# seg7_scan_driver

### config.mk
export PLATFORM = sky130hd
export DESIGN_NAME = seg7_scan_driver
export DESIGN_NICKNAME = d
export VERILOG_FILES = /design/src/rtl/seg7_scan_driver.sv
export SDC_FILE = /design/constraint.sdc
export NUM_CORES = 1
export LEC_CHECK = 0
export ABC_CLOCK_PERIOD_IN_PS = 2650
export CAP_MARGIN = 25
export CELL_PAD_IN_SITES_DETAIL_PLACEMENT = 1
export CELL_PAD_IN_SITES_GLOBAL_PLACEMENT = 2
export CORE_UTILIZATION = 30
export DETAILED_ROUTE_END_ITERATION = 10
export PLACE_DENSITY = 0.78
export SLEW_MARGIN = 20
export SYNTH_ARGS = -nofsm -noshare
export SYNTH_HDL_FRONTEND = slang
export SYNTH_SLANG_ARGS = --single-unit
export TNS_END_PERCENT = 20
### constraint.sdc
create_clock -name clk -period 2.65 [get_ports clk]
set_input_delay 0.795 -clock clk [delete_from_list [all_inputs] [get_ports clk]]
set_output_delay 0.795 -clock clk [all_outputs]
set_load 0.005 [all_outputs]
### src/rtl/seg7_scan_driver.sv
// Scans a double-buffered hex value onto a common-anode 8-digit 7-seg display (SEG/AN active-low).
// Latency: outputs are registered one cycle behind digit_idx/shadow; captured values appear at the next frame start.
// Backpressure: none, value_valid is always accepted (last strobe before commit wins); SEG7_LEADING_ZERO_BLANK_EN blanks leading zeros.
module seg7_scan_driver #(
    parameter int BITWIDTH  = 8,
    parameter int N_DISPLAY = 2,
    parameter int SCAN_DIV  = 100000
) (
    input  logic                 clk,
    input  logic                 rst_n,
    input  logic [BITWIDTH-1:0]  value_in,
    input  logic                 value_valid,
    input  logic [N_DISPLAY-1:0] dp_in,
    output logic [7:0]           SEG,
    output logic [7:0]           AN,
    output logic                 pending,
    output logic                 frame_start
);

    localparam int DIV_W = (SCAN_DIV > 1) ? $clog2(SCAN_DIV) : 1;
    localparam logic [DIV_W-1:0] DIV_LAST = DIV_W'(SCAN_DIV - 1);
    localparam logic [2:0]       IDX_LAST = 3'(N_DISPLAY - 1);

    logic [DIV_W-1:0]    div_cnt_q, div_cnt_d;
    logic [2:0]          digit_idx_q, digit_idx_d;
    logic [BITWIDTH-1:0] shadow_q, shadow_d;
    logic [BITWIDTH-1:0] pend_reg_q, pend_reg_d;
    logic                pending_q, pending_d;
    logic [7:0]          seg_q, seg_d;
    logic [7:0]          an_q, an_d;
    logic                frame_start_q, frame_start_d;

    logic                term_cnt;
    logic                commit;
    logic [31:0]         nib_all;
    logic [3:0]          nib;
    logic [7:0]          dp_all;

    function automatic logic [6:0] glyph(input logic [3:0] n);
        case (n)
            4'h0: glyph = 7'h40;
            4'h1: glyph = 7'h79;
            4'h2: glyph = 7'h24;
            4'h3: glyph = 7'h30;
            4'h4: glyph = 7'h19;
            4'h5: glyph = 7'h12;
            4'h6: glyph = 7'h02;
            4'h7: glyph = 7'h78;
            4'h8: glyph = 7'h00;
            4'h9: glyph = 7'h10;
            4'hA: glyph = 7'h08;
            4'hB: glyph = 7'h03;
            4'hC: glyph = 7'h46;
            4'hD: glyph = 7'h21;
            4'hE: glyph = 7'h06;
            default: glyph = 7'h0E;
        endcase
    endfunction

    // Divider, frame commit and capture into the pending buffer.
    always_comb begin
        term_cnt    = (div_cnt_q == DIV_LAST);
        commit      = term_cnt && (digit_idx_q == IDX_LAST);
        div_cnt_d   = term_cnt ? '0 : div_cnt_q + DIV_W'(1);
        digit_idx_d = digit_idx_q;
        if (term_cnt) begin
            digit_idx_d = (digit_idx_q == IDX_LAST) ? 3'd0 : digit_idx_q + 3'd1;
        end
        shadow_d   = shadow_q;
        pend_reg_d = pend_reg_q;
        pending_d  = pending_q;
        if (commit) begin
            // A strobe landing on the commit edge is the newest value, so it bypasses the buffer.
            if (value_valid) begin
                shadow_d = value_in;
            end else if (pending_q) begin
                shadow_d = pend_reg_q;
            end
            pending_d = 1'b0;
        end else if (value_valid) begin
            pend_reg_d = value_in;
            pending_d  = 1'b1;
        end
    end

`ifdef SEG7_LEADING_ZERO_BLANK_EN
    logic [7:0] zero_from;
    logic       zero_run;

    // zero_from[i]: nibble i and every higher displayed nibble are zero.
    always_comb begin
        zero_from = '1;
        zero_run  = 1'b1;
        for (int i = 7; i >= 0; i--) begin
            if (i < N_DISPLAY) begin
                zero_run     = zero_run && (nib_all[4*i +: 4] == 4'd0);
                zero_from[i] = zero_run;
            end
        end
    end
`endif

    always_comb begin
        nib_all = 32'(shadow_q);
        nib     = nib_all[{digit_idx_q, 2'b00} +: 4];
        dp_all  = 8'(dp_in);
        seg_d   = {~dp_all[digit_idx_q], glyph(nib)};
`ifdef SEG7_LEADING_ZERO_BLANK_EN
        if ((digit_idx_q != 3'd0) && zero_from[digit_idx_q]) begin
            seg_d = 8'hFF;
        end
`endif
        an_d          = ~(8'b1 << digit_idx_q);
        frame_start_d = (digit_idx_q == 3'd0) && (div_cnt_q == '0);
    end

    always_ff @(posedge clk or negedge rst_n) begin
        if (!rst_n) begin
            div_cnt_q     <= '0;
            digit_idx_q   <= '0;
            shadow_q      <= '0;
            pend_reg_q    <= '0;
            pending_q     <= 1'b0;
            seg_q         <= 8'hFF;
            an_q          <= 8'hFF;
            frame_start_q <= 1'b0;
        end else begin
            div_cnt_q     <= div_cnt_d;
            digit_idx_q   <= digit_idx_d;
            shadow_q      <= shadow_d;
            pend_reg_q    <= pend_reg_d;
            pending_q     <= pending_d;
            seg_q         <= seg_d;
            an_q          <= an_d;
            frame_start_q <= frame_start_d;
        end
    end

    assign SEG         = seg_q;
    assign AN          = an_q;
    assign pending     = pending_q;
    assign frame_start = frame_start_q;

endmodule

==> git commit body <==
Refresh implementation metrics

* Run status: finished with violations
- Violations in the final reports: design-rule violations
- During I/O placement, the number of pins put on the boundary was 31.
- Worst-case setup slack after placement: 0.368 ns
- Clock Skew: 0.0161 ns
- DRC violation count after routing: 2
- Counting instances in the post-synthesis netlist gives the leading cell types as sky130_fd_sc_hd__dfrtp_1, sky130_fd_sc_hd__nor2_1, sky130_fd_sc_hd__dfstp_2.
* H-Tree Depth: 2
- The worst register-to-register path has a setup slack of 0.38 ns.
- Count of final setup violators: 0
* Detailed placement HPWL: 3.93 mm
- The share of total power dissipated in combinational logic is 0.041.
- I/O Buffers: 30
* Share of total power in sequential cells: 0.577
- For this run, the script counts the antenna cells in the layout as 0.
* Power drawn by the clock network: 0.000558 W
==> sequential cells by signal (all words and copies together) (netlist names) <==
| register | count |
|---|---|
| pending | 1 |
| SEG | 8 |
| digit_idx_q | 3 |
| frame_start | 1 |
| pend_reg_q | 8 |
| shadow_q | 8 |
| div_cnt_q | 17 |
| AN | 8 |
==> layout make-up <==
cell class | count | area share
Tap cell | 105 | 0.0424
Timing Repair Buffer | 40 | 0.119
Sequential cell | 54 | 0.442
Clock buffer | 5 | 0.0222
Multi-Input combinational cell | 152 | 0.344
Inverter | 13 | 0.0157
Clock inverter | 3 | 0.0145
**seg7_scan_driver: local utilization**

The die is cut into 9 by 9 equal tiles; dark blue is low, red is high, 0 to 100% covered.
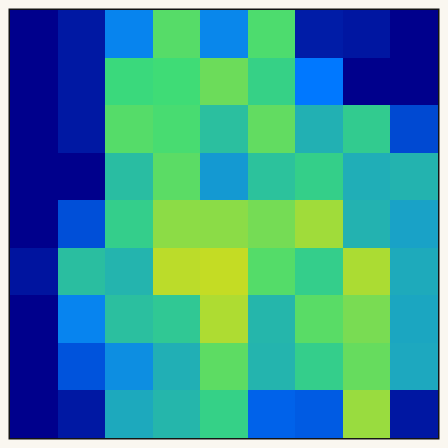
densest ninth of the die: middle
mean over tiles: 34%
nearly empty tiles: 15%
fullest tile: 68%
core area: 8180 um^2
Post-Route Utilization: 0.379
effective utilization at floorplan: 0.309

**seg7_scan_driver: metal layers overlaid**

Bar = 20 um.
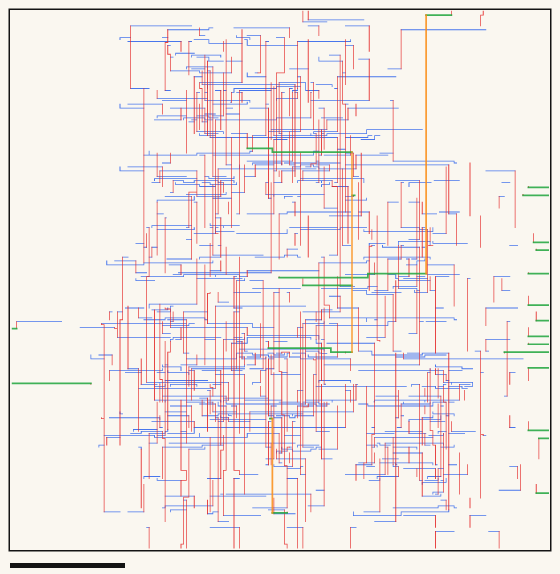
legend:
  met2:
    color: red
    wire_length: 2670 um
  met3:
    color: green
    wire_length: 137 um
  met1:
    color: blue
    wire_length: 2510 um
  met4:
    color: orange
    wire_length: 95.9 um
GRT Resource Usage Total: 0.141
via count: 1818

**seg7_scan_driver: routing congestion**

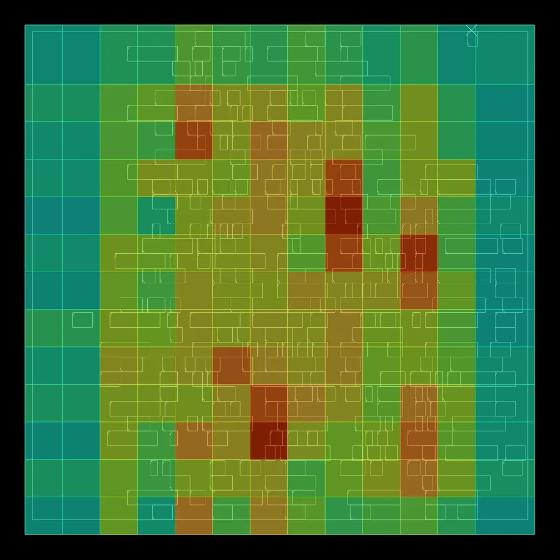
met2 track demand over resource in global routing: 0.235
met1 demand-to-capacity share in global routing: 0.181
busiest grt layer: met2
Routed wire per std cell: 14.6 um


# serial_add_ctrl

File: src/rtl/serial_add_pkg.sv
// Shared types and helpers for the bit-serial adder/subtractor controller.
package serial_add_pkg;

  typedef enum logic [1:0] {
    ST_IDLE = 2'd0,
    ST_RUN  = 2'd1,
    ST_DONE = 2'd2
  } state_t;

  // Bit counter width: at least one bit even for WIDTH=1.
  function automatic int cnt_width(input int width);
    int w_v;
    if (width <= 1) begin
      w_v = 1;
    end else begin
      w_v = $clog2(width);
    end
    return w_v;
  endfunction

endpackage

File: src/rtl/fa_cell.sv
// Single 1-bit full adder shared across all bit positions of the serial datapath.
module fa_cell (
  input  logic x,
  input  logic y,
  input  logic cin,
  output logic sum,
  output logic cout
);

  assign sum  = x ^ y ^ cin;
  assign cout = (x & y) | (x & cin) | (y & cin);

endmodule

File: src/rtl/serial_add_ctrl.sv
// Bit-serial adder/subtractor: operands processed LSB-first through one full-adder
// cell, with a start/busy/done handshake and registered results.
module serial_add_ctrl
  import serial_add_pkg::*;
#(
  parameter int WIDTH = 8
) (
  input  logic             clk,
  input  logic             rst,
  input  logic             start,
  input  logic             sub,
  input  logic             cin,
  input  logic [WIDTH-1:0] a,
  input  logic [WIDTH-1:0] b,
  output logic             busy,
  output logic             done,
  output logic [WIDTH-1:0] sum,
  output logic             cout,
  output logic             ovf
);

  localparam int             CW       = cnt_width(WIDTH);
  localparam logic [CW-1:0]  CNT_LAST = CW'(WIDTH - 1);
  localparam logic [CW-1:0]  CNT_ONE  = CW'(1);

  state_t            state_r;
  state_t            state_nx_s;
  logic [WIDTH-1:0]  opa_r;
  logic [WIDTH-1:0]  opb_r;
  logic [WIDTH-1:0]  res_r;
  logic [WIDTH:0]    res_ext_s;
  logic [WIDTH-1:0]  res_next_s;
  logic              carry_r;
  logic [CW-1:0]     cnt_r;
  logic              fa_sum_s;
  logic              fa_cout_s;
  logic              last_bit_s;
  logic              c_msb_in_s;
  logic              busy_s;
  logic              done_s;
  logic [WIDTH-1:0]  sum_r;
  logic              cout_r;
  logic              ovf_r;

  fa_cell u_fa (
    .x    (opa_r[0]),
    .y    (opb_r[0]),
    .cin  (carry_r),
    .sum  (fa_sum_s),
    .cout (fa_cout_s)
  );

  // New sum bit enters at the MSB; the extended vector keeps WIDTH=1 legal.
  assign res_ext_s  = {fa_sum_s, res_r};
  assign res_next_s = res_ext_s[WIDTH:1];
  assign last_bit_s = (state_r == ST_RUN) && (cnt_r == CNT_LAST);
  // On the final bit the carry register holds the carry into the MSB.
  assign c_msb_in_s = carry_r;

  // State register.
  always_ff @(posedge clk or posedge rst) begin
    if (rst) begin
      state_r <= ST_IDLE;
    end else begin
      state_r <= state_nx_s;
    end
  end

  // Next-state logic; the unused encoding falls back to idle.
  always_comb begin
    state_nx_s = ST_IDLE;
    case (state_r)
      ST_IDLE: begin
        if (start) begin
          state_nx_s = ST_RUN;
        end else begin
          state_nx_s = ST_IDLE;
        end
      end
      ST_RUN: begin
        if (cnt_r == CNT_LAST) begin
          state_nx_s = ST_DONE;
        end else begin
          state_nx_s = ST_RUN;
        end
      end
      ST_DONE: state_nx_s = ST_IDLE;
      default: state_nx_s = ST_IDLE;
    endcase
  end

  // Handshake decode from the registered state.
  always_comb begin
    busy_s = 1'b0;
    done_s = 1'b0;
    case (state_r)
      ST_IDLE: begin
        busy_s = 1'b0;
        done_s = 1'b0;
      end
      ST_RUN: begin
        busy_s = 1'b1;
        done_s = 1'b0;
      end
      ST_DONE: begin
        busy_s = 1'b1;
        done_s = 1'b1;
      end
      default: begin
        busy_s = 1'b0;
        done_s = 1'b0;
      end
    endcase
  end

  // Operand capture and per-bit shifting of operands, partial result and carry.
  always_ff @(posedge clk or posedge rst) begin
    if (rst) begin
      opa_r   <= '0;
      opb_r   <= '0;
      res_r   <= '0;
      carry_r <= 1'b0;
      cnt_r   <= '0;
    end else begin
      case (state_r)
        ST_IDLE: begin
          if (start) begin
            opa_r   <= a;
            opb_r   <= sub ? ~b : b;
            carry_r <= sub ? 1'b1 : cin;
            res_r   <= '0;
            cnt_r   <= '0;
          end
        end
        ST_RUN: begin
          opa_r   <= opa_r >> 1;
          opb_r   <= opb_r >> 1;
          res_r   <= res_next_s;
          carry_r <= fa_cout_s;
          cnt_r   <= cnt_r + CNT_ONE;
        end
        default: begin
        end
      endcase
    end
  end

  // Result registers update only on the completing edge.
  always_ff @(posedge clk or posedge rst) begin
    if (rst) begin
      sum_r  <= '0;
      cout_r <= 1'b0;
      ovf_r  <= 1'b0;
    end else if (last_bit_s) begin
      sum_r  <= res_next_s;
      cout_r <= fa_cout_s;
      ovf_r  <= c_msb_in_s ^ fa_cout_s;
    end
  end

  assign busy = busy_s;
  assign done = done_s;
  assign sum  = sum_r;
  assign cout = cout_r;
  assign ovf  = ovf_r;

endmodule

File: config.mk
export PLATFORM = sky130hd
export DESIGN_NAME = serial_add_ctrl
export DESIGN_NICKNAME = d
export VERILOG_FILES = /design/src/rtl/serial_add_pkg.sv /design/src/rtl/fa_cell.sv /design/src/rtl/serial_add_ctrl.sv
export SDC_FILE = /design/constraint.sdc
export NUM_CORES = 1
export LEC_CHECK = 0
export CORE_MARGIN = 2
export CORE_UTILIZATION = 45
export CTS_CLUSTER_SIZE = 10
export DETAILED_ROUTE_END_ITERATION = 7
export PLACE_DENSITY = 0.73
export SKIP_CTS_REPAIR_TIMING = 1
export SYNTH_ARGS = -nofsm -noshare
export SYNTH_HDL_FRONTEND = slang
export SYNTH_SLANG_ARGS = --single-unit
export TNS_END_PERCENT = 10
File: constraint.sdc
create_clock -name clk -period 1.4 [get_ports clk]
set_input_delay 0.35 -clock clk [delete_from_list [all_inputs] [get_ports clk]]
set_output_delay 0.35 -clock clk [all_outputs]
set_load 0.1 [all_outputs]
**serial_add_ctrl: metal layers overlaid**

Bar = 20 um.
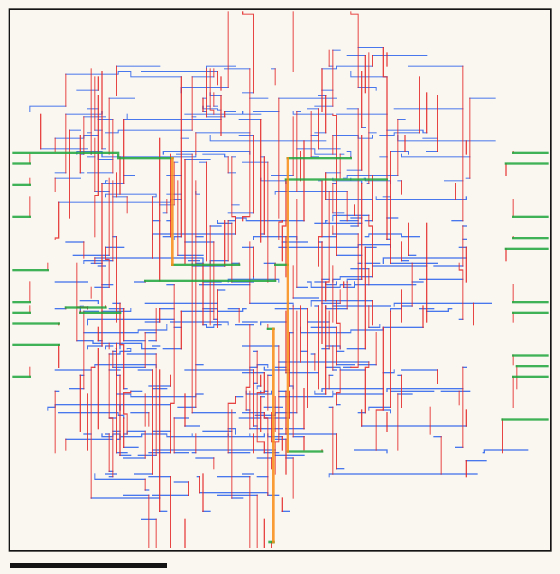
legend:
  met3:
    color: green
    wire_length: 163 um
  met4:
    color: orange
    wire_length: 78.2 um
  met1:
    color: blue
    wire_length: 1350 um
  met2:
    color: red
    wire_length: 1740 um

**serial_add_ctrl: local utilization**

The die is cut into 7 by 7 equal tiles; dark blue is low, red is high, 0 to 100% covered.
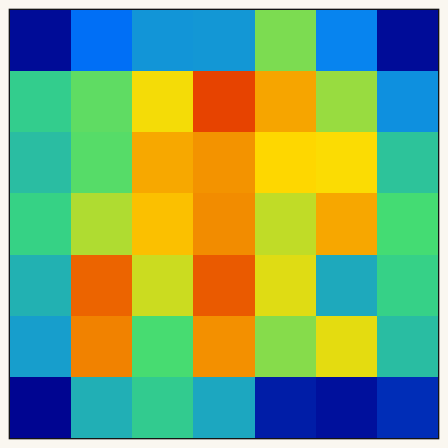
tiles over 75% full: 25%
mean over tiles: 52%
fullest tile: 92%
densest ninth of the die: middle
nearly empty tiles: 2.0%

==> git commit body <==
Refresh implementation metrics

- After layout, the worst setup slack is -0.117 ns.
- Wire length on met3: 163 um
- Crit path to: done
- Portion of the post-synthesis area used by sequential elements: 0.516
- Worst min path class: input pin to asynchronous set/reset pin
- The script parses the final routing iteration and logs DRC violations as 0.
* Maximum root-to-sink buffer count: 2
* Average cell area after synthesis: 11.5 um^2
- Largest stage delay, worst path: 0.40 ns
- The flow ran to the end, but the final reports show violations.
- Violations in the final reports: negative setup slack
* Yosys synthesis chip area: 1890 um^2
* Cell count after placement: 250
- The power report attributes to the clock group a share of 0.120.
- Busiest grt layer: met2
* I/O Buffers: 32
- Most common reg cell: sky130_fd_sc_hd__dfrtp_1
- Ao+oa area frac: 0.0965
- N_diodes: 0
- Detailed placement HPWL: 2.55 mm
- The smallest clock period supported by the final layout is computed as 1.52 ns.
- After clock tree synthesis, the clock-pin slew on the worst setup and hold paths is 0.07 ns.
- Highest metal layer used by the detailed router: met4
* Proportion of layout cells with a drive suffix above 1: 0.274
* Yosys xor share: 0.0416
* Multiplexer share of the synthesized area: 0.153
* Synth Net Count: 192
* Start point of the critical path: state_r[1]
- Counting pins that exceed their max-slew limit in the final report gives 0.
- Total number of nets in the final design: 234
- By instance count after routing, the leading logic cell type is sky130_fd_sc_hd__dfrtp_1.
- Highest ir drop seen on vdd: 1.01 mV
* Count of final setup violators: 7
- Switching share of total power: 0.443
- Measured on the finished design, the core utilization comes to 0.630.
- Netlist Area Pre-Place: 1890 um^2
* Dpl cell area: 2430 um^2
-- area by class of cell --
cell class                      instances  area (um^2)  area share
Clock buffer                            5         68.8      0.0271
Inverter                                5         21.3     0.00838
Multi-Input combinational cell        112          835       0.329
Clock inverter                          3         15.0     0.00592
Sequential cell                        39          976       0.385
Tap cell                               50         62.6      0.0247
Timing Repair Buffer                   44          559       0.220
-- critical path, delay by kind of cell (launching register included) --
kind,cells,cell delay [ns]
flops,1,0.40
fa+ha+maj,1,0.18
buf+inv,2,0.30

# pwm_ramp_sequencer

File: config.mk
export PLATFORM = sky130hd
export DESIGN_NAME = pwm_ramp_sequencer
export DESIGN_NICKNAME = d
export VERILOG_FILES = /design/src/rtl/pwm_ramp_pkg.sv /design/src/rtl/pwm_ramp_timer.sv /design/src/rtl/pwm_ramp_sequencer.sv
export SDC_FILE = /design/constraint.sdc
export NUM_CORES = 1
export LEC_CHECK = 0
export CAP_MARGIN = 20
export CORE_MARGIN = 1
export CORE_UTILIZATION = 55
export DETAILED_ROUTE_END_ITERATION = 6
export PLACE_DENSITY = 0.74
export SETUP_SLACK_MARGIN = 0.1
export SLEW_MARGIN = 10
export SYNTH_ARGS = -nofsm -noshare
export SYNTH_HDL_FRONTEND = slang
export SYNTH_HIERARCHICAL = 1
export SYNTH_SLANG_ARGS = --single-unit
File: constraint.sdc
create_clock -name csi_clk -period 6.1 [get_ports csi_clk]
set_input_delay 1.22 -clock csi_clk [delete_from_list [all_inputs] [get_ports csi_clk]]
set_output_delay 1.22 -clock csi_clk [all_outputs]
set_load 0.005 [all_outputs]
File: src/rtl/pwm_ramp_pkg.sv
// Shared types and constants for the PWM ramp sequencer.
// Holds the FSM state encoding, the config slave word map and CTRL/STAT
// bit positions, the downstream PWM slave word map, the reset constants,
// the master write payload struct and small arithmetic helpers.
package pwm_ramp_pkg;

    localparam int unsigned DATA_W = 32;
    localparam int unsigned ADDR_W = 2;
    localparam int unsigned BE_W   = 4;

    typedef enum logic [1:0] {
        ST_IDLE  = 2'd0,
        ST_WAIT  = 2'd1,
        ST_CALC  = 2'd2,
        ST_WRITE = 2'd3
    } state_e;

    // Config slave word addresses
    localparam logic [ADDR_W-1:0] CFG_TARGET   = 2'd0;
    localparam logic [ADDR_W-1:0] CFG_STEP     = 2'd1;
    localparam logic [ADDR_W-1:0] CFG_INTERVAL = 2'd2;
    localparam logic [ADDR_W-1:0] CFG_CTRL     = 2'd3;

    // CTRL/STAT bit positions
    localparam int unsigned CTRL_START  = 0;
    localparam int unsigned CTRL_ABORT  = 1;
    localparam int unsigned CTRL_IRQ_EN = 2;
    localparam int unsigned STAT_BUSY   = 8;
    localparam int unsigned STAT_DONE   = 9;

    // Downstream PWM slave word map
    typedef enum logic [ADDR_W-1:0] {
        PWM_PW     = 2'd0,
        PWM_PERIOD = 2'd1,
        PWM_ENABLE = 2'd2
    } pwm_reg_e;

    // Reset constants
    localparam int unsigned       PW_RESET_DEF       = 250000;
    localparam int unsigned       INTERVAL_RESET_DEF = 50000;
    localparam logic [DATA_W-1:0] STEP_RESET         = 32'd1;

    // Master write payload
    typedef struct packed {
        logic [ADDR_W-1:0] address;
        logic [BE_W-1:0]   byteenable;
        logic [DATA_W-1:0] writedata;
    } avm_req_t;

    // One ramp step toward target; clamps at target so it never overshoots or wraps.
    function automatic logic [DATA_W-1:0] calc_next(input logic [DATA_W-1:0] cur,
                                                    input logic [DATA_W-1:0] target,
                                                    input logic [DATA_W-1:0] step);
        logic [DATA_W-1:0] step_eff;
        logic [DATA_W-1:0] res;
        step_eff = (step == '0) ? DATA_W'(1) : step;
        if (cur < target) begin
            res = ((target - cur) <= step_eff) ? target : cur + step_eff;
        end else if (cur > target) begin
            res = ((cur - target) <= step_eff) ? target : cur - step_eff;
        end else begin
            res = cur;
        end
        return res;
    endfunction

    // Byte-lane merge of a write into an existing register value.
    function automatic logic [DATA_W-1:0] be_merge(input logic [DATA_W-1:0] old_val,
                                                   input logic [DATA_W-1:0] new_val,
                                                   input logic [BE_W-1:0]   be);
        logic [DATA_W-1:0] res;
        res = old_val;
        for (int i = 0; i < int'(BE_W); i++) begin
            if (be[i]) res[i*8 +: 8] = new_val[i*8 +: 8];
        end
        return res;
    endfunction

endpackage

File: src/rtl/pwm_ramp_timer.sv
// Interval down-counter for the ramp sequencer.
// Ports: csi_clk/rsi_rst clock and async active-high reset; load/load_value
// restart the count (0 is treated as 1); enable decrements once per cycle;
// expire (registered) is high while the count reads 1.
module pwm_ramp_timer
    import pwm_ramp_pkg::*;
(
    input  logic              csi_clk,
    input  logic              rsi_rst,
    input  logic              load,
    input  logic [DATA_W-1:0] load_value,
    input  logic              enable,
    output logic              expire
);

    logic [DATA_W-1:0] count_q;

    // expire is registered alongside the count so it mirrors (count_q == 1)
    always_ff @(posedge csi_clk or posedge rsi_rst) begin
        if (rsi_rst) begin
            count_q <= '0;
            expire  <= 1'b0;
        end else if (load) begin
            count_q <= (load_value == '0) ? DATA_W'(1) : load_value;
            expire  <= (load_value <= DATA_W'(1));
        end else if (enable && (count_q != '0)) begin
            count_q <= count_q - DATA_W'(1);
            expire  <= (count_q == DATA_W'(2));
        end
    end

endmodule

File: src/rtl/pwm_ramp_sequencer.sv
// PWM pulse-width ramp sequencer.
// A config slave (avs_s0_*) holds TARGET, STEP, INTERVAL and CTRL/STAT.
// On START the block steps its tracked pulse width toward TARGET, writing
// each intermediate value to a PWM slave through a master port (avm_m0_*)
// every INTERVAL cycles. ins_irq is a level interrupt for DONE & IRQ_EN.
module pwm_ramp_sequencer
    import pwm_ramp_pkg::*;
#(
    parameter int unsigned PW_RESET       = PW_RESET_DEF,
    parameter int unsigned INTERVAL_RESET = INTERVAL_RESET_DEF
) (
    input  logic              csi_clk,
    input  logic              rsi_rst,
    input  logic              avs_s0_chip_select,
    input  logic              avs_s0_read,
    input  logic              avs_s0_write,
    input  logic [ADDR_W-1:0] avs_s0_address,
    input  logic [BE_W-1:0]   avs_s0_byteenable,
    input  logic [DATA_W-1:0] avs_s0_writedata,
    output logic [DATA_W-1:0] avs_s0_readdata,
    output logic [ADDR_W-1:0] avm_m0_address,
    output logic              avm_m0_write,
    output logic [BE_W-1:0]   avm_m0_byteenable,
    output logic [DATA_W-1:0] avm_m0_writedata,
    input  logic              avm_m0_waitrequest,
    output logic              ins_irq
);

    state_e            state_q, state_d;
    logic [DATA_W-1:0] cur_q, cur_d;
    logic [DATA_W-1:0] target_q, step_q, interval_q;
    logic              irq_en_q, irq_en_d;
    logic              done_q, done_d;
    logic              abort_pend_q, abort_pend_d;
    avm_req_t          avm_q, avm_d;
    logic              avm_write_q, avm_write_d;
    logic [DATA_W-1:0] readdata_q, rd_word;
    logic              ins_irq_q;

    logic cfg_wr, cfg_rd, ctrl_wr0;
    logic start_req, abort_req, done_clr;
    logic done_set, done_start_clr;
    logic tmr_load, tmr_en, tmr_expire;

    // Config slave decode; CTRL pulses need lane 0, DONE clear needs lane 1
    always_comb begin
        cfg_wr    = avs_s0_chip_select && avs_s0_write;
        cfg_rd    = avs_s0_chip_select && avs_s0_read;
        ctrl_wr0  = cfg_wr && (avs_s0_address == CFG_CTRL) && avs_s0_byteenable[0];
        start_req = ctrl_wr0 && avs_s0_writedata[CTRL_START];
        abort_req = ctrl_wr0 && avs_s0_writedata[CTRL_ABORT];
        done_clr  = cfg_wr && (avs_s0_address == CFG_CTRL) && avs_s0_byteenable[1]
                    && avs_s0_writedata[STAT_DONE];
        irq_en_d  = ctrl_wr0 ? avs_s0_writedata[CTRL_IRQ_EN] : irq_en_q;
    end

    // Read mux; reserved bits read as zero
    always_comb begin
        rd_word = '0;
        case (avs_s0_address)
            CFG_TARGET:   rd_word = target_q;
            CFG_STEP:     rd_word = step_q;
            CFG_INTERVAL: rd_word = interval_q;
            default: begin
                rd_word[CTRL_IRQ_EN] = irq_en_q;
                rd_word[STAT_BUSY]   = (state_q != ST_IDLE);
                rd_word[STAT_DONE]   = done_q;
            end
        endcase
    end

    // Next-state and master-port logic
    always_comb begin
        state_d        = state_q;
        cur_d          = cur_q;
        avm_d          = avm_q;
        avm_write_d    = 1'b0;
        abort_pend_d   = abort_pend_q;
        done_set       = 1'b0;
        done_start_clr = 1'b0;
        tmr_load       = 1'b0;
        tmr_en         = 1'b0;
        case (state_q)
            ST_IDLE: begin
                abort_pend_d = 1'b0;
                if (start_req && !abort_req) begin
                    if (cur_q == target_q) begin
                        done_set = 1'b1;
                    end else begin
                        done_start_clr = 1'b1;
                        tmr_load       = 1'b1;
                        state_d        = ST_WAIT;
                    end
                end
            end
            ST_WAIT: begin
                tmr_en = 1'b1;
                if (abort_req) begin
                    state_d = ST_IDLE;
                end else if (tmr_expire) begin
                    state_d = ST_CALC;
                end
            end
            ST_CALC: begin
                if (abort_req) begin
                    state_d = ST_IDLE;
                end else begin
                    avm_d.address    = ADDR_W'(PWM_PW);
                    avm_d.byteenable = '1;
                    avm_d.writedata  = calc_next(cur_q, target_q, step_q);
                    avm_write_d      = 1'b1;
                    state_d          = ST_WRITE;
                end
            end
            ST_WRITE: begin
                avm_write_d = 1'b1;
                if (abort_req) abort_pend_d = 1'b1;
                // An abort during the transfer is remembered until it completes
                if (!avm_m0_waitrequest) begin
                    avm_write_d = 1'b0;
                    cur_d       = avm_q.writedata;
                    if (abort_pend_q || abort_req) begin
                        abort_pend_d = 1'b0;
                        state_d      = ST_IDLE;
                    end else if (avm_q.writedata == target_q) begin
                        done_set = 1'b1;
                        state_d  = ST_IDLE;
                    end else begin
                        tmr_load = 1'b1;
                        state_d  = ST_WAIT;
                    end
                end
            end
            default: state_d = ST_IDLE;
        endcase

        // A completion setting DONE takes priority over a same-cycle clear
        if (done_set) begin
            done_d = 1'b1;
        end else if (done_start_clr || done_clr) begin
            done_d = 1'b0;
        end else begin
            done_d = done_q;
        end
    end

    // FSM, tracked pulse width and master port registers
    always_ff @(posedge csi_clk or posedge rsi_rst) begin
        if (rsi_rst) begin
            state_q      <= ST_IDLE;
            cur_q        <= DATA_W'(PW_RESET);
            avm_q        <= '0;
            avm_write_q  <= 1'b0;
            abort_pend_q <= 1'b0;
            done_q       <= 1'b0;
            irq_en_q     <= 1'b0;
            ins_irq_q    <= 1'b0;
        end else begin
            state_q      <= state_d;
            cur_q        <= cur_d;
            avm_q        <= avm_d;
            avm_write_q  <= avm_write_d;
            abort_pend_q <= abort_pend_d;
            done_q       <= done_d;
            irq_en_q     <= irq_en_d;
            ins_irq_q    <= done_d && irq_en_d;
        end
    end

    // Config registers and registered read data
    always_ff @(posedge csi_clk or posedge rsi_rst) begin
        if (rsi_rst) begin
            target_q   <= DATA_W'(PW_RESET);
            step_q     <= STEP_RESET;
            interval_q <= DATA_W'(INTERVAL_RESET);
            readdata_q <= '0;
        end else begin
            if (cfg_wr) begin
                case (avs_s0_address)
                    CFG_TARGET:   target_q   <= be_merge(target_q, avs_s0_writedata, avs_s0_byteenable);
                    CFG_STEP:     step_q     <= be_merge(step_q, avs_s0_writedata, avs_s0_byteenable);
                    CFG_INTERVAL: interval_q <= be_merge(interval_q, avs_s0_writedata, avs_s0_byteenable);
                    default: ;
                endcase
            end
            if (cfg_rd) readdata_q <= rd_word;
        end
    end

    pwm_ramp_timer u_timer (
        .csi_clk    (csi_clk),
        .rsi_rst    (rsi_rst),
        .load       (tmr_load),
        .load_value (interval_q),
        .enable     (tmr_en),
        .expire     (tmr_expire)
    );

    assign avs_s0_readdata   = readdata_q;
    assign avm_m0_address    = avm_q.address;
    assign avm_m0_write      = avm_write_q;
    assign avm_m0_byteenable = avm_q.byteenable;
    assign avm_m0_writedata  = avm_q.writedata;
    assign ins_irq           = ins_irq_q;

endmodule
**pwm_ramp_sequencer: metal layers overlaid**

Bar = 50 um.
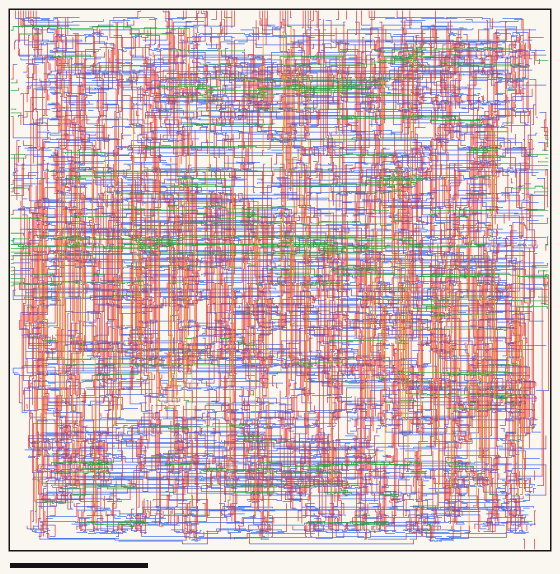
legend:
  met3:
    color: green
    wire_length: 6190 um
  met2:
    color: red
    wire_length: 33.7 mm
  met1:
    color: blue
    wire_length: 30.8 mm
  met4:
    color: orange
    wire_length: 5440 um
via count: 19962
Routed wire per std cell: 25.4 um
GRT Resource Usage Total: 0.392

==> git commit body <==
Refresh implementation metrics

- Run status: finished with violations
- Violations in the final reports: design-rule violations
- The portion of synthesized area spent on multiplexers is 0.0709.
* Die outline area: 38200 um^2
- STA shows the worst min-delay path finishing at avs_s0_readdata[6].
* Average cell area after synthesis: 8.26 um^2
* Hold path depth: 2
- The routed design uses 33.7 mm of met2 wire.
- The worst setup path is launched from a flip-flop.
* Accumulated negative setup slack: 0 ns
- Most frequent cells in the layout: sky130_fd_sc_hd__nand2_1, sky130_fd_sc_hd__a21oi_1, sky130_fd_sc_hd__nor2_1
- DRC violation count after routing: 1
- Worst min path class: flip-flop to flip-flop
* RePlAce Congestion: 1.02
* Clock Latency Late Sink: 0.55 ns
- Distinct lib cells used: 90
- TritonRoute pass-1 iters: 7
- Share of the synthesized area in the top cell type: 0.258
- The initial antenna violation count is 0.
- The main area contributors are sky130_fd_sc_hd__dfrtp_1, sky130_fd_sc_hd__ha_1, sky130_fd_sc_hd__a21oi_1, sky130_fd_sc_hd__xnor2_1, sky130_fd_sc_hd__mux2_2.
* Yosys xor share: 0.0592
* Wire length of the first global-routing pass: 114 mm
- The critical path contains buffers and inverters numbering 3 combined.
* I/O Buffers: 113
* Maximum number of pins on one net before global-route repair: 103
- CLK BUF: 40
* Clock Skew: 0.0151 ns
- By instance count, the cell type seen most on the critical path is sky130_fd_sc_hd__a21oi_1.
- The global routing stage identified its most utilized layer as met2.
- Power group with the highest consumption: combinational logic
* Share of final layout cell area taken by non-clock buffers: 0.0654
- Of the total power, registers draw 0.187.
- Seq group: 0.00294 W
- Internal power comes to 0.00745 W.
**pwm_ramp_sequencer: clock distribution**

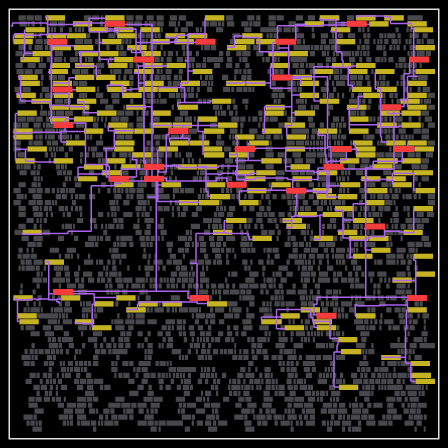
legend:
  cells driving clock nets:
    color: red
    count: 26
  clock wires:
    color: purple
    length: 3390 um
  flip-flops:
    color: yellow
    count: 233
flops lie: widely spread

[worst min-delay path: stages, from the launching register on]
cell,delay [ns]
sky130_fd_sc_hd__dfrtp_1,0.34
sky130_fd_sc_hd__nand2_1,0.05
sky130_fd_sc_hd__o21ai_0,0.06
[through the flow]
step                area (um^2)  worst slack [ns]  instances  power [W]   util
floorplan                 20600              1.04       2490     0.0103      -
global placement          21900             0.268       2945     0.0134  0.598
detailed placement        21900             0.199       2945     0.0136  0.598
CTS                       22800             0.169       2991     0.0152  0.622
global route              22900            0.0209       2995     0.0168  0.624
finish                    22900             0.317       2995     0.0157  0.624

# rr_arb64

**rr_arb64: metal layers overlaid**

Bar = 50 um.
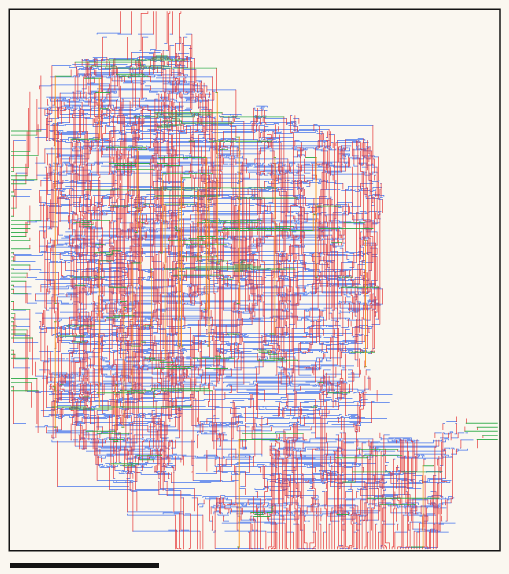
**rr_arb64: local utilization**

The die is cut into 16 by 18 equal tiles; dark blue is low, red is high, 0 to 100% covered.
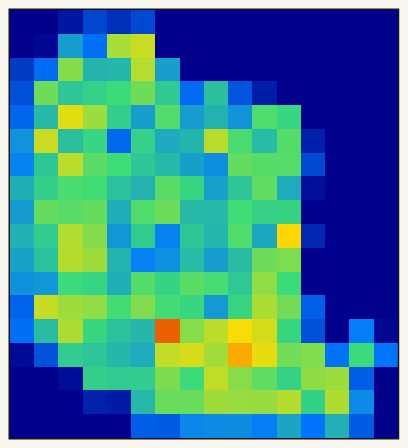
**rr_arb64: routing congestion**

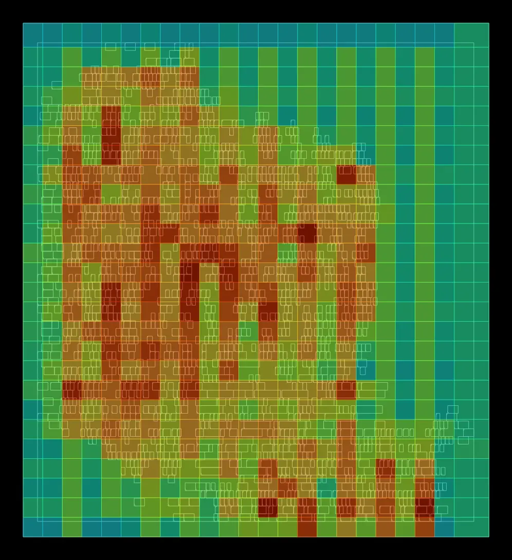
**src/rtl/rr_arb64_pkg.sv**
```systemverilog
// Shared constants for the 64-way round-robin arbiter: requester count,
// index width and FSM state encodings.
package rr_arb64_pkg;

  localparam int N_REQ = 64;
  localparam int IDX_W = 6;

  localparam logic [0:0] ST_IDLE  = 1'b0;
  localparam logic [0:0] ST_GRANT = 1'b1;

endpackage

```
**src/rtl/rr_arb64_dec6to64.sv**
```systemverilog
// 6-to-64 one-hot decoder built from two 3-to-8 pre-decoders whose
// outputs are combined as an 8x8 AND matrix.
module dec6to64 (
  input  logic [5:0]  idx,
  output logic [63:0] onehot
);

  logic [7:0]  lo_dec;
  logic [7:0]  hi_dec;
  logic [63:0] hi_rep;

  always_comb begin
    lo_dec = '0;
    hi_dec = '0;
    lo_dec[idx[2:0]] = 1'b1;
    hi_dec[idx[5:3]] = 1'b1;
  end

  // Each high-group line covers one contiguous byte of the output.
  for (genvar g = 0; g < 8; g++) begin : g_hi_rep
    assign hi_rep[8*g +: 8] = {8{hi_dec[g]}};
  end

  assign onehot = {8{lo_dec}} & hi_rep;

endmodule

```
**src/rtl/rr_arb64.sv**
```systemverilog
// Round-robin arbiter for 64 requesters: holds each grant until a
// valid/ready handshake, then re-arbitrates in the same cycle.
module rr_arb64
  import rr_arb64_pkg::*;
(
  input  logic                          clk,
  input  logic                          rst,
  input  logic [rr_arb64_pkg::N_REQ-1:0] req,
  input  logic                          gnt_ready,
  output logic                          gnt_valid,
  output logic [rr_arb64_pkg::IDX_W-1:0] gnt_idx,
  output logic [rr_arb64_pkg::N_REQ-1:0] gnt_onehot,
  output logic                          busy
);

  logic [0:0]       state;
  logic [IDX_W-1:0] ptr;
  logic [IDX_W-1:0] gnt_idx_q;
  logic             handshake;
  logic             any_req;
  logic [IDX_W-1:0] search_base;
  logic [IDX_W-1:0] pick;
  logic [N_REQ-1:0] dec_onehot;

  // First set bit at or after base, wrapping modulo 64: rotate right by
  // base, find the lowest set bit, then add base back.
  function automatic logic [IDX_W-1:0] rr_pick(
    input logic [N_REQ-1:0] r,
    input logic [IDX_W-1:0] base
  );
    logic [2*N_REQ-1:0] dbl;
    logic [N_REQ-1:0]   rot;
    logic [IDX_W-1:0]   off;
    dbl = {r, r} >> base;
    rot = dbl[N_REQ-1:0];
    off = '0;
    for (int i = N_REQ - 1; i >= 0; i--) begin
      if (rot[i]) off = IDX_W'(i);
    end
    return off + base;
  endfunction

  assign handshake = (state == ST_GRANT) && gnt_ready;
  assign any_req   = |req;
  // On a handshake the pointer update is bypassed so the next grant needs no bubble.
  assign search_base = handshake ? gnt_idx_q + 1'b1 : ptr;
  assign pick        = rr_pick(req, search_base);

  // NOTE: state registers use non-blocking assignments so every flop samples
  // pre-edge values; blocking here would create order-dependent simulation.
  always_ff @(posedge clk or posedge rst) begin
    if (rst) begin
      state     <= ST_IDLE;
      ptr       <= '0;
      gnt_idx_q <= '0;
    end else begin
      case (state)
        ST_IDLE: begin
          if (any_req) begin
            state     <= ST_GRANT;
            gnt_idx_q <= pick;
          end
        end
        default: begin
          if (handshake) begin
            ptr <= gnt_idx_q + 1'b1;
            if (any_req) gnt_idx_q <= pick;
            else         state     <= ST_IDLE;
          end
        end
      endcase
    end
  end

  assign gnt_valid = (state == ST_GRANT);
  assign busy      = gnt_valid;
  assign gnt_idx   = gnt_idx_q;

  dec6to64 u_dec (
    .idx    (gnt_idx_q),
    .onehot (dec_onehot)
  );

  assign gnt_onehot = dec_onehot & {N_REQ{gnt_valid}};

endmodule

```
**config.mk**
```make
export PLATFORM = sky130hd
export DESIGN_NAME = rr_arb64
export DESIGN_NICKNAME = d
export VERILOG_FILES = /design/src/rtl/rr_arb64_pkg.sv /design/src/rtl/rr_arb64_dec6to64.sv /design/src/rtl/rr_arb64.sv
export SDC_FILE = /design/constraint.sdc
export NUM_CORES = 1
export LEC_CHECK = 0
export ABC_AREA = 1
export CAP_MARGIN = 20
export CORE_AREA = 5 5 159 176
export CTS_CLUSTER_SIZE = 20
export DETAILED_ROUTE_END_ITERATION = 10
export DIE_AREA = 0 0 164 181
export HOLD_SLACK_MARGIN = 0.03
export SLEW_MARGIN = 20
export SYNTH_ARGS = -nofsm -noshare
export SYNTH_HDL_FRONTEND = slang
export SYNTH_HIERARCHICAL = 1
export SYNTH_SLANG_ARGS = --single-unit
export TNS_END_PERCENT = 50
```
**constraint.sdc**
```tcl
create_clock -name clk -period 9.75 [get_ports clk]
set_input_delay 2.4375 -clock clk [delete_from_list [all_inputs] [get_ports clk]]
set_output_delay 2.4375 -clock clk [all_outputs]
set_load 0.1 [all_outputs]
```
==> git commit body <==
Refresh implementation metrics

- Averaged over all synthesized cells, the footprint is 4.53 um^2.
- Walking the critical path from launch to capture passes 79 cell instances.
- The worst setup path is launched from an input pin.
* Number of flip-flops and latches: 13
* Post CTS Setup Buffer Count: 0
* Well Taps: 352
* Number of vias per cell: 4.99
- Grt met3 use: 0.0132
* Cell count after synthesis: 1698
* Portion of the post-synthesis area used by sequential elements: 0.0423
* Detailed placement HPWL: 26.7 mm
- Buffering stage count on the worst path with inverters included: 4
- Wire length of the first global-routing pass: 50.6 mm
* Final hold slack: 0.504 ns
- Headroom to the max-slew limit came out at 0.318.
- Area taken by multi-input logic gates: 5980 um^2
* Distinct lib cells used: 40
- TritonCTS buffer count: 3
* Total tool warning count: 26
- CTS placed an instance of sky130_fd_sc_hd__clkbuf_16 at the clock tree root.
* Die X-Extent: 164 um
* Pin slew with the least headroom to its limit: 1.02 ns
- STA lists the maximum fanout along the critical path as 35.
* Ys Warns: 6
- The launch point of the critical path was reported as gnt_ready.
- I/O Buffers: 138
* Synth Net Count: 1772
- The chip occupies 29700 um^2.
- Combinational share of cell area: 0.620
- Aggregate global routing overflow: 0
* Run status: finished clean
- According to the finish report, the design has a final net count of 1866.
- By instance count after routing, the leading logic cell types are sky130_fd_sc_hd__nand2_1, sky130_fd_sc_hd__inv_1, sky130_fd_sc_hd__nand3_1.
About 'metal layers overlaid' of rr_arb64:
legend:
  met2:
    color: red
    wire_length: 15400 um
  met4:
    color: orange
    wire_length: 1000 um
  met3:
    color: green
    wire_length: 1660 um
  met1:
    color: blue
    wire_length: 14500 um

About 'local utilization' of rr_arb64:
nearly empty tiles: 29%
emptiest ninth of the die: top right
densest ninth of the die: bottom middle
mean over tiles: 31%
fullest tile: 89%
core area: 25900 um^2
Post-Route Utilization: 0.372
effective utilization at floorplan: 0.297

About 'routing congestion' of rr_arb64:
Routed wire per std cell: 15.2 um
met2 track demand over resource in global routing: 0.355
busiest grt layer: met2
met1 demand-to-capacity share in global routing: 0.287

[kinds of logic after synthesis]
kind of cell | synth area share
simple gates | 0.596
compound gates | 0.148
fa+ha+maj | 0.0124
mux | 0.00260
xor+xnor | 0.00911
flops | 0.0423
buf+inv | 0.189
[tightest hold or removal path, stage by stage, from the launching register on]
cell,delay [ns]
sky130_fd_sc_hd__dfrtp_1,0.32
sky130_fd_sc_hd__nand2_1,0.08
sky130_fd_sc_hd__nand2_1,0.07

# pattern_sequencer_flat

**pattern_sequencer_flat: local utilization**

The die is cut into 6 by 8 equal tiles; dark blue is low, red is high, 0 to 100% covered.
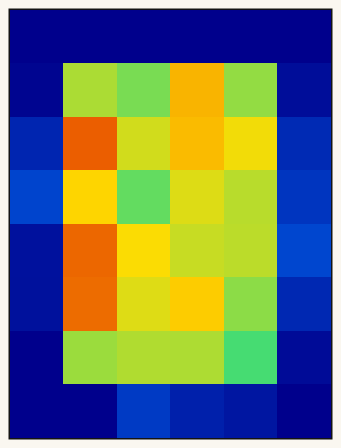
**pattern_sequencer_flat: metal layers overlaid**

Bar = 20 um.
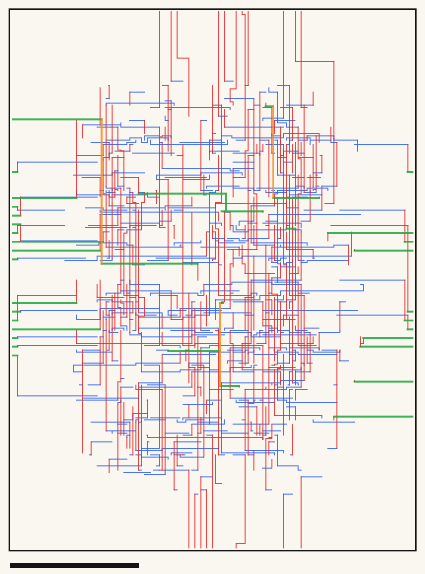
## config.mk

```make
export PLATFORM = sky130hd
export DESIGN_NAME = pattern_sequencer_flat
export DESIGN_NICKNAME = d
export VERILOG_FILES = /design/src/rtl/pattern_sequencer_if.sv /design/src/rtl/pattern_sequencer.sv /design/src/flat_wrapper.sv
export SDC_FILE = /design/constraint.sdc
export NUM_CORES = 1
export LEC_CHECK = 0
export CAP_MARGIN = 20
export CORE_AREA = 8 8 55 76
export DETAILED_ROUTE_END_ITERATION = 10
export DIE_AREA = 0 0 63 84
export PLACE_DENSITY_LB_ADDON = 0.15
export SLEW_MARGIN = 15
export SYNTH_ARGS = -nofsm -noshare
export SYNTH_HDL_FRONTEND = slang
export SYNTH_SLANG_ARGS = --single-unit
```

## constraint.sdc

```tcl
create_clock -name i_clk -period 3.5 [get_ports i_clk]
set_input_delay 0.7 -clock i_clk [delete_from_list [all_inputs] [get_ports i_clk]]
set_output_delay 0.7 -clock i_clk [all_outputs]
set_load 0.01 [all_outputs]
```

## src/rtl/pattern_sequencer_if.sv

```systemverilog
// Purpose: bundles the request/response strobes and pattern-memory read port of pattern_sequencer.
// Ports: i_enable/i_restart (controller requests), o_* (decoded entry + status), o_mem_addr/i_mem_data (memory).
// slave modport = sequencer side, master modport = controller + memory side.
interface pattern_sequencer_if #(
  parameter int ADDR_WIDTH     = 8,
  parameter int NOTE_WIDTH     = 6,
  parameter int DURATION_WIDTH = 8
) ();
  localparam int DATA_WIDTH = 2 + NOTE_WIDTH + DURATION_WIDTH;

  logic                      i_enable;
  logic                      i_restart;
  logic                      o_valid;
  logic [NOTE_WIDTH-1:0]     o_note;
  logic [DURATION_WIDTH-1:0] o_duration;
  logic                      o_rest;
  logic                      o_end;
  logic                      o_error;
  logic                      o_busy;
  logic [ADDR_WIDTH-1:0]     o_mem_addr;
  logic [DATA_WIDTH-1:0]     i_mem_data;

  modport slave (
    input  i_enable, i_restart, i_mem_data,
    output o_valid, o_note, o_duration, o_rest, o_end, o_error, o_busy, o_mem_addr
  );

  modport master (
    output i_enable, i_restart, i_mem_data,
    input  o_valid, o_note, o_duration, o_rest, o_end, o_error, o_busy, o_mem_addr
  );
endinterface

```

## src/rtl/pattern_sequencer.sv

```systemverilog
// Purpose: fetch the next playable pattern entry on request, resolving JUMPs internally.
// Latency: o_valid 3 cycles after i_enable, plus 2 cycles per followed jump.
// Backpressure: none; i_enable while o_busy is dropped, not queued. i_restart wins over i_enable.
// Ports: i_clk, i_rst (sync, active-high), bus (slave modport of pattern_sequencer_if).
module pattern_sequencer #(
  parameter int ADDR_WIDTH     = 8,
  parameter int NOTE_WIDTH     = 6,
  parameter int DURATION_WIDTH = 8,
  parameter int MAX_JUMPS      = 4
) (
  input  logic                i_clk,
  input  logic                i_rst,
  pattern_sequencer_if.slave  bus
);
  localparam int DATA_WIDTH = 2 + NOTE_WIDTH + DURATION_WIDTH;
  localparam int JCNT_W     = $clog2(MAX_JUMPS + 1);
  localparam logic [JCNT_W-1:0] JMAX = JCNT_W'(MAX_JUMPS);

  localparam logic [1:0] OP_NOTE = 2'b00;
  localparam logic [1:0] OP_REST = 2'b01;
  localparam logic [1:0] OP_JUMP = 2'b10;
  localparam logic [1:0] OP_END  = 2'b11;

  typedef enum logic [1:0] {S_IDLE, S_READ, S_DECODE} state_e;

  state_e                    state_q, state_d;
  logic [ADDR_WIDTH-1:0]     pc_q, pc_d;
  logic [JCNT_W-1:0]         jcnt_q, jcnt_d;
  logic                      valid_q, valid_d;
  logic [NOTE_WIDTH-1:0]     note_q, note_d;
  logic [DURATION_WIDTH-1:0] dur_q, dur_d;
  logic                      rest_q, rest_d;
  logic                      end_q, end_d;
  logic                      error_q, error_d;

  logic [1:0]                op;
  logic [NOTE_WIDTH-1:0]     f_note;
  logic [DURATION_WIDTH-1:0] f_dur;
  logic [ADDR_WIDTH-1:0]     f_target;
  logic                      jump_ok;

  assign op       = bus.i_mem_data[DATA_WIDTH-1 -: 2];
  assign f_note   = bus.i_mem_data[DURATION_WIDTH +: NOTE_WIDTH];
  assign f_dur    = bus.i_mem_data[DURATION_WIDTH-1:0];
  assign f_target = bus.i_mem_data[ADDR_WIDTH-1:0];
  assign jump_ok  = (jcnt_q < JMAX);

  // State register plus all datapath flops.
  always_ff @(posedge i_clk) begin
    if (i_rst) begin
      state_q <= S_IDLE;
      pc_q    <= '0;
      jcnt_q  <= '0;
      valid_q <= 1'b0;
      note_q  <= '0;
      dur_q   <= '0;
      rest_q  <= 1'b1;
      end_q   <= 1'b0;
      error_q <= 1'b0;
    end else begin
      state_q <= state_d;
      pc_q    <= pc_d;
      jcnt_q  <= jcnt_d;
      valid_q <= valid_d;
      note_q  <= note_d;
      dur_q   <= dur_d;
      rest_q  <= rest_d;
      end_q   <= end_d;
      error_q <= error_d;
    end
  end

  // Next state and next datapath values.
  always_comb begin
    state_d = state_q;
    pc_d    = pc_q;
    jcnt_d  = jcnt_q;
    valid_d = 1'b0;
    note_d  = note_q;
    dur_d   = dur_q;
    rest_d  = rest_q;
    end_d   = end_q;
    error_d = error_q;

    if (bus.i_restart) begin
      // Drops any in-flight request: valid_d stays 0.
      state_d = S_IDLE;
      pc_d    = '0;
      end_d   = 1'b0;
      error_d = 1'b0;
    end else begin
      case (state_q)
        S_IDLE: begin
          if (bus.i_enable) begin
            state_d = S_READ;
            jcnt_d  = '0;
          end
        end
        S_READ: state_d = S_DECODE;
        S_DECODE: begin
          state_d = S_IDLE;
          case (op)
            OP_NOTE, OP_REST: begin
              valid_d = 1'b1;
              rest_d  = (op == OP_REST);
              note_d  = (op == OP_REST) ? '0 : f_note;
              dur_d   = f_dur;
              end_d   = 1'b0;
              pc_d    = pc_q + ADDR_WIDTH'(1);
            end
            OP_JUMP: begin
              pc_d = f_target;
              if (jump_ok) begin
                jcnt_d  = jcnt_q + JCNT_W'(1);
                state_d = S_READ;
              end else begin
                // Jump budget exhausted: return a silent entry and flag it.
                valid_d = 1'b1;
                rest_d  = 1'b1;
                note_d  = '0;
                dur_d   = '0;
                end_d   = 1'b0;
                error_d = 1'b1;
              end
            end
            OP_END: begin
              // pc left on the END entry so later requests hit it again.
              valid_d = 1'b1;
              rest_d  = 1'b1;
              end_d   = 1'b1;
              note_d  = '0;
              dur_d   = '0;
            end
            default: ;
          endcase
        end
        default: state_d = S_IDLE;
      endcase
    end
  end

  // Outputs.
  always_comb begin
    bus.o_busy     = (state_q != S_IDLE);
    bus.o_valid    = valid_q;
    bus.o_note     = note_q;
    bus.o_duration = dur_q;
    bus.o_rest     = rest_q;
    bus.o_end      = end_q;
    bus.o_error    = error_q;
    bus.o_mem_addr = pc_q;
  end
endmodule

```

## src/flat_wrapper.sv

```systemverilog
// flat-port wrapper written by rule: the top's interface ports become plain ports
module pattern_sequencer_flat 
#(
  parameter int ADDR_WIDTH     = 8,
  parameter int NOTE_WIDTH     = 6,
  parameter int DURATION_WIDTH = 8,
  parameter int MAX_JUMPS      = 4
)
  (i_clk, i_rst, bus_i_enable, bus_i_restart, bus_i_mem_data, bus_o_valid, bus_o_note, bus_o_duration, bus_o_rest, bus_o_end, bus_o_error, bus_o_busy, bus_o_mem_addr);
  pattern_sequencer_if #(.ADDR_WIDTH(ADDR_WIDTH), .NOTE_WIDTH(NOTE_WIDTH), .DURATION_WIDTH(DURATION_WIDTH)) bus_i ();
  input  logic i_clk;
  input  logic i_rst;
  input wire logic [$bits(bus_i.i_enable)-1:0] bus_i_enable;
  input wire logic [$bits(bus_i.i_restart)-1:0] bus_i_restart;
  input wire logic [$bits(bus_i.i_mem_data)-1:0] bus_i_mem_data;
  output wire logic [$bits(bus_i.o_valid)-1:0] bus_o_valid;
  output wire logic [$bits(bus_i.o_note)-1:0] bus_o_note;
  output wire logic [$bits(bus_i.o_duration)-1:0] bus_o_duration;
  output wire logic [$bits(bus_i.o_rest)-1:0] bus_o_rest;
  output wire logic [$bits(bus_i.o_end)-1:0] bus_o_end;
  output wire logic [$bits(bus_i.o_error)-1:0] bus_o_error;
  output wire logic [$bits(bus_i.o_busy)-1:0] bus_o_busy;
  output wire logic [$bits(bus_i.o_mem_addr)-1:0] bus_o_mem_addr;
  assign bus_i.i_enable = bus_i_enable;
  assign bus_i.i_restart = bus_i_restart;
  assign bus_i.i_mem_data = bus_i_mem_data;
  assign bus_o_valid = bus_i.o_valid;
  assign bus_o_note = bus_i.o_note;
  assign bus_o_duration = bus_i.o_duration;
  assign bus_o_rest = bus_i.o_rest;
  assign bus_o_end = bus_i.o_end;
  assign bus_o_error = bus_i.o_error;
  assign bus_o_busy = bus_i.o_busy;
  assign bus_o_mem_addr = bus_i.o_mem_addr;
  pattern_sequencer #(.ADDR_WIDTH(ADDR_WIDTH), .NOTE_WIDTH(NOTE_WIDTH), .DURATION_WIDTH(DURATION_WIDTH), .MAX_JUMPS(MAX_JUMPS)) u_core (.i_clk(i_clk), .i_rst(i_rst), .bus(bus_i));
endmodule
```

==> git commit body <==
Refresh implementation metrics

- The tool flagged a number of max-cap violations equal to 0.
- In this run the worst setup path begins at bus_i_mem_data[15].
- Buffers inserted to repair hold after CTS numbered 0.
* Layout Area Growth over Synthesis: 41.3%
* Grt met3 use: 0.0565
* Cell row count: 24
- At floorplan, the net count of the design was reported as 190.
* Proportion of layout cells with a drive suffix above 1: 0.0794
- Number of vias per cell: 5.53
- Critical register-to-register path endpoint: u_core.bus.o_mem_addr[7]
- Crit path to: u_core.bus.o_rest
- Ys Warns: 0
- The share of synthesized area in the top cell type comes to 0.437.
- Post-synthesis async set-or-reset flop share: 0
- Per the synthesis report, the XOR/XNOR share of the synthesized area is 0.00616.
- Hold violation total from the final report: 0
- Number of enable-type register cells in the synthesized netlist: 0
- Die X-Extent: 63 um
* Run status: finished clean
- Via count: 1400
- In this design, the stage delay of the slowest critical-path cell is 0.54 ns.
* Combinational share of cell area: 0.367
- The net count of the finished layout is 235.
* Netlist Area Pre-Place: 1420 um^2
- Total cells reported by yosys after synthesis: 168
- The report gives the cell count of the worst hold path as 2.
- Clk sinks: 31
- The clock period could shrink to 2.43 ns.
- Clock Latency Late Sink: 0.28 ns
- Flip-flop and latch count after synthesis: 31
* Well Taps: 39
* Critical path cell sequence: clkdlybuf4s50_1 -> buf_4 -> nand2b_1 -> buf_4 -> o21ai_2 -> nor2_1 -> a211o_1
- Worst Setup Start Kind: input pin
- Routed wire per std cell: 15.6 um
- Data arrives at the worst endpoint at 2.60 ns.
* Final hold slack: 0.459 ns
## Picture notes: 'local utilization' of pattern_sequencer_flat
fullest tile: 89%
tiles over 75% full: 15%
emptiest ninth of the die: bottom right
Post-Route Utilization: 0.662
core area: 3030 um^2
effective utilization at floorplan: 0.469

## Picture notes: 'metal layers overlaid' of pattern_sequencer_flat
legend:
  met3:
    color: green
    wire_length: 206 um
  met4:
    color: orange
    wire_length: 49.6 um
  met1:
    color: blue
    wire_length: 1730 um
  met2:
    color: red
    wire_length: 1960 um

[power groups by stage]
stage                     combinational [W]  sequential [W]  clock [W]
after floorplan                   0.0000287        0.000365          0
after global routing              0.0000687        0.000357   0.000331
after CTS                         0.0000632        0.000357   0.000316
after global placement            0.0000607        0.000365          0
final                             0.0000632        0.000357   0.000312
after detailed placement          0.0000626        0.000365          0

# exe_mul_stage

**exe_mul_stage: local utilization**

The die is cut into 18 by 18 equal tiles; dark blue is low, red is high, 0 to 100% covered.
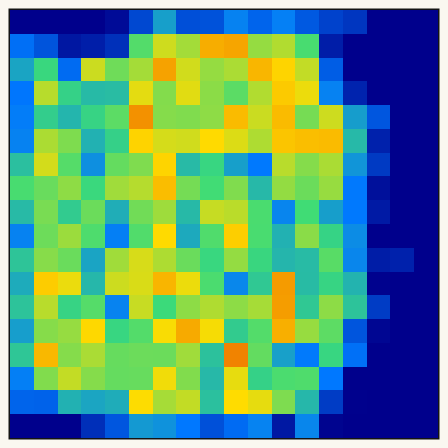
**exe_mul_stage: clock distribution**

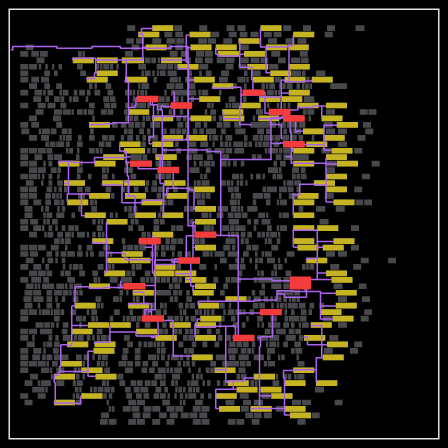
[src/rtl/exe_pkg.sv]
// Shared types and constants for the execute-stage multiply unit.
package exe_pkg;

  typedef enum logic [1:0] {
    IDLE = 2'd0,
    BUSY = 2'd1,
    DONE = 2'd2
  } mul_state_t;

  localparam logic [1:0] FWD_REG = 2'b00;
  localparam logic [1:0] FWD_MEM = 2'b01;
  localparam logic [1:0] FWD_WB  = 2'b10;

  localparam int unsigned FLAG_N = 3;
  localparam int unsigned FLAG_Z = 2;
  localparam int unsigned FLAG_C = 1;
  localparam int unsigned FLAG_V = 0;

endpackage

[src/rtl/operand_fwd_mux.sv]
// 3:1 operand forwarding mux; the unused select code falls back to the register file.
module operand_fwd_mux
  import exe_pkg::*;
#(
  parameter int unsigned DATA_W = 32
) (
  input  logic [1:0]        sel_i,
  input  logic [DATA_W-1:0] reg_val_i,
  input  logic [DATA_W-1:0] mem_val_i,
  input  logic [DATA_W-1:0] wb_val_i,
  output logic [DATA_W-1:0] val_o
);

  always_comb begin
    case (sel_i)
      FWD_MEM: val_o = mem_val_i;
      FWD_WB:  val_o = wb_val_i;
      default: val_o = reg_val_i;
    endcase
  end

endmodule

[src/rtl/exe_mul_stage.sv]
// Iterative shift-add MUL/MLA unit beside the single-cycle ALU, with its own EXE/MEM register.
module exe_mul_stage
  import exe_pkg::*;
#(
  parameter int unsigned DATA_W         = 32,
  parameter int unsigned REG_ADDR_W     = 4,
  parameter int unsigned BITS_PER_CYCLE = 1,
  parameter int unsigned EARLY_TERM     = 0
) (
  input  logic                  clk,
  input  logic                  rst,
  input  logic                  freeze,
  input  logic                  flush,
  input  logic                  mul_start,
  input  logic                  accumulate,
  input  logic                  set_flags,
  input  logic                  wb_en_in,
  input  logic [REG_ADDR_W-1:0] dest_in,
  input  logic [DATA_W-1:0]     val_Rn,
  input  logic [DATA_W-1:0]     val_Rm,
  input  logic [DATA_W-1:0]     val_Ra,
  input  logic [1:0]            fwd_sel_rn,
  input  logic [1:0]            fwd_sel_rm,
  input  logic [1:0]            fwd_sel_ra,
  input  logic [DATA_W-1:0]     MEM_wb_value,
  input  logic [DATA_W-1:0]     WB_wb_value,
  input  logic [3:0]            status_in,
  output logic                  busy,
  output logic                  wb_en_hazard,
  output logic [REG_ADDR_W-1:0] dest_hazard,
  output logic                  valid_out,
  output logic                  wb_en_out,
  output logic [REG_ADDR_W-1:0] dest_out,
  output logic [DATA_W-1:0]     mul_res_out,
  output logic                  status_w_en_out,
  output logic [3:0]            status_out
);

  localparam int unsigned STEPS = DATA_W / BITS_PER_CYCLE;
  localparam int unsigned CNT_W = $clog2(STEPS + 1);
  localparam logic [CNT_W-1:0] CNT_LAST = CNT_W'(STEPS - 1);

  mul_state_t state_q, state_d;
  logic [DATA_W-1:0]     mcand_q, mcand_d, mplier_q, mplier_d, acc_q, acc_d;
  logic [CNT_W-1:0]      cnt_q, cnt_d;
  logic                  wb_en_q, wb_en_d, set_flags_q, set_flags_d;
  logic [REG_ADDR_W-1:0] dest_q, dest_d;
  logic                  c_q, c_d, v_q, v_d;

  logic                  valid_q, valid_d, wb_en_out_q, wb_en_out_d;
  logic                  status_w_en_q, status_w_en_d;
  logic [REG_ADDR_W-1:0] dest_out_q, dest_out_d;
  logic [DATA_W-1:0]     res_q, res_d;
  logic [3:0]            status_q, status_d;

  logic [DATA_W-1:0] rn_fwd, rm_fwd, ra_fwd, partial, mplier_shift;

  operand_fwd_mux #(.DATA_W(DATA_W)) u_fwd_rn (
    .sel_i(fwd_sel_rn), .reg_val_i(val_Rn), .mem_val_i(MEM_wb_value), .wb_val_i(WB_wb_value),
    .val_o(rn_fwd)
  );
  operand_fwd_mux #(.DATA_W(DATA_W)) u_fwd_rm (
    .sel_i(fwd_sel_rm), .reg_val_i(val_Rm), .mem_val_i(MEM_wb_value), .wb_val_i(WB_wb_value),
    .val_o(rm_fwd)
  );
  operand_fwd_mux #(.DATA_W(DATA_W)) u_fwd_ra (
    .sel_i(fwd_sel_ra), .reg_val_i(val_Ra), .mem_val_i(MEM_wb_value), .wb_val_i(WB_wb_value),
    .val_o(ra_fwd)
  );

  // mcand * mplier[B-1:0] as a sum of shifted multiplicands, one per retired bit.
  always_comb begin
    partial = '0;
    for (int unsigned i = 0; i < BITS_PER_CYCLE; i++) begin
      if (mplier_q[i]) partial = partial + (mcand_q << i);
    end
  end

  assign mplier_shift = mplier_q >> BITS_PER_CYCLE;

  always_comb begin
    state_d       = state_q;
    mcand_d       = mcand_q;
    mplier_d      = mplier_q;
    acc_d         = acc_q;
    cnt_d         = cnt_q;
    wb_en_d       = wb_en_q;
    dest_d        = dest_q;
    set_flags_d   = set_flags_q;
    c_d           = c_q;
    v_d           = v_q;
    valid_d       = valid_q;
    wb_en_out_d   = wb_en_out_q;
    dest_out_d    = dest_out_q;
    res_d         = res_q;
    status_w_en_d = status_w_en_q;
    status_d      = status_q;

    // Bubble by default; data fields keep their last value.
    if (!freeze) begin
      valid_d       = 1'b0;
      wb_en_out_d   = 1'b0;
      status_w_en_d = 1'b0;
    end

    case (state_q)
      IDLE: begin
        if (mul_start) begin
          mcand_d     = rn_fwd;
          mplier_d    = rm_fwd;
          acc_d       = accumulate ? ra_fwd : '0;
          cnt_d       = '0;
          wb_en_d     = wb_en_in;
          dest_d      = dest_in;
          set_flags_d = set_flags;
          c_d         = status_in[FLAG_C];
          v_d         = status_in[FLAG_V];
          state_d     = BUSY;
        end
      end
      BUSY: begin
        acc_d    = acc_q + partial;
        mcand_d  = mcand_q << BITS_PER_CYCLE;
        mplier_d = mplier_shift;
        cnt_d    = cnt_q + 1'b1;
        if (cnt_q == CNT_LAST || (EARLY_TERM != 0 && mplier_shift == '0)) state_d = DONE;
      end
      DONE: begin
        if (!freeze) begin
          valid_d          = 1'b1;
          wb_en_out_d      = wb_en_q;
          dest_out_d       = dest_q;
          res_d            = acc_q;
          status_w_en_d    = set_flags_q;
          status_d[FLAG_N] = acc_q[DATA_W-1];
          status_d[FLAG_Z] = (acc_q == '0);
          status_d[FLAG_C] = c_q;
          status_d[FLAG_V] = v_q;
          state_d          = IDLE;
        end
      end
      default: state_d = IDLE;
    endcase

    if (flush) begin
      state_d       = IDLE;
      valid_d       = 1'b0;
      wb_en_out_d   = 1'b0;
      status_w_en_d = 1'b0;
    end
  end

  always_ff @(posedge clk or negedge rst) begin
    if (!rst) begin
      state_q       <= IDLE;
      mcand_q       <= '0;
      mplier_q      <= '0;
      acc_q         <= '0;
      cnt_q         <= '0;
      wb_en_q       <= 1'b0;
      dest_q        <= '0;
      set_flags_q   <= 1'b0;
      c_q           <= 1'b0;
      v_q           <= 1'b0;
      valid_q       <= 1'b0;
      wb_en_out_q   <= 1'b0;
      dest_out_q    <= '0;
      res_q         <= '0;
      status_w_en_q <= 1'b0;
      status_q      <= '0;
    end else begin
      state_q       <= state_d;
      mcand_q       <= mcand_d;
      mplier_q      <= mplier_d;
      acc_q         <= acc_d;
      cnt_q         <= cnt_d;
      wb_en_q       <= wb_en_d;
      dest_q        <= dest_d;
      set_flags_q   <= set_flags_d;
      c_q           <= c_d;
      v_q           <= v_d;
      valid_q       <= valid_d;
      wb_en_out_q   <= wb_en_out_d;
      dest_out_q    <= dest_out_d;
      res_q         <= res_d;
      status_w_en_q <= status_w_en_d;
      status_q      <= status_d;
    end
  end

  assign busy            = (state_q != IDLE);
  assign wb_en_hazard    = busy & wb_en_q;
  assign dest_hazard     = dest_q;
  assign valid_out       = valid_q;
  assign wb_en_out       = wb_en_out_q;
  assign dest_out        = dest_out_q;
  assign mul_res_out     = res_q;
  assign status_w_en_out = status_w_en_q;
  assign status_out      = status_q;

endmodule

[config.mk]
export PLATFORM = sky130hd
export DESIGN_NAME = exe_mul_stage
export DESIGN_NICKNAME = d
export VERILOG_FILES = /design/src/rtl/exe_pkg.sv /design/src/rtl/operand_fwd_mux.sv /design/src/rtl/exe_mul_stage.sv
export SDC_FILE = /design/constraint.sdc
export NUM_CORES = 1
export LEC_CHECK = 0
export CAP_MARGIN = 10
export CORE_MARGIN = 4
export CORE_UTILIZATION = 35
export DETAILED_ROUTE_END_ITERATION = 12
export PLACE_DENSITY = 0.67
export SLEW_MARGIN = 10
export SYNTH_ARGS = -nofsm -noshare
export SYNTH_HDL_FRONTEND = slang
export SYNTH_SLANG_ARGS = --single-unit
[constraint.sdc]
create_clock -name clk -period 4.84 [get_ports clk]
set_clock_uncertainty 0.1 [all_clocks]
set_input_delay 1.21 -clock clk [delete_from_list [all_inputs] [get_ports clk]]
set_output_delay 1.21 -clock clk [all_outputs]
set_load 0.05 [all_outputs]
==> git commit body <==
Refresh implementation metrics

* Pin slew with the least headroom to its limit: 0.988 ns
- FMAX: 265 MHz
- Post-Layout Cell Count: 1793
- Maximum number of pins on one net before global-route repair: 99
- The final antenna diode tally reported by the flow is 0.
- Hold path depth: 2
- Slowest stage cell, crit path: sky130_fd_sc_hd__dfrtp_1
- In this run the horizontal extent of the chip is 180 um.
- For hold timing, the worst endpoint is mplier_q[8].
- WS Path Type: flip-flop to flip-flop
- First DRT Iteration DRCs: 884
- TritonCTS built the clock tree.
- Adding up every negative setup slack in the final design gives 0 ns.
- Vertical die dimension: 180 um
- Total count of max-transition violations in the final report: 0
- Fin worst setup slack: 1.07 ns
- Worst setup EP type: flip-flop
- Hold Startpoint: mplier_q[8]
- The initialized floorplan defines 62 standard-cell rows.
- The capture point of the worst register-to-register path is recorded as acc_q[24].
* Highest ir drop seen on vdd: 0.203 mV
* Number of flip-flops and latches: 154
- All stages included, the depth of the critical timing path comes to 11.
- Worst Path Required: 5.05 ns
- Finished layout cell area: 13600 um^2
* Run status: finished clean
* R2R depth: 11
* Clk sinks: 154
- The number of buffers and inverters on the critical path is 0.
Notes on 'local utilization' of exe_mul_stage above:
emptiest ninth of the die: bottom right
mean over tiles: 40%
densest ninth of the die: top middle

Notes on 'clock distribution' of exe_mul_stage above:
legend:
  flip-flops:
    color: yellow
    count: 154
  cells driving clock nets:
    color: red
    count: 17
  clock wires:
    color: purple
    length: 2220 um
routed clock nets: 18
power drawn by the clock network: 0.00146 W
Clock Latency Late Sink: 0.43 ns
proportion of power drawn by the clock network: 0.338

## metal layers
layer  up-vias  GRT usage
li1       4892          -
met1      4970      0.316
met2       476      0.335
met3        48     0.0428
met4         0     0.0493
met5         -          0
## kinds of logic (layout without fill, tap and decap cells)
family,Yosys count,after routing,synth area share
compound gates,501,501,0.309
simple gates,344,344,0.154
flops,154,154,0.371
buf+inv,111,296,0.0431
mux,50,50,0.0539
fa+ha+maj,39,39,0.0477
xor+xnor,25,25,0.0211

# serial_subtractor

### src/rtl/serial_subtractor.sv
`default_nettype none
// ============================================================================
//  Module      : serial_subtractor
//  Description : Bit-serial WIDTH-bit subtractor, d = a - b - bin, LSB first,
//                with start/busy/done handshake and held registered result.
//                Define OVERFLOW_FLAG_EN to enable the signed overflow flag.
//  Revision    : 1.0 - initial release
// ============================================================================
module serial_subtractor #(
    parameter int WIDTH = 4
) (
    input  logic             clk,
    input  logic             reset,
    input  logic             start,
    input  logic [WIDTH-1:0] a,
    input  logic [WIDTH-1:0] b,
    input  logic             bin,
    output logic             busy,
    output logic             done,
    output logic [WIDTH-1:0] d,
    output logic             bout,
    output logic             ovf
);

    localparam int              c_CNT_W    = (WIDTH > 2) ? $clog2(WIDTH) : 1;
    localparam logic [c_CNT_W-1:0] c_CNT_LAST = c_CNT_W'(WIDTH - 1);

    localparam logic [1:0] c_ST_IDLE  = 2'd0;
    localparam logic [1:0] c_ST_SHIFT = 2'd1;
    localparam logic [1:0] c_ST_DONE  = 2'd2;

    logic [1:0]         r_state;
    logic [1:0]         w_state_next;
    logic [WIDTH-1:0]   r_a_sh;
    logic [WIDTH-1:0]   r_b_sh;
    logic               r_br;
    logic [c_CNT_W-1:0] r_cnt;
    logic [WIDTH-1:0]   r_res;
    logic [WIDTH-1:0]   r_d;
    logic               r_bout;

    logic               w_accept;
    logic               w_last;
    logic               w_diff;
    logic               w_br_next;
    logic [WIDTH-1:0]   w_res_next;

    assign w_accept   = (r_state == c_ST_IDLE) && start;
    assign w_last     = (r_cnt == c_CNT_LAST);
    assign w_diff     = r_a_sh[0] ^ r_b_sh[0] ^ r_br;
    assign w_br_next  = (~r_a_sh[0] & r_b_sh[0]) | (~(r_a_sh[0] ^ r_b_sh[0]) & r_br);
    assign w_res_next = {w_diff, r_res[WIDTH-1:1]};

    always_ff @(posedge clk) begin
        if (reset) begin
            r_state <= c_ST_IDLE;
        end else begin
            r_state <= w_state_next;
        end
    end

    always_comb begin
        w_state_next = r_state;
        case (r_state)
            c_ST_IDLE:  if (start) w_state_next = c_ST_SHIFT;
            c_ST_SHIFT: if (w_last) w_state_next = c_ST_DONE;
            c_ST_DONE:  w_state_next = c_ST_IDLE;
            default:    w_state_next = c_ST_IDLE;
        endcase
    end

    always_ff @(posedge clk) begin
        if (reset) begin
            r_a_sh <= '0;
            r_b_sh <= '0;
            r_br   <= 1'b0;
            r_cnt  <= '0;
            r_res  <= '0;
            r_d    <= '0;
            r_bout <= 1'b0;
        end else if (w_accept) begin
            r_a_sh <= a;
            r_b_sh <= b;
            r_br   <= bin;
            r_cnt  <= '0;
        end else if (r_state == c_ST_SHIFT) begin
            r_a_sh <= r_a_sh >> 1;
            r_b_sh <= r_b_sh >> 1;
            r_br   <= w_br_next;
            r_res  <= w_res_next;
            r_cnt  <= r_cnt + 1'b1;
            // Final bit: publish the completed result together with its borrow
            if (w_last) begin
                r_d    <= w_res_next;
                r_bout <= w_br_next;
            end
        end
    end

`ifdef OVERFLOW_FLAG_EN
    logic r_a_msb;
    logic r_b_msb;
    logic r_ovf;

    always_ff @(posedge clk) begin
        if (reset) begin
            r_a_msb <= 1'b0;
            r_b_msb <= 1'b0;
            r_ovf   <= 1'b0;
        end else if (w_accept) begin
            r_a_msb <= a[WIDTH-1];
            r_b_msb <= b[WIDTH-1];
        end else if ((r_state == c_ST_SHIFT) && w_last) begin
            // w_diff is the MSB of the final difference on the last bit-cycle
            r_ovf <= (r_a_msb ^ r_b_msb) & (r_a_msb ^ w_diff);
        end
    end

    assign ovf = r_ovf;
`else
    assign ovf = 1'b0;
`endif

    assign busy = (r_state != c_ST_IDLE);
    assign done = (r_state == c_ST_DONE);
    assign d    = r_d;
    assign bout = r_bout;

endmodule
`default_nettype wire

### config.mk
export PLATFORM = sky130hd
export DESIGN_NAME = serial_subtractor
export DESIGN_NICKNAME = d
export VERILOG_FILES = /design/src/rtl/serial_subtractor.sv
export SDC_FILE = /design/constraint.sdc
export NUM_CORES = 1
export LEC_CHECK = 0
export CORE_AREA = 2 2 52 54
export CTS_BUF_LIST = sky130_fd_sc_hd__clkbuf_4
export CTS_CLUSTER_SIZE = 12
export DETAILED_ROUTE_END_ITERATION = 6
export DIE_AREA = 0 0 54 56
export PLACE_DENSITY_LB_ADDON = 0.15
export SLEW_MARGIN = 25
export SYNTH_ARGS = -nofsm -noshare
export SYNTH_HDL_FRONTEND = slang
export SYNTH_SLANG_ARGS = --single-unit
### constraint.sdc
create_clock -name clk -period 1.7 [get_ports clk]
set_clock_uncertainty 0.1 [all_clocks]
set_input_delay 0.34 -clock clk [delete_from_list [all_inputs] [get_ports clk]]
set_output_delay 0.34 -clock clk [all_outputs]
set_load 0.02 [all_outputs]
**serial_subtractor: clock distribution**

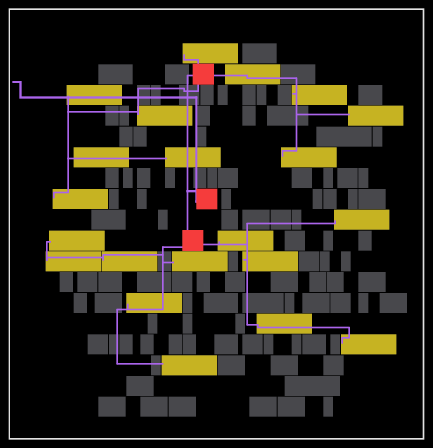
legend:
  clock wires:
    color: purple
    length: 256 um
  flip-flops:
    color: yellow
    count: 21
  cells driving clock nets:
    color: red
    count: 3
routed clock nets: 4

**serial_subtractor: selected gate families**

Bar = 20 um.
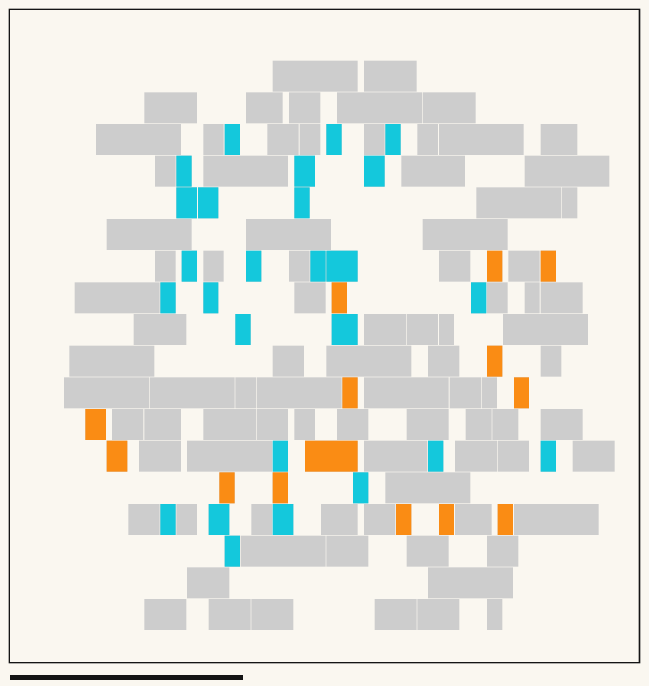
legend:
  NOR gates:
    color: orange
    cells: 14
  NAND gates:
    color: cyan
    cells: 26
most common library cell in the layout ignoring fill and taps: sky130_fd_sc_hd__dfxtp_1
Post-Layout Cell Count: 157
combinational share of cell area: 0.373

==> git commit body <==
Refresh implementation metrics

* Run status: finished clean
- Share of total power in sequential cells: 0.561
- sky130_fd_sc_hd__dfxtp_1 takes more of the synthesized area than any other cell.
- In the post-synthesis netlist, the cell with the most instances is sky130_fd_sc_hd__dfxtp_1.
- DRC violation count after routing: 0
* Crit path to: busy
- Cell class contributing the biggest share of worst-path delay: flip-flops
- Fraction of the cycle the final worst path needs: 0.940
- Looking at the critical path, the single cell with the biggest stage delay is sky130_fd_sc_hd__dfxtp_1.
- Wire length of the first global-routing pass: 3.24 mm
- For this design the total switching power over the nets is 0.000245 W.
* Clock Latency Late Sink: 0.30 ns
- Multiplexer share of the synthesized area: 0.0108
- The floorplan step records an initial core utilization of 0.381.
- Per the run summary, max-cap violations total 0.
* Flip-flop and latch count after synthesis: 21
- The final layout report lists a non-clock inverter count of 4.
- In this run the critical path is formed by inv_1 -> nand2_1 -> clkdlybuf4s15_1.
- Worst-path clk slew: 0.12 ns
- Aggregate global routing overflow: 0
* Portion of the post-synthesis area used by sequential elements: 0.453
* Number of hold buffers added after cts: 0
- Gates resized during post-CTS repair numbered 4.
- Endpoints with negative setup slack in the final report add up to 0.
stage by stage:
| step | total power [W] | utilization | area, um^2 | instances | setup WS [ns] |
|---|---|---|---|---|---|
| final | 0.000954 | 0.486 | 1180 | 157 | 0.102 |
| after global routing | 0.00101 | 0.486 | 1180 | 157 | 0.0186 |
| after CTS | 0.000967 | 0.484 | 1180 | 157 | 0.00188 |
| after detailed placement | 0.000715 | 0.473 | 1150 | 153 | -0.0354 |
| after global placement | 0.000712 | 0.473 | 1150 | 153 | -0.0229 |
| after floorplan | 0.000656 | - | 927 | 107 | 0.419 |

# hazard_ctrl_flat

**hazard_ctrl_flat: local utilization**

The die is cut into 6 by 6 equal tiles; dark blue is low, red is high, 0 to 100% covered.
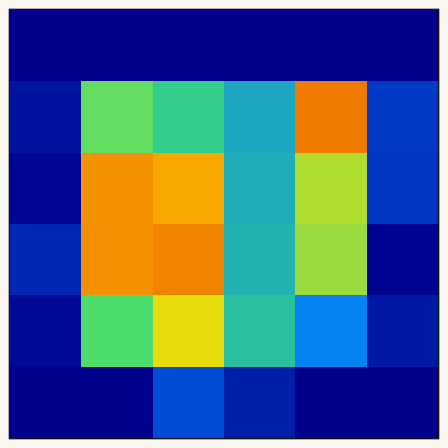
**hazard_ctrl_flat: selected gate families**

Bar = 20 um.
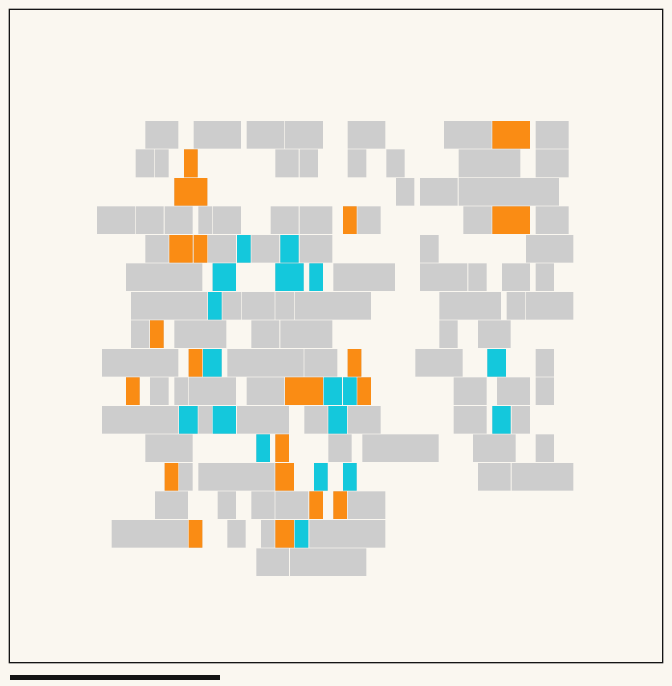
<file path="src/rtl/hazard_ctrl_if.sv">
// Pipeline-side signal bundle for hazard_ctrl. The pipeline is the master: it drives the
// ID/EX and IF/ID fields and the branch and memory status. hazard_ctrl is the slave: it
// returns the write enables, flush, bubble and stall controls.
interface hazard_ctrl_if;
  logic       IDEX_MemRead_i;
  logic [4:0] IDEX_RTaddr_i;
  logic [4:0] IFID_RSaddr_i;
  logic [4:0] IFID_RTaddr_i;
  logic       Branch_i;
  logic       Jump_i;
  logic       MemBusy_i;
  logic       PCWrite_o;
  logic       IFIDWrite_o;
  logic       IFIDFlush_o;
  logic       CtrlZero_o;
  logic       Stall_o;
  logic       Err_o;

  modport master (
    output IDEX_MemRead_i, IDEX_RTaddr_i, IFID_RSaddr_i, IFID_RTaddr_i,
    output Branch_i, Jump_i, MemBusy_i,
    input  PCWrite_o, IFIDWrite_o, IFIDFlush_o, CtrlZero_o, Stall_o, Err_o
  );

  modport slave (
    input  IDEX_MemRead_i, IDEX_RTaddr_i, IFID_RSaddr_i, IFID_RTaddr_i,
    input  Branch_i, Jump_i, MemBusy_i,
    output PCWrite_o, IFIDWrite_o, IFIDFlush_o, CtrlZero_o, Stall_o, Err_o
  );
endinterface

</file>
<file path="src/rtl/hazard_ctrl.sv">
// Pipeline hazard and stall controller: load-use bubbles, branch/jump flushes, multi-cycle
// data-memory waits with a timeout watchdog, and a pending-flush latch so a branch seen
// while the pipe is frozen is not lost.
// Optional statistics counters are built when HAZARD_STATS_EN is defined.
module hazard_ctrl #(
  parameter int unsigned TIMEOUT_W   = 8,
  parameter int unsigned MEM_TIMEOUT = 200
) (
  input  logic            clk_i,
  input  logic            rst_i,
  hazard_ctrl_if.slave    bus
`ifdef HAZARD_STATS_EN
  ,
  output logic [31:0]     LoadStallCnt_o,
  output logic [31:0]     MemStallCnt_o,
  output logic [31:0]     FlushCnt_o
`endif
);

  localparam logic [1:0] StRun     = 2'd0;
  localparam logic [1:0] StMemWait = 2'd1;
  localparam logic [1:0] StError   = 2'd2;

  localparam logic [TIMEOUT_W-1:0] TimeoutVal = TIMEOUT_W'(MEM_TIMEOUT);
  localparam logic [TIMEOUT_W-1:0] CntMax     = '1;

  logic [1:0]           state_q, state_d;
  logic [TIMEOUT_W-1:0] cnt_q, cnt_d;
  logic                 flush_pend_q, flush_pend_d;

  logic load_use;
  logic redirect;
  logic pc_write, ifid_write, ifid_flush, ctrl_zero, stall, err;
  logic load_stall;

  assign load_use = bus.IDEX_MemRead_i && (bus.IDEX_RTaddr_i != 5'd0) &&
                    ((bus.IDEX_RTaddr_i == bus.IFID_RSaddr_i) ||
                     (bus.IDEX_RTaddr_i == bus.IFID_RTaddr_i));
  assign redirect = bus.Branch_i || bus.Jump_i;

  // Next-state and output decode; reset forces the safe output pattern last.
  always_comb begin
    state_d      = state_q;
    cnt_d        = cnt_q;
    flush_pend_d = flush_pend_q;
    pc_write     = 1'b0;
    ifid_write   = 1'b0;
    ifid_flush   = 1'b0;
    ctrl_zero    = 1'b0;
    stall        = 1'b0;
    err          = 1'b0;
    load_stall   = 1'b0;

    case (state_q)
      StRun, StMemWait: begin
        if (state_q == StMemWait && bus.MemBusy_i) begin
          stall = 1'b1;
          if (redirect) flush_pend_d = 1'b1;
          if (cnt_q == TimeoutVal) state_d = StError;
          if (cnt_q != CntMax) cnt_d = cnt_q + 1'b1;
        end else begin
          // The cycle MemBusy drops is already a normal RUN cycle: hazards are evaluated
          // combinationally so no extra dead cycle follows a memory wait.
          state_d = StRun;
          if (state_q == StMemWait) cnt_d = '0;
          if (bus.MemBusy_i) begin
            stall   = 1'b1;
            cnt_d   = TIMEOUT_W'(1);
            state_d = StMemWait;
            if (redirect) flush_pend_d = 1'b1;
          end else if (load_use) begin
            // ID re-evaluates the branch next cycle, so it is deliberately not latched.
            ctrl_zero  = 1'b1;
            load_stall = 1'b1;
          end else if (redirect || flush_pend_q) begin
            pc_write     = 1'b1;
            ifid_write   = 1'b1;
            ifid_flush   = 1'b1;
            flush_pend_d = 1'b0;
          end else begin
            pc_write   = 1'b1;
            ifid_write = 1'b1;
          end
        end
      end
      StError: begin
        stall     = 1'b1;
        ctrl_zero = 1'b1;
        err       = 1'b1;
      end
      default: begin
        state_d = StRun;
      end
    endcase

    if (rst_i) begin
      pc_write   = 1'b0;
      ifid_write = 1'b0;
      ifid_flush = 1'b1;
      ctrl_zero  = 1'b1;
      stall      = 1'b0;
      err        = 1'b0;
      load_stall = 1'b0;
    end
  end

  // State, watchdog counter and pending-flush latch.
  always_ff @(posedge clk_i) begin
    if (rst_i) begin
      state_q      <= StRun;
      cnt_q        <= '0;
      flush_pend_q <= 1'b0;
    end else begin
      state_q      <= state_d;
      cnt_q        <= cnt_d;
      flush_pend_q <= flush_pend_d;
    end
  end

  assign bus.PCWrite_o   = pc_write;
  assign bus.IFIDWrite_o = ifid_write;
  assign bus.IFIDFlush_o = ifid_flush;
  assign bus.CtrlZero_o  = ctrl_zero;
  assign bus.Stall_o     = stall;
  assign bus.Err_o       = err;

`ifdef HAZARD_STATS_EN
  logic [31:0] load_cnt_q, mem_cnt_q, flush_cnt_q;
  logic        mem_stall_evt;

  // A memory stall is any frozen cycle outside ERROR; reset already forces stall low.
  assign mem_stall_evt = stall && (state_q != StError);

  // Saturating event counters.
  always_ff @(posedge clk_i) begin
    if (rst_i) begin
      load_cnt_q  <= '0;
      mem_cnt_q   <= '0;
      flush_cnt_q <= '0;
    end else begin
      if (load_stall && load_cnt_q != 32'hFFFF_FFFF) load_cnt_q <= load_cnt_q + 32'd1;
      if (mem_stall_evt && mem_cnt_q != 32'hFFFF_FFFF) mem_cnt_q <= mem_cnt_q + 32'd1;
      if (ifid_flush && flush_cnt_q != 32'hFFFF_FFFF) flush_cnt_q <= flush_cnt_q + 32'd1;
    end
  end

  assign LoadStallCnt_o = load_cnt_q;
  assign MemStallCnt_o  = mem_cnt_q;
  assign FlushCnt_o     = flush_cnt_q;
`endif

endmodule

</file>
<file path="src/flat_wrapper.sv">
// flat-port wrapper written by rule: the top's interface ports become plain ports
module hazard_ctrl_flat 
#(
  parameter int unsigned TIMEOUT_W   = 8,
  parameter int unsigned MEM_TIMEOUT = 200
)
  (clk_i, rst_i, bus_IDEX_MemRead_i, bus_IDEX_RTaddr_i, bus_IFID_RSaddr_i, bus_IFID_RTaddr_i, bus_Branch_i, bus_Jump_i, bus_MemBusy_i, bus_PCWrite_o, bus_IFIDWrite_o, bus_IFIDFlush_o, bus_CtrlZero_o, bus_Stall_o, bus_Err_o);
  hazard_ctrl_if bus_i ();
  input  logic clk_i;
  input  logic rst_i;
  input wire logic [$bits(bus_i.IDEX_MemRead_i)-1:0] bus_IDEX_MemRead_i;
  input wire logic [$bits(bus_i.IDEX_RTaddr_i)-1:0] bus_IDEX_RTaddr_i;
  input wire logic [$bits(bus_i.IFID_RSaddr_i)-1:0] bus_IFID_RSaddr_i;
  input wire logic [$bits(bus_i.IFID_RTaddr_i)-1:0] bus_IFID_RTaddr_i;
  input wire logic [$bits(bus_i.Branch_i)-1:0] bus_Branch_i;
  input wire logic [$bits(bus_i.Jump_i)-1:0] bus_Jump_i;
  input wire logic [$bits(bus_i.MemBusy_i)-1:0] bus_MemBusy_i;
  output wire logic [$bits(bus_i.PCWrite_o)-1:0] bus_PCWrite_o;
  output wire logic [$bits(bus_i.IFIDWrite_o)-1:0] bus_IFIDWrite_o;
  output wire logic [$bits(bus_i.IFIDFlush_o)-1:0] bus_IFIDFlush_o;
  output wire logic [$bits(bus_i.CtrlZero_o)-1:0] bus_CtrlZero_o;
  output wire logic [$bits(bus_i.Stall_o)-1:0] bus_Stall_o;
  output wire logic [$bits(bus_i.Err_o)-1:0] bus_Err_o;
  assign bus_i.IDEX_MemRead_i = bus_IDEX_MemRead_i;
  assign bus_i.IDEX_RTaddr_i = bus_IDEX_RTaddr_i;
  assign bus_i.IFID_RSaddr_i = bus_IFID_RSaddr_i;
  assign bus_i.IFID_RTaddr_i = bus_IFID_RTaddr_i;
  assign bus_i.Branch_i = bus_Branch_i;
  assign bus_i.Jump_i = bus_Jump_i;
  assign bus_i.MemBusy_i = bus_MemBusy_i;
  assign bus_PCWrite_o = bus_i.PCWrite_o;
  assign bus_IFIDWrite_o = bus_i.IFIDWrite_o;
  assign bus_IFIDFlush_o = bus_i.IFIDFlush_o;
  assign bus_CtrlZero_o = bus_i.CtrlZero_o;
  assign bus_Stall_o = bus_i.Stall_o;
  assign bus_Err_o = bus_i.Err_o;
  hazard_ctrl #(.TIMEOUT_W(TIMEOUT_W), .MEM_TIMEOUT(MEM_TIMEOUT)) u_core (.clk_i(clk_i), .rst_i(rst_i), .bus(bus_i));
endmodule
</file>
<file path="config.mk">
export PLATFORM = sky130hd
export DESIGN_NAME = hazard_ctrl_flat
export DESIGN_NICKNAME = d
export VERILOG_FILES = /design/src/rtl/hazard_ctrl_if.sv /design/src/rtl/hazard_ctrl.sv /design/src/flat_wrapper.sv
export SDC_FILE = /design/constraint.sdc
export NUM_CORES = 1
export LEC_CHECK = 0
export ABC_CLOCK_PERIOD_IN_PS = 2200
export CAP_MARGIN = 20
export CORE_MARGIN = 8
export CORE_UTILIZATION = 35
export CTS_BUF_LIST = sky130_fd_sc_hd__clkbuf_8
export DETAILED_ROUTE_END_ITERATION = 10
export PLACE_DENSITY = 0.65
export SLEW_MARGIN = 20
export SYNTH_ARGS = -nofsm -noshare
export SYNTH_HDL_FRONTEND = slang
export SYNTH_SLANG_ARGS = --single-unit
export TNS_END_PERCENT = 1
</file>
<file path="constraint.sdc">
create_clock -name clk_i -period 2.2 [get_ports clk_i]
set_input_delay 0.44 -clock clk_i [delete_from_list [all_inputs] [get_ports clk_i]]
set_output_delay 0.44 -clock clk_i [all_outputs]
set_load 0.01 [all_outputs]
</file>
==> git commit body <==
Refresh implementation metrics

- STA classifies the critical path endpoint as an output pin.
- Average cell area after synthesis: 7.79 um^2
- Distinct lib cells used: 32
* Maximum root-to-sink buffer count: 2
- The STA report counts the stages on the worst setup path as 6.
* Number of antenna-violating nets in the routed design: 0
* RePlAce Congestion: 0.742
* Largest stage delay, worst path: 0.29 ns
- The script computed the net switching share of total power as 0.250.
- Highest metal layer used by the detailed router: met4
- STA puts the critical path data arrival time at 1.67 ns.
- Comb power frac: 0.218
* Clock Skew: 0.00664 ns
- In the layout the commonest cells are sky130_fd_sc_hd__nor2_1, sky130_fd_sc_hd__dfxtp_1, sky130_fd_sc_hd__xnor2_1, sky130_fd_sc_hd__clkbuf_2.
* Ao+oa area frac: 0.125
* R2R Setup Slk: 0.48 ns
- Hold violation total from the final report: 0
* Area fraction in and, or, nand and nor cells after synthesis: 0.303
- Final wirelength: 2.10 mm
- Startpoint of the most critical register-to-register path: u_core.cnt_q[0]
* Vertical die dimension: 62.2 um
* FMAX: 474 MHz
- Clock Latency Late Sink: 0.24 ns
- In the final layout, the share of cells above drive strength 1 is 0.267.
* Clock period minus worst slack: 2.11 ns
* Grt met3 use: 0.0358
- For the worst flop-to-flop path, the logic depth is 5.
* Aggregate global routing overflow: 0
* Layout Area Growth over Synthesis: 51.5%
* Most frequent cell after synthesis: sky130_fd_sc_hd__nor2_1
- The startpoint identified for the worst hold timing path is u_core.cnt_q[7].
- Worst Path Required: 1.76 ns
* Via count of the first global-routing pass: 760
- At the floorplan stage, the core utilization is reported as 0.378.
- Combinational gate power: 0.000112 W
- Before any placement, the netlist area is recorded as 748 um^2.
- Of the post-synthesis cell area, the part taken by muxes is 0.0134.
- Proportion of power drawn by the clock network: 0.380
* Run status: finished clean
* Total power density per cell area: 455 nW/um^2
- Timing analysis after detailed placement gives a worst setup slack of -0.827 ns.
- Sw power: 0.000129 W
- Internal power component: 0.000387 W
- Biggest area cells: sky130_fd_sc_hd__dfxtp_1, sky130_fd_sc_hd__xnor2_1, sky130_fd_sc_hd__nor2_1, sky130_fd_sc_hd__xor2_1, sky130_fd_sc_hd__nand3_1
Notes on 'local utilization' of hazard_ctrl_flat above:
tiles over 75% full: 14%
emptiest ninth of the die: bottom right
densest ninth of the die: middle
nearly empty tiles: 36%
fullest tile: 86%

Notes on 'selected gate families' of hazard_ctrl_flat above:
legend:
  NOR gates:
    color: orange
    cells: 20
  NAND gates:
    color: cyan
    cells: 18
most common library cell in the layout ignoring fill and taps: sky130_fd_sc_hd__nor2_1
Post-Layout Cell Count: 158
combinational share of cell area: 0.483

## state kept, by name, summed over array words and instances, names as in the netlist
register and cells:
u_core.flush_pend_q 1, u_core.cnt_q 8, u_core.state_q 2
## timing repair
action | in CTS | in global routing
pin swaps | 11 | 14
hold buffers | 0 | 0
buffers inserted | 0 | 0
setup endpoints to repair | 5 | 5
gates resized | 33 | 29

# mod_updown_counter

## src/rtl/mod_updown_counter_pkg.sv

```systemverilog
// Shared multiplier-control constants for the up/down modulo counter.
// Run-mode codes and one-shot state encoding.
package mod_updown_counter_pkg;

  localparam int MODE_WRAP    = 0;
  localparam int MODE_SAT     = 1;
  localparam int MODE_ONESHOT = 2;

  typedef enum logic [1:0] {
    IDLE = 2'd0,
    RUN  = 2'd1,
    DONE = 2'd2
  } os_state_e;

endpackage

```

## src/rtl/mod_updown_step.sv

```systemverilog
// Combinational step unit: next modulo value and limit detect.
// Compares before stepping, so MODULUS = 2^N needs no extra bit.
module mod_updown_step
  import mod_updown_counter_pkg::*;
#(
  parameter int N       = 4,
  parameter int MODULUS = 16
) (
  input  logic [N-1:0] count,
  input  logic         up,
  output logic [N-1:0] stepValue,
  output logic         atLimit
);

  localparam logic [N:0]   MAX_W = (N+1)'(MODULUS - 1);
  localparam logic [N-1:0] MAX   = MAX_W[N-1:0];

  always_comb begin
    if (up) begin
      atLimit   = (count == MAX);
      stepValue = atLimit ? '0 : count + N'(1);
    end else begin
      atLimit   = (count == '0);
      stepValue = atLimit ? MAX : count - N'(1);
    end
  end

endmodule

```

## src/rtl/mod_updown_counter.sv

```systemverilog
// Up/down modulo counter with load and wrap/saturate/one-shot modes.
// All state lives here; the step unit is purely combinational.
module mod_updown_counter
  import mod_updown_counter_pkg::*;
#(
  parameter int N       = 4,
  parameter int MODULUS = 16,
  parameter int MODE    = 0
) (
  input  logic         clk,
  input  logic         clr,
  input  logic         enable,
  input  logic         up,
  input  logic         load,
  input  logic [N-1:0] loadValue,
  input  logic         start,
  output logic [N-1:0] count,
  output logic         overflow,
  output logic         busy,
  output logic         done
);

  generate
    if (MODULUS < 2 || MODULUS > (2 ** N)) begin : g_bad_mod
      $error("MODULUS out of range 2..2^N");
    end
    if (MODE < 0 || MODE > 2) begin : g_bad_mode
      $error("MODE must be 0, 1 or 2");
    end
  endgenerate

  localparam logic [N:0]   MAX_W = (N+1)'(MODULUS - 1);
  localparam logic [N-1:0] MAX   = MAX_W[N-1:0];

  logic [N-1:0] r_count;
  logic         r_ovf;
  os_state_e    r_state;

  logic [N-1:0] w_count_nxt;
  logic [N-1:0] w_step;
  logic [N-1:0] w_load_val;
  logic         w_ovf_nxt;
  logic         w_at_limit;
  os_state_e    w_state_nxt;

  mod_updown_step #(
    .N       (N),
    .MODULUS (MODULUS)
  ) u_step (
    .count     (r_count),
    .up        (up),
    .stepValue (w_step),
    .atLimit   (w_at_limit)
  );

  assign w_load_val = (loadValue > MAX) ? MAX : loadValue;

  always_comb begin
    w_count_nxt = r_count;
    w_ovf_nxt   = 1'b0;
    w_state_nxt = r_state;
    if (MODE == MODE_ONESHOT) begin
      unique case (r_state)
        IDLE: begin
          if (load) begin
            w_count_nxt = w_load_val;
          end else if (start) begin
            w_count_nxt = up ? '0 : MAX;
            w_state_nxt = RUN;
          end
        end
        RUN: begin
          if (load) begin
            w_count_nxt = w_load_val;
          end else if (enable) begin
            if (w_at_limit) w_state_nxt = DONE;
            else            w_count_nxt = w_step;
          end
        end
        DONE: begin
          w_state_nxt = IDLE;
          if (load) w_count_nxt = w_load_val;
        end
        default: w_state_nxt = IDLE;
      endcase
    end else begin
      w_state_nxt = IDLE;
      if (load) begin
        w_count_nxt = w_load_val;
      end else if (enable) begin
        w_ovf_nxt = w_at_limit;
        // saturate holds at the limit; wrap always takes the step
        if (!(MODE == MODE_SAT && w_at_limit))
          w_count_nxt = w_step;
      end
    end
  end

  always_ff @(posedge clk or posedge clr) begin
    if (clr) begin
      r_count <= '0;
      r_ovf   <= 1'b0;
      r_state <= IDLE;
    end else begin
      r_count <= w_count_nxt;
      r_ovf   <= w_ovf_nxt;
      r_state <= w_state_nxt;
    end
  end

  assign count    = r_count;
  assign overflow = r_ovf;
  assign busy     = (r_state == RUN);
  assign done     = (r_state == DONE);

endmodule

```

## config.mk

```make
export PLATFORM = sky130hd
export DESIGN_NAME = mod_updown_counter
export DESIGN_NICKNAME = d
export VERILOG_FILES = /design/src/rtl/mod_updown_counter_pkg.sv /design/src/rtl/mod_updown_step.sv /design/src/rtl/mod_updown_counter.sv
export SDC_FILE = /design/constraint.sdc
export NUM_CORES = 1
export LEC_CHECK = 0
export ABC_AREA = 1
export CORE_AREA = 2 2 39 41
export CTS_CLUSTER_DIAMETER = 40
export DETAILED_ROUTE_END_ITERATION = 6
export DIE_AREA = 0 0 41 43
export GPL_TIMING_DRIVEN = 1
export SLEW_MARGIN = 20
export SYNTH_ARGS = -nofsm -noshare
export SYNTH_HDL_FRONTEND = slang
export SYNTH_SLANG_ARGS = --single-unit
```

## constraint.sdc

```tcl
create_clock -name clk -period 1.35 [get_ports clk]
set_input_delay 0.405 -clock clk [delete_from_list [all_inputs] [get_ports clk]]
set_output_delay 0.405 -clock clk [all_outputs]
set_load 0.05 [all_outputs]
```

==> git commit body <==
Refresh implementation metrics

* Critical path cell sequence: buf_6 -> buf_12
- Worst min path class: input pin to asynchronous set/reset pin
- The number of maximum-capacitance violations recorded for the run is 0.
- Across the VDD grid, the largest voltage drop is 0.667 mV.
- Worst Setup Start Kind: flip-flop
* FMAX: 746 MHz
- Core area: 1380 um^2
* Maximum number of pins on one net before global-route repair: 9
- Dividing the final minimum period by the clock period gives 0.993.
- Per the area breakdown, the dominant cell category is non-clock buffers.
- Area fraction in and, or, nand and nor cells after synthesis: 0.324
- Most frequent cells after synthesis: sky130_fd_sc_hd__nand2_1, sky130_fd_sc_hd__inv_1, sky130_fd_sc_hd__dfrtp_1, sky130_fd_sc_hd__nand3_1
- Per the detail_route report, vias per standard cell equal 4.45.
* Cell count after synthesis: 59
* Count of cell instances traversed by the critical path: 2
- On the critical path the data arrives at 0.94 ns.
- Worst Path Required: 0.95 ns
* Fin worst setup slack: 0.00961 ns
* Number of hold buffers added after cts: 0
* Well Taps: 16
* Slowest stage cell, crit path: sky130_fd_sc_hd__dfrtp_2
- Looking at the reg2reg group, the worst path ends at count[3].
- The run finished with clean final reports.
- The share of the Yosys chip area taken by registers is 0.314.
- The design draws 0.000739 W.
timing repair:
action | CTS | global route
endpoints found under the setup margin | 4 | 5
resized | 2 | 9
setup buffers | 2 | 2
gates cloned | 0 | 0
state kept, by name (all words and copies together), names as in the netlist:
signal,flops
count,4
overflow,1
power breakdown:
| part | switching (W) | leakage, nW | internal (W) | total (W) |
|---|---|---|---|---|
| combinational | 0.000183 | 0.304 | 0.000178 | 0.000361 |
| clock | 0.0000561 | 0.0150 | 0.000111 | 0.000167 |
| sequential | 0.0000404 | 0.0577 | 0.000171 | 0.000211 |
**mod_updown_counter: routing congestion**

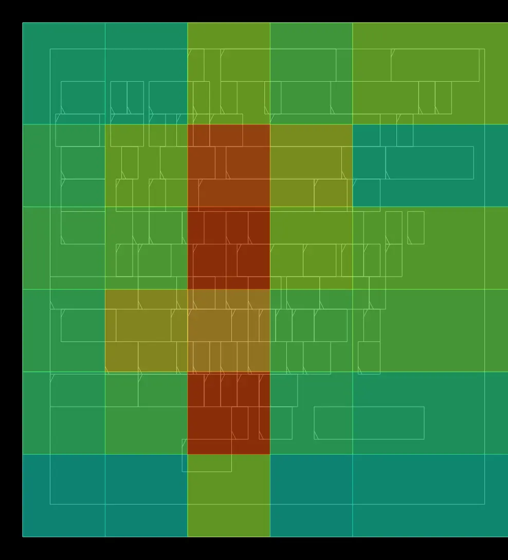
busiest grt layer: met1
met2 track demand over resource in global routing: 0.203
met1 demand-to-capacity share in global routing: 0.215

**mod_updown_counter: selected gate families**

Bar = 10 um.
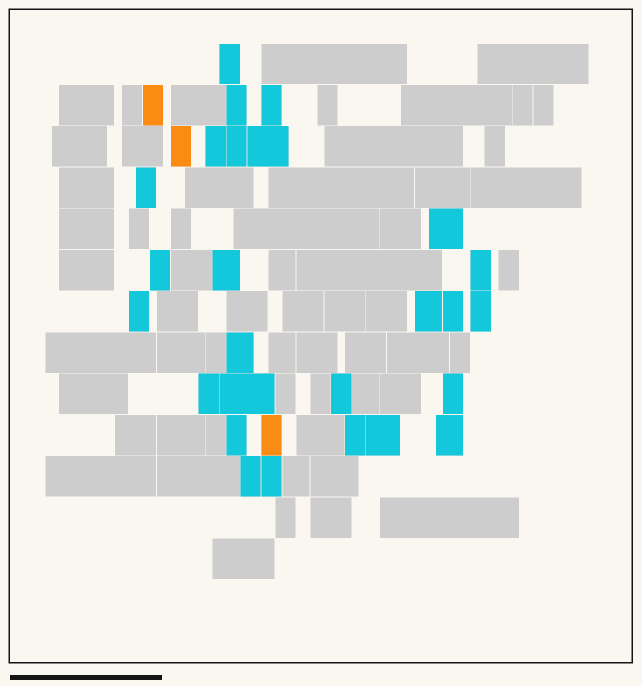
legend:
  NAND gates:
    color: cyan
    cells: 26
  NOR gates:
    color: orange
    cells: 3
combinational share of cell area: 0.329
most common library cell in the layout ignoring fill and taps: sky130_fd_sc_hd__nand2_1
Post-Layout Cell Count: 103


# bullet_ctrl

**bullet_ctrl: clock distribution**

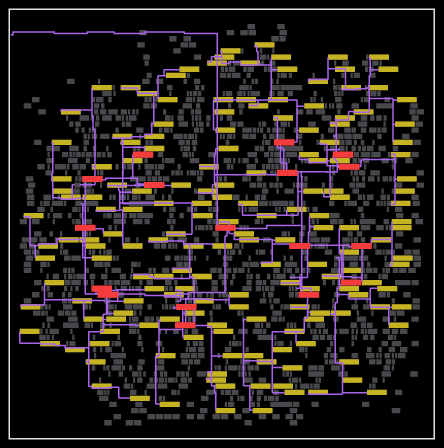
**bullet_ctrl: metal layers overlaid**

Bar = 50 um.
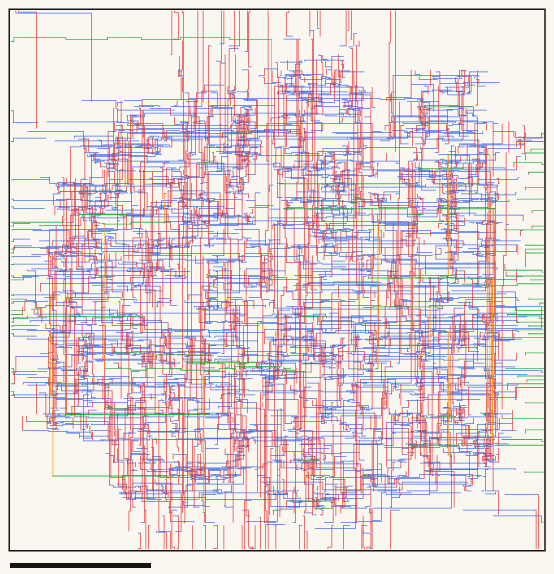
### src/rtl/bullet_ctrl.sv
// bullet_ctrl: fixed pool of NUM_BULLETS bullets for one tank. It spawns on shoot edges, moves live bullets once per frame and retires them.
// Define BULLET_BOUNCE_EN to make wall hits reflect the velocity instead of retiring the bullet.
module bullet_ctrl #(
  parameter int         NUM_BULLETS  = 4,
  parameter int         BULLET_SPEED = 8,
  parameter logic [9:0] LIFETIME     = 10'd300,
  parameter logic [5:0] COOLDOWN     = 6'd15,
  parameter logic [9:0] SCREEN_X_MAX = 10'd639,
  parameter logic [9:0] SCREEN_Y_MAX = 10'd479
) (
  input  logic                      frame_clk,
  input  logic                      Reset,
  input  logic [1:0]                game_end,
  input  logic                      ShootBullet,
  input  logic [9:0]                TankX,
  input  logic [9:0]                TankY,
  input  logic [7:0]                sin,
  input  logic [7:0]                cos,
  input  logic [NUM_BULLETS-1:0]    wall_hit_x,
  input  logic [NUM_BULLETS-1:0]    wall_hit_y,
  input  logic [NUM_BULLETS-1:0]    bullet_kill,
  output logic [10*NUM_BULLETS-1:0] BulletX,
  output logic [10*NUM_BULLETS-1:0] BulletY,
  output logic [NUM_BULLETS-1:0]    BulletActive,
  output logic                      ShotFired
);

`ifdef BULLET_BOUNCE_EN
  localparam bit BOUNCE = 1'b1;
`else
  localparam bit BOUNCE = 1'b0;
`endif

  localparam logic [6:0] SPEED7 = 7'(BULLET_SPEED);

  // Sign-magnitude direction to signed per-frame step; invert flips the forward sense.
  function automatic logic signed [9:0] dir_step(input logic [7:0] sm, input logic invert);
    logic [12:0]       prod;
    logic signed [9:0] mag;
    prod = 13'({7'd0, SPEED7} * {7'd0, sm[6:0]});
    mag  = $signed(10'(prod >> 7));
    return (sm[7] ^ invert) ? -mag : mag;
  endfunction

  logic [9:0]              pos_x   [NUM_BULLETS];
  logic [9:0]              pos_y   [NUM_BULLETS];
  logic signed [9:0]       vel_x   [NUM_BULLETS];
  logic signed [9:0]       vel_y   [NUM_BULLETS];
  logic [9:0]              life    [NUM_BULLETS];
  logic [NUM_BULLETS-1:0]  active;
  logic [5:0]              cool;
  logic                    shoot_q;

  logic [9:0]              nx_x    [NUM_BULLETS];
  logic [9:0]              nx_y    [NUM_BULLETS];
  logic signed [9:0]       nx_vx   [NUM_BULLETS];
  logic signed [9:0]       nx_vy   [NUM_BULLETS];
  logic [9:0]              nx_life [NUM_BULLETS];
  logic [NUM_BULLETS-1:0]  nx_act;
  logic [5:0]              nx_cool;
  logic                    nx_fire;

  logic signed [9:0]       eff_vx  [NUM_BULLETS];
  logic signed [9:0]       eff_vy  [NUM_BULLETS];
  logic [9:0]              mv_x    [NUM_BULLETS];
  logic [9:0]              mv_y    [NUM_BULLETS];
  logic signed [9:0]       spawn_vx;
  logic signed [9:0]       spawn_vy;
  logic [NUM_BULLETS-1:0]  spawn_sel;
  logic                    spawn_ok;
  logic                    taken;

  always_comb begin
    spawn_ok  = ShootBullet & ~shoot_q & (cool == 6'd0);
    spawn_vx  = dir_step(cos, 1'b0);
    spawn_vy  = dir_step(sin, 1'b1);
    taken     = 1'b0;
    spawn_sel = '0;
    // Lowest free slot wins; slots freed this edge are not visible until the next.
    for (int i = 0; i < NUM_BULLETS; i++) begin
      if (spawn_ok && !active[i] && !taken) begin
        spawn_sel[i] = 1'b1;
        taken        = 1'b1;
      end
    end
    nx_fire = taken;
    nx_cool = taken ? COOLDOWN : ((cool != 6'd0) ? cool - 6'd1 : 6'd0);

    for (int i = 0; i < NUM_BULLETS; i++) begin
      nx_x[i]    = pos_x[i];
      nx_y[i]    = pos_y[i];
      nx_vx[i]   = vel_x[i];
      nx_vy[i]   = vel_y[i];
      nx_life[i] = life[i];
      nx_act[i]  = active[i];
      eff_vx[i]  = (BOUNCE && wall_hit_x[i]) ? -vel_x[i] : vel_x[i];
      eff_vy[i]  = (BOUNCE && wall_hit_y[i]) ? -vel_y[i] : vel_y[i];
      mv_x[i]    = pos_x[i] + $unsigned(eff_vx[i]);
      mv_y[i]    = pos_y[i] + $unsigned(eff_vy[i]);
      if (spawn_sel[i]) begin
        nx_x[i]    = TankX;
        nx_y[i]    = TankY;
        nx_vx[i]   = spawn_vx;
        nx_vy[i]   = spawn_vy;
        nx_life[i] = LIFETIME;
        nx_act[i]  = 1'b1;
      end else if (active[i]) begin
        if (bullet_kill[i]) begin
          nx_act[i] = 1'b0;
        end else if (life[i] == 10'd1) begin
          nx_act[i] = 1'b0;
        end else if (!BOUNCE && (wall_hit_x[i] || wall_hit_y[i])) begin
          nx_act[i] = 1'b0;
        end else begin
          // Negative wrap lands above the screen limits, so one compare covers both edges.
          nx_x[i]    = mv_x[i];
          nx_y[i]    = mv_y[i];
          nx_vx[i]   = eff_vx[i];
          nx_vy[i]   = eff_vy[i];
          nx_life[i] = life[i] - 10'd1;
          nx_act[i]  = (mv_x[i] <= SCREEN_X_MAX) && (mv_y[i] <= SCREEN_Y_MAX);
        end
      end
    end
  end

  always_ff @(posedge frame_clk or negedge Reset) begin
    if (!Reset) begin
      shoot_q   <= 1'b0;
      active    <= '0;
      cool      <= 6'd0;
      ShotFired <= 1'b0;
      for (int i = 0; i < NUM_BULLETS; i++) begin
        pos_x[i] <= '0;
        pos_y[i] <= '0;
        vel_x[i] <= '0;
        vel_y[i] <= '0;
        life[i]  <= '0;
      end
    end else begin
      shoot_q <= ShootBullet;
      if (game_end != 2'b00) begin
        active    <= '0;
        cool      <= 6'd0;
        ShotFired <= 1'b0;
        for (int i = 0; i < NUM_BULLETS; i++) begin
          pos_x[i] <= '0;
          pos_y[i] <= '0;
          vel_x[i] <= '0;
          vel_y[i] <= '0;
          life[i]  <= '0;
        end
      end else begin
        active    <= nx_act;
        cool      <= nx_cool;
        ShotFired <= nx_fire;
        for (int i = 0; i < NUM_BULLETS; i++) begin
          pos_x[i] <= nx_x[i];
          pos_y[i] <= nx_y[i];
          vel_x[i] <= nx_vx[i];
          vel_y[i] <= nx_vy[i];
          life[i]  <= nx_life[i];
        end
      end
    end
  end

  for (genvar g = 0; g < NUM_BULLETS; g++) begin : g_out
    assign BulletX[10*g +: 10] = pos_x[g];
    assign BulletY[10*g +: 10] = pos_y[g];
  end
  assign BulletActive = active;

endmodule

### config.mk
export PLATFORM = sky130hd
export DESIGN_NAME = bullet_ctrl
export DESIGN_NICKNAME = d
export VERILOG_FILES = /design/src/rtl/bullet_ctrl.sv
export SDC_FILE = /design/constraint.sdc
export NUM_CORES = 1
export LEC_CHECK = 0
export CORE_AREA = 4 4 185 187
export CTS_CLUSTER_SIZE = 40
export DETAILED_ROUTE_END_ITERATION = 16
export DIE_AREA = 0 0 189 191
export MAX_ROUTING_LAYER = met4
export PLACE_DENSITY_LB_ADDON = 0.15
export REMOVE_ABC_BUFFERS = 1
export SKIP_CTS_REPAIR_TIMING = 1
export SLEW_MARGIN = 20
export SYNTH_ARGS = -nofsm -noshare
export SYNTH_HDL_FRONTEND = slang
export SYNTH_SLANG_ARGS = --single-unit
### constraint.sdc
create_clock -name frame_clk -period 5.93 [get_ports frame_clk]
set_input_delay 1.779 -clock frame_clk [delete_from_list [all_inputs] [get_ports frame_clk]]
set_output_delay 1.779 -clock frame_clk [all_outputs]
set_load 0.005 [all_outputs]
==> git commit body <==
Refresh implementation metrics

- Yosys xor share: 0.0761
- For reference, the mux area share after synthesis is 0.0142.
* Run status: finished clean
- Effective utilization at floorplan: 0.348
- Detailed routing placed a total of 15.1 mm of wire on met2.
- Most common library cell in the layout ignoring fill and taps: sky130_fd_sc_hd__dfrtp_1
* Clock Skew: 0.0143 ns
- Start point of the critical path: wall_hit_y[1]
- Aggregate global routing overflow: 0
- The script parses the final routing iteration and logs DRC violations as 0.
- Clk sinks: 172
- Number of antenna-violating nets in the routed design: 0
* Clock tree from TritonCTS: yes
- The layout report lists the clock-cell share of area as 0.0445.
* Critical register-to-register path endpoint: BulletX[29]
- Total power density per cell area: 212 nW/um^2
- Leak: 5.84 nW
- The cell-mix breakdown from Yosys lists the adder-cell area share as 0.108.
- Maximum fanout along the worst path: 35
- R2R Setup Slk: 2.91 ns
* Fraction of the cycle the final worst path needs: 0.677
* Biggest area cells: sky130_fd_sc_hd__dfrtp_1, sky130_fd_sc_hd__ha_1, sky130_fd_sc_hd__nor2_1, sky130_fd_sc_hd__xnor2_1, sky130_fd_sc_hd__nand2_1
- Ao+oa area frac: 0.202
- The transition time recorded at the tightest slew-check pin is 0.824 ns.
* Area fraction in and, or, nand and nor cells after synthesis: 0.177
* Vertical die dimension: 191 um
* Worst Setup Start Kind: input pin
* Worst Hold Endpoint: cool[0]
- The worst setup path is captured at a flip-flop.
- Most frequent cells in the layout: sky130_fd_sc_hd__dfrtp_1, sky130_fd_sc_hd__nor2_1, sky130_fd_sc_hd__nand2_1
* Wire length on met3: 1.45 mm
- The timing report shows that the slowest cell on the worst path is sky130_fd_sc_hd__nor4b_1.
- Post-synthesis async set-or-reset flop share: 1.00
## Picture notes: 'clock distribution' of bullet_ctrl
legend:
  clock wires:
    color: purple
    length: 2680 um
  flip-flops:
    color: yellow
    count: 172
  cells driving clock nets:
    color: red
    count: 17
routed clock nets: 18
flops lie: widely spread

## Picture notes: 'metal layers overlaid' of bullet_ctrl
legend:
  met1:
    color: blue
    wire_length: 16400 um
  met3:
    color: green
    wire_length: 1450 um
  met2:
    color: red
    wire_length: 15100 um
  met4:
    color: orange
    wire_length: 811 um
GRT Resource Usage Total: 0.193
via count: 9641

## metrics by stage
step | total power [W] | hold slack, ns | setup WS, ns | instances
final | 0.00288 | 0.523 | 1.92 | 1826
after global routing | 0.00302 | 0.548 | 1.72 | 1826
after CTS | 0.00292 | 0.513 | 1.91 | 1826
after detailed placement | 0.00172 | 0.504 | 1.47 | 1794
after global placement | 0.00172 | 0.493 | 1.41 | 1794
after floorplan | 0.00151 | 0.462 | 2.10 | 1207
## report_power, final
group,internal (W),switching [W]
combinational,0.000172,0.000270
clock,0.000677,0.000515
sequential,0.00121,0.0000402

# conv_coeff_seq_flat

**conv_coeff_seq_flat: clock distribution**

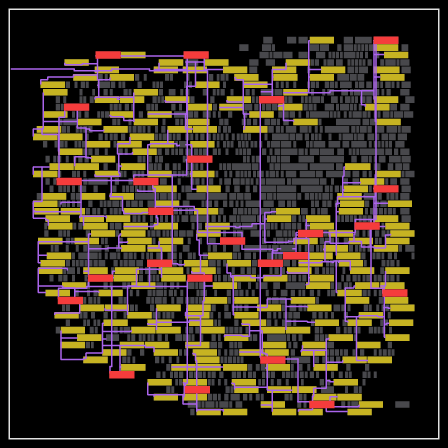
==> src/rtl/conv_coeff_seq_if.sv <==
// Handshake, configuration and coefficient-stream signals of conv_coeff_seq.
// master drives start/config/fc_ready; slave (the sequencer) drives the stream.
interface conv_coeff_seq_if #(
  parameter int unsigned COEF_W = 8,
  parameter int unsigned AW     = 7
);
  logic                     start;
  logic [1:0]               mode;
  logic                     cfg_we;
  logic [AW-1:0]            cfg_addr;
  logic signed [COEF_W-1:0] cfg_data;
  logic                     fc_ready;
  logic                     fc_valid;
  logic signed [COEF_W-1:0] fc;
  logic [3:0]               fc_row;
  logic [3:0]               fc_col;
  logic                     busy;
  logic                     done;

  modport master (
    output start, mode, cfg_we, cfg_addr, cfg_data, fc_ready,
    input  fc_valid, fc, fc_row, fc_col, busy, done
  );

  modport slave (
    input  start, mode, cfg_we, cfg_addr, cfg_data, fc_ready,
    output fc_valid, fc, fc_row, fc_col, busy, done
  );
endinterface

==> src/rtl/conv_coeff_seq.sv <==
// KxK convolution coefficient sequencer: streams one coefficient per accepted beat in
// raster order from a built-in kernel or a programmable bank, with ready/valid back-pressure.
module conv_coeff_seq #(
  parameter int unsigned K      = 5,
  parameter int unsigned COEF_W = 8,
  parameter int unsigned AW     = 7
) (
  input logic             clk,
  input logic             rst_n,
  conv_coeff_seq_if.slave bus
);
  localparam int unsigned N  = K * K;
  localparam int unsigned IW = $clog2(N);
  localparam int unsigned C  = (K - 1) / 2;

  typedef enum logic [1:0] {StIdle, StStream, StDone} state_e;

  state_e                   state_q;
  logic [1:0]               mode_q;
  logic [3:0]               row_q, col_q;
  logic                     fc_valid_q, busy_q, done_q;
  logic signed [COEF_W-1:0] fc_q;
  logic signed [COEF_W-1:0] bank_q [N];

  logic                     wr_en, start_ok, last;
  logic [3:0]               nxt_row, nxt_col, lk_row, lk_col;
  logic [1:0]               lk_mode;
  logic [IW-1:0]            lk_idx;
  logic                     lk_centre;
  logic signed [COEF_W-1:0] lk_bank, lk_coef;

  always_comb begin
    wr_en    = bus.cfg_we && (state_q != StStream) && (32'(bus.cfg_addr) < N);
    start_ok = (state_q == StIdle) && bus.start;
    last     = (32'(row_q) == K - 1) && (32'(col_q) == K - 1);

    if (32'(col_q) == K - 1) begin
      nxt_col = '0;
      nxt_row = row_q + 4'd1;
    end else begin
      nxt_col = col_q + 4'd1;
      nxt_row = row_q;
    end

    // The lookup targets the coefficient that will be presented after this edge.
    if (start_ok) begin
      lk_mode = bus.mode;
      lk_row  = '0;
      lk_col  = '0;
    end else begin
      lk_mode = mode_q;
      lk_row  = nxt_row;
      lk_col  = nxt_col;
    end

    lk_idx  = IW'(32'(lk_row) * K + 32'(lk_col));
    lk_bank = '0;
    if (32'(lk_idx) < N) lk_bank = bank_q[lk_idx];
    // A write coinciding with start must be visible to the first beat.
    if (wr_en && (32'(bus.cfg_addr) == 32'(lk_idx))) lk_bank = bus.cfg_data;

    lk_centre = (32'(lk_row) == C) && (32'(lk_col) == C);
    unique case (lk_mode)
      2'd0:    lk_coef = lk_centre ? COEF_W'(N - 1) : '1;
      2'd1:    lk_coef = COEF_W'(1);
      2'd2:    lk_coef = lk_centre ? COEF_W'(1) : '0;
      default: lk_coef = lk_bank;
    endcase
  end

  always_ff @(posedge clk or negedge rst_n) begin
    if (!rst_n) begin
      state_q    <= StIdle;
      mode_q     <= '0;
      row_q      <= '0;
      col_q      <= '0;
      fc_q       <= '0;
      fc_valid_q <= 1'b0;
      busy_q     <= 1'b0;
      done_q     <= 1'b0;
      for (int unsigned i = 0; i < N; i++) bank_q[i] <= '0;
    end else begin
      if (wr_en) bank_q[IW'(bus.cfg_addr)] <= bus.cfg_data;
      done_q <= 1'b0;
      unique case (state_q)
        StIdle: begin
          if (start_ok) begin
            state_q    <= StStream;
            mode_q     <= bus.mode;
            row_q      <= '0;
            col_q      <= '0;
            fc_q       <= lk_coef;
            fc_valid_q <= 1'b1;
            busy_q     <= 1'b1;
          end
        end
        StStream: begin
          if (bus.fc_ready) begin
            if (last) begin
              state_q    <= StDone;
              fc_valid_q <= 1'b0;
              busy_q     <= 1'b0;
              done_q     <= 1'b1;
            end else begin
              row_q <= nxt_row;
              col_q <= nxt_col;
              fc_q  <= lk_coef;
            end
          end
        end
        StDone: state_q <= StIdle;
        default: state_q <= StIdle;
      endcase
    end
  end

  assign bus.fc_valid = fc_valid_q;
  assign bus.fc       = fc_q;
  assign bus.fc_row   = row_q;
  assign bus.fc_col   = col_q;
  assign bus.busy     = busy_q;
  assign bus.done     = done_q;
endmodule

==> src/flat_wrapper.sv <==
// flat-port wrapper written by rule: the top's interface ports become plain ports
module conv_coeff_seq_flat 
#(
  parameter int unsigned K      = 5,
  parameter int unsigned COEF_W = 8,
  parameter int unsigned AW     = 7
)
  (clk, rst_n, bus_start, bus_mode, bus_cfg_we, bus_cfg_addr, bus_cfg_data, bus_fc_ready, bus_fc_valid, bus_fc, bus_fc_row, bus_fc_col, bus_busy, bus_done);
  conv_coeff_seq_if #(.COEF_W(COEF_W), .AW(AW)) bus_i ();
  input logic clk;
  input logic rst_n;
  input wire logic [$bits(bus_i.start)-1:0] bus_start;
  input wire logic [$bits(bus_i.mode)-1:0] bus_mode;
  input wire logic [$bits(bus_i.cfg_we)-1:0] bus_cfg_we;
  input wire logic [$bits(bus_i.cfg_addr)-1:0] bus_cfg_addr;
  input wire logic [$bits(bus_i.cfg_data)-1:0] bus_cfg_data;
  input wire logic [$bits(bus_i.fc_ready)-1:0] bus_fc_ready;
  output wire logic [$bits(bus_i.fc_valid)-1:0] bus_fc_valid;
  output wire logic [$bits(bus_i.fc)-1:0] bus_fc;
  output wire logic [$bits(bus_i.fc_row)-1:0] bus_fc_row;
  output wire logic [$bits(bus_i.fc_col)-1:0] bus_fc_col;
  output wire logic [$bits(bus_i.busy)-1:0] bus_busy;
  output wire logic [$bits(bus_i.done)-1:0] bus_done;
  assign bus_i.start = bus_start;
  assign bus_i.mode = bus_mode;
  assign bus_i.cfg_we = bus_cfg_we;
  assign bus_i.cfg_addr = bus_cfg_addr;
  assign bus_i.cfg_data = bus_cfg_data;
  assign bus_i.fc_ready = bus_fc_ready;
  assign bus_fc_valid = bus_i.fc_valid;
  assign bus_fc = bus_i.fc;
  assign bus_fc_row = bus_i.fc_row;
  assign bus_fc_col = bus_i.fc_col;
  assign bus_busy = bus_i.busy;
  assign bus_done = bus_i.done;
  conv_coeff_seq #(.K(K), .COEF_W(COEF_W), .AW(AW)) u_core (.clk(clk), .rst_n(rst_n), .bus(bus_i));
endmodule
==> config.mk <==
export PLATFORM = sky130hd
export DESIGN_NAME = conv_coeff_seq_flat
export DESIGN_NICKNAME = d
export VERILOG_FILES = /design/src/rtl/conv_coeff_seq_if.sv /design/src/rtl/conv_coeff_seq.sv /design/src/flat_wrapper.sv
export SDC_FILE = /design/constraint.sdc
export NUM_CORES = 1
export LEC_CHECK = 0
export ABC_AREA = 1
export CAP_MARGIN = 20
export CORE_MARGIN = 8
export CORE_UTILIZATION = 55
export DETAILED_ROUTE_END_ITERATION = 6
export PLACE_DENSITY = 0.79
export SETUP_SLACK_MARGIN = 0.05
export SLEW_MARGIN = 0
export SYNTH_ARGS = -nofsm -noshare
export SYNTH_HDL_FRONTEND = slang
export SYNTH_SLANG_ARGS = --single-unit
==> constraint.sdc <==
create_clock -name clk -period 3.3 [get_ports clk]
set_input_delay 0.825 -clock clk [delete_from_list [all_inputs] [get_ports clk]]
set_output_delay 0.825 -clock clk [all_outputs]
set_load 0.02 [all_outputs]
==> git commit body <==
Refresh implementation metrics

- Run status: finished with violations
- The checks that failed: design-rule violations, negative setup slack.
* Hold violation total from the final report: 0
- WS Path Type: flip-flop to flip-flop
- Clock latency on the worst-skew pair, taken at its later pin, is 0.53 ns.
- Antenna violations before repair: 0
- Power drawn by the clock network: 0.00269 W
* Wire length on met3: 2.53 mm
- Fin worst setup slack: -0.241 ns
* Count of final setup violators: 8
- Number of enable-type register cells in the synthesized netlist: 0
- In this design, the stage delay of the slowest critical-path cell is 0.52 ns.
* Highest ir drop seen on vdd: 0.788 mV
- Count of non-CTS inverters in the layout: 61
- Counting every net in the synthesized netlist gives 1411.
- OpenSTA, run right after detailed placement, puts the worst setup slack at -0.751 ns.
* Netlist Area Pre-Place: 10900 um^2
- Per the synthesis report, the simple-gate share of the synthesized area is 0.293.
- Critical path arrival: 3.99 ns
- Buffering stage count on the worst path with inverters included: 5
- The flow inserted 265 tap cells.
* Number of vias per cell: 5.66
- DRC violation count after routing: 4
* Share of final layout cell area taken by non-clock buffers: 0.106
- Comb power frac: 0.514
Notes on 'clock distribution' of conv_coeff_seq_flat above:
legend:
  clock wires:
    color: purple
    length: 2740 um
  cells driving clock nets:
    color: red
    count: 24
  flip-flops:
    color: yellow
    count: 222
routed clock nets: 25
flops lie: widely spread
proportion of power drawn by the clock network: 0.224
Clock Skew: 0.0145 ns

## registers in the layout, indices dropped and copies added, names as in the netlist
name / cells
u_core.bus.fc_row: 4
u_core.bank_q: 200
u_core.bus.fc_valid: 1
u_core.bus.fc: 8
u_core.state_q: 2
u_core.mode_q: 2
u_core.bus.fc_col: 4
u_core.bus.done: 1
## timing repair
action                     4_1_cts  5_1_grt
pin swaps                       10        3
setup endpoints to repair        8        8
resized                         14        9
buffers inserted                 4        1
cloned                           1        0

# npc_fetch

**npc_fetch: local utilization**

The die is cut into 12 by 13 equal tiles; dark blue is low, red is high, 0 to 100% covered.
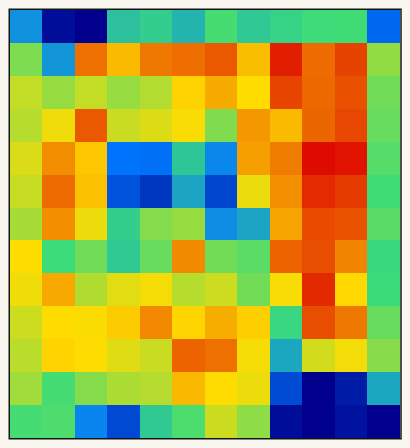
### src/rtl/npc_fetch.sv
// Fetch/next-PC unit: a three-state fetch-issue sequencer.
// It computes the next PC for pc_inc, branch, jump and jr,
// and counts retired instructions.
module npc_fetch #(
    parameter logic [31:0] RESET_PC = 32'h0000_3000
) (
    input  logic        clk,
    input  logic        rst_n,
    input  logic [2:0]  NPC_src,
    input  logic [2:0]  NPC_branch_cond,
    input  logic [15:0] immediate,
    input  logic [25:0] instr_index,
    input  logic [31:0] jr_target,
    input  logic        alu_zero,
    input  logic        stall,
    output logic        imem_req,
    output logic [31:0] imem_addr,
    input  logic        imem_ready,
    input  logic [31:0] imem_rdata,
    output logic [31:0] instr,
    output logic        instr_valid,
    output logic [31:0] PC,
    output logic [31:0] PC_inc,
    output logic [31:0] retire_cnt
);

    typedef enum logic [1:0] {StIdle, StFetch, StIssue} state_e;

    state_e      state_q, state_d;
    logic [31:0] pc_q, pc_d;
    logic [31:0] instr_q, instr_d;
    logic [31:0] retire_q, retire_d;
    logic [31:0] pc_plus4;
    logic [31:0] br_offset;
    logic        br_taken;
    logic [31:0] next_pc;

    // The low two bits of jr_target are dropped to force word alignment.
    logic        unused_jr_low;
    assign unused_jr_low = ^jr_target[1:0];

    assign pc_plus4  = pc_q + 32'd4;
    assign br_offset = {{14{immediate[15]}}, immediate, 2'b00};

    // Branch decision; condition codes 3-7 behave as no_branch.
    always_comb begin
        br_taken = 1'b0;
        case (NPC_branch_cond)
            3'd1:    br_taken = alu_zero;
            3'd2:    br_taken = ~alu_zero;
            default: br_taken = 1'b0;
        endcase
    end

    // Next-PC select; invalid source codes fall back to PC+4.
    always_comb begin
        next_pc = pc_plus4;
        case (NPC_src)
            3'd1:    next_pc = br_taken ? (pc_plus4 + br_offset) : pc_plus4;
            3'd2:    next_pc = {pc_plus4[31:28], instr_index, 2'b00};
            3'd3:    next_pc = {jr_target[31:2], 2'b00};
            default: next_pc = pc_plus4;
        endcase
    end

    // Sequencer next-state: capture in FETCH, retire and advance in ISSUE.
    always_comb begin
        state_d  = state_q;
        pc_d     = pc_q;
        instr_d  = instr_q;
        retire_d = retire_q;
        unique case (state_q)
            StIdle: state_d = StFetch;
            StFetch: begin
                if (imem_ready) begin
                    instr_d = imem_rdata;
                    state_d = StIssue;
                end
            end
            StIssue: begin
                if (!stall) begin
                    pc_d     = next_pc;
                    retire_d = retire_q + 32'd1;
                    state_d  = StFetch;
                end
            end
            default: state_d = StIdle;
        endcase
    end

    // State registers with asynchronous active-low reset.
    always_ff @(posedge clk or negedge rst_n) begin
        if (!rst_n) begin
            state_q  <= StIdle;
            pc_q     <= RESET_PC;
            instr_q  <= 32'd0;
            retire_q <= 32'd0;
        end else begin
            state_q  <= state_d;
            pc_q     <= pc_d;
            instr_q  <= instr_d;
            retire_q <= retire_d;
        end
    end

    assign imem_req    = (state_q == StFetch);
    assign instr_valid = (state_q == StIssue);
    assign imem_addr   = pc_q;
    assign PC          = pc_q;
    assign PC_inc      = pc_plus4;
    assign instr       = instr_q;
    assign retire_cnt  = retire_q;

endmodule
### config.mk
export PLATFORM = sky130hd
export DESIGN_NAME = npc_fetch
export DESIGN_NICKNAME = d
export VERILOG_FILES = /design/src/rtl/npc_fetch.sv
export SDC_FILE = /design/constraint.sdc
export NUM_CORES = 1
export LEC_CHECK = 0
export ABC_CLOCK_PERIOD_IN_PS = 6800
export CAP_MARGIN = 20
export CORE_ASPECT_RATIO = 1.1
export CORE_MARGIN = 2
export CORE_UTILIZATION = 48
export DETAILED_ROUTE_END_ITERATION = 6
export PLACE_DENSITY = 0.9
export REMOVE_ABC_BUFFERS = 1
export SYNTH_ARGS = -nofsm -noshare
export SYNTH_HDL_FRONTEND = slang
export SYNTH_SLANG_ARGS = --single-unit
### constraint.sdc
create_clock -name clk -period 6.8 [get_ports clk]
set_input_delay 1.36 -clock clk [delete_from_list [all_inputs] [get_ports clk]]
set_output_delay 1.36 -clock clk [all_outputs]
set_load 0.03 [all_outputs]
==> git commit body <==
Refresh implementation metrics

- In this run the layout overhead on the synthesized area is reported as 42.3%.
- Most frequent cell after synthesis: sky130_fd_sc_hd__dfrtp_1
- According to the floorplan report, the placeable core area is 13900 um^2.
- Number of hold buffers added after cts: 0
- The floorplan has 45 rows.
- Count of final setup violators: 0
- Maximum number of pins on one net before global-route repair: 69
- Setup repair after global routing left no endpoint under its margin.
- RePlAce Congestion: 0.949
- Summed over all layers, the global routing overflow is 0.
- The synthesized netlist handed to floorplanning was reported with a cell count of 766.
* Number of enable-type register cells in the synthesized netlist: 0
- Nets still carrying antenna violations after routing amount to 0.
* Area taken by multi-input logic gates: 4070 um^2
- The layout has 1065 filler cells.
* Number of flip-flops and latches: 96
- The script parses the final routing iteration and logs DRC violations as 0.
* Critical path cell sequence: nand3_1 -> nor4_1 -> nor2b_1 -> and2_1 -> and4_1 -> nand3_1 -> xnor2_1 -> clkdlybuf4s50_1
* Most frequent cells in the layout: sky130_fd_sc_hd__clkdlybuf4s50_1, sky130_fd_sc_hd__dfrtp_1, sky130_fd_sc_hd__nand2_1
- The first global-routing pass estimated 35.7 mm of wire.
* Number of combinational gates with multiple inputs: 594
* Master cell of the clock root buffer: sky130_fd_sc_hd__clkbuf_16
* Biggest area cells: sky130_fd_sc_hd__dfrtp_1, sky130_fd_sc_hd__ha_1, sky130_fd_sc_hd__xnor2_1, sky130_fd_sc_hd__mux2_2, sky130_fd_sc_hd__xor2_1
- The final timing report derives a shortest allowable period of 5.53 ns.
* ClkCell Share: 0.0296
- The wire-length estimate of the detail-placed layout is 17.6 mm.
- Yosys stat counts 766 cells in the synthesized netlist.
- Non-clock buffers in the final layout number 277.
- Routed wire per std cell: 19.4 um
* Crit path to: PC_inc[31]
* TritonRoute pass-1 iters: 5
- Leak: 4.17 nW
- After the first detailed-routing iteration, the DRC count stood at 469.
- Ys Warns: 0
- Total tool warning count: 31
* Largest stage delay, worst path: 0.96 ns
* Run status: finished clean
- The number of global-route vias before repair is 6767.
- Per the synth stats, the flop cell with the highest instance count is sky130_fd_sc_hd__dfrtp_1.
- In the detailed route, the total length drawn on met3 is 1.77 mm.
* Flop share of the area: 0.245
* Average cell area after synthesis: 9.01 um^2
* Worst Setup Start Kind: flip-flop
- In this run the tightest slew margin relative to its limit is 0.289.
- Hold Startpoint: retire_cnt[31]
About 'local utilization' of npc_fetch:
tiles over 75% full: 34%
fullest tile: 99%
emptiest ninth of the die: bottom right
nearly empty tiles: 2.6%
densest ninth of the die: right middle

-- routing by layer --
metal  vias to the layer above  GRT usage
met1                      3247      0.338
met2                       319      0.538
met5                         -          0
met4                         2      0.147
li1                       3188          -
met3                        62     0.0590
-- logic make-up (layout without fill, tap and decap cells) --
family,count (synthesis),after routing,synth area share
and+or+nand+nor,255,255,0.181
AOI/OAI and AO/OA,181,181,0.178
DFF,96,96,0.349
xor gates and xnor gates,81,81,0.104
buffers and inverters,81,310,0.0649
adders and majority gates,36,36,0.0664
muxes,35,35,0.0566
other,1,6,0.000544

# mem_arbiter_flat

**mem_arbiter_flat: selected gate families**

Bar = 100 um.
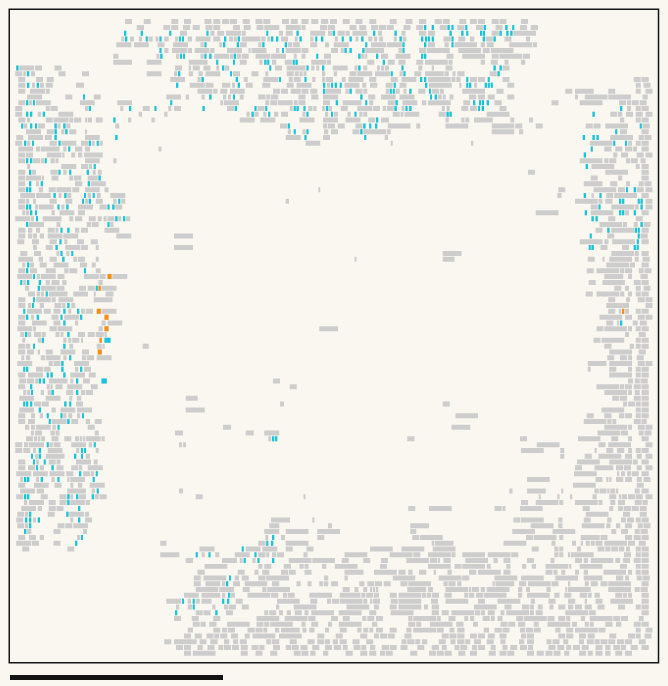
**mem_arbiter_flat: local utilization**

The die is cut into 30 by 31 equal tiles; dark blue is low, red is high, 0 to 100% covered.
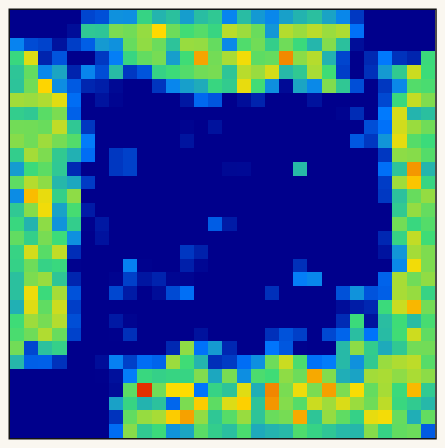
## config.mk

```make
export PLATFORM = sky130hd
export DESIGN_NAME = mem_arbiter_flat
export DESIGN_NICKNAME = d
export VERILOG_FILES = /design/src/rtl/mem_arbiter_if.sv /design/src/rtl/mem_arbiter.sv /design/src/flat_wrapper.sv
export SDC_FILE = /design/constraint.sdc
export NUM_CORES = 1
export LEC_CHECK = 0
export CORE_AREA = 2 2 302 304
export CTS_CLUSTER_DIAMETER = 200
export DETAILED_ROUTE_END_ITERATION = 6
export DIE_AREA = 0 0 304 306
export GPL_TIMING_DRIVEN = 0
export MAX_ROUTING_LAYER = met4
export SYNTH_ARGS = -nofsm -noshare
export SYNTH_HDL_FRONTEND = slang
export SYNTH_SLANG_ARGS = --single-unit
```

## constraint.sdc

```tcl
create_clock -name clk -period 5.2 [get_ports clk]
set_clock_uncertainty 0.1 [all_clocks]
set_input_delay 1.04 -clock clk [delete_from_list [all_inputs] [get_ports clk]]
set_output_delay 1.04 -clock clk [all_outputs]
set_load 0.01 [all_outputs]
```

## src/rtl/mem_arbiter_if.sv

```systemverilog
// mem_arbiter_if
//
// Bundles the three request/response channels that meet at the memory
// arbiter: the I-cache refill port, the D-cache refill/writeback port and
// the off-chip memory request channel.
//
// Parameters:
//   AWIDTH  byte address width
//   DWIDTH  memory beat/line width
//   MWIDTH  write byte-mask width (DWIDTH/8)
//
// Modports:
//   slave   the arbiter's view: cache requests and memory responses come in,
//           cache ready/responses and memory requests go out
//   master  the surrounding system's view (caches + memory model)

interface mem_arbiter_if #(
    parameter int AWIDTH = 32,
    parameter int DWIDTH = 128,
    parameter int MWIDTH = 16
);
    // I-cache port (read only)
    logic              ic_req_valid;
    logic              ic_req_ready;
    logic [AWIDTH-1:0] ic_req_addr;
    logic              ic_resp_valid;
    logic [DWIDTH-1:0] ic_resp_data;

    // D-cache port (read or write)
    logic              dc_req_valid;
    logic              dc_req_ready;
    logic              dc_req_rw;
    logic [AWIDTH-1:0] dc_req_addr;
    logic [DWIDTH-1:0] dc_req_wdata;
    logic [MWIDTH-1:0] dc_req_wmask;
    logic              dc_resp_valid;
    logic [DWIDTH-1:0] dc_resp_data;

    // Memory channel
    logic              mem_req_valid;
    logic              mem_req_ready;
    logic              mem_req_rw;
    logic [AWIDTH-1:0] mem_req_addr;
    logic [DWIDTH-1:0] mem_req_wdata;
    logic [MWIDTH-1:0] mem_req_wmask;
    logic              mem_resp_valid;
    logic [DWIDTH-1:0] mem_resp_data;

    modport slave (
        input  ic_req_valid, ic_req_addr,
        input  dc_req_valid, dc_req_rw, dc_req_addr, dc_req_wdata, dc_req_wmask,
        input  mem_req_ready, mem_resp_valid, mem_resp_data,
        output ic_req_ready, ic_resp_valid, ic_resp_data,
        output dc_req_ready, dc_resp_valid, dc_resp_data,
        output mem_req_valid, mem_req_rw, mem_req_addr, mem_req_wdata, mem_req_wmask
    );

    modport master (
        output ic_req_valid, ic_req_addr,
        output dc_req_valid, dc_req_rw, dc_req_addr, dc_req_wdata, dc_req_wmask,
        output mem_req_ready, mem_resp_valid, mem_resp_data,
        input  ic_req_ready, ic_resp_valid, ic_resp_data,
        input  dc_req_ready, dc_resp_valid, dc_resp_data,
        input  mem_req_valid, mem_req_rw, mem_req_addr, mem_req_wdata, mem_req_wmask
    );
endinterface

```

## src/rtl/mem_arbiter.sv

```systemverilog
// mem_arbiter
//
// Shares the single main-memory request channel between the I-cache refill
// port and the D-cache refill/writeback port. One transaction is in flight
// at a time; read data is returned only to the port that issued the read.
//
// Ports:
//   clk    single clock, rising edge
//   reset  synchronous, active-low
//   bus    mem_arbiter_if.slave: I-cache, D-cache and memory channels
//   busy   high whenever the FSM is not IDLE
//
// Configuration:
//   MEM_ARB_ROUND_ROBIN_EN  defined   -> round-robin on ties, pointer flips
//                                        to the other port after each grant
//                           undefined -> fixed priority, D-cache wins ties
//
// All outputs come from registers or the state bits. The request-ready
// pulse is therefore registered: the grant is decided one cycle ahead
// (whenever the FSM is about to be IDLE) and the pulse appears while the
// FSM sits in IDLE. The handshake only completes if the requester still
// holds valid during that pulse, so a requester that drops valid early is
// never granted.

module mem_arbiter #(
    parameter int AWIDTH = 32,
    parameter int DWIDTH = 128,
    parameter int MWIDTH = 16
) (
    input  logic          clk,
    input  logic          reset,
    mem_arbiter_if.slave  bus,
    output logic          busy
);

    typedef enum logic [1:0] {
        S_IDLE,
        S_ISSUE,
        S_WAIT,
        S_RESP
    } state_t;

    state_t            state_q, state_d;
    logic              owner_q;      // 0 = I-cache, 1 = D-cache
    logic              rw_q;
    logic              ic_ready_q, dc_ready_q;
    logic              ic_ready_d, dc_ready_d;
    logic              grant_ic, grant_dc;
    logic              take_ic, take_dc;
    logic              in_issue, in_resp;

    logic [AWIDTH-1:0] addr_q;
    logic [DWIDTH-1:0] wdata_q;
    logic [MWIDTH-1:0] wmask_q;
    logic [DWIDTH-1:0] rdata_q;

`ifdef MEM_ARB_ROUND_ROBIN_EN
    logic              rr_ptr_q;     // 0 = I-cache favoured on the next tie
`endif

    // A handshake is the registered ready pulse meeting a still-valid request.
    assign take_ic = ic_ready_q & bus.ic_req_valid;
    assign take_dc = dc_ready_q & bus.dc_req_valid;

    // Tie-break between the two ports.
    always_comb begin
        grant_ic = 1'b0;
        grant_dc = 1'b0;
        if (bus.ic_req_valid && bus.dc_req_valid) begin
`ifdef MEM_ARB_ROUND_ROBIN_EN
            grant_ic = ~rr_ptr_q;
            grant_dc = rr_ptr_q;
`else
            grant_dc = 1'b1;
`endif
        end else begin
            grant_ic = bus.ic_req_valid;
            grant_dc = bus.dc_req_valid;
        end
    end

    // Next state, plus the look-ahead ready pulse for the coming IDLE cycle.
    always_comb begin
        state_d = state_q;
        case (state_q)
            S_IDLE:  if (take_ic || take_dc) state_d = S_ISSUE;
            S_ISSUE: if (bus.mem_req_ready)  state_d = rw_q ? S_IDLE : S_WAIT;
            S_WAIT:  if (bus.mem_resp_valid) state_d = S_RESP;
            S_RESP:  state_d = S_IDLE;
            default: state_d = S_IDLE;
        endcase
        ic_ready_d = (state_d == S_IDLE) && grant_ic;
        dc_ready_d = (state_d == S_IDLE) && grant_dc;
    end

    // Control state.
    always_ff @(posedge clk) begin
        if (!reset) begin
            state_q    <= S_IDLE;
            owner_q    <= 1'b0;
            rw_q       <= 1'b0;
            ic_ready_q <= 1'b0;
            dc_ready_q <= 1'b0;
        end else begin
            state_q    <= state_d;
            ic_ready_q <= ic_ready_d;
            dc_ready_q <= dc_ready_d;
            if (take_ic || take_dc) begin
                owner_q <= take_dc;
                rw_q    <= take_dc & bus.dc_req_rw;
            end
        end
    end

`ifdef MEM_ARB_ROUND_ROBIN_EN
    // Point at the port that did not just win.
    always_ff @(posedge clk) begin
        if (!reset) begin
            rr_ptr_q <= 1'b0;
        end else if (take_ic || take_dc) begin
            rr_ptr_q <= take_ic;
        end
    end
`endif

    // Data capture. These registers are only visible through state-gated
    // outputs, so they need no reset.
    always_ff @(posedge clk) begin
        if (take_ic) begin
            addr_q  <= bus.ic_req_addr;
            wdata_q <= '0;
            wmask_q <= '0;
        end else if (take_dc) begin
            addr_q  <= bus.dc_req_addr;
            wdata_q <= bus.dc_req_wdata;
            wmask_q <= bus.dc_req_wmask;
        end
        if ((state_q == S_WAIT) && bus.mem_resp_valid) begin
            rdata_q <= bus.mem_resp_data;
        end
    end

    assign in_issue = (state_q == S_ISSUE);
    assign in_resp  = (state_q == S_RESP);

    assign bus.ic_req_ready  = ic_ready_q;
    assign bus.dc_req_ready  = dc_ready_q;

    assign bus.mem_req_valid = in_issue;
    assign bus.mem_req_rw    = in_issue & rw_q;
    assign bus.mem_req_addr  = in_issue ? addr_q  : '0;
    assign bus.mem_req_wdata = in_issue ? wdata_q : '0;
    assign bus.mem_req_wmask = in_issue ? wmask_q : '0;

    assign bus.ic_resp_valid = in_resp & ~owner_q;
    assign bus.dc_resp_valid = in_resp &  owner_q;
    assign bus.ic_resp_data  = in_resp ? rdata_q : '0;
    assign bus.dc_resp_data  = in_resp ? rdata_q : '0;

    assign busy = (state_q != S_IDLE);

endmodule

```

## src/flat_wrapper.sv

```systemverilog
// flat-port wrapper written by rule: the top's interface ports become plain ports
module mem_arbiter_flat 
#(
    parameter int AWIDTH = 32,
    parameter int DWIDTH = 128,
    parameter int MWIDTH = 16
)
  (clk, reset, busy, bus_ic_req_valid, bus_ic_req_addr, bus_dc_req_valid, bus_dc_req_rw, bus_dc_req_addr, bus_dc_req_wdata, bus_dc_req_wmask, bus_mem_req_ready, bus_mem_resp_valid, bus_mem_resp_data, bus_ic_req_ready, bus_ic_resp_valid, bus_ic_resp_data, bus_dc_req_ready, bus_dc_resp_valid, bus_dc_resp_data, bus_mem_req_valid, bus_mem_req_rw, bus_mem_req_addr, bus_mem_req_wdata, bus_mem_req_wmask);
  mem_arbiter_if #(.AWIDTH(AWIDTH), .DWIDTH(DWIDTH), .MWIDTH(MWIDTH)) bus_i ();
  input  logic clk;
  input  logic reset;
  output logic busy;
  input wire logic [$bits(bus_i.ic_req_valid)-1:0] bus_ic_req_valid;
  input wire logic [$bits(bus_i.ic_req_addr)-1:0] bus_ic_req_addr;
  input wire logic [$bits(bus_i.dc_req_valid)-1:0] bus_dc_req_valid;
  input wire logic [$bits(bus_i.dc_req_rw)-1:0] bus_dc_req_rw;
  input wire logic [$bits(bus_i.dc_req_addr)-1:0] bus_dc_req_addr;
  input wire logic [$bits(bus_i.dc_req_wdata)-1:0] bus_dc_req_wdata;
  input wire logic [$bits(bus_i.dc_req_wmask)-1:0] bus_dc_req_wmask;
  input wire logic [$bits(bus_i.mem_req_ready)-1:0] bus_mem_req_ready;
  input wire logic [$bits(bus_i.mem_resp_valid)-1:0] bus_mem_resp_valid;
  input wire logic [$bits(bus_i.mem_resp_data)-1:0] bus_mem_resp_data;
  output wire logic [$bits(bus_i.ic_req_ready)-1:0] bus_ic_req_ready;
  output wire logic [$bits(bus_i.ic_resp_valid)-1:0] bus_ic_resp_valid;
  output wire logic [$bits(bus_i.ic_resp_data)-1:0] bus_ic_resp_data;
  output wire logic [$bits(bus_i.dc_req_ready)-1:0] bus_dc_req_ready;
  output wire logic [$bits(bus_i.dc_resp_valid)-1:0] bus_dc_resp_valid;
  output wire logic [$bits(bus_i.dc_resp_data)-1:0] bus_dc_resp_data;
  output wire logic [$bits(bus_i.mem_req_valid)-1:0] bus_mem_req_valid;
  output wire logic [$bits(bus_i.mem_req_rw)-1:0] bus_mem_req_rw;
  output wire logic [$bits(bus_i.mem_req_addr)-1:0] bus_mem_req_addr;
  output wire logic [$bits(bus_i.mem_req_wdata)-1:0] bus_mem_req_wdata;
  output wire logic [$bits(bus_i.mem_req_wmask)-1:0] bus_mem_req_wmask;
  assign bus_i.ic_req_valid = bus_ic_req_valid;
  assign bus_i.ic_req_addr = bus_ic_req_addr;
  assign bus_i.dc_req_valid = bus_dc_req_valid;
  assign bus_i.dc_req_rw = bus_dc_req_rw;
  assign bus_i.dc_req_addr = bus_dc_req_addr;
  assign bus_i.dc_req_wdata = bus_dc_req_wdata;
  assign bus_i.dc_req_wmask = bus_dc_req_wmask;
  assign bus_i.mem_req_ready = bus_mem_req_ready;
  assign bus_i.mem_resp_valid = bus_mem_resp_valid;
  assign bus_i.mem_resp_data = bus_mem_resp_data;
  assign bus_ic_req_ready = bus_i.ic_req_ready;
  assign bus_ic_resp_valid = bus_i.ic_resp_valid;
  assign bus_ic_resp_data = bus_i.ic_resp_data;
  assign bus_dc_req_ready = bus_i.dc_req_ready;
  assign bus_dc_resp_valid = bus_i.dc_resp_valid;
  assign bus_dc_resp_data = bus_i.dc_resp_data;
  assign bus_mem_req_valid = bus_i.mem_req_valid;
  assign bus_mem_req_rw = bus_i.mem_req_rw;
  assign bus_mem_req_addr = bus_i.mem_req_addr;
  assign bus_mem_req_wdata = bus_i.mem_req_wdata;
  assign bus_mem_req_wmask = bus_i.mem_req_wmask;
  mem_arbiter #(.AWIDTH(AWIDTH), .DWIDTH(DWIDTH), .MWIDTH(MWIDTH)) u_core (.clk(clk), .reset(reset), .bus(bus_i), .busy(busy));
endmodule
```

==> git commit body <==
Refresh implementation metrics

* Post-Synth Adder-Cell Area: 0
- Setup repair after global routing left no endpoint under its margin.
* Master cell of the clock root buffer: sky130_fd_sc_hd__clkbuf_16
- Cell count after placement: 3358
- The class occupying the most area after layout is reported as non-clock buffers.
* Clock tree from TritonCTS: yes
- In this run the tool buffered the top-level ports with 781 buffer cells.
* Library cell occupying the most area in the post-synthesis netlist: sky130_fd_sc_hd__edfxtp_1
- Synth Net Count: 1743
* Clk sinks: 310
- The post-route utilization of the core is recorded as 0.269.
- The script computed a power per unit cell area of 277 nW/um^2.
- Per the post-run analysis, buffers plus inverters along the critical path come to 4.
- Per the synthesis report, the XOR/XNOR share of the synthesized area is 0.
- In this run the post-CTS setup repair buffer count came out at 0.
- Antenna violations before repair: 16
* N_diodes: 9
- The global routing stage identified its most utilized layer as met2.
- The detail route stage leaves a number of antenna-violating nets equal to 0.
- The overall die size recorded for this design is 93000 um^2.
- The final design was reported to hold multi-input combinational gates totalling 857.
- During tapcell insertion the tool placed 1176 well taps.
* Total cells reported by yosys after synthesis: 1400
- Row generation in the floorplan step produced 110 rows.
* Yosys synthesis chip area: 13500 um^2
* Pin slew with the least headroom to its limit: 0.783 ns
- Total power: 0.00668 W
- Area taken by multi-input logic gates: 4220 um^2
* H-Tree Depth: 2
- All stages included, the depth of the critical timing path comes to 5.
- Maximum fanout along the worst path: 10
- Worst-path clk slew: 0.06 ns
- Count of boundary I/O pins: 782
* Start point of the critical path: u_core.state_q[1]
* Met1 demand-to-capacity share in global routing: 0.140
* Run status: finished clean
- Hold timing on the final database bottoms out at a slack of 0.347 ns.
About 'selected gate families' of mem_arbiter_flat:
legend:
  NOR gates:
    color: orange
    cells: 8
    where: left middle
  NAND gates:
    color: cyan
    cells: 390
    where: widely spread

About 'local utilization' of mem_arbiter_flat:
mean over tiles: 24%
emptiest ninth of the die: middle
densest ninth of the die: bottom right
nearly empty tiles: 43%

[state kept, by name, indices dropped and copies added, names as in the netlist]
| name | flops |
|---|---|
| u_core.wmask_q | 16 |
| u_core.wdata_q | 128 |
| u_core.bus.dc_req_ready | 1 |
| u_core.state_q | 2 |
| u_core.bus.ic_req_ready | 1 |
| u_core.rdata_q | 128 |
| u_core.owner_q | 1 |
| u_core.addr_q | 32 |
| u_core.rw_q | 1 |
[report_power, final]
part	internal [W]	total [W]	switching, W
Sequential	0.00288	0.00302	0.000138
Clock	0.00156	0.00268	0.00112
Combinational	0.000546	0.000978	0.000432

# fpadd_rr_arbiter

**fpadd_rr_arbiter: metal layers overlaid**

Bar = 50 um.
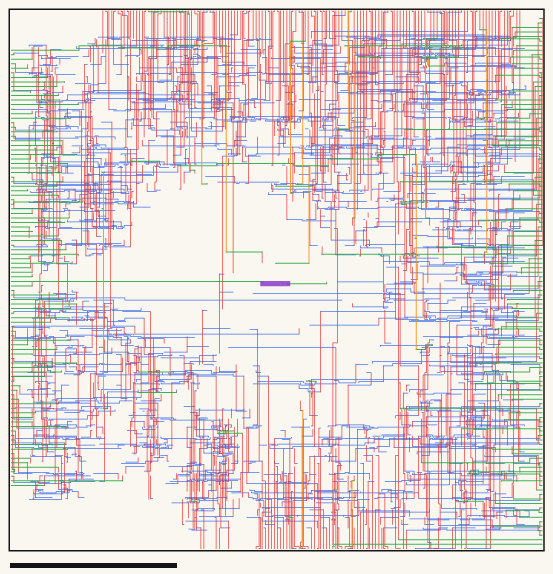
**fpadd_rr_arbiter: selected gate families**

Bar = 50 um.
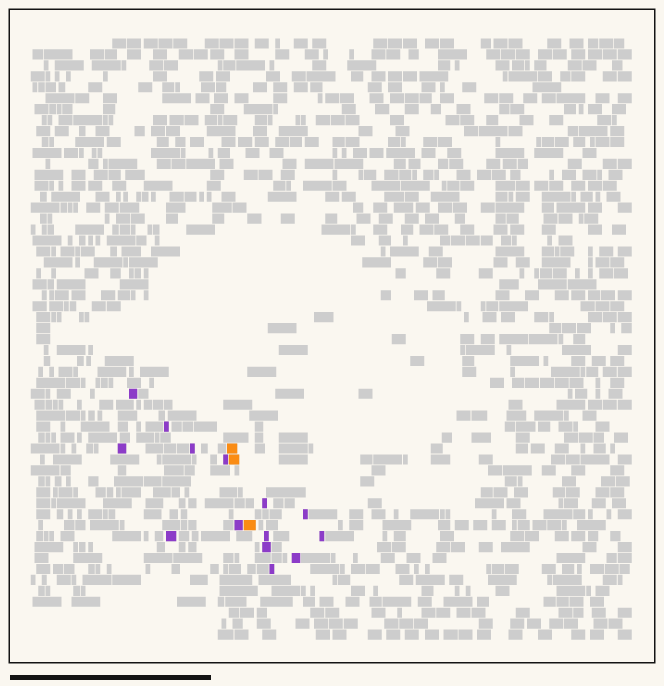
**fpadd_rr_arbiter: clock distribution**

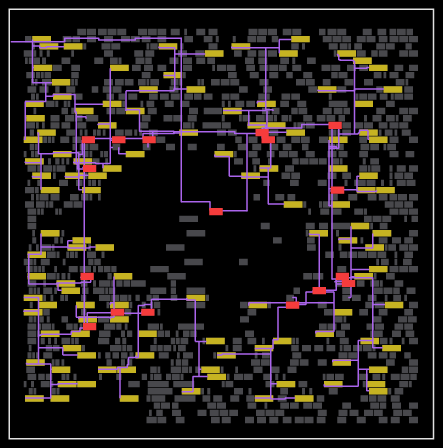
[config.mk]
export PLATFORM = sky130hd
export DESIGN_NAME = fpadd_rr_arbiter
export DESIGN_NICKNAME = d
export VERILOG_FILES = /design/src/rtl/fpadd_rr_arbiter.sv
export SDC_FILE = /design/constraint.sdc
export NUM_CORES = 1
export LEC_CHECK = 0
export CORE_AREA = 5 5 155 157
export CTS_BUF_LIST = sky130_fd_sc_hd__clkbuf_4 sky130_fd_sc_hd__clkbuf_8
export DETAILED_ROUTE_END_ITERATION = 12
export DIE_AREA = 0 0 160 162
export RECOVER_POWER = 50
export SLEW_MARGIN = 20
export SYNTH_ARGS = -nofsm -noshare
export SYNTH_HDL_FRONTEND = slang
export SYNTH_SLANG_ARGS = --single-unit
[constraint.sdc]
create_clock -name clk -period 3.05 [get_ports clk]
set_input_delay 0.61 -clock clk [delete_from_list [all_inputs] [get_ports clk]]
set_output_delay 0.61 -clock clk [all_outputs]
set_load 0.1 [all_outputs]
[src/rtl/fpadd_rr_arbiter.sv]
// fpadd_rr_arbiter
//   Round-robin scheduler sharing one multi-cycle floating-point add/sub unit
//   among NREQ requesters. One job is in flight at a time: the round-robin
//   winner is accepted in IDLE, launched in ISSUE, awaited in WAIT and its
//   result is returned to that requester only from RESP.
//
// Optional build macro:
//   FPADD_TIMEOUT_EN - adds a WAIT watchdog. After TIMEOUT cycles without
//                      fa_done the job completes with rsp_z=1, rsp_ovf=2'b11.
//
// Ports:
//   clk, rst          clock, synchronous active-high reset
//   req[NREQ]         per-requester operation request
//   req_x/req_y       32-bit operands, requester i in bits [32i+31:32i]
//   req_sub[NREQ]     1 = x-y, 0 = x+y
//   gnt[NREQ]         one-hot accept pulse
//   rsp_valid[NREQ]   one-hot result-valid pulse
//   rsp_z, rsp_ovf    shared result bus and overflow code (held until next capture)
//   busy              high whenever the FSM is not in IDLE
//   fa_start          one-cycle launch pulse to the adder
//   fa_x, fa_y,fa_sub adder operands, stable from launch until the job ends
//   fa_done,fa_z,fa_ovf  adder completion pulse and result
//   dbg_state         current FSM state (0 IDLE, 1 ISSUE, 2 WAIT, 3 RESP)
//
// Handshake: a requester holds req and its operands until it sees its gnt
// pulse and drops req no later than the cycle after. req is only sampled in
// IDLE, so a request still high during ISSUE/WAIT/RESP is never re-issued.
// The adder sees fa_start for one cycle and answers with a one-cycle fa_done
// at least one cycle later; fa_done is only honoured in WAIT.
module fpadd_rr_arbiter #(
   parameter int NREQ    = 4,
   parameter int TIMEOUT = 64,
   parameter int PW      = 3
) (
   input  logic                 clk,
   input  logic                 rst,
   input  logic [NREQ-1:0]      req,
   input  logic [32*NREQ-1:0]   req_x,
   input  logic [32*NREQ-1:0]   req_y,
   input  logic [NREQ-1:0]      req_sub,
   output logic [NREQ-1:0]      gnt,
   output logic [NREQ-1:0]      rsp_valid,
   output logic [31:0]          rsp_z,
   output logic [1:0]           rsp_ovf,
   output logic                 busy,
   output logic                 fa_start,
   output logic [31:0]          fa_x,
   output logic [31:0]          fa_y,
   output logic                 fa_sub,
   input  logic                 fa_done,
   input  logic [31:0]          fa_z,
   input  logic [1:0]           fa_ovf,
   output logic [1:0]           dbg_state
);

   localparam int RW  = 2**PW;
   localparam int PW1 = PW + 1;

   if (NREQ < 2 || NREQ > 8 || RW < NREQ || TIMEOUT < 2) begin : g_bad_params
      $error("fpadd_rr_arbiter: illegal NREQ/PW/TIMEOUT combination");
   end

   typedef enum logic [1:0] {
      S_IDLE  = 2'd0,
      S_ISSUE = 2'd1,
      S_WAIT  = 2'd2,
      S_RESP  = 2'd3
   } state_t;

   state_t            state_q, state_d;
   logic [PW-1:0]     ptr_q, ptr_d;
   logic [PW-1:0]     winner_q, winner_d;
   logic [31:0]       fa_x_q, fa_x_d, fa_y_q, fa_y_d;
   logic              fa_sub_q, fa_sub_d;
   logic              fa_start_q, fa_start_d;
   logic [NREQ-1:0]   gnt_q, gnt_d, rsp_valid_q, rsp_valid_d;
   logic [31:0]       rsp_z_q, rsp_z_d;
   logic [1:0]        rsp_ovf_q, rsp_ovf_d;
   logic              busy_q, busy_d;
`ifdef FPADD_TIMEOUT_EN
   logic [31:0]       tmo_cnt_q, tmo_cnt_d;
`endif

   // Arbitration helpers
   logic [RW-1:0]     req_pad;
   logic [PW:0]       cand_sum;
   logic              found;
   logic [PW-1:0]     pick;
   logic [NREQ-1:0]   pick_oh, win_oh;
   logic [31:0]       sel_x, sel_y;
   logic              sel_sub;

   always_comb begin
      // Round-robin scan: candidates ptr, ptr+1, ... wrapped modulo NREQ.
      // req is zero-extended to 2**PW bits so a PW-bit index is always in range.
      req_pad  = RW'(req);
      cand_sum = '0;
      found    = 1'b0;
      pick     = '0;
      for (int k = 0; k < NREQ; k++) begin
         cand_sum = {1'b0, ptr_q} + PW1'(k);
         if (cand_sum >= PW1'(NREQ)) cand_sum = cand_sum - PW1'(NREQ);
         if (!found && req_pad[cand_sum[PW-1:0]]) begin
            found = 1'b1;
            pick  = cand_sum[PW-1:0];
         end
      end

      sel_x   = '0;
      sel_y   = '0;
      sel_sub = 1'b0;
      pick_oh = '0;
      win_oh  = '0;
      for (int i = 0; i < NREQ; i++) begin
         pick_oh[i] = (pick == PW'(i));
         win_oh[i]  = (winner_q == PW'(i));
         if (pick == PW'(i)) begin
            sel_x   = req_x[32*i +: 32];
            sel_y   = req_y[32*i +: 32];
            sel_sub = req_sub[i];
         end
      end

      state_d     = state_q;
      ptr_d       = ptr_q;
      winner_d    = winner_q;
      fa_x_d      = fa_x_q;
      fa_y_d      = fa_y_q;
      fa_sub_d    = fa_sub_q;
      fa_start_d  = 1'b0;
      gnt_d       = '0;
      rsp_valid_d = '0;
      rsp_z_d     = rsp_z_q;
      rsp_ovf_d   = rsp_ovf_q;
`ifdef FPADD_TIMEOUT_EN
      tmo_cnt_d   = tmo_cnt_q;
`endif

      case (state_q)
         S_IDLE: begin
            if (found) begin
               winner_d = pick;
               fa_x_d   = sel_x;
               fa_y_d   = sel_y;
               fa_sub_d = sel_sub;
               gnt_d    = pick_oh;
               state_d  = S_ISSUE;
            end
         end
         S_ISSUE: begin
            fa_start_d = 1'b1;
            state_d    = S_WAIT;
`ifdef FPADD_TIMEOUT_EN
            tmo_cnt_d  = '0;
`endif
         end
         S_WAIT: begin
            if (fa_done) begin
               rsp_z_d   = fa_z;
               rsp_ovf_d = fa_ovf;
               state_d   = S_RESP;
            end
`ifdef FPADD_TIMEOUT_EN
            // Watchdog: TIMEOUT cycles of WAIT without an answer.
            else if (tmo_cnt_q == 32'(TIMEOUT - 1)) begin
               rsp_z_d   = 32'h0000_0001;
               rsp_ovf_d = 2'b11;
               state_d   = S_RESP;
            end else begin
               tmo_cnt_d = tmo_cnt_q + 32'd1;
            end
`endif
         end
         S_RESP: begin
            rsp_valid_d = win_oh;
            ptr_d       = (winner_q == PW'(NREQ - 1)) ? '0 : winner_q + 1'b1;
            state_d     = S_IDLE;
         end
         default: state_d = S_IDLE;
      endcase

      // Registered busy tracks the state register exactly.
      busy_d = (state_d != S_IDLE);
   end

   always_ff @(posedge clk) begin
      if (rst) begin
         state_q     <= S_IDLE;
         ptr_q       <= '0;
         winner_q    <= '0;
         fa_x_q      <= '0;
         fa_y_q      <= '0;
         fa_sub_q    <= 1'b0;
         fa_start_q  <= 1'b0;
         gnt_q       <= '0;
         rsp_valid_q <= '0;
         rsp_z_q     <= '0;
         rsp_ovf_q   <= '0;
         busy_q      <= 1'b0;
`ifdef FPADD_TIMEOUT_EN
         tmo_cnt_q   <= '0;
`endif
      end else begin
         state_q     <= state_d;
         ptr_q       <= ptr_d;
         winner_q    <= winner_d;
         fa_x_q      <= fa_x_d;
         fa_y_q      <= fa_y_d;
         fa_sub_q    <= fa_sub_d;
         fa_start_q  <= fa_start_d;
         gnt_q       <= gnt_d;
         rsp_valid_q <= rsp_valid_d;
         rsp_z_q     <= rsp_z_d;
         rsp_ovf_q   <= rsp_ovf_d;
         busy_q      <= busy_d;
`ifdef FPADD_TIMEOUT_EN
         tmo_cnt_q   <= tmo_cnt_d;
`endif
      end
   end

   assign gnt       = gnt_q;
   assign rsp_valid = rsp_valid_q;
   assign rsp_z     = rsp_z_q;
   assign rsp_ovf   = rsp_ovf_q;
   assign busy      = busy_q;
   assign fa_start  = fa_start_q;
   assign fa_x      = fa_x_q;
   assign fa_y      = fa_y_q;
   assign fa_sub    = fa_sub_q;
   assign dbg_state = state_q;

endmodule

==> git commit body <==
Refresh implementation metrics

* Violations in the final reports: max-capacitance violations, max-slew violations
- The region available for standard cell placement spans 22400 um^2.
- The flow ran to the end, but the final reports show violations.
- Internal power component: 0.00442 W
- For the clock group, total power comes out at 0.00136 W.
- The cell-mix breakdown from Yosys lists the compound-gate area share as 0.153.
- Critical register-to-register path endpoint: fa_x[6]
- I/O Buffers: 411
- Clock Latency Late Sink: 0.45 ns
- Total of max-cap violations: 1
- Effective utilization at floorplan: 0.264
* Flop area: 2340 um^2
- Worst min path class: flip-flop to flip-flop
- Sorting the synthesized cells by area gives the leading types as sky130_fd_sc_hd__dfxtp_1, sky130_fd_sc_hd__mux2i_1, sky130_fd_sc_hd__o221ai_1, sky130_fd_sc_hd__nand2_1, sky130_fd_sc_hd__a21oi_1.
- Share of final layout cell area taken by non-clock buffers: 0.383
* Routed wire per std cell: 19.9 um
- Routing resource usage on met2 recorded by global route was 0.327.
* Dominant combinational cell family by area after synthesis: multiplexers
- Looking at the critical path, the highest net fanout was 39.
- TritonCTS buffer count: 17
* Die X-Extent: 160 um
* Total power density per cell area: 1050 nW/um^2
* Max transition margin: -0.120
- Clock tree from TritonCTS: yes
- Worst-path clk slew: 0.09 ns
* Multiplexer share of the synthesized area: 0.242
* Fin worst setup slack: 0.218 ns
* Dpl cell area: 10200 um^2
- The synthesized instance count is 621.
* Total tool warning count: 34
- Hold path depth: 2
* Met1 demand-to-capacity share in global routing: 0.222
- Total count of max-transition violations in the final report: 37
- Post CTS Setup Buffer Count: 0
- Grt met3 use: 0.0797
- For this floorplan the total number of well-tap instances is 285.
- According to the timing report, the arrival time at the worst endpoint equals 3.19 ns.
- Yosys instantiated no cell more often than sky130_fd_sc_hd__nand2_1.
- The biggest slice of the area belongs to non-clock buffers.
- The final timing report lists a hold violation count of 0.
About 'metal layers overlaid' of fpadd_rr_arbiter:
legend:
  met2:
    color: red
    wire_length: 12900 um
  met4:
    color: orange
    wire_length: 683 um
  met5:
    color: purple
    wire_length: 7.40 um
  met1:
    color: blue
    wire_length: 10400 um
  met3:
    color: green
    wire_length: 2530 um

About 'selected gate families' of fpadd_rr_arbiter:
legend:
  NOR gates:
    color: purple
    cells: 14
  AND-OR and OR-AND gates:
    color: orange
    cells: 3
most common library cell in the layout ignoring fill and taps: sky130_fd_sc_hd__clkdlybuf4s50_1
combinational share of cell area: 0.315
Post-Layout Cell Count: 1334

About 'clock distribution' of fpadd_rr_arbiter:
legend:
  flip-flops:
    color: yellow
    count: 117
  cells driving clock nets:
    color: red
    count: 17
  clock wires:
    color: purple
    length: 1920 um
routed clock nets: 18
flops lie: widely spread

## worst max-delay path, cell delays in order, from the launching register on
cell	delay, ns
sky130_fd_sc_hd__dfxtp_1	0.33
sky130_fd_sc_hd__inv_1	0.08
sky130_fd_sc_hd__ha_1	0.49
sky130_fd_sc_hd__mux4_2	0.59
sky130_fd_sc_hd__a221oi_4	0.40
sky130_fd_sc_hd__nand2_2	0.16
sky130_fd_sc_hd__a21oi_4	0.25
sky130_fd_sc_hd__buf_12	0.24
sky130_fd_sc_hd__nand2_1	0.09
sky130_fd_sc_hd__o221ai_1	0.07

# ysyx_22040125_pipe_reg

**ysyx_22040125_pipe_reg: routing congestion**

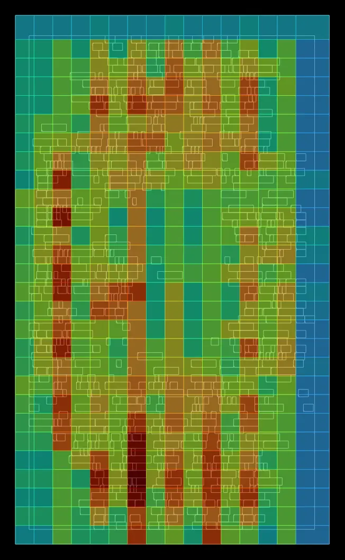
## src/rtl/ysyx_22040125_pipe_pkg.sv

```systemverilog
// Shared types and constants for the ysyx_22040125 flow-controlled pipeline register.
// The state encoding is {skid_valid, main_valid}, so bit 0 and bit 1 double as the valid flags.
package ysyx_22040125_pipe_pkg;

    typedef enum logic [1:0] {
        S_EMPTY = 2'b00,
        S_BUSY  = 2'b01,
        S_FULL  = 2'b11
    } state_t;

    localparam int                    PERF_CNT_W   = 32;
    localparam logic [PERF_CNT_W-1:0] PERF_CNT_MAX = '1;

endpackage

```

## src/rtl/ysyx_22040125_sat_cnt.sv

```systemverilog
// Saturating up-counter with enable; it sticks at all-ones instead of wrapping.
// It is used for the optional pipeline performance counters.
module ysyx_22040125_sat_cnt #(
    parameter int WIDTH = 32
) (
    input  logic             clk,
    input  logic             rst,
    input  logic             en,
    output logic [WIDTH-1:0] cnt
);

    localparam logic [WIDTH-1:0] MAX = '1;

    always_ff @(posedge clk or posedge rst) begin
        if (rst) begin
            cnt <= '0;
        end else if (en && (cnt != MAX)) begin
            cnt <= cnt + WIDTH'(1);
        end
    end

endmodule

```

## src/rtl/ysyx_22040125_pipe_reg.sv

```systemverilog
// Generic valid/ready pipeline stage with a 2-entry skid buffer, registered in_ready and flush.
// Optional stall/bubble counters are built only when PIPE_REG_PERF_EN is defined.
module ysyx_22040125_pipe_reg
    import ysyx_22040125_pipe_pkg::*;
#(
    parameter int DATA_W         = 64,
    parameter bit CLEAR_ON_FLUSH = 1'b1
) (
    input  logic              clk,
    input  logic              rst,
    input  logic              in_valid,
    output logic              in_ready,
    input  logic [DATA_W-1:0] in_data,
    output logic              out_valid,
    input  logic              out_ready,
    output logic [DATA_W-1:0] out_data,
    input  logic              flush
`ifdef PIPE_REG_PERF_EN
    ,
    output logic [PERF_CNT_W-1:0] stall_cnt,
    output logic [PERF_CNT_W-1:0] bubble_cnt
`endif
);

    state_t            state;
    state_t            next_state;
    logic [DATA_W-1:0] main_data;
    logic [DATA_W-1:0] skid_data;
    logic              main_valid;
    logic              skid_valid;
    logic              in_fire;
    logic              out_fire;
    logic              load_main_in;
    logic              load_main_skid;
    logic              load_skid;

    assign main_valid = state[0];
    assign skid_valid = state[1];

    // in_ready comes straight from a flop, so it has no combinational path from out_ready.
    assign in_ready  = !skid_valid;
    assign out_valid = main_valid;
    assign out_data  = main_data;

    assign in_fire  = in_valid && in_ready;
    assign out_fire = out_valid && out_ready;

    always_comb begin
        next_state     = state;
        load_main_in   = 1'b0;
        load_main_skid = 1'b0;
        load_skid      = 1'b0;
        if (flush) begin
            next_state = S_EMPTY;
        end else begin
            unique case (state)
                S_EMPTY: begin
                    if (in_fire) begin
                        next_state   = S_BUSY;
                        load_main_in = 1'b1;
                    end
                end
                S_BUSY: begin
                    if (in_fire && out_ready) begin
                        load_main_in = 1'b1;
                    end else if (in_fire) begin
                        next_state = S_FULL;
                        load_skid  = 1'b1;
                    end else if (out_fire) begin
                        next_state = S_EMPTY;
                    end
                end
                S_FULL: begin
                    if (out_fire) begin
                        next_state     = S_BUSY;
                        load_main_skid = 1'b1;
                    end
                end
                default: next_state = S_EMPTY;
            endcase
        end
    end

    always_ff @(posedge clk or posedge rst) begin
        if (rst) begin
            state <= S_EMPTY;
        end else begin
            state <= next_state;
        end
    end

    // The skid entry always moves into main before new input can land there, which keeps FIFO order.
    always_ff @(posedge clk or posedge rst) begin
        if (rst) begin
            main_data <= '0;
            skid_data <= '0;
        end else if (flush) begin
            if (CLEAR_ON_FLUSH) begin
                main_data <= '0;
                skid_data <= '0;
            end
        end else begin
            if (load_main_in) begin
                main_data <= in_data;
            end else if (load_main_skid) begin
                main_data <= skid_data;
            end
            if (load_skid) begin
                skid_data <= in_data;
            end
        end
    end

`ifdef PIPE_REG_PERF_EN
    ysyx_22040125_sat_cnt #(
        .WIDTH(PERF_CNT_W)
    ) u_stall_cnt (
        .clk (clk),
        .rst (rst),
        .en  (out_valid && !out_ready),
        .cnt (stall_cnt)
    );

    ysyx_22040125_sat_cnt #(
        .WIDTH(PERF_CNT_W)
    ) u_bubble_cnt (
        .clk (clk),
        .rst (rst),
        .en  (!out_valid),
        .cnt (bubble_cnt)
    );
`endif

endmodule

```

## config.mk

```make
export PLATFORM = sky130hd
export DESIGN_NAME = ysyx_22040125_pipe_reg
export DESIGN_NICKNAME = d
export VERILOG_FILES = /design/src/rtl/ysyx_22040125_pipe_pkg.sv /design/src/rtl/ysyx_22040125_sat_cnt.sv /design/src/rtl/ysyx_22040125_pipe_reg.sv
export SDC_FILE = /design/constraint.sdc
export NUM_CORES = 1
export LEC_CHECK = 0
export CAP_MARGIN = 20
export CORE_ASPECT_RATIO = 1.75
export CORE_MARGIN = 5
export CORE_UTILIZATION = 30
export CTS_CLUSTER_SIZE = 30
export DETAILED_ROUTE_END_ITERATION = 16
export GPL_TIMING_DRIVEN = 0
export SETUP_SLACK_MARGIN = 0.15
export SLEW_MARGIN = 0
export SYNTH_ARGS = -nofsm -noshare
export SYNTH_HDL_FRONTEND = slang
export SYNTH_SLANG_ARGS = --single-unit
```

## constraint.sdc

```tcl
create_clock -name clk -period 4.4 [get_ports clk]
set_input_delay 0.44 -clock clk [delete_from_list [all_inputs] [get_ports clk]]
set_output_delay 0.44 -clock clk [all_outputs]
set_load 0.02 [all_outputs]
```

==> git commit body <==
Refresh implementation metrics

- Per the STA report, the cell with the highest stage delay on the worst path is sky130_fd_sc_hd__clkdlybuf4s50_1.
- TritonCTS buffer count: 17
- In this run the standard cell core region covers 19200 um^2.
- After detailed placement, the design holds a cell count of 900.
- Cell class contributing the biggest share of worst-path delay: buffers and inverters
* RSZ-0062 raised after global routing: no
* Ao+oa area frac: 0.253
- The synthesized netlist has a Yosys-reported chip area of 5880 um^2.
- Post-synthesis async set-or-reset flop share: 1.00
* I/O Buffers: 133
- The most frequently used library cell after synthesis is sky130_fd_sc_hd__nand2_1.
- Sw power: 0.00129 W
- The worst register-to-register path has a setup slack of 2.34 ns.
- The script reports the combined buffer and inverter count of the critical path as 2.
- IR analysis of the VDD net gives a maximum drop of 0.214 mV.
* Cell row count: 67
* Highest metal layer used by the detailed router: met4
- Distinct lib cells used: 26
- Worst-path clk slew: 0.06 ns
- TritonCTS built the clock tree.
* Seq group: 0.00150 W
* Clock period minus worst slack: 2.10 ns
- In the setup report, the worst path falls into the class flip-flop to output pin.
* Library cell occupying the most area in the post-synthesis netlist: sky130_fd_sc_hd__dfrtp_1
- Number of hold buffers added after cts: 0
- Final wirelength: 17.7 mm
- Looking at the max-slew report, the worst-margin pin has a slew of 0.754 ns.
- In this run, power in combinational logic comes to 0.00120 W.
- Portion of the post-synthesis area used by sequential elements: 0.553
* Most common reg cell: sky130_fd_sc_hd__dfrtp_1
- For this design the top-level I/O count stands at 135.
* Total of max-cap violations: 0
- Crit path to: in_ready
- Total cells reported by yosys after synthesis: 525
- Biggest area cells: sky130_fd_sc_hd__dfrtp_1, sky130_fd_sc_hd__a311oi_2, sky130_fd_sc_hd__a22o_1, sky130_fd_sc_hd__nand2_1, sky130_fd_sc_hd__nor2_1
* Most frequent cells in the layout: sky130_fd_sc_hd__clkdlybuf4s50_1, sky130_fd_sc_hd__nand2_1, sky130_fd_sc_hd__dfrtp_1
- Vertical die dimension: 195 um
- Run status: finished clean
* Netlist Area Pre-Place: 5880 um^2
* Post-Synth Adder-Cell Area: 0.00851
- After detailed routing, the number of vias per cell comes to 5.14.
* RePlAce Congestion: 0.773
Notes on 'routing congestion' of ysyx_22040125_pipe_reg above:
GRT Resource Usage Total: 0.161
Post-Route Utilization: 0.422

==> registers in the layout (all words and copies together) (netlist names) <==
name and count:
out_data 64, skid_data 64, state 2
==> final cells by class <==
| cell class | count | area (um^2) | area share |
|---|---|---|---|
| multi-input combinational | 342 | 2350 | 0.290 |
| inverter | 5 | 23.8 | 0.00294 |
| sequential | 130 | 3250 | 0.402 |
| buffer | 48 | 262 | 0.0323 |
| clock buffer | 25 | 495 | 0.0612 |
| timing repair buffer | 134 | 1360 | 0.168 |
| clock inverter | 5 | 52.6 | 0.00649 |
| tap | 241 | 302 | 0.0373 |

# tt_result_uart_tx

**tt_result_uart_tx: metal layers overlaid**

Bar = 20 um.
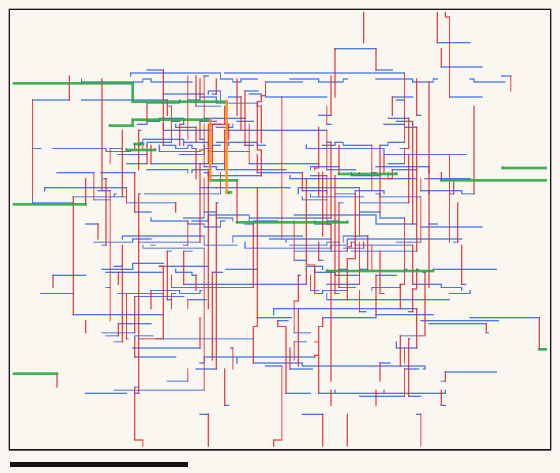
**tt_result_uart_tx: selected gate families**

Bar = 20 um.
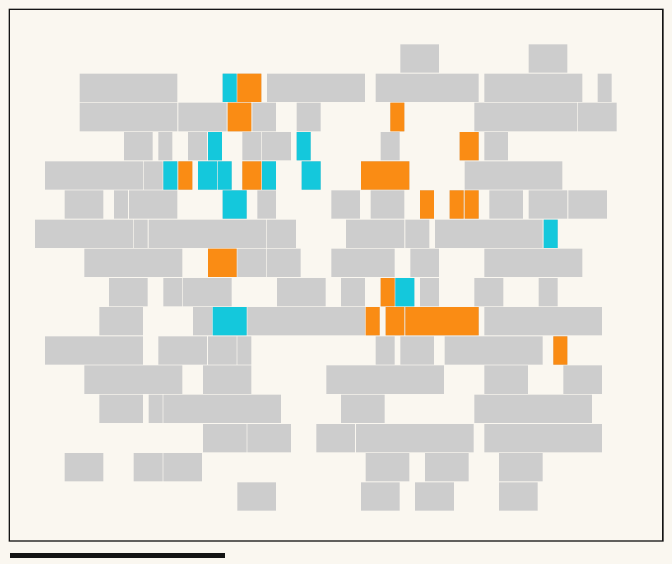
--- config.mk ---
export PLATFORM = sky130hd
export DESIGN_NAME = tt_result_uart_tx
export DESIGN_NICKNAME = d
export VERILOG_FILES = /design/src/rtl/tt_result_uart_tx.sv
export SDC_FILE = /design/constraint.sdc
export NUM_CORES = 1
export LEC_CHECK = 0
export CORE_ASPECT_RATIO = 0.8
export CORE_MARGIN = 2
export CORE_UTILIZATION = 45
export DETAILED_ROUTE_END_ITERATION = 8
export PLACE_DENSITY_LB_ADDON = 0.05
export SYNTH_ARGS = -nofsm -noshare
export SYNTH_HDL_FRONTEND = slang
export SYNTH_SLANG_ARGS = --single-unit
--- constraint.sdc ---
create_clock -name clk -period 2.76 [get_ports clk]
set_clock_uncertainty 0.2 [all_clocks]
set_input_delay 0.414 -clock clk [delete_from_list [all_inputs] [get_ports clk]]
set_output_delay 0.414 -clock clk [all_outputs]
set_load 0.005 [all_outputs]
--- src/rtl/tt_result_uart_tx.sv ---
// ---------------------------------------------------------------------------
// tt_result_uart_tx
//   Serial transmitter for 8-bit datapath results. A byte is taken over a
//   valid/ready handshake and shifted out on a single pin as an async frame:
//   start bit (0), eight data bits LSB first, optional even parity bit and
//   one or two stop bits (1). The line idles high.
//
//   Frame length is FRAME = (1 + 8 + PARITY_EN + STOP_BITS) * CLKS_PER_BIT.
//   The final cycle of the last stop bit is spent back in IDLE with ready=1
//   and done=1. A producer holding valid high is therefore accepted on the
//   edge that ends the frame, and the next start bit follows the stop bit
//   with no gap, giving one accept every FRAME cycles.
//
// Parameters
//   CLKS_PER_BIT  clk cycles per serial bit (>= 2)
//   PARITY_EN     1 = append even-parity bit after the data bits
//   STOP_BITS     number of stop bits (1 or 2)
//
// Ports
//   clk      in   clock, all state changes on the rising edge
//   reset    in   asynchronous active-high reset, aborts any frame at once
//   data_in  in   byte to send, sampled only on the accepting edge
//   valid    in   producer has data_in available
//   ready    out  transmitter idle, a valid this cycle is accepted
//   tx       out  serial line, idle high
//   busy     out  frame in progress (complement of ready outside reset)
//   done     out  one-cycle pulse in the final cycle of a frame
// ---------------------------------------------------------------------------
module tt_result_uart_tx #(
    parameter int CLKS_PER_BIT = 16,
    parameter int PARITY_EN    = 0,
    parameter int STOP_BITS    = 1
) (
    input  logic       clk,
    input  logic       reset,
    input  logic [7:0] data_in,
    input  logic       valid,
    output logic       ready,
    output logic       tx,
    output logic       busy,
    output logic       done
);

    localparam int BAUD_W = (CLKS_PER_BIT > 1) ? $clog2(CLKS_PER_BIT) : 1;

    localparam logic [BAUD_W-1:0] BAUD_LAST   = BAUD_W'(CLKS_PER_BIT - 1);
    localparam logic [BAUD_W-1:0] BAUD_PENULT = BAUD_W'(CLKS_PER_BIT - 2);
    localparam logic [BAUD_W-1:0] BAUD_ONE    = BAUD_W'(1);
    localparam logic [BAUD_W-1:0] BAUD_ZERO   = '0;
    localparam logic [2:0]        STOP_LAST   = 3'(STOP_BITS - 1);

    typedef enum logic [2:0] {
        ST_IDLE   = 3'd0,
        ST_START  = 3'd1,
        ST_DATA   = 3'd2,
        ST_PARITY = 3'd3,
        ST_STOP   = 3'd4
    } state_t;

    state_t            state_q, state_d;
    logic [BAUD_W-1:0] baud_q,  baud_d;
    logic [2:0]        bit_q,   bit_d;
    logic [7:0]        shift_q, shift_d;
    logic              par_q,   par_d;
    logic              tx_q,    tx_d;
    logic              ready_q, ready_d;
    logic              busy_q,  busy_d;
    logic              done_q,  done_d;

    logic              baud_wrap;

    assign baud_wrap = (baud_q == BAUD_LAST);

    // Next-state and registered-output logic. tx_d always holds the line
    // level for the cycle after the coming edge, so tx is a pure flop.
    always_comb begin
        state_d = state_q;
        baud_d  = baud_q;
        bit_d   = bit_q;
        shift_d = shift_q;
        par_d   = par_q;
        tx_d    = tx_q;
        done_d  = 1'b0;

        case (state_q)
            ST_IDLE: begin
                tx_d = 1'b1;
                if (valid && ready_q) begin
                    state_d = ST_START;
                    baud_d  = BAUD_ZERO;
                    bit_d   = 3'd0;
                    shift_d = data_in;
                    par_d   = ^data_in;
                    tx_d    = 1'b0;
                end
            end

            ST_START: begin
                if (baud_wrap) begin
                    state_d = ST_DATA;
                    baud_d  = BAUD_ZERO;
                    tx_d    = shift_q[0];
                end else begin
                    baud_d = baud_q + BAUD_ONE;
                end
            end

            ST_DATA: begin
                if (baud_wrap) begin
                    baud_d  = BAUD_ZERO;
                    shift_d = shift_q >> 1;
                    if (bit_q == 3'd7) begin
                        bit_d = 3'd0;
                        if (PARITY_EN != 0) begin
                            state_d = ST_PARITY;
                            tx_d    = par_q;
                        end else begin
                            state_d = ST_STOP;
                            tx_d    = 1'b1;
                        end
                    end else begin
                        bit_d = bit_q + 3'd1;
                        // shift_q[0] is on the line now, [1] goes next
                        tx_d  = shift_q[1];
                    end
                end else begin
                    baud_d = baud_q + BAUD_ONE;
                end
            end

            ST_PARITY: begin
                if (baud_wrap) begin
                    state_d = ST_STOP;
                    baud_d  = BAUD_ZERO;
                    bit_d   = 3'd0;
                    tx_d    = 1'b1;
                end else begin
                    baud_d = baud_q + BAUD_ONE;
                end
            end

            ST_STOP: begin
                tx_d = 1'b1;
                // Leave one cycle early: the last stop-bit cycle is spent
                // in IDLE so a waiting producer is accepted without a gap.
                if ((bit_q == STOP_LAST) && (baud_q == BAUD_PENULT)) begin
                    state_d = ST_IDLE;
                    baud_d  = BAUD_ZERO;
                    bit_d   = 3'd0;
                    done_d  = 1'b1;
                end else if (baud_wrap) begin
                    baud_d = BAUD_ZERO;
                    bit_d  = bit_q + 3'd1;
                end else begin
                    baud_d = baud_q + BAUD_ONE;
                end
            end

            default: begin
                state_d = ST_IDLE;
                baud_d  = BAUD_ZERO;
                bit_d   = 3'd0;
                tx_d    = 1'b1;
            end
        endcase

        ready_d = (state_d == ST_IDLE);
        busy_d  = (state_d != ST_IDLE);
    end

    // Control state and outputs; reset forces the idle line immediately.
    always_ff @(posedge clk or posedge reset) begin
        if (reset) begin
            state_q <= ST_IDLE;
            baud_q  <= BAUD_ZERO;
            bit_q   <= 3'd0;
            tx_q    <= 1'b1;
            ready_q <= 1'b1;
            busy_q  <= 1'b0;
            done_q  <= 1'b0;
        end else begin
            state_q <= state_d;
            baud_q  <= baud_d;
            bit_q   <= bit_d;
            tx_q    <= tx_d;
            ready_q <= ready_d;
            busy_q  <= busy_d;
            done_q  <= done_d;
        end
    end

    // Payload holding registers; only meaningful once a byte is accepted.
    always_ff @(posedge clk) begin
        shift_q <= shift_d;
        par_q   <= par_d;
    end

    assign tx    = tx_q;
    assign ready = ready_q;
    assign busy  = busy_q;
    assign done  = done_q;

endmodule

==> git commit body <==
Refresh implementation metrics

* Run status: finished clean
* Clock period minus worst slack: 2.34 ns
* Vertical die dimension: 49.4 um
* Count of boundary I/O pins: 15
* H-Tree Depth: 1
* Die outline area: 3000 um^2
- With fillers left out, the area of the finished cells amounts to 1380 um^2.
- Maximum root-to-sink buffer count: 2
- The critical path in this run is classified as flip-flop to flip-flop.
- Looking at the VDD voltage map, the peak drop is 0.428 mV.
- In the final layout, the registers with the most flip-flops are shift_q (8), baud_q (4).
- On the final layout, the worst hold slack is 0.217 ns.
- Summed over all nets, wire length on met3 after detailed routing comes to 106 um.
- OpenSTA, run right after detailed placement, puts the worst setup slack at 0.0505 ns.
- Clock tree synthesis selected as its root buffer the cell sky130_fd_sc_hd__clkbuf_4.
- Entering global routing, the biggest net connects 15 pins.
- The global router reports that the layer with the highest usage is met2.
* Flip-flop count of the largest register, all copies and words added: 8
- The detailed router reports a met2 wire length of 853 um.
- After synthesis, the share of cell area in mux cells is 0.0960.
* Via count of the first global-routing pass: 759
* Aggregate global routing overflow: 0
- The OpenROAD report gives the critical path a data arrival time of 2.08 ns.
- Area fraction in and, or, nand and nor cells after synthesis: 0.154
- Buffers added to address setup during post-CTS repair amount to 0.
* Distinct lib cells used: 36
- Flip-flop and latch count after synthesis: 22
- The number of nets handed over by synthesis was 115.
- Netlist Area Pre-Place: 1160 um^2
- Startpoint of the most critical register-to-register path: state_q[0]
* Leak: 0.533 nW
* Max transition margin: 0.298
- Of the total synthesized cell area, the portion taken by full adders, half adders and majority gates is 0.0539.
- 0 antenna diodes ended up in the layout.
* Antenna violations before repair: 0
- Most frequent cell after synthesis: sky130_fd_sc_hd__dfrtp_1
- Once layout is complete, the utilization of the core stands at 0.566.
* Grt met3 use: 0.0584
## Picture notes: 'metal layers overlaid' of tt_result_uart_tx
legend:
  met3:
    color: green
    wire_length: 106 um
  met2:
    color: red
    wire_length: 854 um
  met1:
    color: blue
    wire_length: 1020 um
  met4:
    color: orange
    wire_length: 17.0 um
final wirelength: 1.99 mm
Routed wire per std cell: 13.0 um
GRT Resource Usage Total: 0.155

## Picture notes: 'selected gate families' of tt_result_uart_tx
legend:
  NOR gates:
    color: orange
    cells: 16
  NAND gates:
    color: cyan
    cells: 12

-- where the power goes --
group / total (W) / leakage [nW] / internal [W] / switching (W)
clock: 0.000145 / 0.0154 / 0.0000528 / 0.0000923
combinational: 0.000410 / 0.270 / 0.000204 / 0.000206
sequential: 0.000582 / 0.248 / 0.000468 / 0.000114
-- area by class of cell --
class	instances	area share
Timing Repair Buffer	16	0.112
Clock buffer	3	0.0163
Inverter	6	0.0181
Clock inverter	1	0.00271
Tap cell	36	0.0326
Sequential cell	22	0.429
Multi-Input combinational cell	69	0.389

# seq_sub64

===== src/rtl/seq_sub_pkg.sv =====
// Shared types and defaults for the sequential subtractor.
// Optional feature macro used by seq_sub64: SEQ_SUB_OVF_EN (signed overflow output).
package seq_sub_pkg;

  typedef enum logic [1:0] {
    IDLE = 2'd0,
    RUN  = 2'd1,
    DONE = 2'd2
  } state_t;

  localparam int DEF_WIDTH = 64;
  localparam int DEF_SLICE = 8;

  // Index width for a slice counter over n slices; never narrower than one bit.
  function automatic int idx_w(input int n);
    return (n > 1) ? $clog2(n) : 1;
  endfunction

  localparam int NSLICE = DEF_WIDTH / DEF_SLICE;
  localparam int IDX_W  = idx_w(NSLICE);

endpackage


===== src/rtl/sub_8bit.sv =====
// Combinational W-bit ripple-borrow subtractor: diff = a - b - bin.
// Built as a chain of full-subtractor cells; bout is the borrow out of the MSB cell.
module sub_8bit
  import seq_sub_pkg::*;
#(
  parameter int W = DEF_SLICE
) (
  input  logic [W-1:0] a,
  input  logic [W-1:0] b,
  input  logic         bin,
  output logic [W-1:0] diff,
  output logic         bout
);

  // brw[i] is the borrow into cell i
  logic [W:0] brw;

  assign brw[0] = bin;

  // Full-subtractor cell per bit: borrow when a<b, or a==b with a borrow coming in
  for (genvar i = 0; i < W; i++) begin : g_cell
    assign diff[i]  = a[i] ^ b[i] ^ brw[i];
    assign brw[i+1] = (~a[i] & b[i]) | (~(a[i] ^ b[i]) & brw[i]);
  end

  assign bout = brw[W];

endmodule


===== src/rtl/seq_sub64.sv =====
// Multi-cycle WIDTH-bit subtractor (a - b - bin) reusing one SLICE-bit slice
// over NSLICE cycles, with a start/done handshake.
// Optional macro SEQ_SUB_OVF_EN adds the registered signed-overflow output ovf.
module seq_sub64
  import seq_sub_pkg::*;
#(
  parameter int WIDTH = DEF_WIDTH,
  parameter int SLICE = DEF_SLICE
) (
  input  logic             clk,
  input  logic             rst_n,
  input  logic             start,
  input  logic [WIDTH-1:0] a,
  input  logic [WIDTH-1:0] b,
  input  logic             bin,
  output logic             busy,
  output logic             done,
  output logic [WIDTH-1:0] diff,
  output logic             bout
`ifdef SEQ_SUB_OVF_EN
  ,
  output logic             ovf
`endif
);

  // WIDTH must be an integer multiple of SLICE.
  localparam int NS = WIDTH / SLICE;
  localparam int KW = idx_w(NS);
  localparam logic [KW-1:0] K_LAST = KW'(NS - 1);

  state_t           state;
  logic [KW-1:0]    k;
  logic [WIDTH-1:0] a_r;
  logic [WIDTH-1:0] b_r;
  logic             brw;

  int               off;
  logic [SLICE-1:0] s_a;
  logic [SLICE-1:0] s_b;
  logic [SLICE-1:0] s_diff;
  logic             s_bout;

  // Select the operand slice addressed by the current index
  always_comb begin
    off = int'(k) * SLICE;
    s_a = a_r[off +: SLICE];
    s_b = b_r[off +: SLICE];
  end

  sub_8bit #(
    .W(SLICE)
  ) u_slice (
    .a   (s_a),
    .b   (s_b),
    .bin (brw),
    .diff(s_diff),
    .bout(s_bout)
  );

  // Control FSM plus operand, borrow and result registers; all outputs registered
  always_ff @(posedge clk or negedge rst_n) begin
    if (!rst_n) begin
      state <= IDLE;
      k     <= '0;
      a_r   <= '0;
      b_r   <= '0;
      brw   <= 1'b0;
      busy  <= 1'b0;
      done  <= 1'b0;
      diff  <= '0;
      bout  <= 1'b0;
`ifdef SEQ_SUB_OVF_EN
      ovf   <= 1'b0;
`endif
    end else begin
      case (state)
        IDLE: begin
          // Results from the previous operation stay put until a start is taken
          if (start) begin
            a_r   <= a;
            b_r   <= b;
            brw   <= bin;
            k     <= '0;
            busy  <= 1'b1;
            state <= RUN;
          end
        end
        RUN: begin
          // start is ignored here; operands are stable for the whole run
          diff[off +: SLICE] <= s_diff;
          brw                <= s_bout;
          if (k == K_LAST) begin
            k     <= '0;
            bout  <= s_bout;
`ifdef SEQ_SUB_OVF_EN
            // Differing operand signs and a result sign that left the minuend's sign
            ovf   <= (a_r[WIDTH-1] ^ b_r[WIDTH-1]) & (s_diff[SLICE-1] ^ a_r[WIDTH-1]);
`endif
            done  <= 1'b1;
            state <= DONE;
          end else begin
            k <= k + KW'(1);
          end
        end
        DONE: begin
          // One-cycle done pulse; a start seen now is dropped
          done  <= 1'b0;
          busy  <= 1'b0;
          state <= IDLE;
        end
        default: begin
          done  <= 1'b0;
          busy  <= 1'b0;
          state <= IDLE;
        end
      endcase
    end
  end

endmodule


===== config.mk =====
export PLATFORM = sky130hd
export DESIGN_NAME = seq_sub64
export DESIGN_NICKNAME = d
export VERILOG_FILES = /design/src/rtl/seq_sub_pkg.sv /design/src/rtl/sub_8bit.sv /design/src/rtl/seq_sub64.sv
export SDC_FILE = /design/constraint.sdc
export NUM_CORES = 1
export LEC_CHECK = 0
export ABC_CLOCK_PERIOD_IN_PS = 13510
export CAP_MARGIN = 15
export CORE_ASPECT_RATIO = 1.25
export CORE_MARGIN = 2
export CORE_UTILIZATION = 34
export CTS_BUF_LIST = sky130_fd_sc_hd__clkbuf_8
export CTS_CLUSTER_DIAMETER = 40
export DETAILED_ROUTE_END_ITERATION = 10
export HOLD_SLACK_MARGIN = 0.03
export MAX_ROUTING_LAYER = met4
export PLACE_DENSITY = 0.68
export SYNTH_ARGS = -nofsm -noshare
export SYNTH_HDL_FRONTEND = slang
export SYNTH_SLANG_ARGS = --single-unit

===== constraint.sdc =====
create_clock -name clk -period 13.51 [get_ports clk]
set_input_delay 4.053 -clock clk [delete_from_list [all_inputs] [get_ports clk]]
set_output_delay 4.053 -clock clk [all_outputs]
set_load 0.02 [all_outputs]

**seq_sub64: routing congestion**

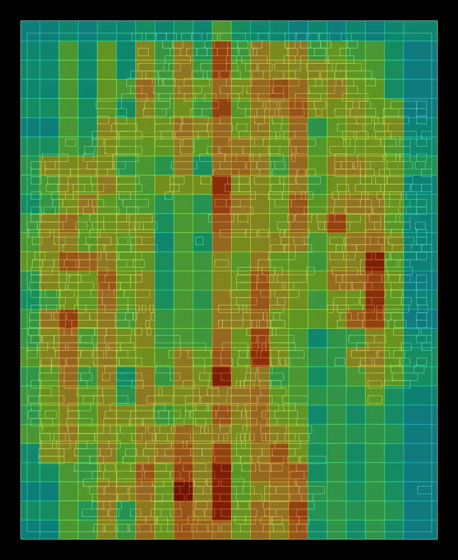
Routed wire per std cell: 18.9 um
Post-Route Utilization: 0.460

==> git commit body <==
Refresh implementation metrics

* Seq group: 0.00103 W
- The timing report notes that buffer and inverter cells on the critical path total 3.
- Critical register-to-register path endpoint: diff[31]
- Per the synth stats, the flop cell with the highest instance count is sky130_fd_sc_hd__dfrtp_1.
- Per the layout area report, the combinational gate area comes to 3850 um^2.
* Layout buffer count excluding clock buffers: 204
- Maximum number of pins on one net before global-route repair: 128
- Share of total power in sequential cells: 0.318
* Cell class contributing the biggest share of worst-path delay: buffers and inverters
- Run status: finished clean
- Summed over all nets, wire length on met3 after detailed routing comes to 1.14 mm.
- Per the cell usage report, the commonest logic cells after layout are sky130_fd_sc_hd__dfrtp_1, sky130_fd_sc_hd__clkdlybuf4s50_1, sky130_fd_sc_hd__mux2_2.
- On the reported timing paths, the clock transition at the registers reads 0.06 ns.
* Finished layout cell area: 12000 um^2
- In this run the tools logged warnings totalling 32.
- The critical path crosses 5 cells after its start point.
- Maximum fanout along the worst path: 82
* Most common library cell in the layout ignoring fill and taps: sky130_fd_sc_hd__dfrtp_1
- The highest layer touched by signal routing is met4.
- Counting flops with a built-in enable in the synthesized netlist gives 0.
* Layout Area Growth over Synthesis: 32.6%
* Hold Startpoint: busy
* Average cell area after synthesis: 15.8 um^2
- The design received a total of 340 well taps at floorplan.
* Effective utilization at floorplan: 0.347
- Post-Layout Cell Count: 1145
- Looking at the VDD voltage map, the peak drop is 0.129 mV.
- The number of global-route vias before repair came to 6038.
- Share of the synthesized area in the top cell type: 0.554
- Clock Latency Late Sink: 0.52 ns
- Startpoint of the most critical register-to-register path: k[0]
- Busiest grt layer: met2
* GRT Resource Usage Total: 0.163
- Flip-flop and latch count after synthesis: 201
- Yosys synthesis chip area: 9080 um^2
* Worst Setup Start Kind: input pin
* Slowest stage cell, crit path: sky130_fd_sc_hd__buf_4
- Count of non-CTS inverters in the layout: 13
flip-flops by register name, summed over array words and instances (netlist names):
name / count
done: 1
diff: 64
brw: 1
state: 2
busy: 1
bout: 1
a_r: 64
k: 3
b_r: 64
cell families (layout without fill, tap and decap cells):
group,count (synthesis),after routing,share of synthesized area
other cells,0,1,0
simple gates,74,74,0.0582
flops,201,201,0.554
buf+inv,42,271,0.0227
compound gates,9,9,0.00717
fa+ha+maj,15,15,0.0273
mux,234,234,0.331

# cpu_slot_sequencer_flat

**cpu_slot_sequencer_flat: routing congestion**

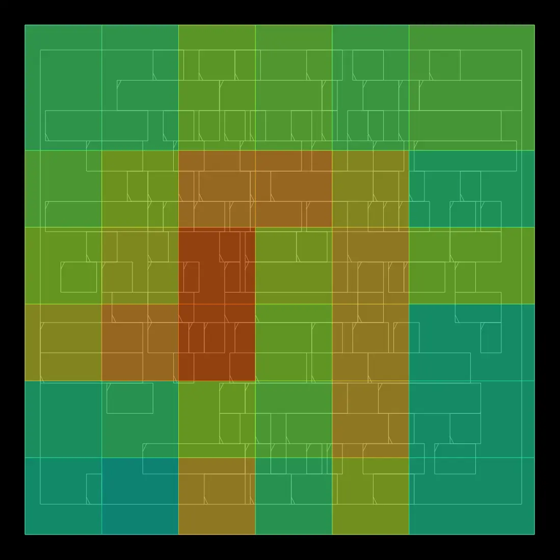
**cpu_slot_sequencer_flat: local utilization**

The die is cut into 9 by 9 equal tiles; dark blue is low, red is high, 0 to 100% covered.
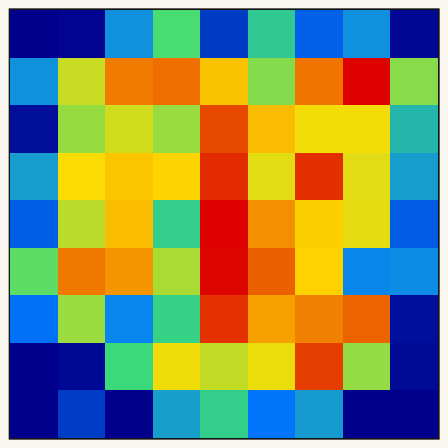
<file path="config.mk">
export PLATFORM = sky130hd
export DESIGN_NAME = cpu_slot_sequencer_flat
export DESIGN_NICKNAME = d
export VERILOG_FILES = /design/src/rtl/cpu_slot_if.sv /design/src/rtl/cpu_slot_sequencer.sv /design/src/flat_wrapper.sv
export SDC_FILE = /design/constraint.sdc
export NUM_CORES = 1
export LEC_CHECK = 0
export CAP_MARGIN = 20
export CORE_UTILIZATION = 45
export CTS_CLUSTER_DIAMETER = 120
export DETAILED_ROUTE_END_ITERATION = 16
export PLACE_DENSITY = 0.73
export SYNTH_ARGS = -nofsm -noshare
export SYNTH_HDL_FRONTEND = slang
export SYNTH_SLANG_ARGS = --single-unit
</file>
<file path="constraint.sdc">
create_clock -name sys_clock_i -period 1.3 [get_ports sys_clock_i]
set_input_delay 0.26 -clock sys_clock_i [delete_from_list [all_inputs] [get_ports sys_clock_i]]
set_output_delay 0.26 -clock sys_clock_i [all_outputs]
set_load 0.03 [all_outputs]
</file>
<file path="src/rtl/cpu_slot_if.sv">
// Bus-slot signal bundle between the slot arbiter/CPU side and cpu_slot_sequencer.
// master drives the grant/request inputs, slave is the sequencer producing the CPU timing.
interface cpu_slot_if #(
    parameter int DIV_WIDTH = 3
);
    logic                 cpu_grant_i;
    logic                 cpu_we_i;
    logic [DIV_WIDTH-1:0] cpu_div_i;
    logic                 cpu_wait_i;
    logic                 cpu_be_o;
    logic                 cpu_clock_o;
    logic                 cpu_addr_strobe_o;
    logic                 cpu_data_strobe_o;
    logic                 cpu_rd_en_o;
    logic                 cpu_wr_en_o;
    logic                 cpu_slot_done_o;
    logic                 cpu_wait_timeout_o;

    modport master (
        output cpu_grant_i, cpu_we_i, cpu_div_i, cpu_wait_i,
        input  cpu_be_o, cpu_clock_o, cpu_addr_strobe_o, cpu_data_strobe_o,
        input  cpu_rd_en_o, cpu_wr_en_o, cpu_slot_done_o, cpu_wait_timeout_o
    );

    modport slave (
        input  cpu_grant_i, cpu_we_i, cpu_div_i, cpu_wait_i,
        output cpu_be_o, cpu_clock_o, cpu_addr_strobe_o, cpu_data_strobe_o,
        output cpu_rd_en_o, cpu_wr_en_o, cpu_slot_done_o, cpu_wait_timeout_o
    );
endinterface

</file>
<file path="src/rtl/cpu_slot_sequencer.sv">
// W65C02S bus-slot timing generator: BE/Phi2/strobes/RAM enables at programmable slot offsets,
// slot divider and slot-done pulse. Define CPU_WAIT_STATE_EN to enable Phi2-high wait stretching.
//
//   state    | meaning
//   ---------+--------------------------------------------------------------
//   S_IDLE   | count 0, waiting for cpu_grant_i
//   S_ACTIVE | granted slot driving the CPU bus timing
//   S_SKIP   | granted slot swallowed by the divider, only slot-done fires
module cpu_slot_sequencer #(
    parameter int SLOT_CYCLES = 16,
    parameter int BE_START    = 1,
    parameter int ADDR_VALID  = 4,
    parameter int PHI_START   = 6,
    parameter int DATA_VALID  = 12,
    parameter int PHI_END     = 13,
    parameter int BE_END      = 14,
    parameter int DIV_WIDTH   = 3,
    parameter int MAX_WAIT    = 15
) (
    input  logic       sys_clock_i,
    input  logic       sys_reset_n_i,
    cpu_slot_if.slave  bus
);
    localparam int CW = $clog2(SLOT_CYCLES);
    localparam int WW = $clog2(MAX_WAIT + 1);

    if (!(SLOT_CYCLES >= 8 && SLOT_CYCLES <= 256 && MAX_WAIT >= 1 && MAX_WAIT <= 255 &&
          BE_START >= 1 && BE_START < ADDR_VALID && ADDR_VALID < PHI_START &&
          PHI_START < DATA_VALID && DATA_VALID < PHI_END && PHI_END < BE_END &&
          BE_END < SLOT_CYCLES)) begin : g_param_check
        $fatal(1, "cpu_slot_sequencer: illegal slot timing parameters");
    end

    typedef enum logic [1:0] {S_IDLE, S_ACTIVE, S_SKIP} state_t;

    state_t               state, state_nxt;
    logic [CW-1:0]        cnt, cnt_nxt;
    logic [DIV_WIDTH-1:0] skip_cnt, skip_nxt;
    logic                 be_q, be_nxt, phi_q, phi_nxt, as_q, as_nxt, ds_q, ds_nxt;
    logic                 rd_q, rd_nxt, wr_q, wr_nxt, done_q, done_nxt, to_q, to_nxt;
    logic                 hold;

`ifdef CPU_WAIT_STATE_EN
    logic [WW-1:0]        wait_cnt, wait_nxt;

    always_ff @(posedge sys_clock_i or negedge sys_reset_n_i) begin
        if (!sys_reset_n_i) wait_cnt <= '0;
        else                wait_cnt <= wait_nxt;
    end
`else
    logic unused_wait;
    assign unused_wait = bus.cpu_wait_i;
`endif

    always_ff @(posedge sys_clock_i or negedge sys_reset_n_i) begin
        if (!sys_reset_n_i) begin
            state    <= S_IDLE;
            cnt      <= '0;
            skip_cnt <= '0;
            be_q     <= 1'b0;
            phi_q    <= 1'b0;
            as_q     <= 1'b0;
            ds_q     <= 1'b0;
            rd_q     <= 1'b0;
            wr_q     <= 1'b0;
            done_q   <= 1'b0;
            to_q     <= 1'b0;
        end else begin
            state    <= state_nxt;
            cnt      <= cnt_nxt;
            skip_cnt <= skip_nxt;
            be_q     <= be_nxt;
            phi_q    <= phi_nxt;
            as_q     <= as_nxt;
            ds_q     <= ds_nxt;
            rd_q     <= rd_nxt;
            wr_q     <= wr_nxt;
            done_q   <= done_nxt;
            to_q     <= to_nxt;
        end
    end

    always_comb begin
        state_nxt = state;
        cnt_nxt   = cnt;
        skip_nxt  = skip_cnt;
        be_nxt    = be_q;
        phi_nxt   = phi_q;
        rd_nxt    = rd_q;
        wr_nxt    = wr_q;
        as_nxt    = 1'b0;
        ds_nxt    = 1'b0;
        done_nxt  = 1'b0;
        to_nxt    = 1'b0;
        hold      = 1'b0;
`ifdef CPU_WAIT_STATE_EN
        wait_nxt  = wait_cnt;
`endif
        case (state)
            S_IDLE: begin
`ifdef CPU_WAIT_STATE_EN
                wait_nxt = '0;
`endif
                if (bus.cpu_grant_i) begin
                    cnt_nxt = CW'(1);
                    if (skip_cnt == '0) begin
                        state_nxt = S_ACTIVE;
                        skip_nxt  = bus.cpu_div_i;
                    end else begin
                        state_nxt = S_SKIP;
                        skip_nxt  = skip_cnt - DIV_WIDTH'(1);
                    end
                end
            end
            S_ACTIVE: begin
                if (cnt == CW'(BE_START)) be_nxt = 1'b1;
                if (cnt == CW'(ADDR_VALID)) begin
                    as_nxt = 1'b1;
                    rd_nxt = !bus.cpu_we_i;
                end
                if (cnt == CW'(PHI_START)) phi_nxt = 1'b1;
                if (cnt == CW'(DATA_VALID)) begin
`ifdef CPU_WAIT_STATE_EN
                    if (bus.cpu_wait_i && wait_cnt < WW'(MAX_WAIT)) begin
                        hold     = 1'b1;
                        wait_nxt = wait_cnt + WW'(1);
                    end else begin
                        ds_nxt = 1'b1;
                        wr_nxt = bus.cpu_we_i;
                        // still requesting here means the wait budget ran out
                        to_nxt = bus.cpu_wait_i;
                    end
`else
                    ds_nxt = 1'b1;
                    wr_nxt = bus.cpu_we_i;
`endif
                end
                if (cnt == CW'(PHI_END)) begin
                    phi_nxt = 1'b0;
                    wr_nxt  = 1'b0;
                end
                if (cnt == CW'(BE_END)) begin
                    be_nxt = 1'b0;
                    rd_nxt = 1'b0;
                end
            end
            default: ;
        endcase
        if (state != S_IDLE && !hold) begin
            if (cnt == CW'(SLOT_CYCLES - 1)) begin
                cnt_nxt   = '0;
                state_nxt = S_IDLE;
                done_nxt  = 1'b1;
            end else begin
                cnt_nxt = cnt + CW'(1);
            end
        end
    end

    assign bus.cpu_be_o           = be_q;
    assign bus.cpu_clock_o        = phi_q;
    assign bus.cpu_addr_strobe_o  = as_q;
    assign bus.cpu_data_strobe_o  = ds_q;
    assign bus.cpu_rd_en_o        = rd_q;
    assign bus.cpu_wr_en_o        = wr_q;
    assign bus.cpu_slot_done_o    = done_q;
    assign bus.cpu_wait_timeout_o = to_q;
endmodule

</file>
<file path="src/flat_wrapper.sv">
// flat-port wrapper written by rule: the top's interface ports become plain ports
module cpu_slot_sequencer_flat 
#(
    parameter int SLOT_CYCLES = 16,
    parameter int BE_START    = 1,
    parameter int ADDR_VALID  = 4,
    parameter int PHI_START   = 6,
    parameter int DATA_VALID  = 12,
    parameter int PHI_END     = 13,
    parameter int BE_END      = 14,
    parameter int DIV_WIDTH   = 3,
    parameter int MAX_WAIT    = 15
)
  (sys_clock_i, sys_reset_n_i, bus_cpu_grant_i, bus_cpu_we_i, bus_cpu_div_i, bus_cpu_wait_i, bus_cpu_be_o, bus_cpu_clock_o, bus_cpu_addr_strobe_o, bus_cpu_data_strobe_o, bus_cpu_rd_en_o, bus_cpu_wr_en_o, bus_cpu_slot_done_o, bus_cpu_wait_timeout_o);
  cpu_slot_if #(.DIV_WIDTH(DIV_WIDTH)) bus_i ();
  input  logic sys_clock_i;
  input  logic sys_reset_n_i;
  input wire logic [$bits(bus_i.cpu_grant_i)-1:0] bus_cpu_grant_i;
  input wire logic [$bits(bus_i.cpu_we_i)-1:0] bus_cpu_we_i;
  input wire logic [$bits(bus_i.cpu_div_i)-1:0] bus_cpu_div_i;
  input wire logic [$bits(bus_i.cpu_wait_i)-1:0] bus_cpu_wait_i;
  output wire logic [$bits(bus_i.cpu_be_o)-1:0] bus_cpu_be_o;
  output wire logic [$bits(bus_i.cpu_clock_o)-1:0] bus_cpu_clock_o;
  output wire logic [$bits(bus_i.cpu_addr_strobe_o)-1:0] bus_cpu_addr_strobe_o;
  output wire logic [$bits(bus_i.cpu_data_strobe_o)-1:0] bus_cpu_data_strobe_o;
  output wire logic [$bits(bus_i.cpu_rd_en_o)-1:0] bus_cpu_rd_en_o;
  output wire logic [$bits(bus_i.cpu_wr_en_o)-1:0] bus_cpu_wr_en_o;
  output wire logic [$bits(bus_i.cpu_slot_done_o)-1:0] bus_cpu_slot_done_o;
  output wire logic [$bits(bus_i.cpu_wait_timeout_o)-1:0] bus_cpu_wait_timeout_o;
  assign bus_i.cpu_grant_i = bus_cpu_grant_i;
  assign bus_i.cpu_we_i = bus_cpu_we_i;
  assign bus_i.cpu_div_i = bus_cpu_div_i;
  assign bus_i.cpu_wait_i = bus_cpu_wait_i;
  assign bus_cpu_be_o = bus_i.cpu_be_o;
  assign bus_cpu_clock_o = bus_i.cpu_clock_o;
  assign bus_cpu_addr_strobe_o = bus_i.cpu_addr_strobe_o;
  assign bus_cpu_data_strobe_o = bus_i.cpu_data_strobe_o;
  assign bus_cpu_rd_en_o = bus_i.cpu_rd_en_o;
  assign bus_cpu_wr_en_o = bus_i.cpu_wr_en_o;
  assign bus_cpu_slot_done_o = bus_i.cpu_slot_done_o;
  assign bus_cpu_wait_timeout_o = bus_i.cpu_wait_timeout_o;
  cpu_slot_sequencer #(.SLOT_CYCLES(SLOT_CYCLES), .BE_START(BE_START), .ADDR_VALID(ADDR_VALID), .PHI_START(PHI_START), .DATA_VALID(DATA_VALID), .PHI_END(PHI_END), .BE_END(BE_END), .DIV_WIDTH(DIV_WIDTH), .MAX_WAIT(MAX_WAIT)) u_core (.sys_clock_i(sys_clock_i), .sys_reset_n_i(sys_reset_n_i), .bus(bus_i));
endmodule
</file>
==> git commit body <==
Refresh implementation metrics

* Run status: finished clean
- Critical path cell sequence: or3b_1 -> or3_1 -> o211ai_2
* Count of final setup violators: 0
- Looking at the post-CTS report, the setup buffer insertion count equals 0.
- First DRT Iteration DRCs: 18
- Most common library cell in the layout ignoring fill and taps: sky130_fd_sc_hd__dfrtp_1
- Counting every sink on the clock net gives 16.
- Number of antenna-violating nets in the routed design: 0
- According to the floorplan report, the die height is 45.8 um.
- DRC violation count after routing: 0
* Layout buffer count excluding clock buffers: 22
* Worst setup EP type: flip-flop
- Post-CTS repair changed the size of 16 cells.
* Cell class ranked first by area: multi-input combinational cells
- Library cell occupying the most area in the post-synthesis netlist: sky130_fd_sc_hd__dfrtp_1
* Ys Warns: 0
- Clock Skew: 0.00449 ns
* Maximum number of pins on one net before global-route repair: 17
* I/O Buffers: 13
- The number of global-route vias before repair came to 647.
- Worst-path clk slew: 0.09 ns
- Worst min path class: input pin to asynchronous set/reset pin
- Detailed route wirelength on metal2: 838 um
- Flip-flop count of the largest register, all copies and words added: 4
* Fill count: 159
- Worst Path Required: 1.52 ns
* Fin worst setup slack: 0.0182 ns
About 'routing congestion' of cpu_slot_sequencer_flat:
met2 track demand over resource in global routing: 0.286
met1 demand-to-capacity share in global routing: 0.258
grt met3 use: 0.0754
GRT Resource Usage Total: 0.197
busiest grt layer: met2

About 'local utilization' of cpu_slot_sequencer_flat:
emptiest ninth of the die: bottom left
densest ninth of the die: middle
fullest tile: 100%
mean over tiles: 53%
tiles over 75% full: 31%
Post-Route Utilization: 0.647
core area: 1760 um^2
effective utilization at floorplan: 0.489

## cells by family (layout without fill, tap and decap cells)
logic type | count (synthesis) | count (layout) | share of synthesized area
other cells | 1 | 1 | 0.00435
mux | 1 | 1 | 0.0131
compound gates | 24 | 24 | 0.183
fa+ha+maj | 6 | 6 | 0.0871
buf+inv | 12 | 34 | 0.0595
flops | 16 | 16 | 0.464
simple gates | 27 | 27 | 0.189
## where the power goes
group	total [W]	internal (W)	switching, W
registers	0.000792	0.000649	0.000143
clock network	0.000327	0.000171	0.000156
logic	0.00120	0.000566	0.000639
total	0.00232	0.00139	0.000938

# uart_tx_framer

## src/rtl/uart_pkg.sv

```systemverilog
// Shared types and defaults for the UART transmit path.
// State encoding and default frame geometry live here.
package uart_pkg;

    localparam int DEF_DATA_WIDTH   = 8;
    localparam int DEF_CLKS_PER_BIT = 16;

    typedef enum logic [2:0] {
        ST_IDLE   = 3'd0,
        ST_START  = 3'd1,
        ST_DATA   = 3'd2,
        ST_PARITY = 3'd3,
        ST_STOP   = 3'd4
    } tx_state_e;

endpackage

```

## src/rtl/uart_baud_cnt.sv

```systemverilog
// Bit-period timer: counts 0..CLKS_PER_BIT-1 and flags the last cycle.
// Wraps on its own at each bit boundary; clear holds it at zero.
module uart_baud_cnt
    import uart_pkg::*;
#(
    parameter int CLKS_PER_BIT = DEF_CLKS_PER_BIT
) (
    input  logic clk,
    input  logic arst_n,
    input  logic clear,
    output logic bit_tick
);

    localparam int CW = $clog2(CLKS_PER_BIT);

    logic [CW-1:0] cnt;

    assign bit_tick = (cnt == CW'(CLKS_PER_BIT - 1));

    always_ff @(posedge clk) begin
        if (!arst_n) begin
            cnt <= '0;
        end else if (clear || bit_tick) begin
            cnt <= '0;
        end else begin
            cnt <= cnt + 1'b1;
        end
    end

endmodule

```

## src/rtl/uart_tx_framer.sv

```systemverilog
// UART transmitter: start bit, LSB-first data, optional even parity, stop bit.
// Define UART_TX_PARITY_EN to insert the parity bit between data and stop.
module uart_tx_framer
    import uart_pkg::*;
#(
    parameter int DATA_WIDTH   = DEF_DATA_WIDTH,
    parameter int CLKS_PER_BIT = DEF_CLKS_PER_BIT
) (
    input  logic                  clk,
    input  logic                  arst_n,
    input  logic                  tx_valid,
    input  logic [DATA_WIDTH-1:0] tx_data,
    output logic                  tx_ready,
    output logic                  tx,
    output logic                  busy,
    output logic                  done
);

    localparam int BW = $clog2(DATA_WIDTH) + 1;

    localparam logic [2:0] IDLE   = ST_IDLE;
    localparam logic [2:0] START  = ST_START;
    localparam logic [2:0] DATA   = ST_DATA;
    localparam logic [2:0] STOP   = ST_STOP;
`ifdef UART_TX_PARITY_EN
    localparam logic [2:0] PARITY = ST_PARITY;
`endif

    logic [2:0]            state;
    logic [2:0]            next_state;
    logic [DATA_WIDTH-1:0] shreg;
    logic [BW-1:0]         bit_cnt;
    logic                  bit_tick;
    logic                  handshake;
    logic                  last_bit;

`ifdef UART_TX_PARITY_EN
    logic                  par_bit;
`endif

    assign handshake = tx_valid && tx_ready;
    assign last_bit  = (bit_cnt == BW'(DATA_WIDTH - 1));

    uart_baud_cnt #(
        .CLKS_PER_BIT (CLKS_PER_BIT)
    ) u_baud (
        .clk      (clk),
        .arst_n   (arst_n),
        .clear    (state == IDLE),
        .bit_tick (bit_tick)
    );

    always_comb begin
        next_state = state;
        unique case (state)
            IDLE:  if (handshake) next_state = START;
            START: if (bit_tick)  next_state = DATA;
            DATA: begin
                if (bit_tick && last_bit) begin
`ifdef UART_TX_PARITY_EN
                    next_state = PARITY;
`else
                    next_state = STOP;
`endif
                end
            end
`ifdef UART_TX_PARITY_EN
            PARITY: if (bit_tick) next_state = STOP;
`endif
            STOP:  if (bit_tick)  next_state = IDLE;
            default: next_state = IDLE;
        endcase
    end

    always_ff @(posedge clk) begin
        if (!arst_n) begin
            state   <= IDLE;
            shreg   <= '0;
            bit_cnt <= '0;
        end else begin
            state <= next_state;
            if (handshake) begin
                shreg   <= tx_data;
                bit_cnt <= '0;
            end else if (state == DATA && bit_tick) begin
                shreg   <= shreg >> 1;
                bit_cnt <= last_bit ? '0 : bit_cnt + 1'b1;
            end
        end
    end

`ifdef UART_TX_PARITY_EN
    // Parity comes from the latched word, so late tx_data edits cannot leak in
    always_ff @(posedge clk) begin
        if (!arst_n) begin
            par_bit <= 1'b0;
        end else if (handshake) begin
            par_bit <= ^tx_data;
        end
    end
`endif

    always_comb begin
        tx = 1'b1;
        unique case (1'b1)
            (state == START):  tx = 1'b0;
            (state == DATA):   tx = shreg[0];
`ifdef UART_TX_PARITY_EN
            (state == PARITY): tx = par_bit;
`endif
            default:           tx = 1'b1;
        endcase
    end

    assign tx_ready = (state == IDLE);
    assign busy     = !tx_ready;
    assign done     = (state == STOP) && bit_tick;

endmodule
```

## config.mk

```make
export PLATFORM = sky130hd
export DESIGN_NAME = uart_tx_framer
export DESIGN_NICKNAME = d
export VERILOG_FILES = /design/src/rtl/uart_pkg.sv /design/src/rtl/uart_baud_cnt.sv /design/src/rtl/uart_tx_framer.sv
export SDC_FILE = /design/constraint.sdc
export NUM_CORES = 1
export LEC_CHECK = 0
export ABC_AREA = 1
export ABC_CLOCK_PERIOD_IN_PS = 1300
export CORE_MARGIN = 3
export CORE_UTILIZATION = 45
export CTS_BUF_LIST = sky130_fd_sc_hd__clkbuf_16
export DETAILED_ROUTE_END_ITERATION = 12
export DONT_BUFFER_PORTS = 1
export HOLD_SLACK_MARGIN = 0.12
export PLACE_DENSITY = 0.7
export SLEW_MARGIN = 20
export SYNTH_ARGS = -nofsm -noshare
export SYNTH_HDL_FRONTEND = slang
export SYNTH_SLANG_ARGS = --single-unit
```

## constraint.sdc

```tcl
create_clock -name clk -period 1.3 [get_ports clk]
set_clock_uncertainty 0.1 [all_clocks]
set_input_delay 0.39 -clock clk [delete_from_list [all_inputs] [get_ports clk]]
set_output_delay 0.39 -clock clk [all_outputs]
set_load 0.02 [all_outputs]
```

**uart_tx_framer: clock distribution**

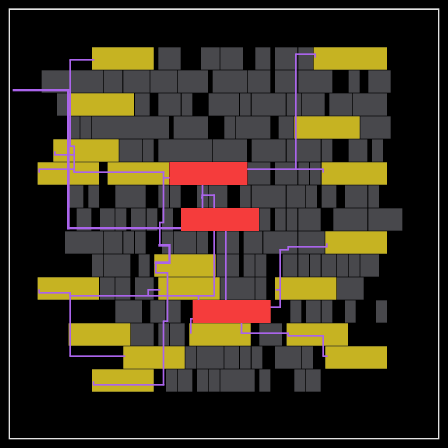
legend:
  cells driving clock nets:
    color: red
    count: 3
  clock wires:
    color: purple
    length: 264 um
  flip-flops:
    color: yellow
    count: 19
flops lie: widely spread
routed clock nets: 4
proportion of power drawn by the clock network: 0.399
power drawn by the clock network: 0.000632 W

==> git commit body <==
Refresh implementation metrics

- The run finished, with violations left.
- The final reports fail on negative setup slack.
- Well Taps: 25
* Switching share of total power: 0.267
- Fin worst setup slack: -0.256 ns
- Along the worst path, the maximum fanout reaches 3.
* Post-synthesis async set-or-reset flop share: 0
- Master cell of the clock root buffer: sky130_fd_sc_hd__clkbuf_16
- Worst min path class: input pin to flip-flop
- Setup violations remaining at the end of the flow were counted as 18.
* Post-Synth Adder-Cell Area: 0.0279
- Cell row count: 15
* Clock Latency Late Sink: 0.25 ns
- Yosys synthesis chip area: 896 um^2
- Sorting the Yosys area breakdown by cell type puts at the top sky130_fd_sc_hd__dfxtp_1.
- By count the netlist is led by sky130_fd_sc_hd__nand2_1, sky130_fd_sc_hd__dfxtp_1, sky130_fd_sc_hd__inv_1, sky130_fd_sc_hd__nor2_1, sky130_fd_sc_hd__a21oi_1.
- Of the cells placed in the final design, the portion with a size suffix greater than 1 is 0.403.
**uart_tx_framer: metal layers overlaid**

Bar = 20 um.
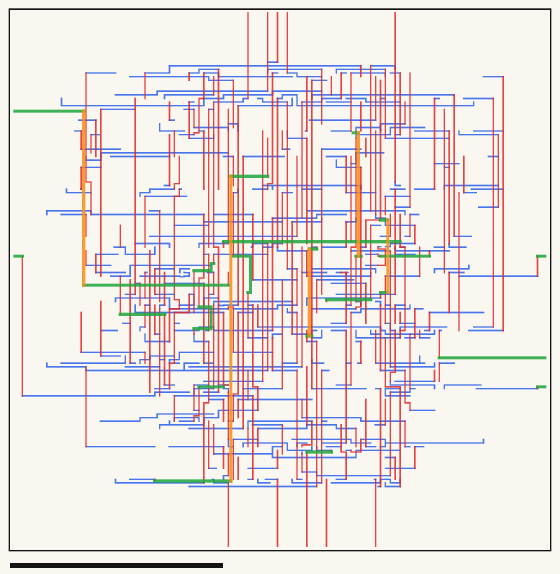
legend:
  met1:
    color: blue
    wire_length: 1050 um
  met3:
    color: green
    wire_length: 91.9 um
  met4:
    color: orange
    wire_length: 71.4 um
  met2:
    color: red
    wire_length: 1280 um
via count: 935
GRT Resource Usage Total: 0.204
final wirelength: 2.50 mm
Routed wire per std cell: 13.9 um

==> layer usage <==
| layer | wire (um) | track usage | up-vias |
|---|---|---|---|
| met4 | 71 | 0.0807 | 0 |
| met2 | 1280 | 0.391 | 32 |
| met5 | 0 | 0 | - |
| met3 | 91 | 0.0356 | 10 |
| met1 | 1050 | 0.216 | 438 |
| li1 | - | - | 455 |
==> sequential cells by signal, summed over array words and instances, names as in the netlist <==
name,flops
shreg,8
state,3
u_baud.cnt,4
bit_cnt,4

# do_chu_ky

**do_chu_ky: local utilization**

The die is cut into 11 by 11 equal tiles; dark blue is low, red is high, 0 to 100% covered.
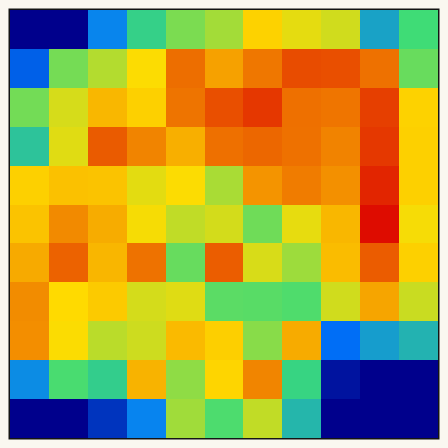
**do_chu_ky: metal layers overlaid**

Bar = 20 um.
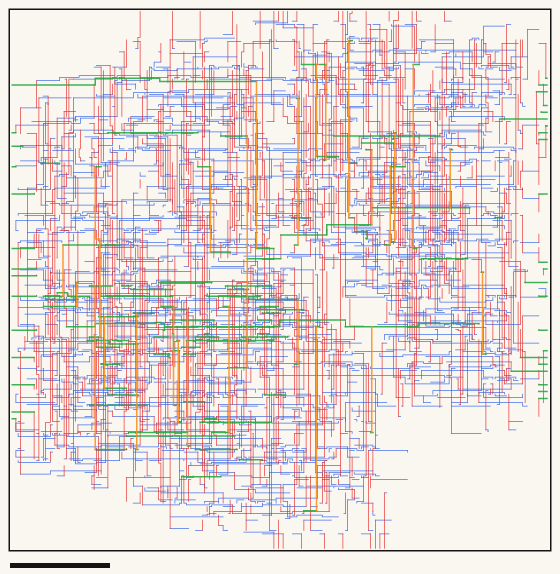
**do_chu_ky: routing congestion**

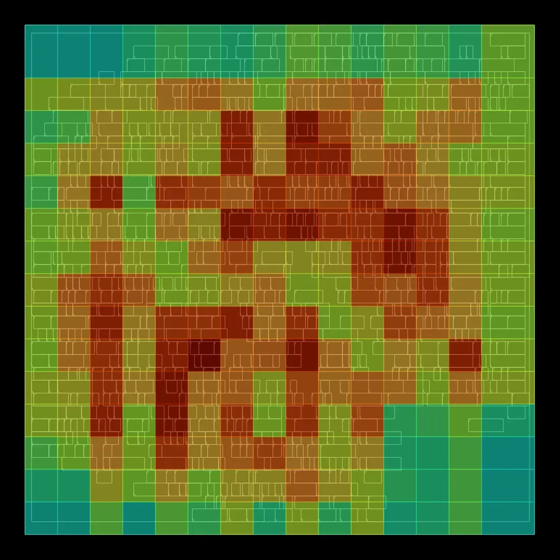
<file path="src/rtl/do_chu_ky.sv">
// do_chu_ky: period / high-time meter for a slow external square wave.
//
// The asynchronous input f_in is synchronised and edge-detected. A free-running
// rise-to-rise counter and a high-phase counter are sampled by a small FSM.
// On every measured rising edge the meter publishes:
//   period    - cycles between the last two rising edges
//   high_time - cycles between the previous rising edge and the following fall
//   valid     - a one-cycle strobe
//   freq_ok   - whether period lies within TOL of the nominal M cycles
// lost is raised when TMAX cycles pass without a rising edge.
//
// Optional build macro DUTY_CHECK_EN adds the duty_ok output. duty_ok reports
// whether the wave is close to 50% duty (|2*high_time - period| <= TOL).
// Without the macro, the port and its logic are absent.

module do_chu_ky #(
    parameter int N    = 30,
    parameter int M    = 50000000,
    parameter int TOL  = 1000,
    parameter int TMAX = 100000000
) (
    input  logic         clk,
    input  logic         reset,
    input  logic         f_in,
    output logic [N-1:0] period,
    output logic [N-1:0] high_time,
    output logic         valid,
    output logic         freq_ok,
    output logic         lost
`ifdef DUTY_CHECK_EN
    ,
    output logic         duty_ok
`endif
);

    // Counter limits and comparison constants, sized to the datapaths they feed.
    localparam logic [N-1:0] C_TMAX    = N'(TMAX);
    localparam logic [N-1:0] C_ONE     = N'(1);
    localparam logic [N:0]   C_M_EXT   = (N+1)'(M);
    localparam logic [N:0]   C_TOL_EXT = (N+1)'(TOL);

    typedef enum logic [1:0] {
        S_IDLE = 2'd0,
        S_HIGH = 2'd1,
        S_LOW  = 2'd2
    } state_t;

    state_t       r_state;
    state_t       w_nextState;

    logic         r_sync1;
    logic         r_sync2;
    logic         r_syncDly;
    logic         w_rise;
    logic         w_fall;

    logic [N-1:0] r_cnt;
    logic [N-1:0] r_hcnt;
    logic         w_cntAtMax;

    logic         w_latchHigh;
    logic         w_latchPeriod;
    logic         w_setLost;

    logic [N-1:0] r_period;
    logic [N-1:0] r_highTime;
    logic         r_valid;
    logic         r_freqOk;
    logic         r_lost;

    logic [N:0]   w_cntExt;
    logic [N:0]   w_freqDiff;
    logic         w_freqOk;

    // Two-flop synchroniser on f_in plus one more stage for edge detection.
    always_ff @(posedge clk) begin
        if (reset) begin
            r_sync1   <= 1'b0;
            r_sync2   <= 1'b0;
            r_syncDly <= 1'b0;
        end else begin
            r_sync1   <= f_in;
            r_sync2   <= r_sync1;
            r_syncDly <= r_sync2;
        end
    end

    assign w_rise     = r_sync2 & ~r_syncDly;
    assign w_fall     = ~r_sync2 & r_syncDly;
    assign w_cntAtMax = (r_cnt == C_TMAX);

    // Rise-to-rise counter. Starts at 1 on a rise so that it reads P at the next
    // rise P cycles later. Saturates at TMAX, which doubles as the loss timer.
    always_ff @(posedge clk) begin
        if (reset) begin
            r_cnt <= '0;
        end else if (w_rise) begin
            r_cnt <= C_ONE;
        end else if (!w_cntAtMax) begin
            r_cnt <= r_cnt + C_ONE;
        end
    end

    // High-phase counter. Runs only while the FSM sits in the high phase, so it
    // holds H in the cycle where the fall is seen.
    always_ff @(posedge clk) begin
        if (reset) begin
            r_hcnt <= '0;
        end else if (w_rise) begin
            r_hcnt <= C_ONE;
        end else if ((r_state == S_HIGH) && (r_hcnt != C_TMAX)) begin
            r_hcnt <= r_hcnt + C_ONE;
        end
    end

    // FSM state register.
    always_ff @(posedge clk) begin
        if (reset) begin
            r_state <= S_IDLE;
        end else begin
            r_state <= w_nextState;
        end
    end

    // Next-state logic and the latch/loss strobes that drive the output registers.
    always_comb begin
        w_nextState   = r_state;
        w_latchHigh   = 1'b0;
        w_latchPeriod = 1'b0;
        w_setLost     = 1'b0;
        case (r_state)
            S_IDLE: begin
                if (w_rise) begin
                    w_nextState = S_HIGH;
                end
            end
            S_HIGH: begin
                if (w_fall) begin
                    w_latchHigh = 1'b1;
                    w_nextState = S_LOW;
                end else if (!w_rise && w_cntAtMax) begin
                    w_setLost   = 1'b1;
                    w_nextState = S_IDLE;
                end
            end
            S_LOW: begin
                if (w_rise) begin
                    w_latchPeriod = 1'b1;
                    w_nextState   = S_HIGH;
                end else if (w_cntAtMax) begin
                    w_setLost   = 1'b1;
                    w_nextState = S_IDLE;
                end
            end
            default: begin
                w_nextState = S_IDLE;
            end
        endcase
    end

    // Tolerance check of the period being latched. One extra bit lets the
    // absolute difference be formed without wrapping when the count is below M.
    always_comb begin
        w_cntExt = {1'b0, r_cnt};
        if (w_cntExt >= C_M_EXT) begin
            w_freqDiff = w_cntExt - C_M_EXT;
        end else begin
            w_freqDiff = C_M_EXT - w_cntExt;
        end
        w_freqOk = (w_freqDiff <= C_TOL_EXT);
    end

    // Measurement output registers. They are updated on the edge that samples the
    // rise or fall, and hold their values across signal loss.
    always_ff @(posedge clk) begin
        if (reset) begin
            r_period   <= '0;
            r_highTime <= '0;
            r_valid    <= 1'b0;
            r_freqOk   <= 1'b0;
            r_lost     <= 1'b0;
        end else begin
            r_valid <= w_latchPeriod;
            if (w_latchHigh) begin
                r_highTime <= r_hcnt;
            end
            if (w_latchPeriod) begin
                r_period <= r_cnt;
                r_freqOk <= w_freqOk;
                r_lost   <= 1'b0;
            end else if (w_setLost) begin
                r_lost <= 1'b1;
            end
        end
    end

    assign period    = r_period;
    assign high_time = r_highTime;
    assign valid     = r_valid;
    assign freq_ok   = r_freqOk;
    assign lost      = r_lost;

`ifdef DUTY_CHECK_EN
    localparam logic [N+1:0] C_TOL_DUTY = (N+2)'(TOL);

    logic [N+1:0] w_twiceHigh;
    logic [N+1:0] w_periodExt;
    logic [N+1:0] w_dutyDiff;
    logic         w_dutyOk;
    logic         r_dutyOk;

    // Duty check: compare twice the high time from the preceding fall against the
    // period now being latched. Two extra bits hold 2*high_time without overflow.
    always_comb begin
        w_twiceHigh = {1'b0, r_highTime, 1'b0};
        w_periodExt = {2'b00, r_cnt};
        if (w_twiceHigh >= w_periodExt) begin
            w_dutyDiff = w_twiceHigh - w_periodExt;
        end else begin
            w_dutyDiff = w_periodExt - w_twiceHigh;
        end
        w_dutyOk = (w_dutyDiff <= C_TOL_DUTY);
    end

    // duty_ok is updated on the same edge as valid.
    always_ff @(posedge clk) begin
        if (reset) begin
            r_dutyOk <= 1'b0;
        end else if (w_latchPeriod) begin
            r_dutyOk <= w_dutyOk;
        end
    end

    assign duty_ok = r_dutyOk;
`endif

endmodule

</file>
<file path="config.mk">
export PLATFORM = sky130hd
export DESIGN_NAME = do_chu_ky
export DESIGN_NICKNAME = d
export VERILOG_FILES = /design/src/rtl/do_chu_ky.sv
export SDC_FILE = /design/constraint.sdc
export NUM_CORES = 1
export LEC_CHECK = 0
export ABC_CLOCK_PERIOD_IN_PS = 3100
export CORE_MARGIN = 1
export CORE_UTILIZATION = 58
export CTS_BUF_LIST = sky130_fd_sc_hd__clkbuf_2 sky130_fd_sc_hd__clkbuf_4 sky130_fd_sc_hd__clkbuf_8
export DETAILED_ROUTE_END_ITERATION = 6
export GPL_TIMING_DRIVEN = 1
export PLACE_DENSITY = 0.93
export SYNTH_ARGS = -nofsm -noshare
export SYNTH_HDL_FRONTEND = slang
export SYNTH_SLANG_ARGS = --single-unit
</file>
<file path="constraint.sdc">
create_clock -name clk -period 3.1 [get_ports clk]
set_input_delay 0.93 -clock clk [delete_from_list [all_inputs] [get_ports clk]]
set_output_delay 0.93 -clock clk [all_outputs]
set_load 0.01 [all_outputs]
</file>
==> git commit body <==
Refresh implementation metrics

* Final wirelength: 15.7 mm
- During synthesis, Yosys emitted a total of 0 warnings.
- Across all setup checks in the final design, the least slack found is 0.353 ns.
* Internal power component: 0.00253 W
- Most frequent cells in the layout: sky130_fd_sc_hd__nand2_1, sky130_fd_sc_hd__dfxtp_1, sky130_fd_sc_hd__a21oi_1
* DRC violation count after routing: 0
* Area fraction in and, or, nand and nor cells after synthesis: 0.297
* Total count of max-transition violations in the final report: 0
- Hold Startpoint: period[20]
* Run status: finished clean
- Netlist Area Pre-Place: 6490 um^2
- Worst Hold Endpoint: period[20]
* Die outline area: 11600 um^2
- In this run, the synthesized area fraction spent on adder and majority cells is recorded as 0.0247.
- Counting every instance in the synthesized netlist gives 821.
- Detailed placement HPWL: 10.8 mm
* Power group with the highest consumption: sequential cells
- Per the repair_timing log after CTS, setup buffers inserted total 0.
- Hold path depth: 2
* WS Path Type: flip-flop to flip-flop
* Total number of nets in the final design: 889
- In the detailed route, the total length drawn on met2 is 7.66 mm.
- The longest clock path from root to sink contains 2 buffers.
* Worst setup EP type: flip-flop
* Clock Latency Late Sink: 0.45 ns
- Buffering stage count on the worst path with inverters included: 0
- The synthesis report names the predominant flop master as sky130_fd_sc_hd__dfxtp_1.
- Share of the synthesized area in the top cell type: 0.395
- Looking at the max-slew report, the worst-margin pin has a slew of 0.692 ns.
- Count of instances resized after the clock tree is built: 0
- The post-synth count of flops with an enable pin is 0.
- Looking at the reg2reg group, the worst path starts from r_cnt[9].
* Critical path cell sequence: or3_1 -> o311a_1 -> or2_0 -> nand2_1 -> mux2i_2 -> mux2i_1 -> a2111oi_2 -> nand4_1 -> o21ai_1
* Die X-Extent: 108 um
* Wire length of the first global-routing pass: 25.9 mm
- Antenna violations before repair: 0
* Area taken by multi-input logic gates: 3620 um^2
- Once layout is complete, the utilization of the core stands at 0.706.
- Post-synthesis async set-or-reset flop share: 0
- Met2 track demand over resource in global routing: 0.486
- Per the detail_route report, vias per standard cell equal 5.79.
- The count of nets left with antenna violations once routing finished came out at 0.
- Total power density per cell area: 434 nW/um^2
- Clock Skew: 0.0105 ns
- Yosys synthesis chip area: 6490 um^2
Notes on 'local utilization' of do_chu_ky above:
tiles over 75% full: 47%
emptiest ninth of the die: bottom right
fullest tile: 99%
nearly empty tiles: 7.4%
mean over tiles: 65%

Notes on 'metal layers overlaid' of do_chu_ky above:
legend:
  met4:
    color: orange
    wire_length: 599 um
  met1:
    color: blue
    wire_length: 6720 um
  met2:
    color: red
    wire_length: 7660 um
  met3:
    color: green
    wire_length: 737 um

Notes on 'routing congestion' of do_chu_ky above:
met1 demand-to-capacity share in global routing: 0.334
Routed wire per std cell: 15.3 um
grt met3 use: 0.0593
GRT Resource Usage Total: 0.284
busiest grt layer: met2

==> registers in the layout, indices dropped and copies added (netlist names) <==
name	cells
r_cnt	30
r_sync1	1
freq_ok	1
period	30
r_sync2	1
valid	1
r_hcnt	30
lost	1
r_syncDly	1
high_time	30
r_state	2
==> area by class of cell <==
class                           count  share of cell area
Timing Repair Buffer               90               0.108
Inverter                           18             0.00879
Clock inverter                     14              0.0233
Multi-Input combinational cell    619               0.471
Tap cell                          140              0.0228
Clock buffer                       18              0.0322
Sequential cell                   128               0.333

# spi_frame_shifter

**spi_frame_shifter: selected gate families**

Bar = 20 um.
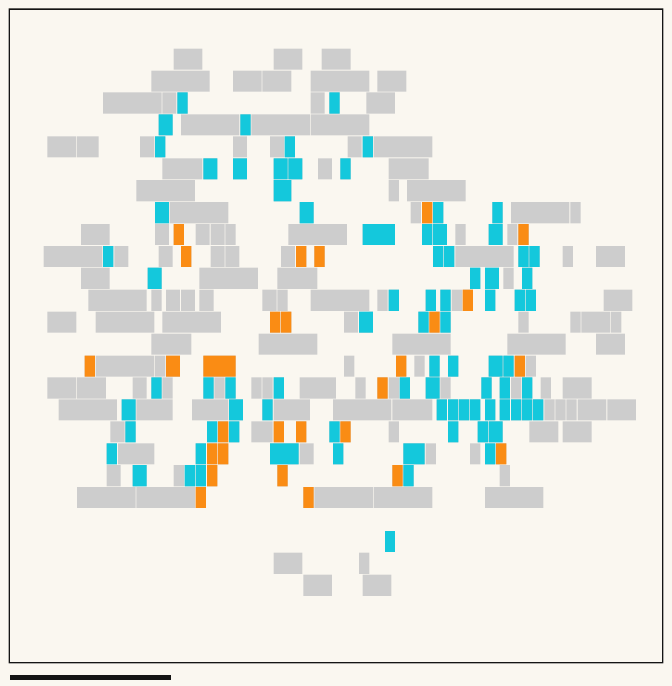
**spi_frame_shifter: local utilization**

The die is cut into 8 by 8 equal tiles; dark blue is low, red is high, 0 to 100% covered.
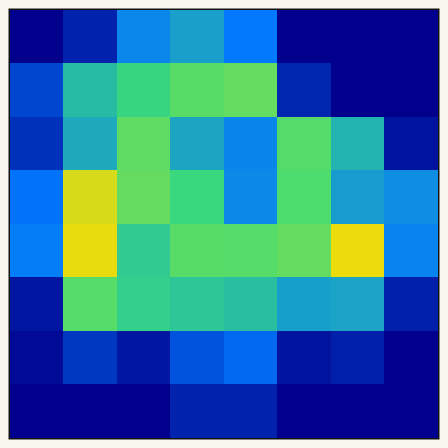
[src/rtl/spi_pkg.sv]
// Shared SPI frame definitions: FSM state encoding, protocol constants and the
// default word width agreed with the downstream address/data FSM.
package spi_pkg;
   typedef enum logic {IDLE = 1'b0, ACTIVE = 1'b1} spi_state_t;

   localparam int SPI_MODE0     = 1;
   localparam int MSB_FIRST     = 1;
   localparam int DEFAULT_WIDTH = 8;
endpackage

[src/rtl/spi_shift_register.sv]
// Generic MSB-first shift register with parallel load; load wins over shift.
module spi_shift_register #(
   parameter int width = 8
) (
   input  logic             clk,
   input  logic             reset,
   input  logic             shift_en,
   input  logic             load_en,
   input  logic             serial_in,
   input  logic [width-1:0] parallel_in,
   output logic [width-1:0] parallel_out,
   output logic             serial_out
);
   logic [width-1:0] r_shift;

   always_ff @(posedge clk) begin
      if (reset)
         r_shift <= '0;
      else if (load_en)
         r_shift <= parallel_in;
      else if (shift_en)
         r_shift <= {r_shift[width-2:0], serial_in};
   end

   assign parallel_out = r_shift;
   assign serial_out   = r_shift[width-1];
endmodule

[src/rtl/spi_frame_shifter.sv]
// SPI mode-0 frame engine: assembles MOSI bits into words and serialises the
// transmit word onto MISO, reloading it at each word boundary for gapless words.
module spi_frame_shifter
   import spi_pkg::*;
#(
   parameter int width      = DEFAULT_WIDTH,
   parameter int countwidth = 3
) (
   input  logic             clk,
   input  logic             reset,
   input  logic             cs_n,
   input  logic             sclk_posedge,
   input  logic             sclk_negedge,
   input  logic             mosi,
   input  logic [width-1:0] tx_data,
   output logic [width-1:0] rx_data,
   output logic             rx_valid,
   output logic             miso,
   output logic             miso_en,
   output logic             busy
);
   localparam logic [countwidth-1:0] LAST_BIT = countwidth'(width - 1);

   spi_state_t             r_state;
   logic [countwidth-1:0]  r_bit_cnt;
   logic                   r_reload;
   logic [width-1:0]       r_rx_data;
   logic                   r_rx_valid;
   logic                   r_miso_en;
   logic                   r_busy;

   logic                   w_run;
   logic                   w_rx_shift;
   logic                   w_tx_edge;
   logic                   w_tx_load;
   logic                   w_tx_shift;
   logic [width-1:0]       w_rx_word;
   logic                   w_tx_msb;
   logic                   w_rx_ser_unused;
   logic [width-1:0]       w_tx_par_unused;

   // cs_n high beats any edge pulse; a posedge masks a coincident negedge.
   assign w_run      = (r_state == ACTIVE) && !cs_n;
   assign w_rx_shift = w_run && sclk_posedge;
   assign w_tx_edge  = w_run && sclk_negedge && !sclk_posedge;
   assign w_tx_load  = ((r_state == IDLE) && !cs_n) || (w_tx_edge && r_reload);
   assign w_tx_shift = w_tx_edge && !r_reload;

   spi_shift_register #(.width(width)) u_rx_shift (
      .clk          (clk),
      .reset        (reset),
      .shift_en     (w_rx_shift),
      .load_en      (1'b0),
      .serial_in    (mosi),
      .parallel_in  ('0),
      .parallel_out (w_rx_word),
      .serial_out   (w_rx_ser_unused)
   );

   spi_shift_register #(.width(width)) u_tx_shift (
      .clk          (clk),
      .reset        (reset),
      .shift_en     (w_tx_shift),
      .load_en      (w_tx_load),
      .serial_in    (1'b0),
      .parallel_in  (tx_data),
      .parallel_out (w_tx_par_unused),
      .serial_out   (w_tx_msb)
   );

   always_ff @(posedge clk) begin
      if (reset) begin
         r_state    <= IDLE;
         r_bit_cnt  <= '0;
         r_reload   <= 1'b0;
         r_rx_data  <= '0;
         r_rx_valid <= 1'b0;
         r_miso_en  <= 1'b0;
         r_busy     <= 1'b0;
      end else begin
         r_rx_valid <= 1'b0;
         case (r_state)
            IDLE: begin
               if (!cs_n) begin
                  r_state   <= ACTIVE;
                  r_busy    <= 1'b1;
                  r_miso_en <= 1'b1;
                  r_bit_cnt <= '0;
                  r_reload  <= 1'b0;
               end
            end
            ACTIVE: begin
               if (cs_n) begin
                  r_state   <= IDLE;
                  r_busy    <= 1'b0;
                  r_miso_en <= 1'b0;
                  r_bit_cnt <= '0;
                  r_reload  <= 1'b0;
               end else if (sclk_posedge) begin
                  if (r_bit_cnt == LAST_BIT) begin
                     r_rx_data  <= {w_rx_word[width-2:0], mosi};
                     r_rx_valid <= 1'b1;
                     r_bit_cnt  <= '0;
                     r_reload   <= 1'b1;
                  end else begin
                     r_bit_cnt <= r_bit_cnt + 1'b1;
                  end
               end else if (sclk_negedge && r_reload) begin
                  r_reload <= 1'b0;
               end
            end
            default: r_state <= IDLE;
         endcase
      end
   end

   assign rx_data  = r_rx_data;
   assign rx_valid = r_rx_valid;
   assign miso     = w_tx_msb && r_busy;
   assign miso_en  = r_miso_en;
   assign busy     = r_busy;

   a_no_dual_edge: assert property (@(posedge clk) disable iff (reset)
      !(sclk_posedge && sclk_negedge));
endmodule

[config.mk]
export PLATFORM = sky130hd
export DESIGN_NAME = spi_frame_shifter
export DESIGN_NICKNAME = d
export VERILOG_FILES = /design/src/rtl/spi_pkg.sv /design/src/rtl/spi_shift_register.sv /design/src/rtl/spi_frame_shifter.sv
export SDC_FILE = /design/constraint.sdc
export NUM_CORES = 1
export LEC_CHECK = 0
export ABC_AREA = 1
export CAP_MARGIN = 20
export CORE_MARGIN = 3
export CORE_UTILIZATION = 25
export CTS_CLUSTER_DIAMETER = 100
export CTS_CLUSTER_SIZE = 16
export DETAILED_ROUTE_END_ITERATION = 10
export PLACE_DENSITY = 0.52
export SYNTH_ARGS = -nofsm -noshare
export SYNTH_HDL_FRONTEND = slang
export SYNTH_SLANG_ARGS = --single-unit
[constraint.sdc]
create_clock -name clk -period 3.9 [get_ports clk]
set_input_delay 0.78 -clock clk [delete_from_list [all_inputs] [get_ports clk]]
set_output_delay 0.78 -clock clk [all_outputs]
set_load 0.1 [all_outputs]
==> git commit body <==
Refresh implementation metrics

- Clock tree synthesis selected as its root buffer the cell sky130_fd_sc_hd__clkbuf_8.
- Cell class contributing the biggest share of worst-path delay: buffers and inverters
- Final hold slack: 0.461 ns
* Flip-flop and latch count after synthesis: 30
- Critical path cell sequence: nand2_1 -> inv_1 -> clkdlybuf4s50_1
- The layout report lists the clock-cell share of area as 0.0422.
- Ao+oa area frac: 0.0910
- Per the layout area report, the combinational fraction of cell area is 0.362.
- The layout report lists the non-clock buffer share of cell area as 0.143.
* GRT Resource Usage Total: 0.108
* Worst Hold Endpoint: rx_data[0]
- The flow measured a signed area growth from synthesis to layout of 28.9%.
* Effective utilization at floorplan: 0.266
* Yosys xor share: 0
- Post-Layout Cell Count: 308
- Layout buffer count excluding clock buffers: 26
* CLK BUF: 7
- Number of vias per cell: 4.11
- Per the layout area report, the register area comes to 601 um^2.
* Fill count: 598
- Per the timing report, the most critical flop-to-flop path finishes at u_tx_shift.parallel_out[7].
- Most frequent cell after synthesis: sky130_fd_sc_hd__nand2_1
* Via count: 1266
- Per the post-place timing report, worst setup slack is 1.35 ns.
- Total tool warning count: 28
- Switching share of total power: 0.272
- Per the OpenROAD power report, switching power amounts to 0.000179 W.
- The script parses the final routing iteration and logs DRC violations as 0.
* Area taken by multi-input logic gates: 654 um^2
- The area recorded from the Yosys report for this design is 1400 um^2.
- Fin worst setup slack: 1.19 ns
* R2R Setup Slk: 2.34 ns
* Run status: finished clean
* Detailed placement HPWL: 2.23 mm
- Dpl cell area: 1730 um^2
* RePlAce Congestion: 0.805
* Share of the synthesized area in the top cell type: 0.428
- Overall power consumption after layout is estimated at 0.000656 W.
Notes on 'selected gate families' of spi_frame_shifter above:
legend:
  NAND gates:
    color: cyan
    cells: 82
  NOR gates:
    color: orange
    cells: 28

Notes on 'local utilization' of spi_frame_shifter above:
nearly empty tiles: 20%
mean over tiles: 26%
fullest tile: 73%

## layer usage
| layer | vias up | track usage | wire length, um |
|---|---|---|---|
| met5 | - | 0 | 0 |
| met4 | 0 | 0.0507 | 53 |
| met3 | 8 | 0.0333 | 175 |
| met2 | 23 | 0.166 | 1300 |
| met1 | 539 | 0.138 | 1620 |
| li1 | 696 | - | - |
## power groups by stage
stage                     sequential, W  combinational (W)  clock (W)
final                          0.000324          0.0000993   0.000233
after detailed placement       0.000331          0.0000997          0
after floorplan                0.000336          0.0000636          0
after global routing           0.000326           0.000113   0.000256
after CTS                      0.000324           0.000100   0.000241
after global placement         0.000331           0.000101          0

# sum_accumulator

==> src/rtl/sum_accumulator.sv <==
// ============================================================================
// Module   : sum_accumulator
// Brief    : Accumulates a fixed-length run of {c_out, sum} adder results into
//            a saturating running total, counting samples and carry events.
// Revision : 1.0 - initial release
// ============================================================================
`default_nettype none

module sum_accumulator #(
  parameter int DATA_W = 8,
  parameter int ACC_W  = 16,
  parameter int CNT_W  = 8
) (
  input  logic              clk,
  input  logic              rst,
  input  logic              start,
  input  logic [CNT_W-1:0]  num_samples,
  input  logic              in_valid,
  output logic              in_ready,
  input  logic [DATA_W-1:0] in_sum,
  input  logic              in_c_out,
  output logic [ACC_W-1:0]  acc_out,
  output logic [CNT_W-1:0]  carry_cnt,
  output logic [CNT_W-1:0]  sample_cnt,
  output logic              busy,
  output logic              done,
  output logic              ovf
);

  localparam logic [1:0] c_idle  = 2'd0;
  localparam logic [1:0] c_accum = 2'd1;
  localparam logic [1:0] c_done  = 2'd2;

  localparam logic [CNT_W-1:0] c_cnt_max = {CNT_W{1'b1}};
  localparam logic [CNT_W-1:0] c_cnt_one = {{(CNT_W-1){1'b0}}, 1'b1};
  localparam logic [ACC_W-1:0] c_acc_max = {ACC_W{1'b1}};

  logic [1:0]       r_state;
  logic [1:0]       w_state_nxt;
  logic [ACC_W-1:0] r_acc;
  logic [CNT_W-1:0] r_carry_cnt;
  logic [CNT_W-1:0] r_sample_cnt;
  logic [CNT_W-1:0] r_target;
  logic             r_ovf;

  logic             w_accepting;
  logic             w_transfer;
  logic             w_start_ok;
  logic [ACC_W:0]   w_addend;
  logic [ACC_W:0]   w_sum;
  logic [CNT_W-1:0] w_sample_nxt;
  logic             w_last;

  // One spare bit above the accumulator exposes overflow of the addition.
  assign w_addend     = {{(ACC_W-DATA_W){1'b0}}, in_c_out, in_sum};
  assign w_sum        = {1'b0, r_acc} + w_addend;
  assign w_accepting  = (r_state == c_accum);
  assign w_transfer   = in_valid && w_accepting;
  assign w_start_ok   = start && (r_state == c_idle);
  assign w_sample_nxt = r_sample_cnt + c_cnt_one;
  assign w_last       = (w_sample_nxt == r_target);

  always_ff @(posedge clk) begin
    if (rst) begin
      r_state <= c_idle;
    end else begin
      r_state <= w_state_nxt;
    end
  end

  always_comb begin
    w_state_nxt = r_state;
    case (r_state)
      c_idle: begin
        if (start) begin
          w_state_nxt = (num_samples == '0) ? c_done : c_accum;
        end
      end
      c_accum: begin
        if (w_transfer && w_last) begin
          w_state_nxt = c_done;
        end
      end
      c_done:  w_state_nxt = c_idle;
      default: w_state_nxt = c_idle;
    endcase
  end

  always_comb begin
    in_ready = w_accepting;
    busy     = w_accepting;
    done     = (r_state == c_done);
  end

  always_ff @(posedge clk) begin
    if (rst) begin
      r_acc        <= '0;
      r_carry_cnt  <= '0;
      r_sample_cnt <= '0;
      r_target     <= '0;
      r_ovf        <= 1'b0;
    end else if (w_start_ok) begin
      r_acc        <= '0;
      r_carry_cnt  <= '0;
      r_sample_cnt <= '0;
      r_target     <= num_samples;
      r_ovf        <= 1'b0;
    end else if (w_transfer) begin
      if (w_sum[ACC_W]) begin
        r_acc <= c_acc_max;
        r_ovf <= 1'b1;
      end else begin
        r_acc <= w_sum[ACC_W-1:0];
      end
      r_sample_cnt <= w_sample_nxt;
      if (in_c_out && (r_carry_cnt != c_cnt_max)) begin
        r_carry_cnt <= r_carry_cnt + c_cnt_one;
      end
    end
  end

  assign acc_out    = r_acc;
  assign carry_cnt  = r_carry_cnt;
  assign sample_cnt = r_sample_cnt;
  assign ovf        = r_ovf;

endmodule

`default_nettype wire

==> config.mk <==
export PLATFORM = sky130hd
export DESIGN_NAME = sum_accumulator
export DESIGN_NICKNAME = d
export VERILOG_FILES = /design/src/rtl/sum_accumulator.sv
export SDC_FILE = /design/constraint.sdc
export NUM_CORES = 1
export LEC_CHECK = 0
export CAP_MARGIN = 20
export CELL_PAD_IN_SITES_DETAIL_PLACEMENT = 0
export CELL_PAD_IN_SITES_GLOBAL_PLACEMENT = 2
export CORE_UTILIZATION = 31
export DETAILED_ROUTE_END_ITERATION = 7
export PLACE_DENSITY_LB_ADDON = 0.12
export SLEW_MARGIN = 20
export SYNTH_ARGS = -nofsm -noshare
export SYNTH_HDL_FRONTEND = slang
export SYNTH_SLANG_ARGS = --single-unit
==> constraint.sdc <==
create_clock -name clk -period 7.8 [get_ports clk]
set_input_delay 2.34 -clock clk [delete_from_list [all_inputs] [get_ports clk]]
set_output_delay 2.34 -clock clk [all_outputs]
set_load 0.02 [all_outputs]
==> git commit body <==
Refresh implementation metrics

- Counting tap cells, the placed design contains a total of 415 instances.
- R2R depth: 7
- Most frequent cells in the layout: sky130_fd_sc_hd__clkdlybuf4s50_1, sky130_fd_sc_hd__dfxtp_1, sky130_fd_sc_hd__nor2_1
- Die outline area: 7940 um^2
* Die X-Extent: 89.1 um
- Of all flip-flops after synthesis, the portion carrying an async set or reset was 0.
- Among all stages on the critical path, the maximum delay recorded is 0.45 ns.
- The total area inside the core boundary comes to 7290 um^2.
* Final wirelength: 5.65 mm
* Fill count: 781
- RePlAce Congestion: 0.740
- Cell class contributing the biggest share of worst-path delay: AND-OR/OR-AND gates
* Power drawn by the clock network: 0.000179 W
- Dpl cell area: 2990 um^2
- Average cell area after synthesis: 8.71 um^2
- Layout Area Growth over Synthesis: 32.1%
- Synth Net Count: 303
* Buffering stage count on the worst path with inverters included: 1
* TritonRoute pass-1 iters: 4
- R2R Setup Slk: 5.38 ns
- After routing the design area is 3110 um^2.
- The clock tree has to reach 43 sinks.
- Run status: finished clean
- The final timing report lists a max-slew violation count of 0.
* Total power density per cell area: 172 nW/um^2
- Cell row count: 31
* Wire length the detailed router placed on met1: 3.00 mm
- The switching portion of total power comes to 0.294.
- Prior to clock tree synthesis, the placed netlist has a worst setup slack of 2.92 ns.
- Ys Warns: 0
- Wire length of the first global-routing pass: 8.88 mm
- Count of boundary I/O pins: 57
[final cells by class]
type	instances	area, um^2	area share
flip-flops and latches	43	861	0.277
repair buffers	56	561	0.180
well taps	99	124	0.0399
clock inverters	3	43.8	0.0141
clock buffers	5	68.8	0.0222
inverters	6	22.5	0.00725
multi-input cells	211	1430	0.459
[stage by stage]
stage	hold slack (ns)	utilization
2_1_floorplan	0.457	-
3_3_place_gp	0.436	0.411
3_5_place_dp	0.443	0.411
4_1_cts	0.459	0.426
5_1_grt	0.519	0.426
6_report	0.457	0.426
**sum_accumulator: routing congestion**

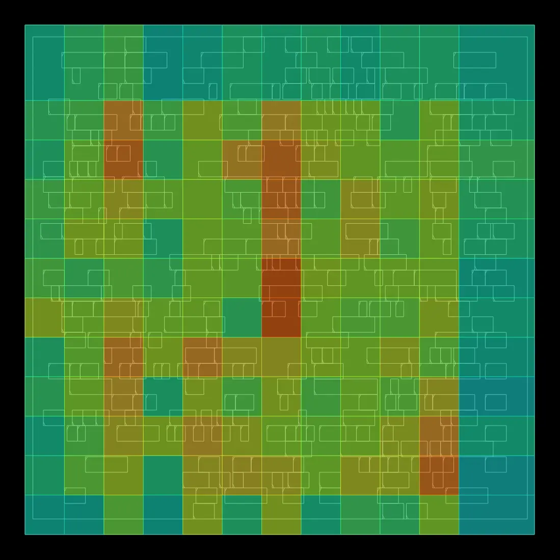
Routed wire per std cell: 13.3 um
busiest grt layer: met2
grt met3 use: 0.0351
GRT Resource Usage Total: 0.145

**sum_accumulator: selected gate families**

Bar = 20 um.
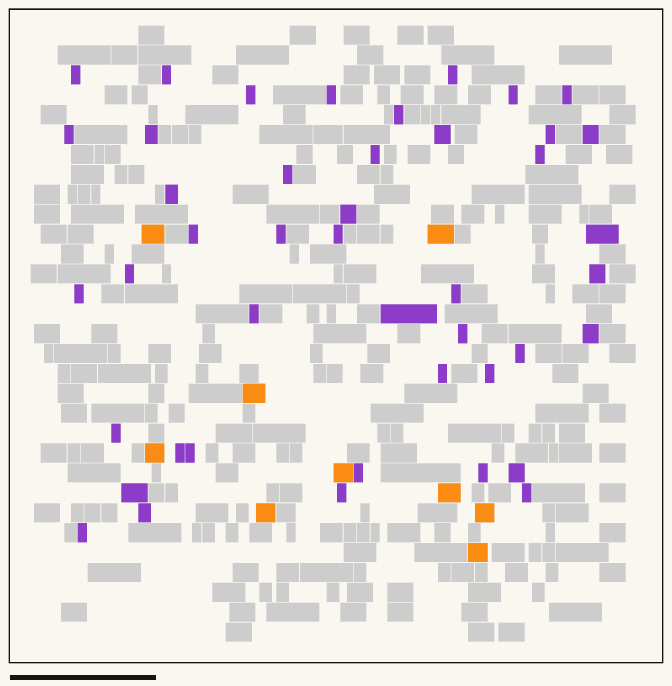
legend:
  AND-OR and OR-AND gates:
    color: orange
    cells: 9
  NOR gates:
    color: purple
    cells: 44
    where: widely spread



==> layout pictures side by side <==
Local utilization.
image #1
The die is cut into 10 by 10 equal tiles; dark blue is low, red is high, 0 to 100% covered.
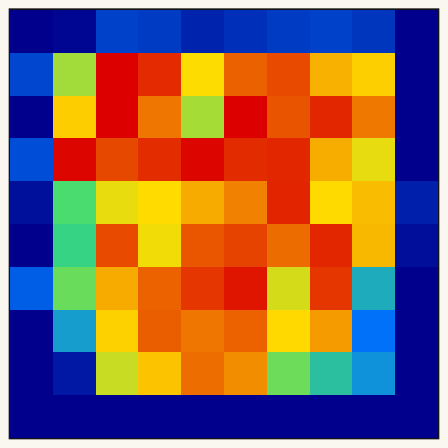
image #2
The die is cut into 20 by 20 equal tiles; dark blue is low, red is high, 0 to 100% covered.
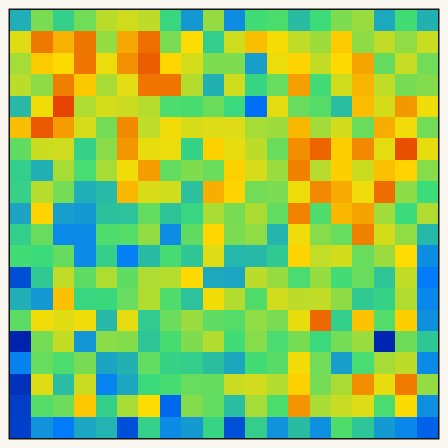
image #3
The die is cut into 19 by 19 equal tiles; dark blue is low, red is high, 0 to 100% covered.
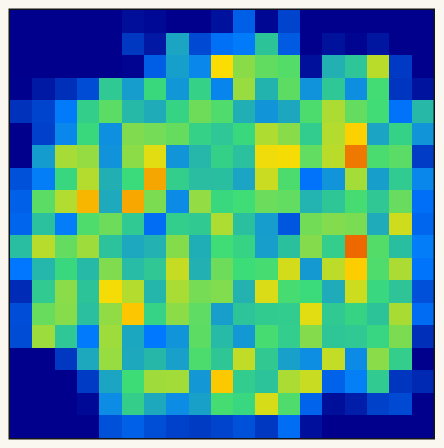
image #4
The die is cut into 16 by 16 equal tiles; dark blue is low, red is high, 0 to 100% covered.
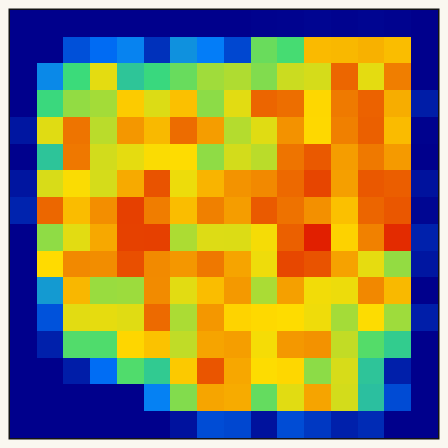
image #5
The die is cut into 6 by 5 equal tiles; dark blue is low, red is high, 0 to 100% covered.
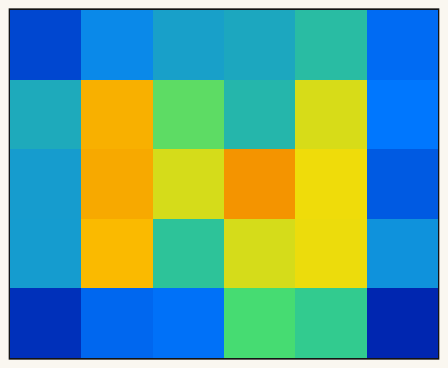
image #6
The die is cut into 15 by 19 equal tiles; dark blue is low, red is high, 0 to 100% covered.
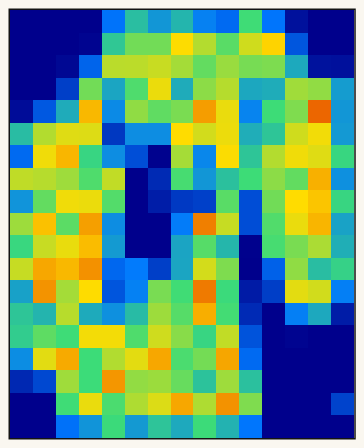
- image #5 = tt_result_uart_tx
- image #1 = uart_tx_framer
- image #6 = seq_sub64
- image #2 = pwm_ramp_sequencer
- image #3 = bullet_ctrl
- image #4 = conv_coeff_seq_flat


==> gallery <==
Metal layers overlaid.
panel A
Bar = 10 um.
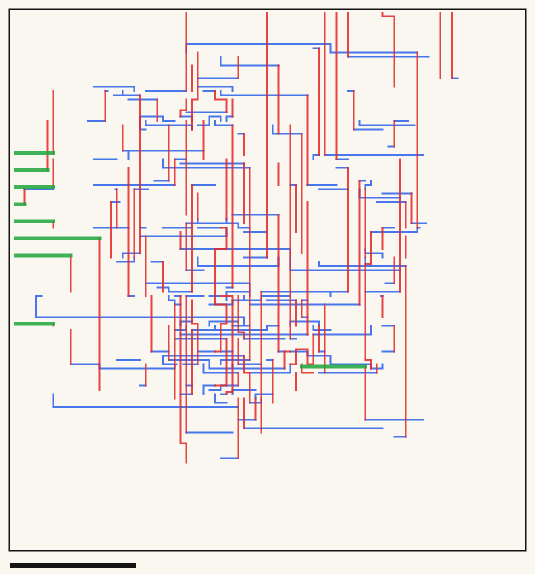
panel B
Bar = 20 um.
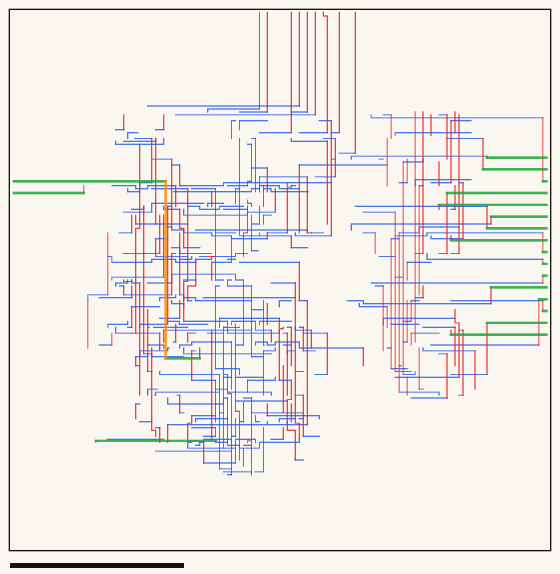
panel C
Bar = 20 um.
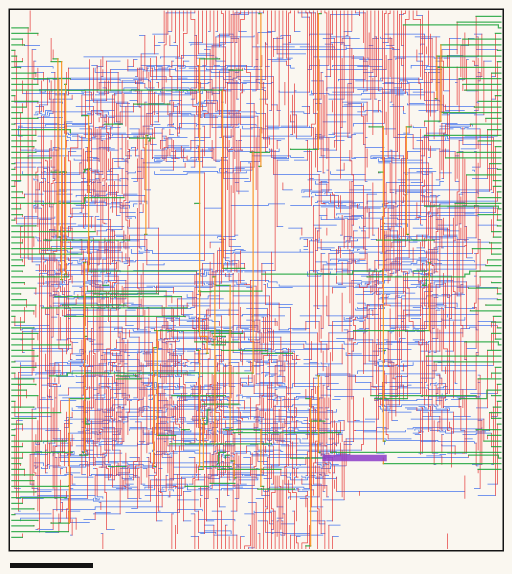
panel D
Bar = 20 um.
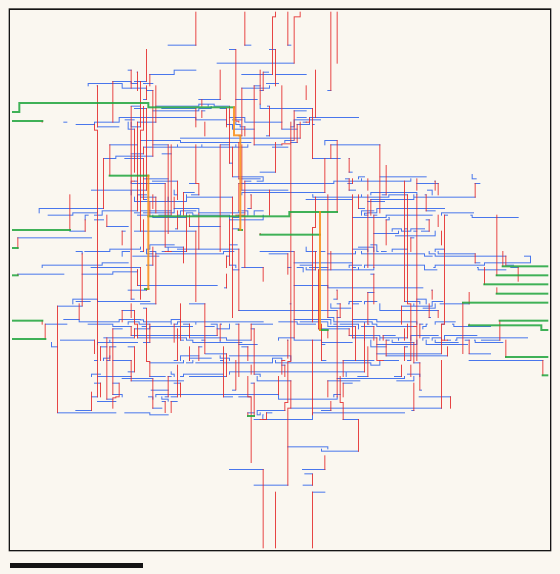
panel E
Bar = 20 um.
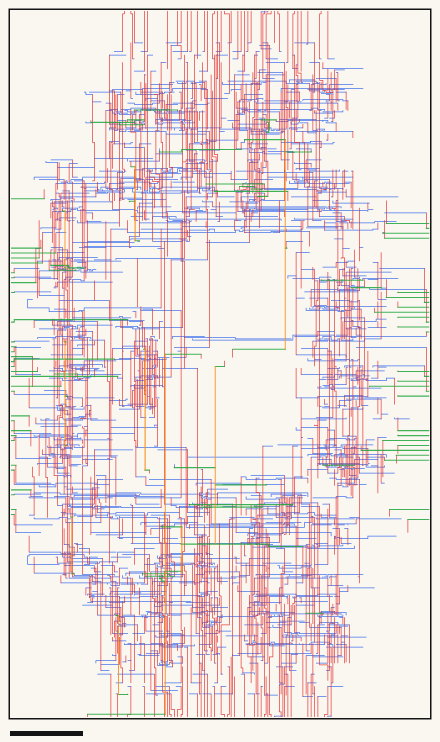
panel F
Bar = 100 um.
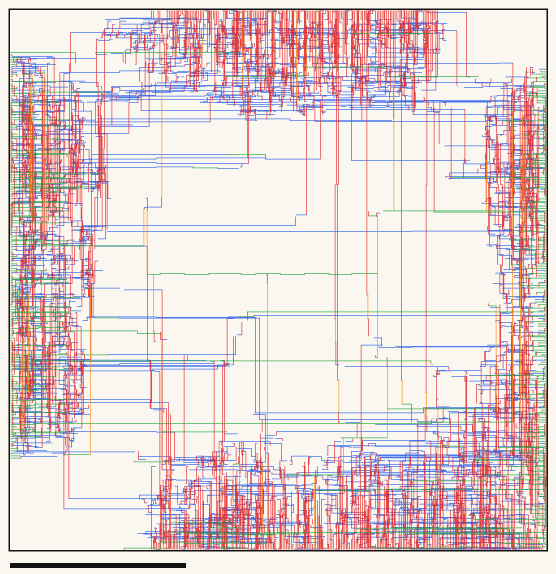
- panel E = ysyx_22040125_pipe_reg
- panel F = mem_arbiter_flat
- panel A = mod_updown_counter
- panel B = hazard_ctrl_flat
- panel D = spi_frame_shifter
- panel C = npc_fetch
Of these, largest die: panel F
Of these, smallest die: panel A

Power figures rest on the tool's default switching activity, not on a simulated workload.
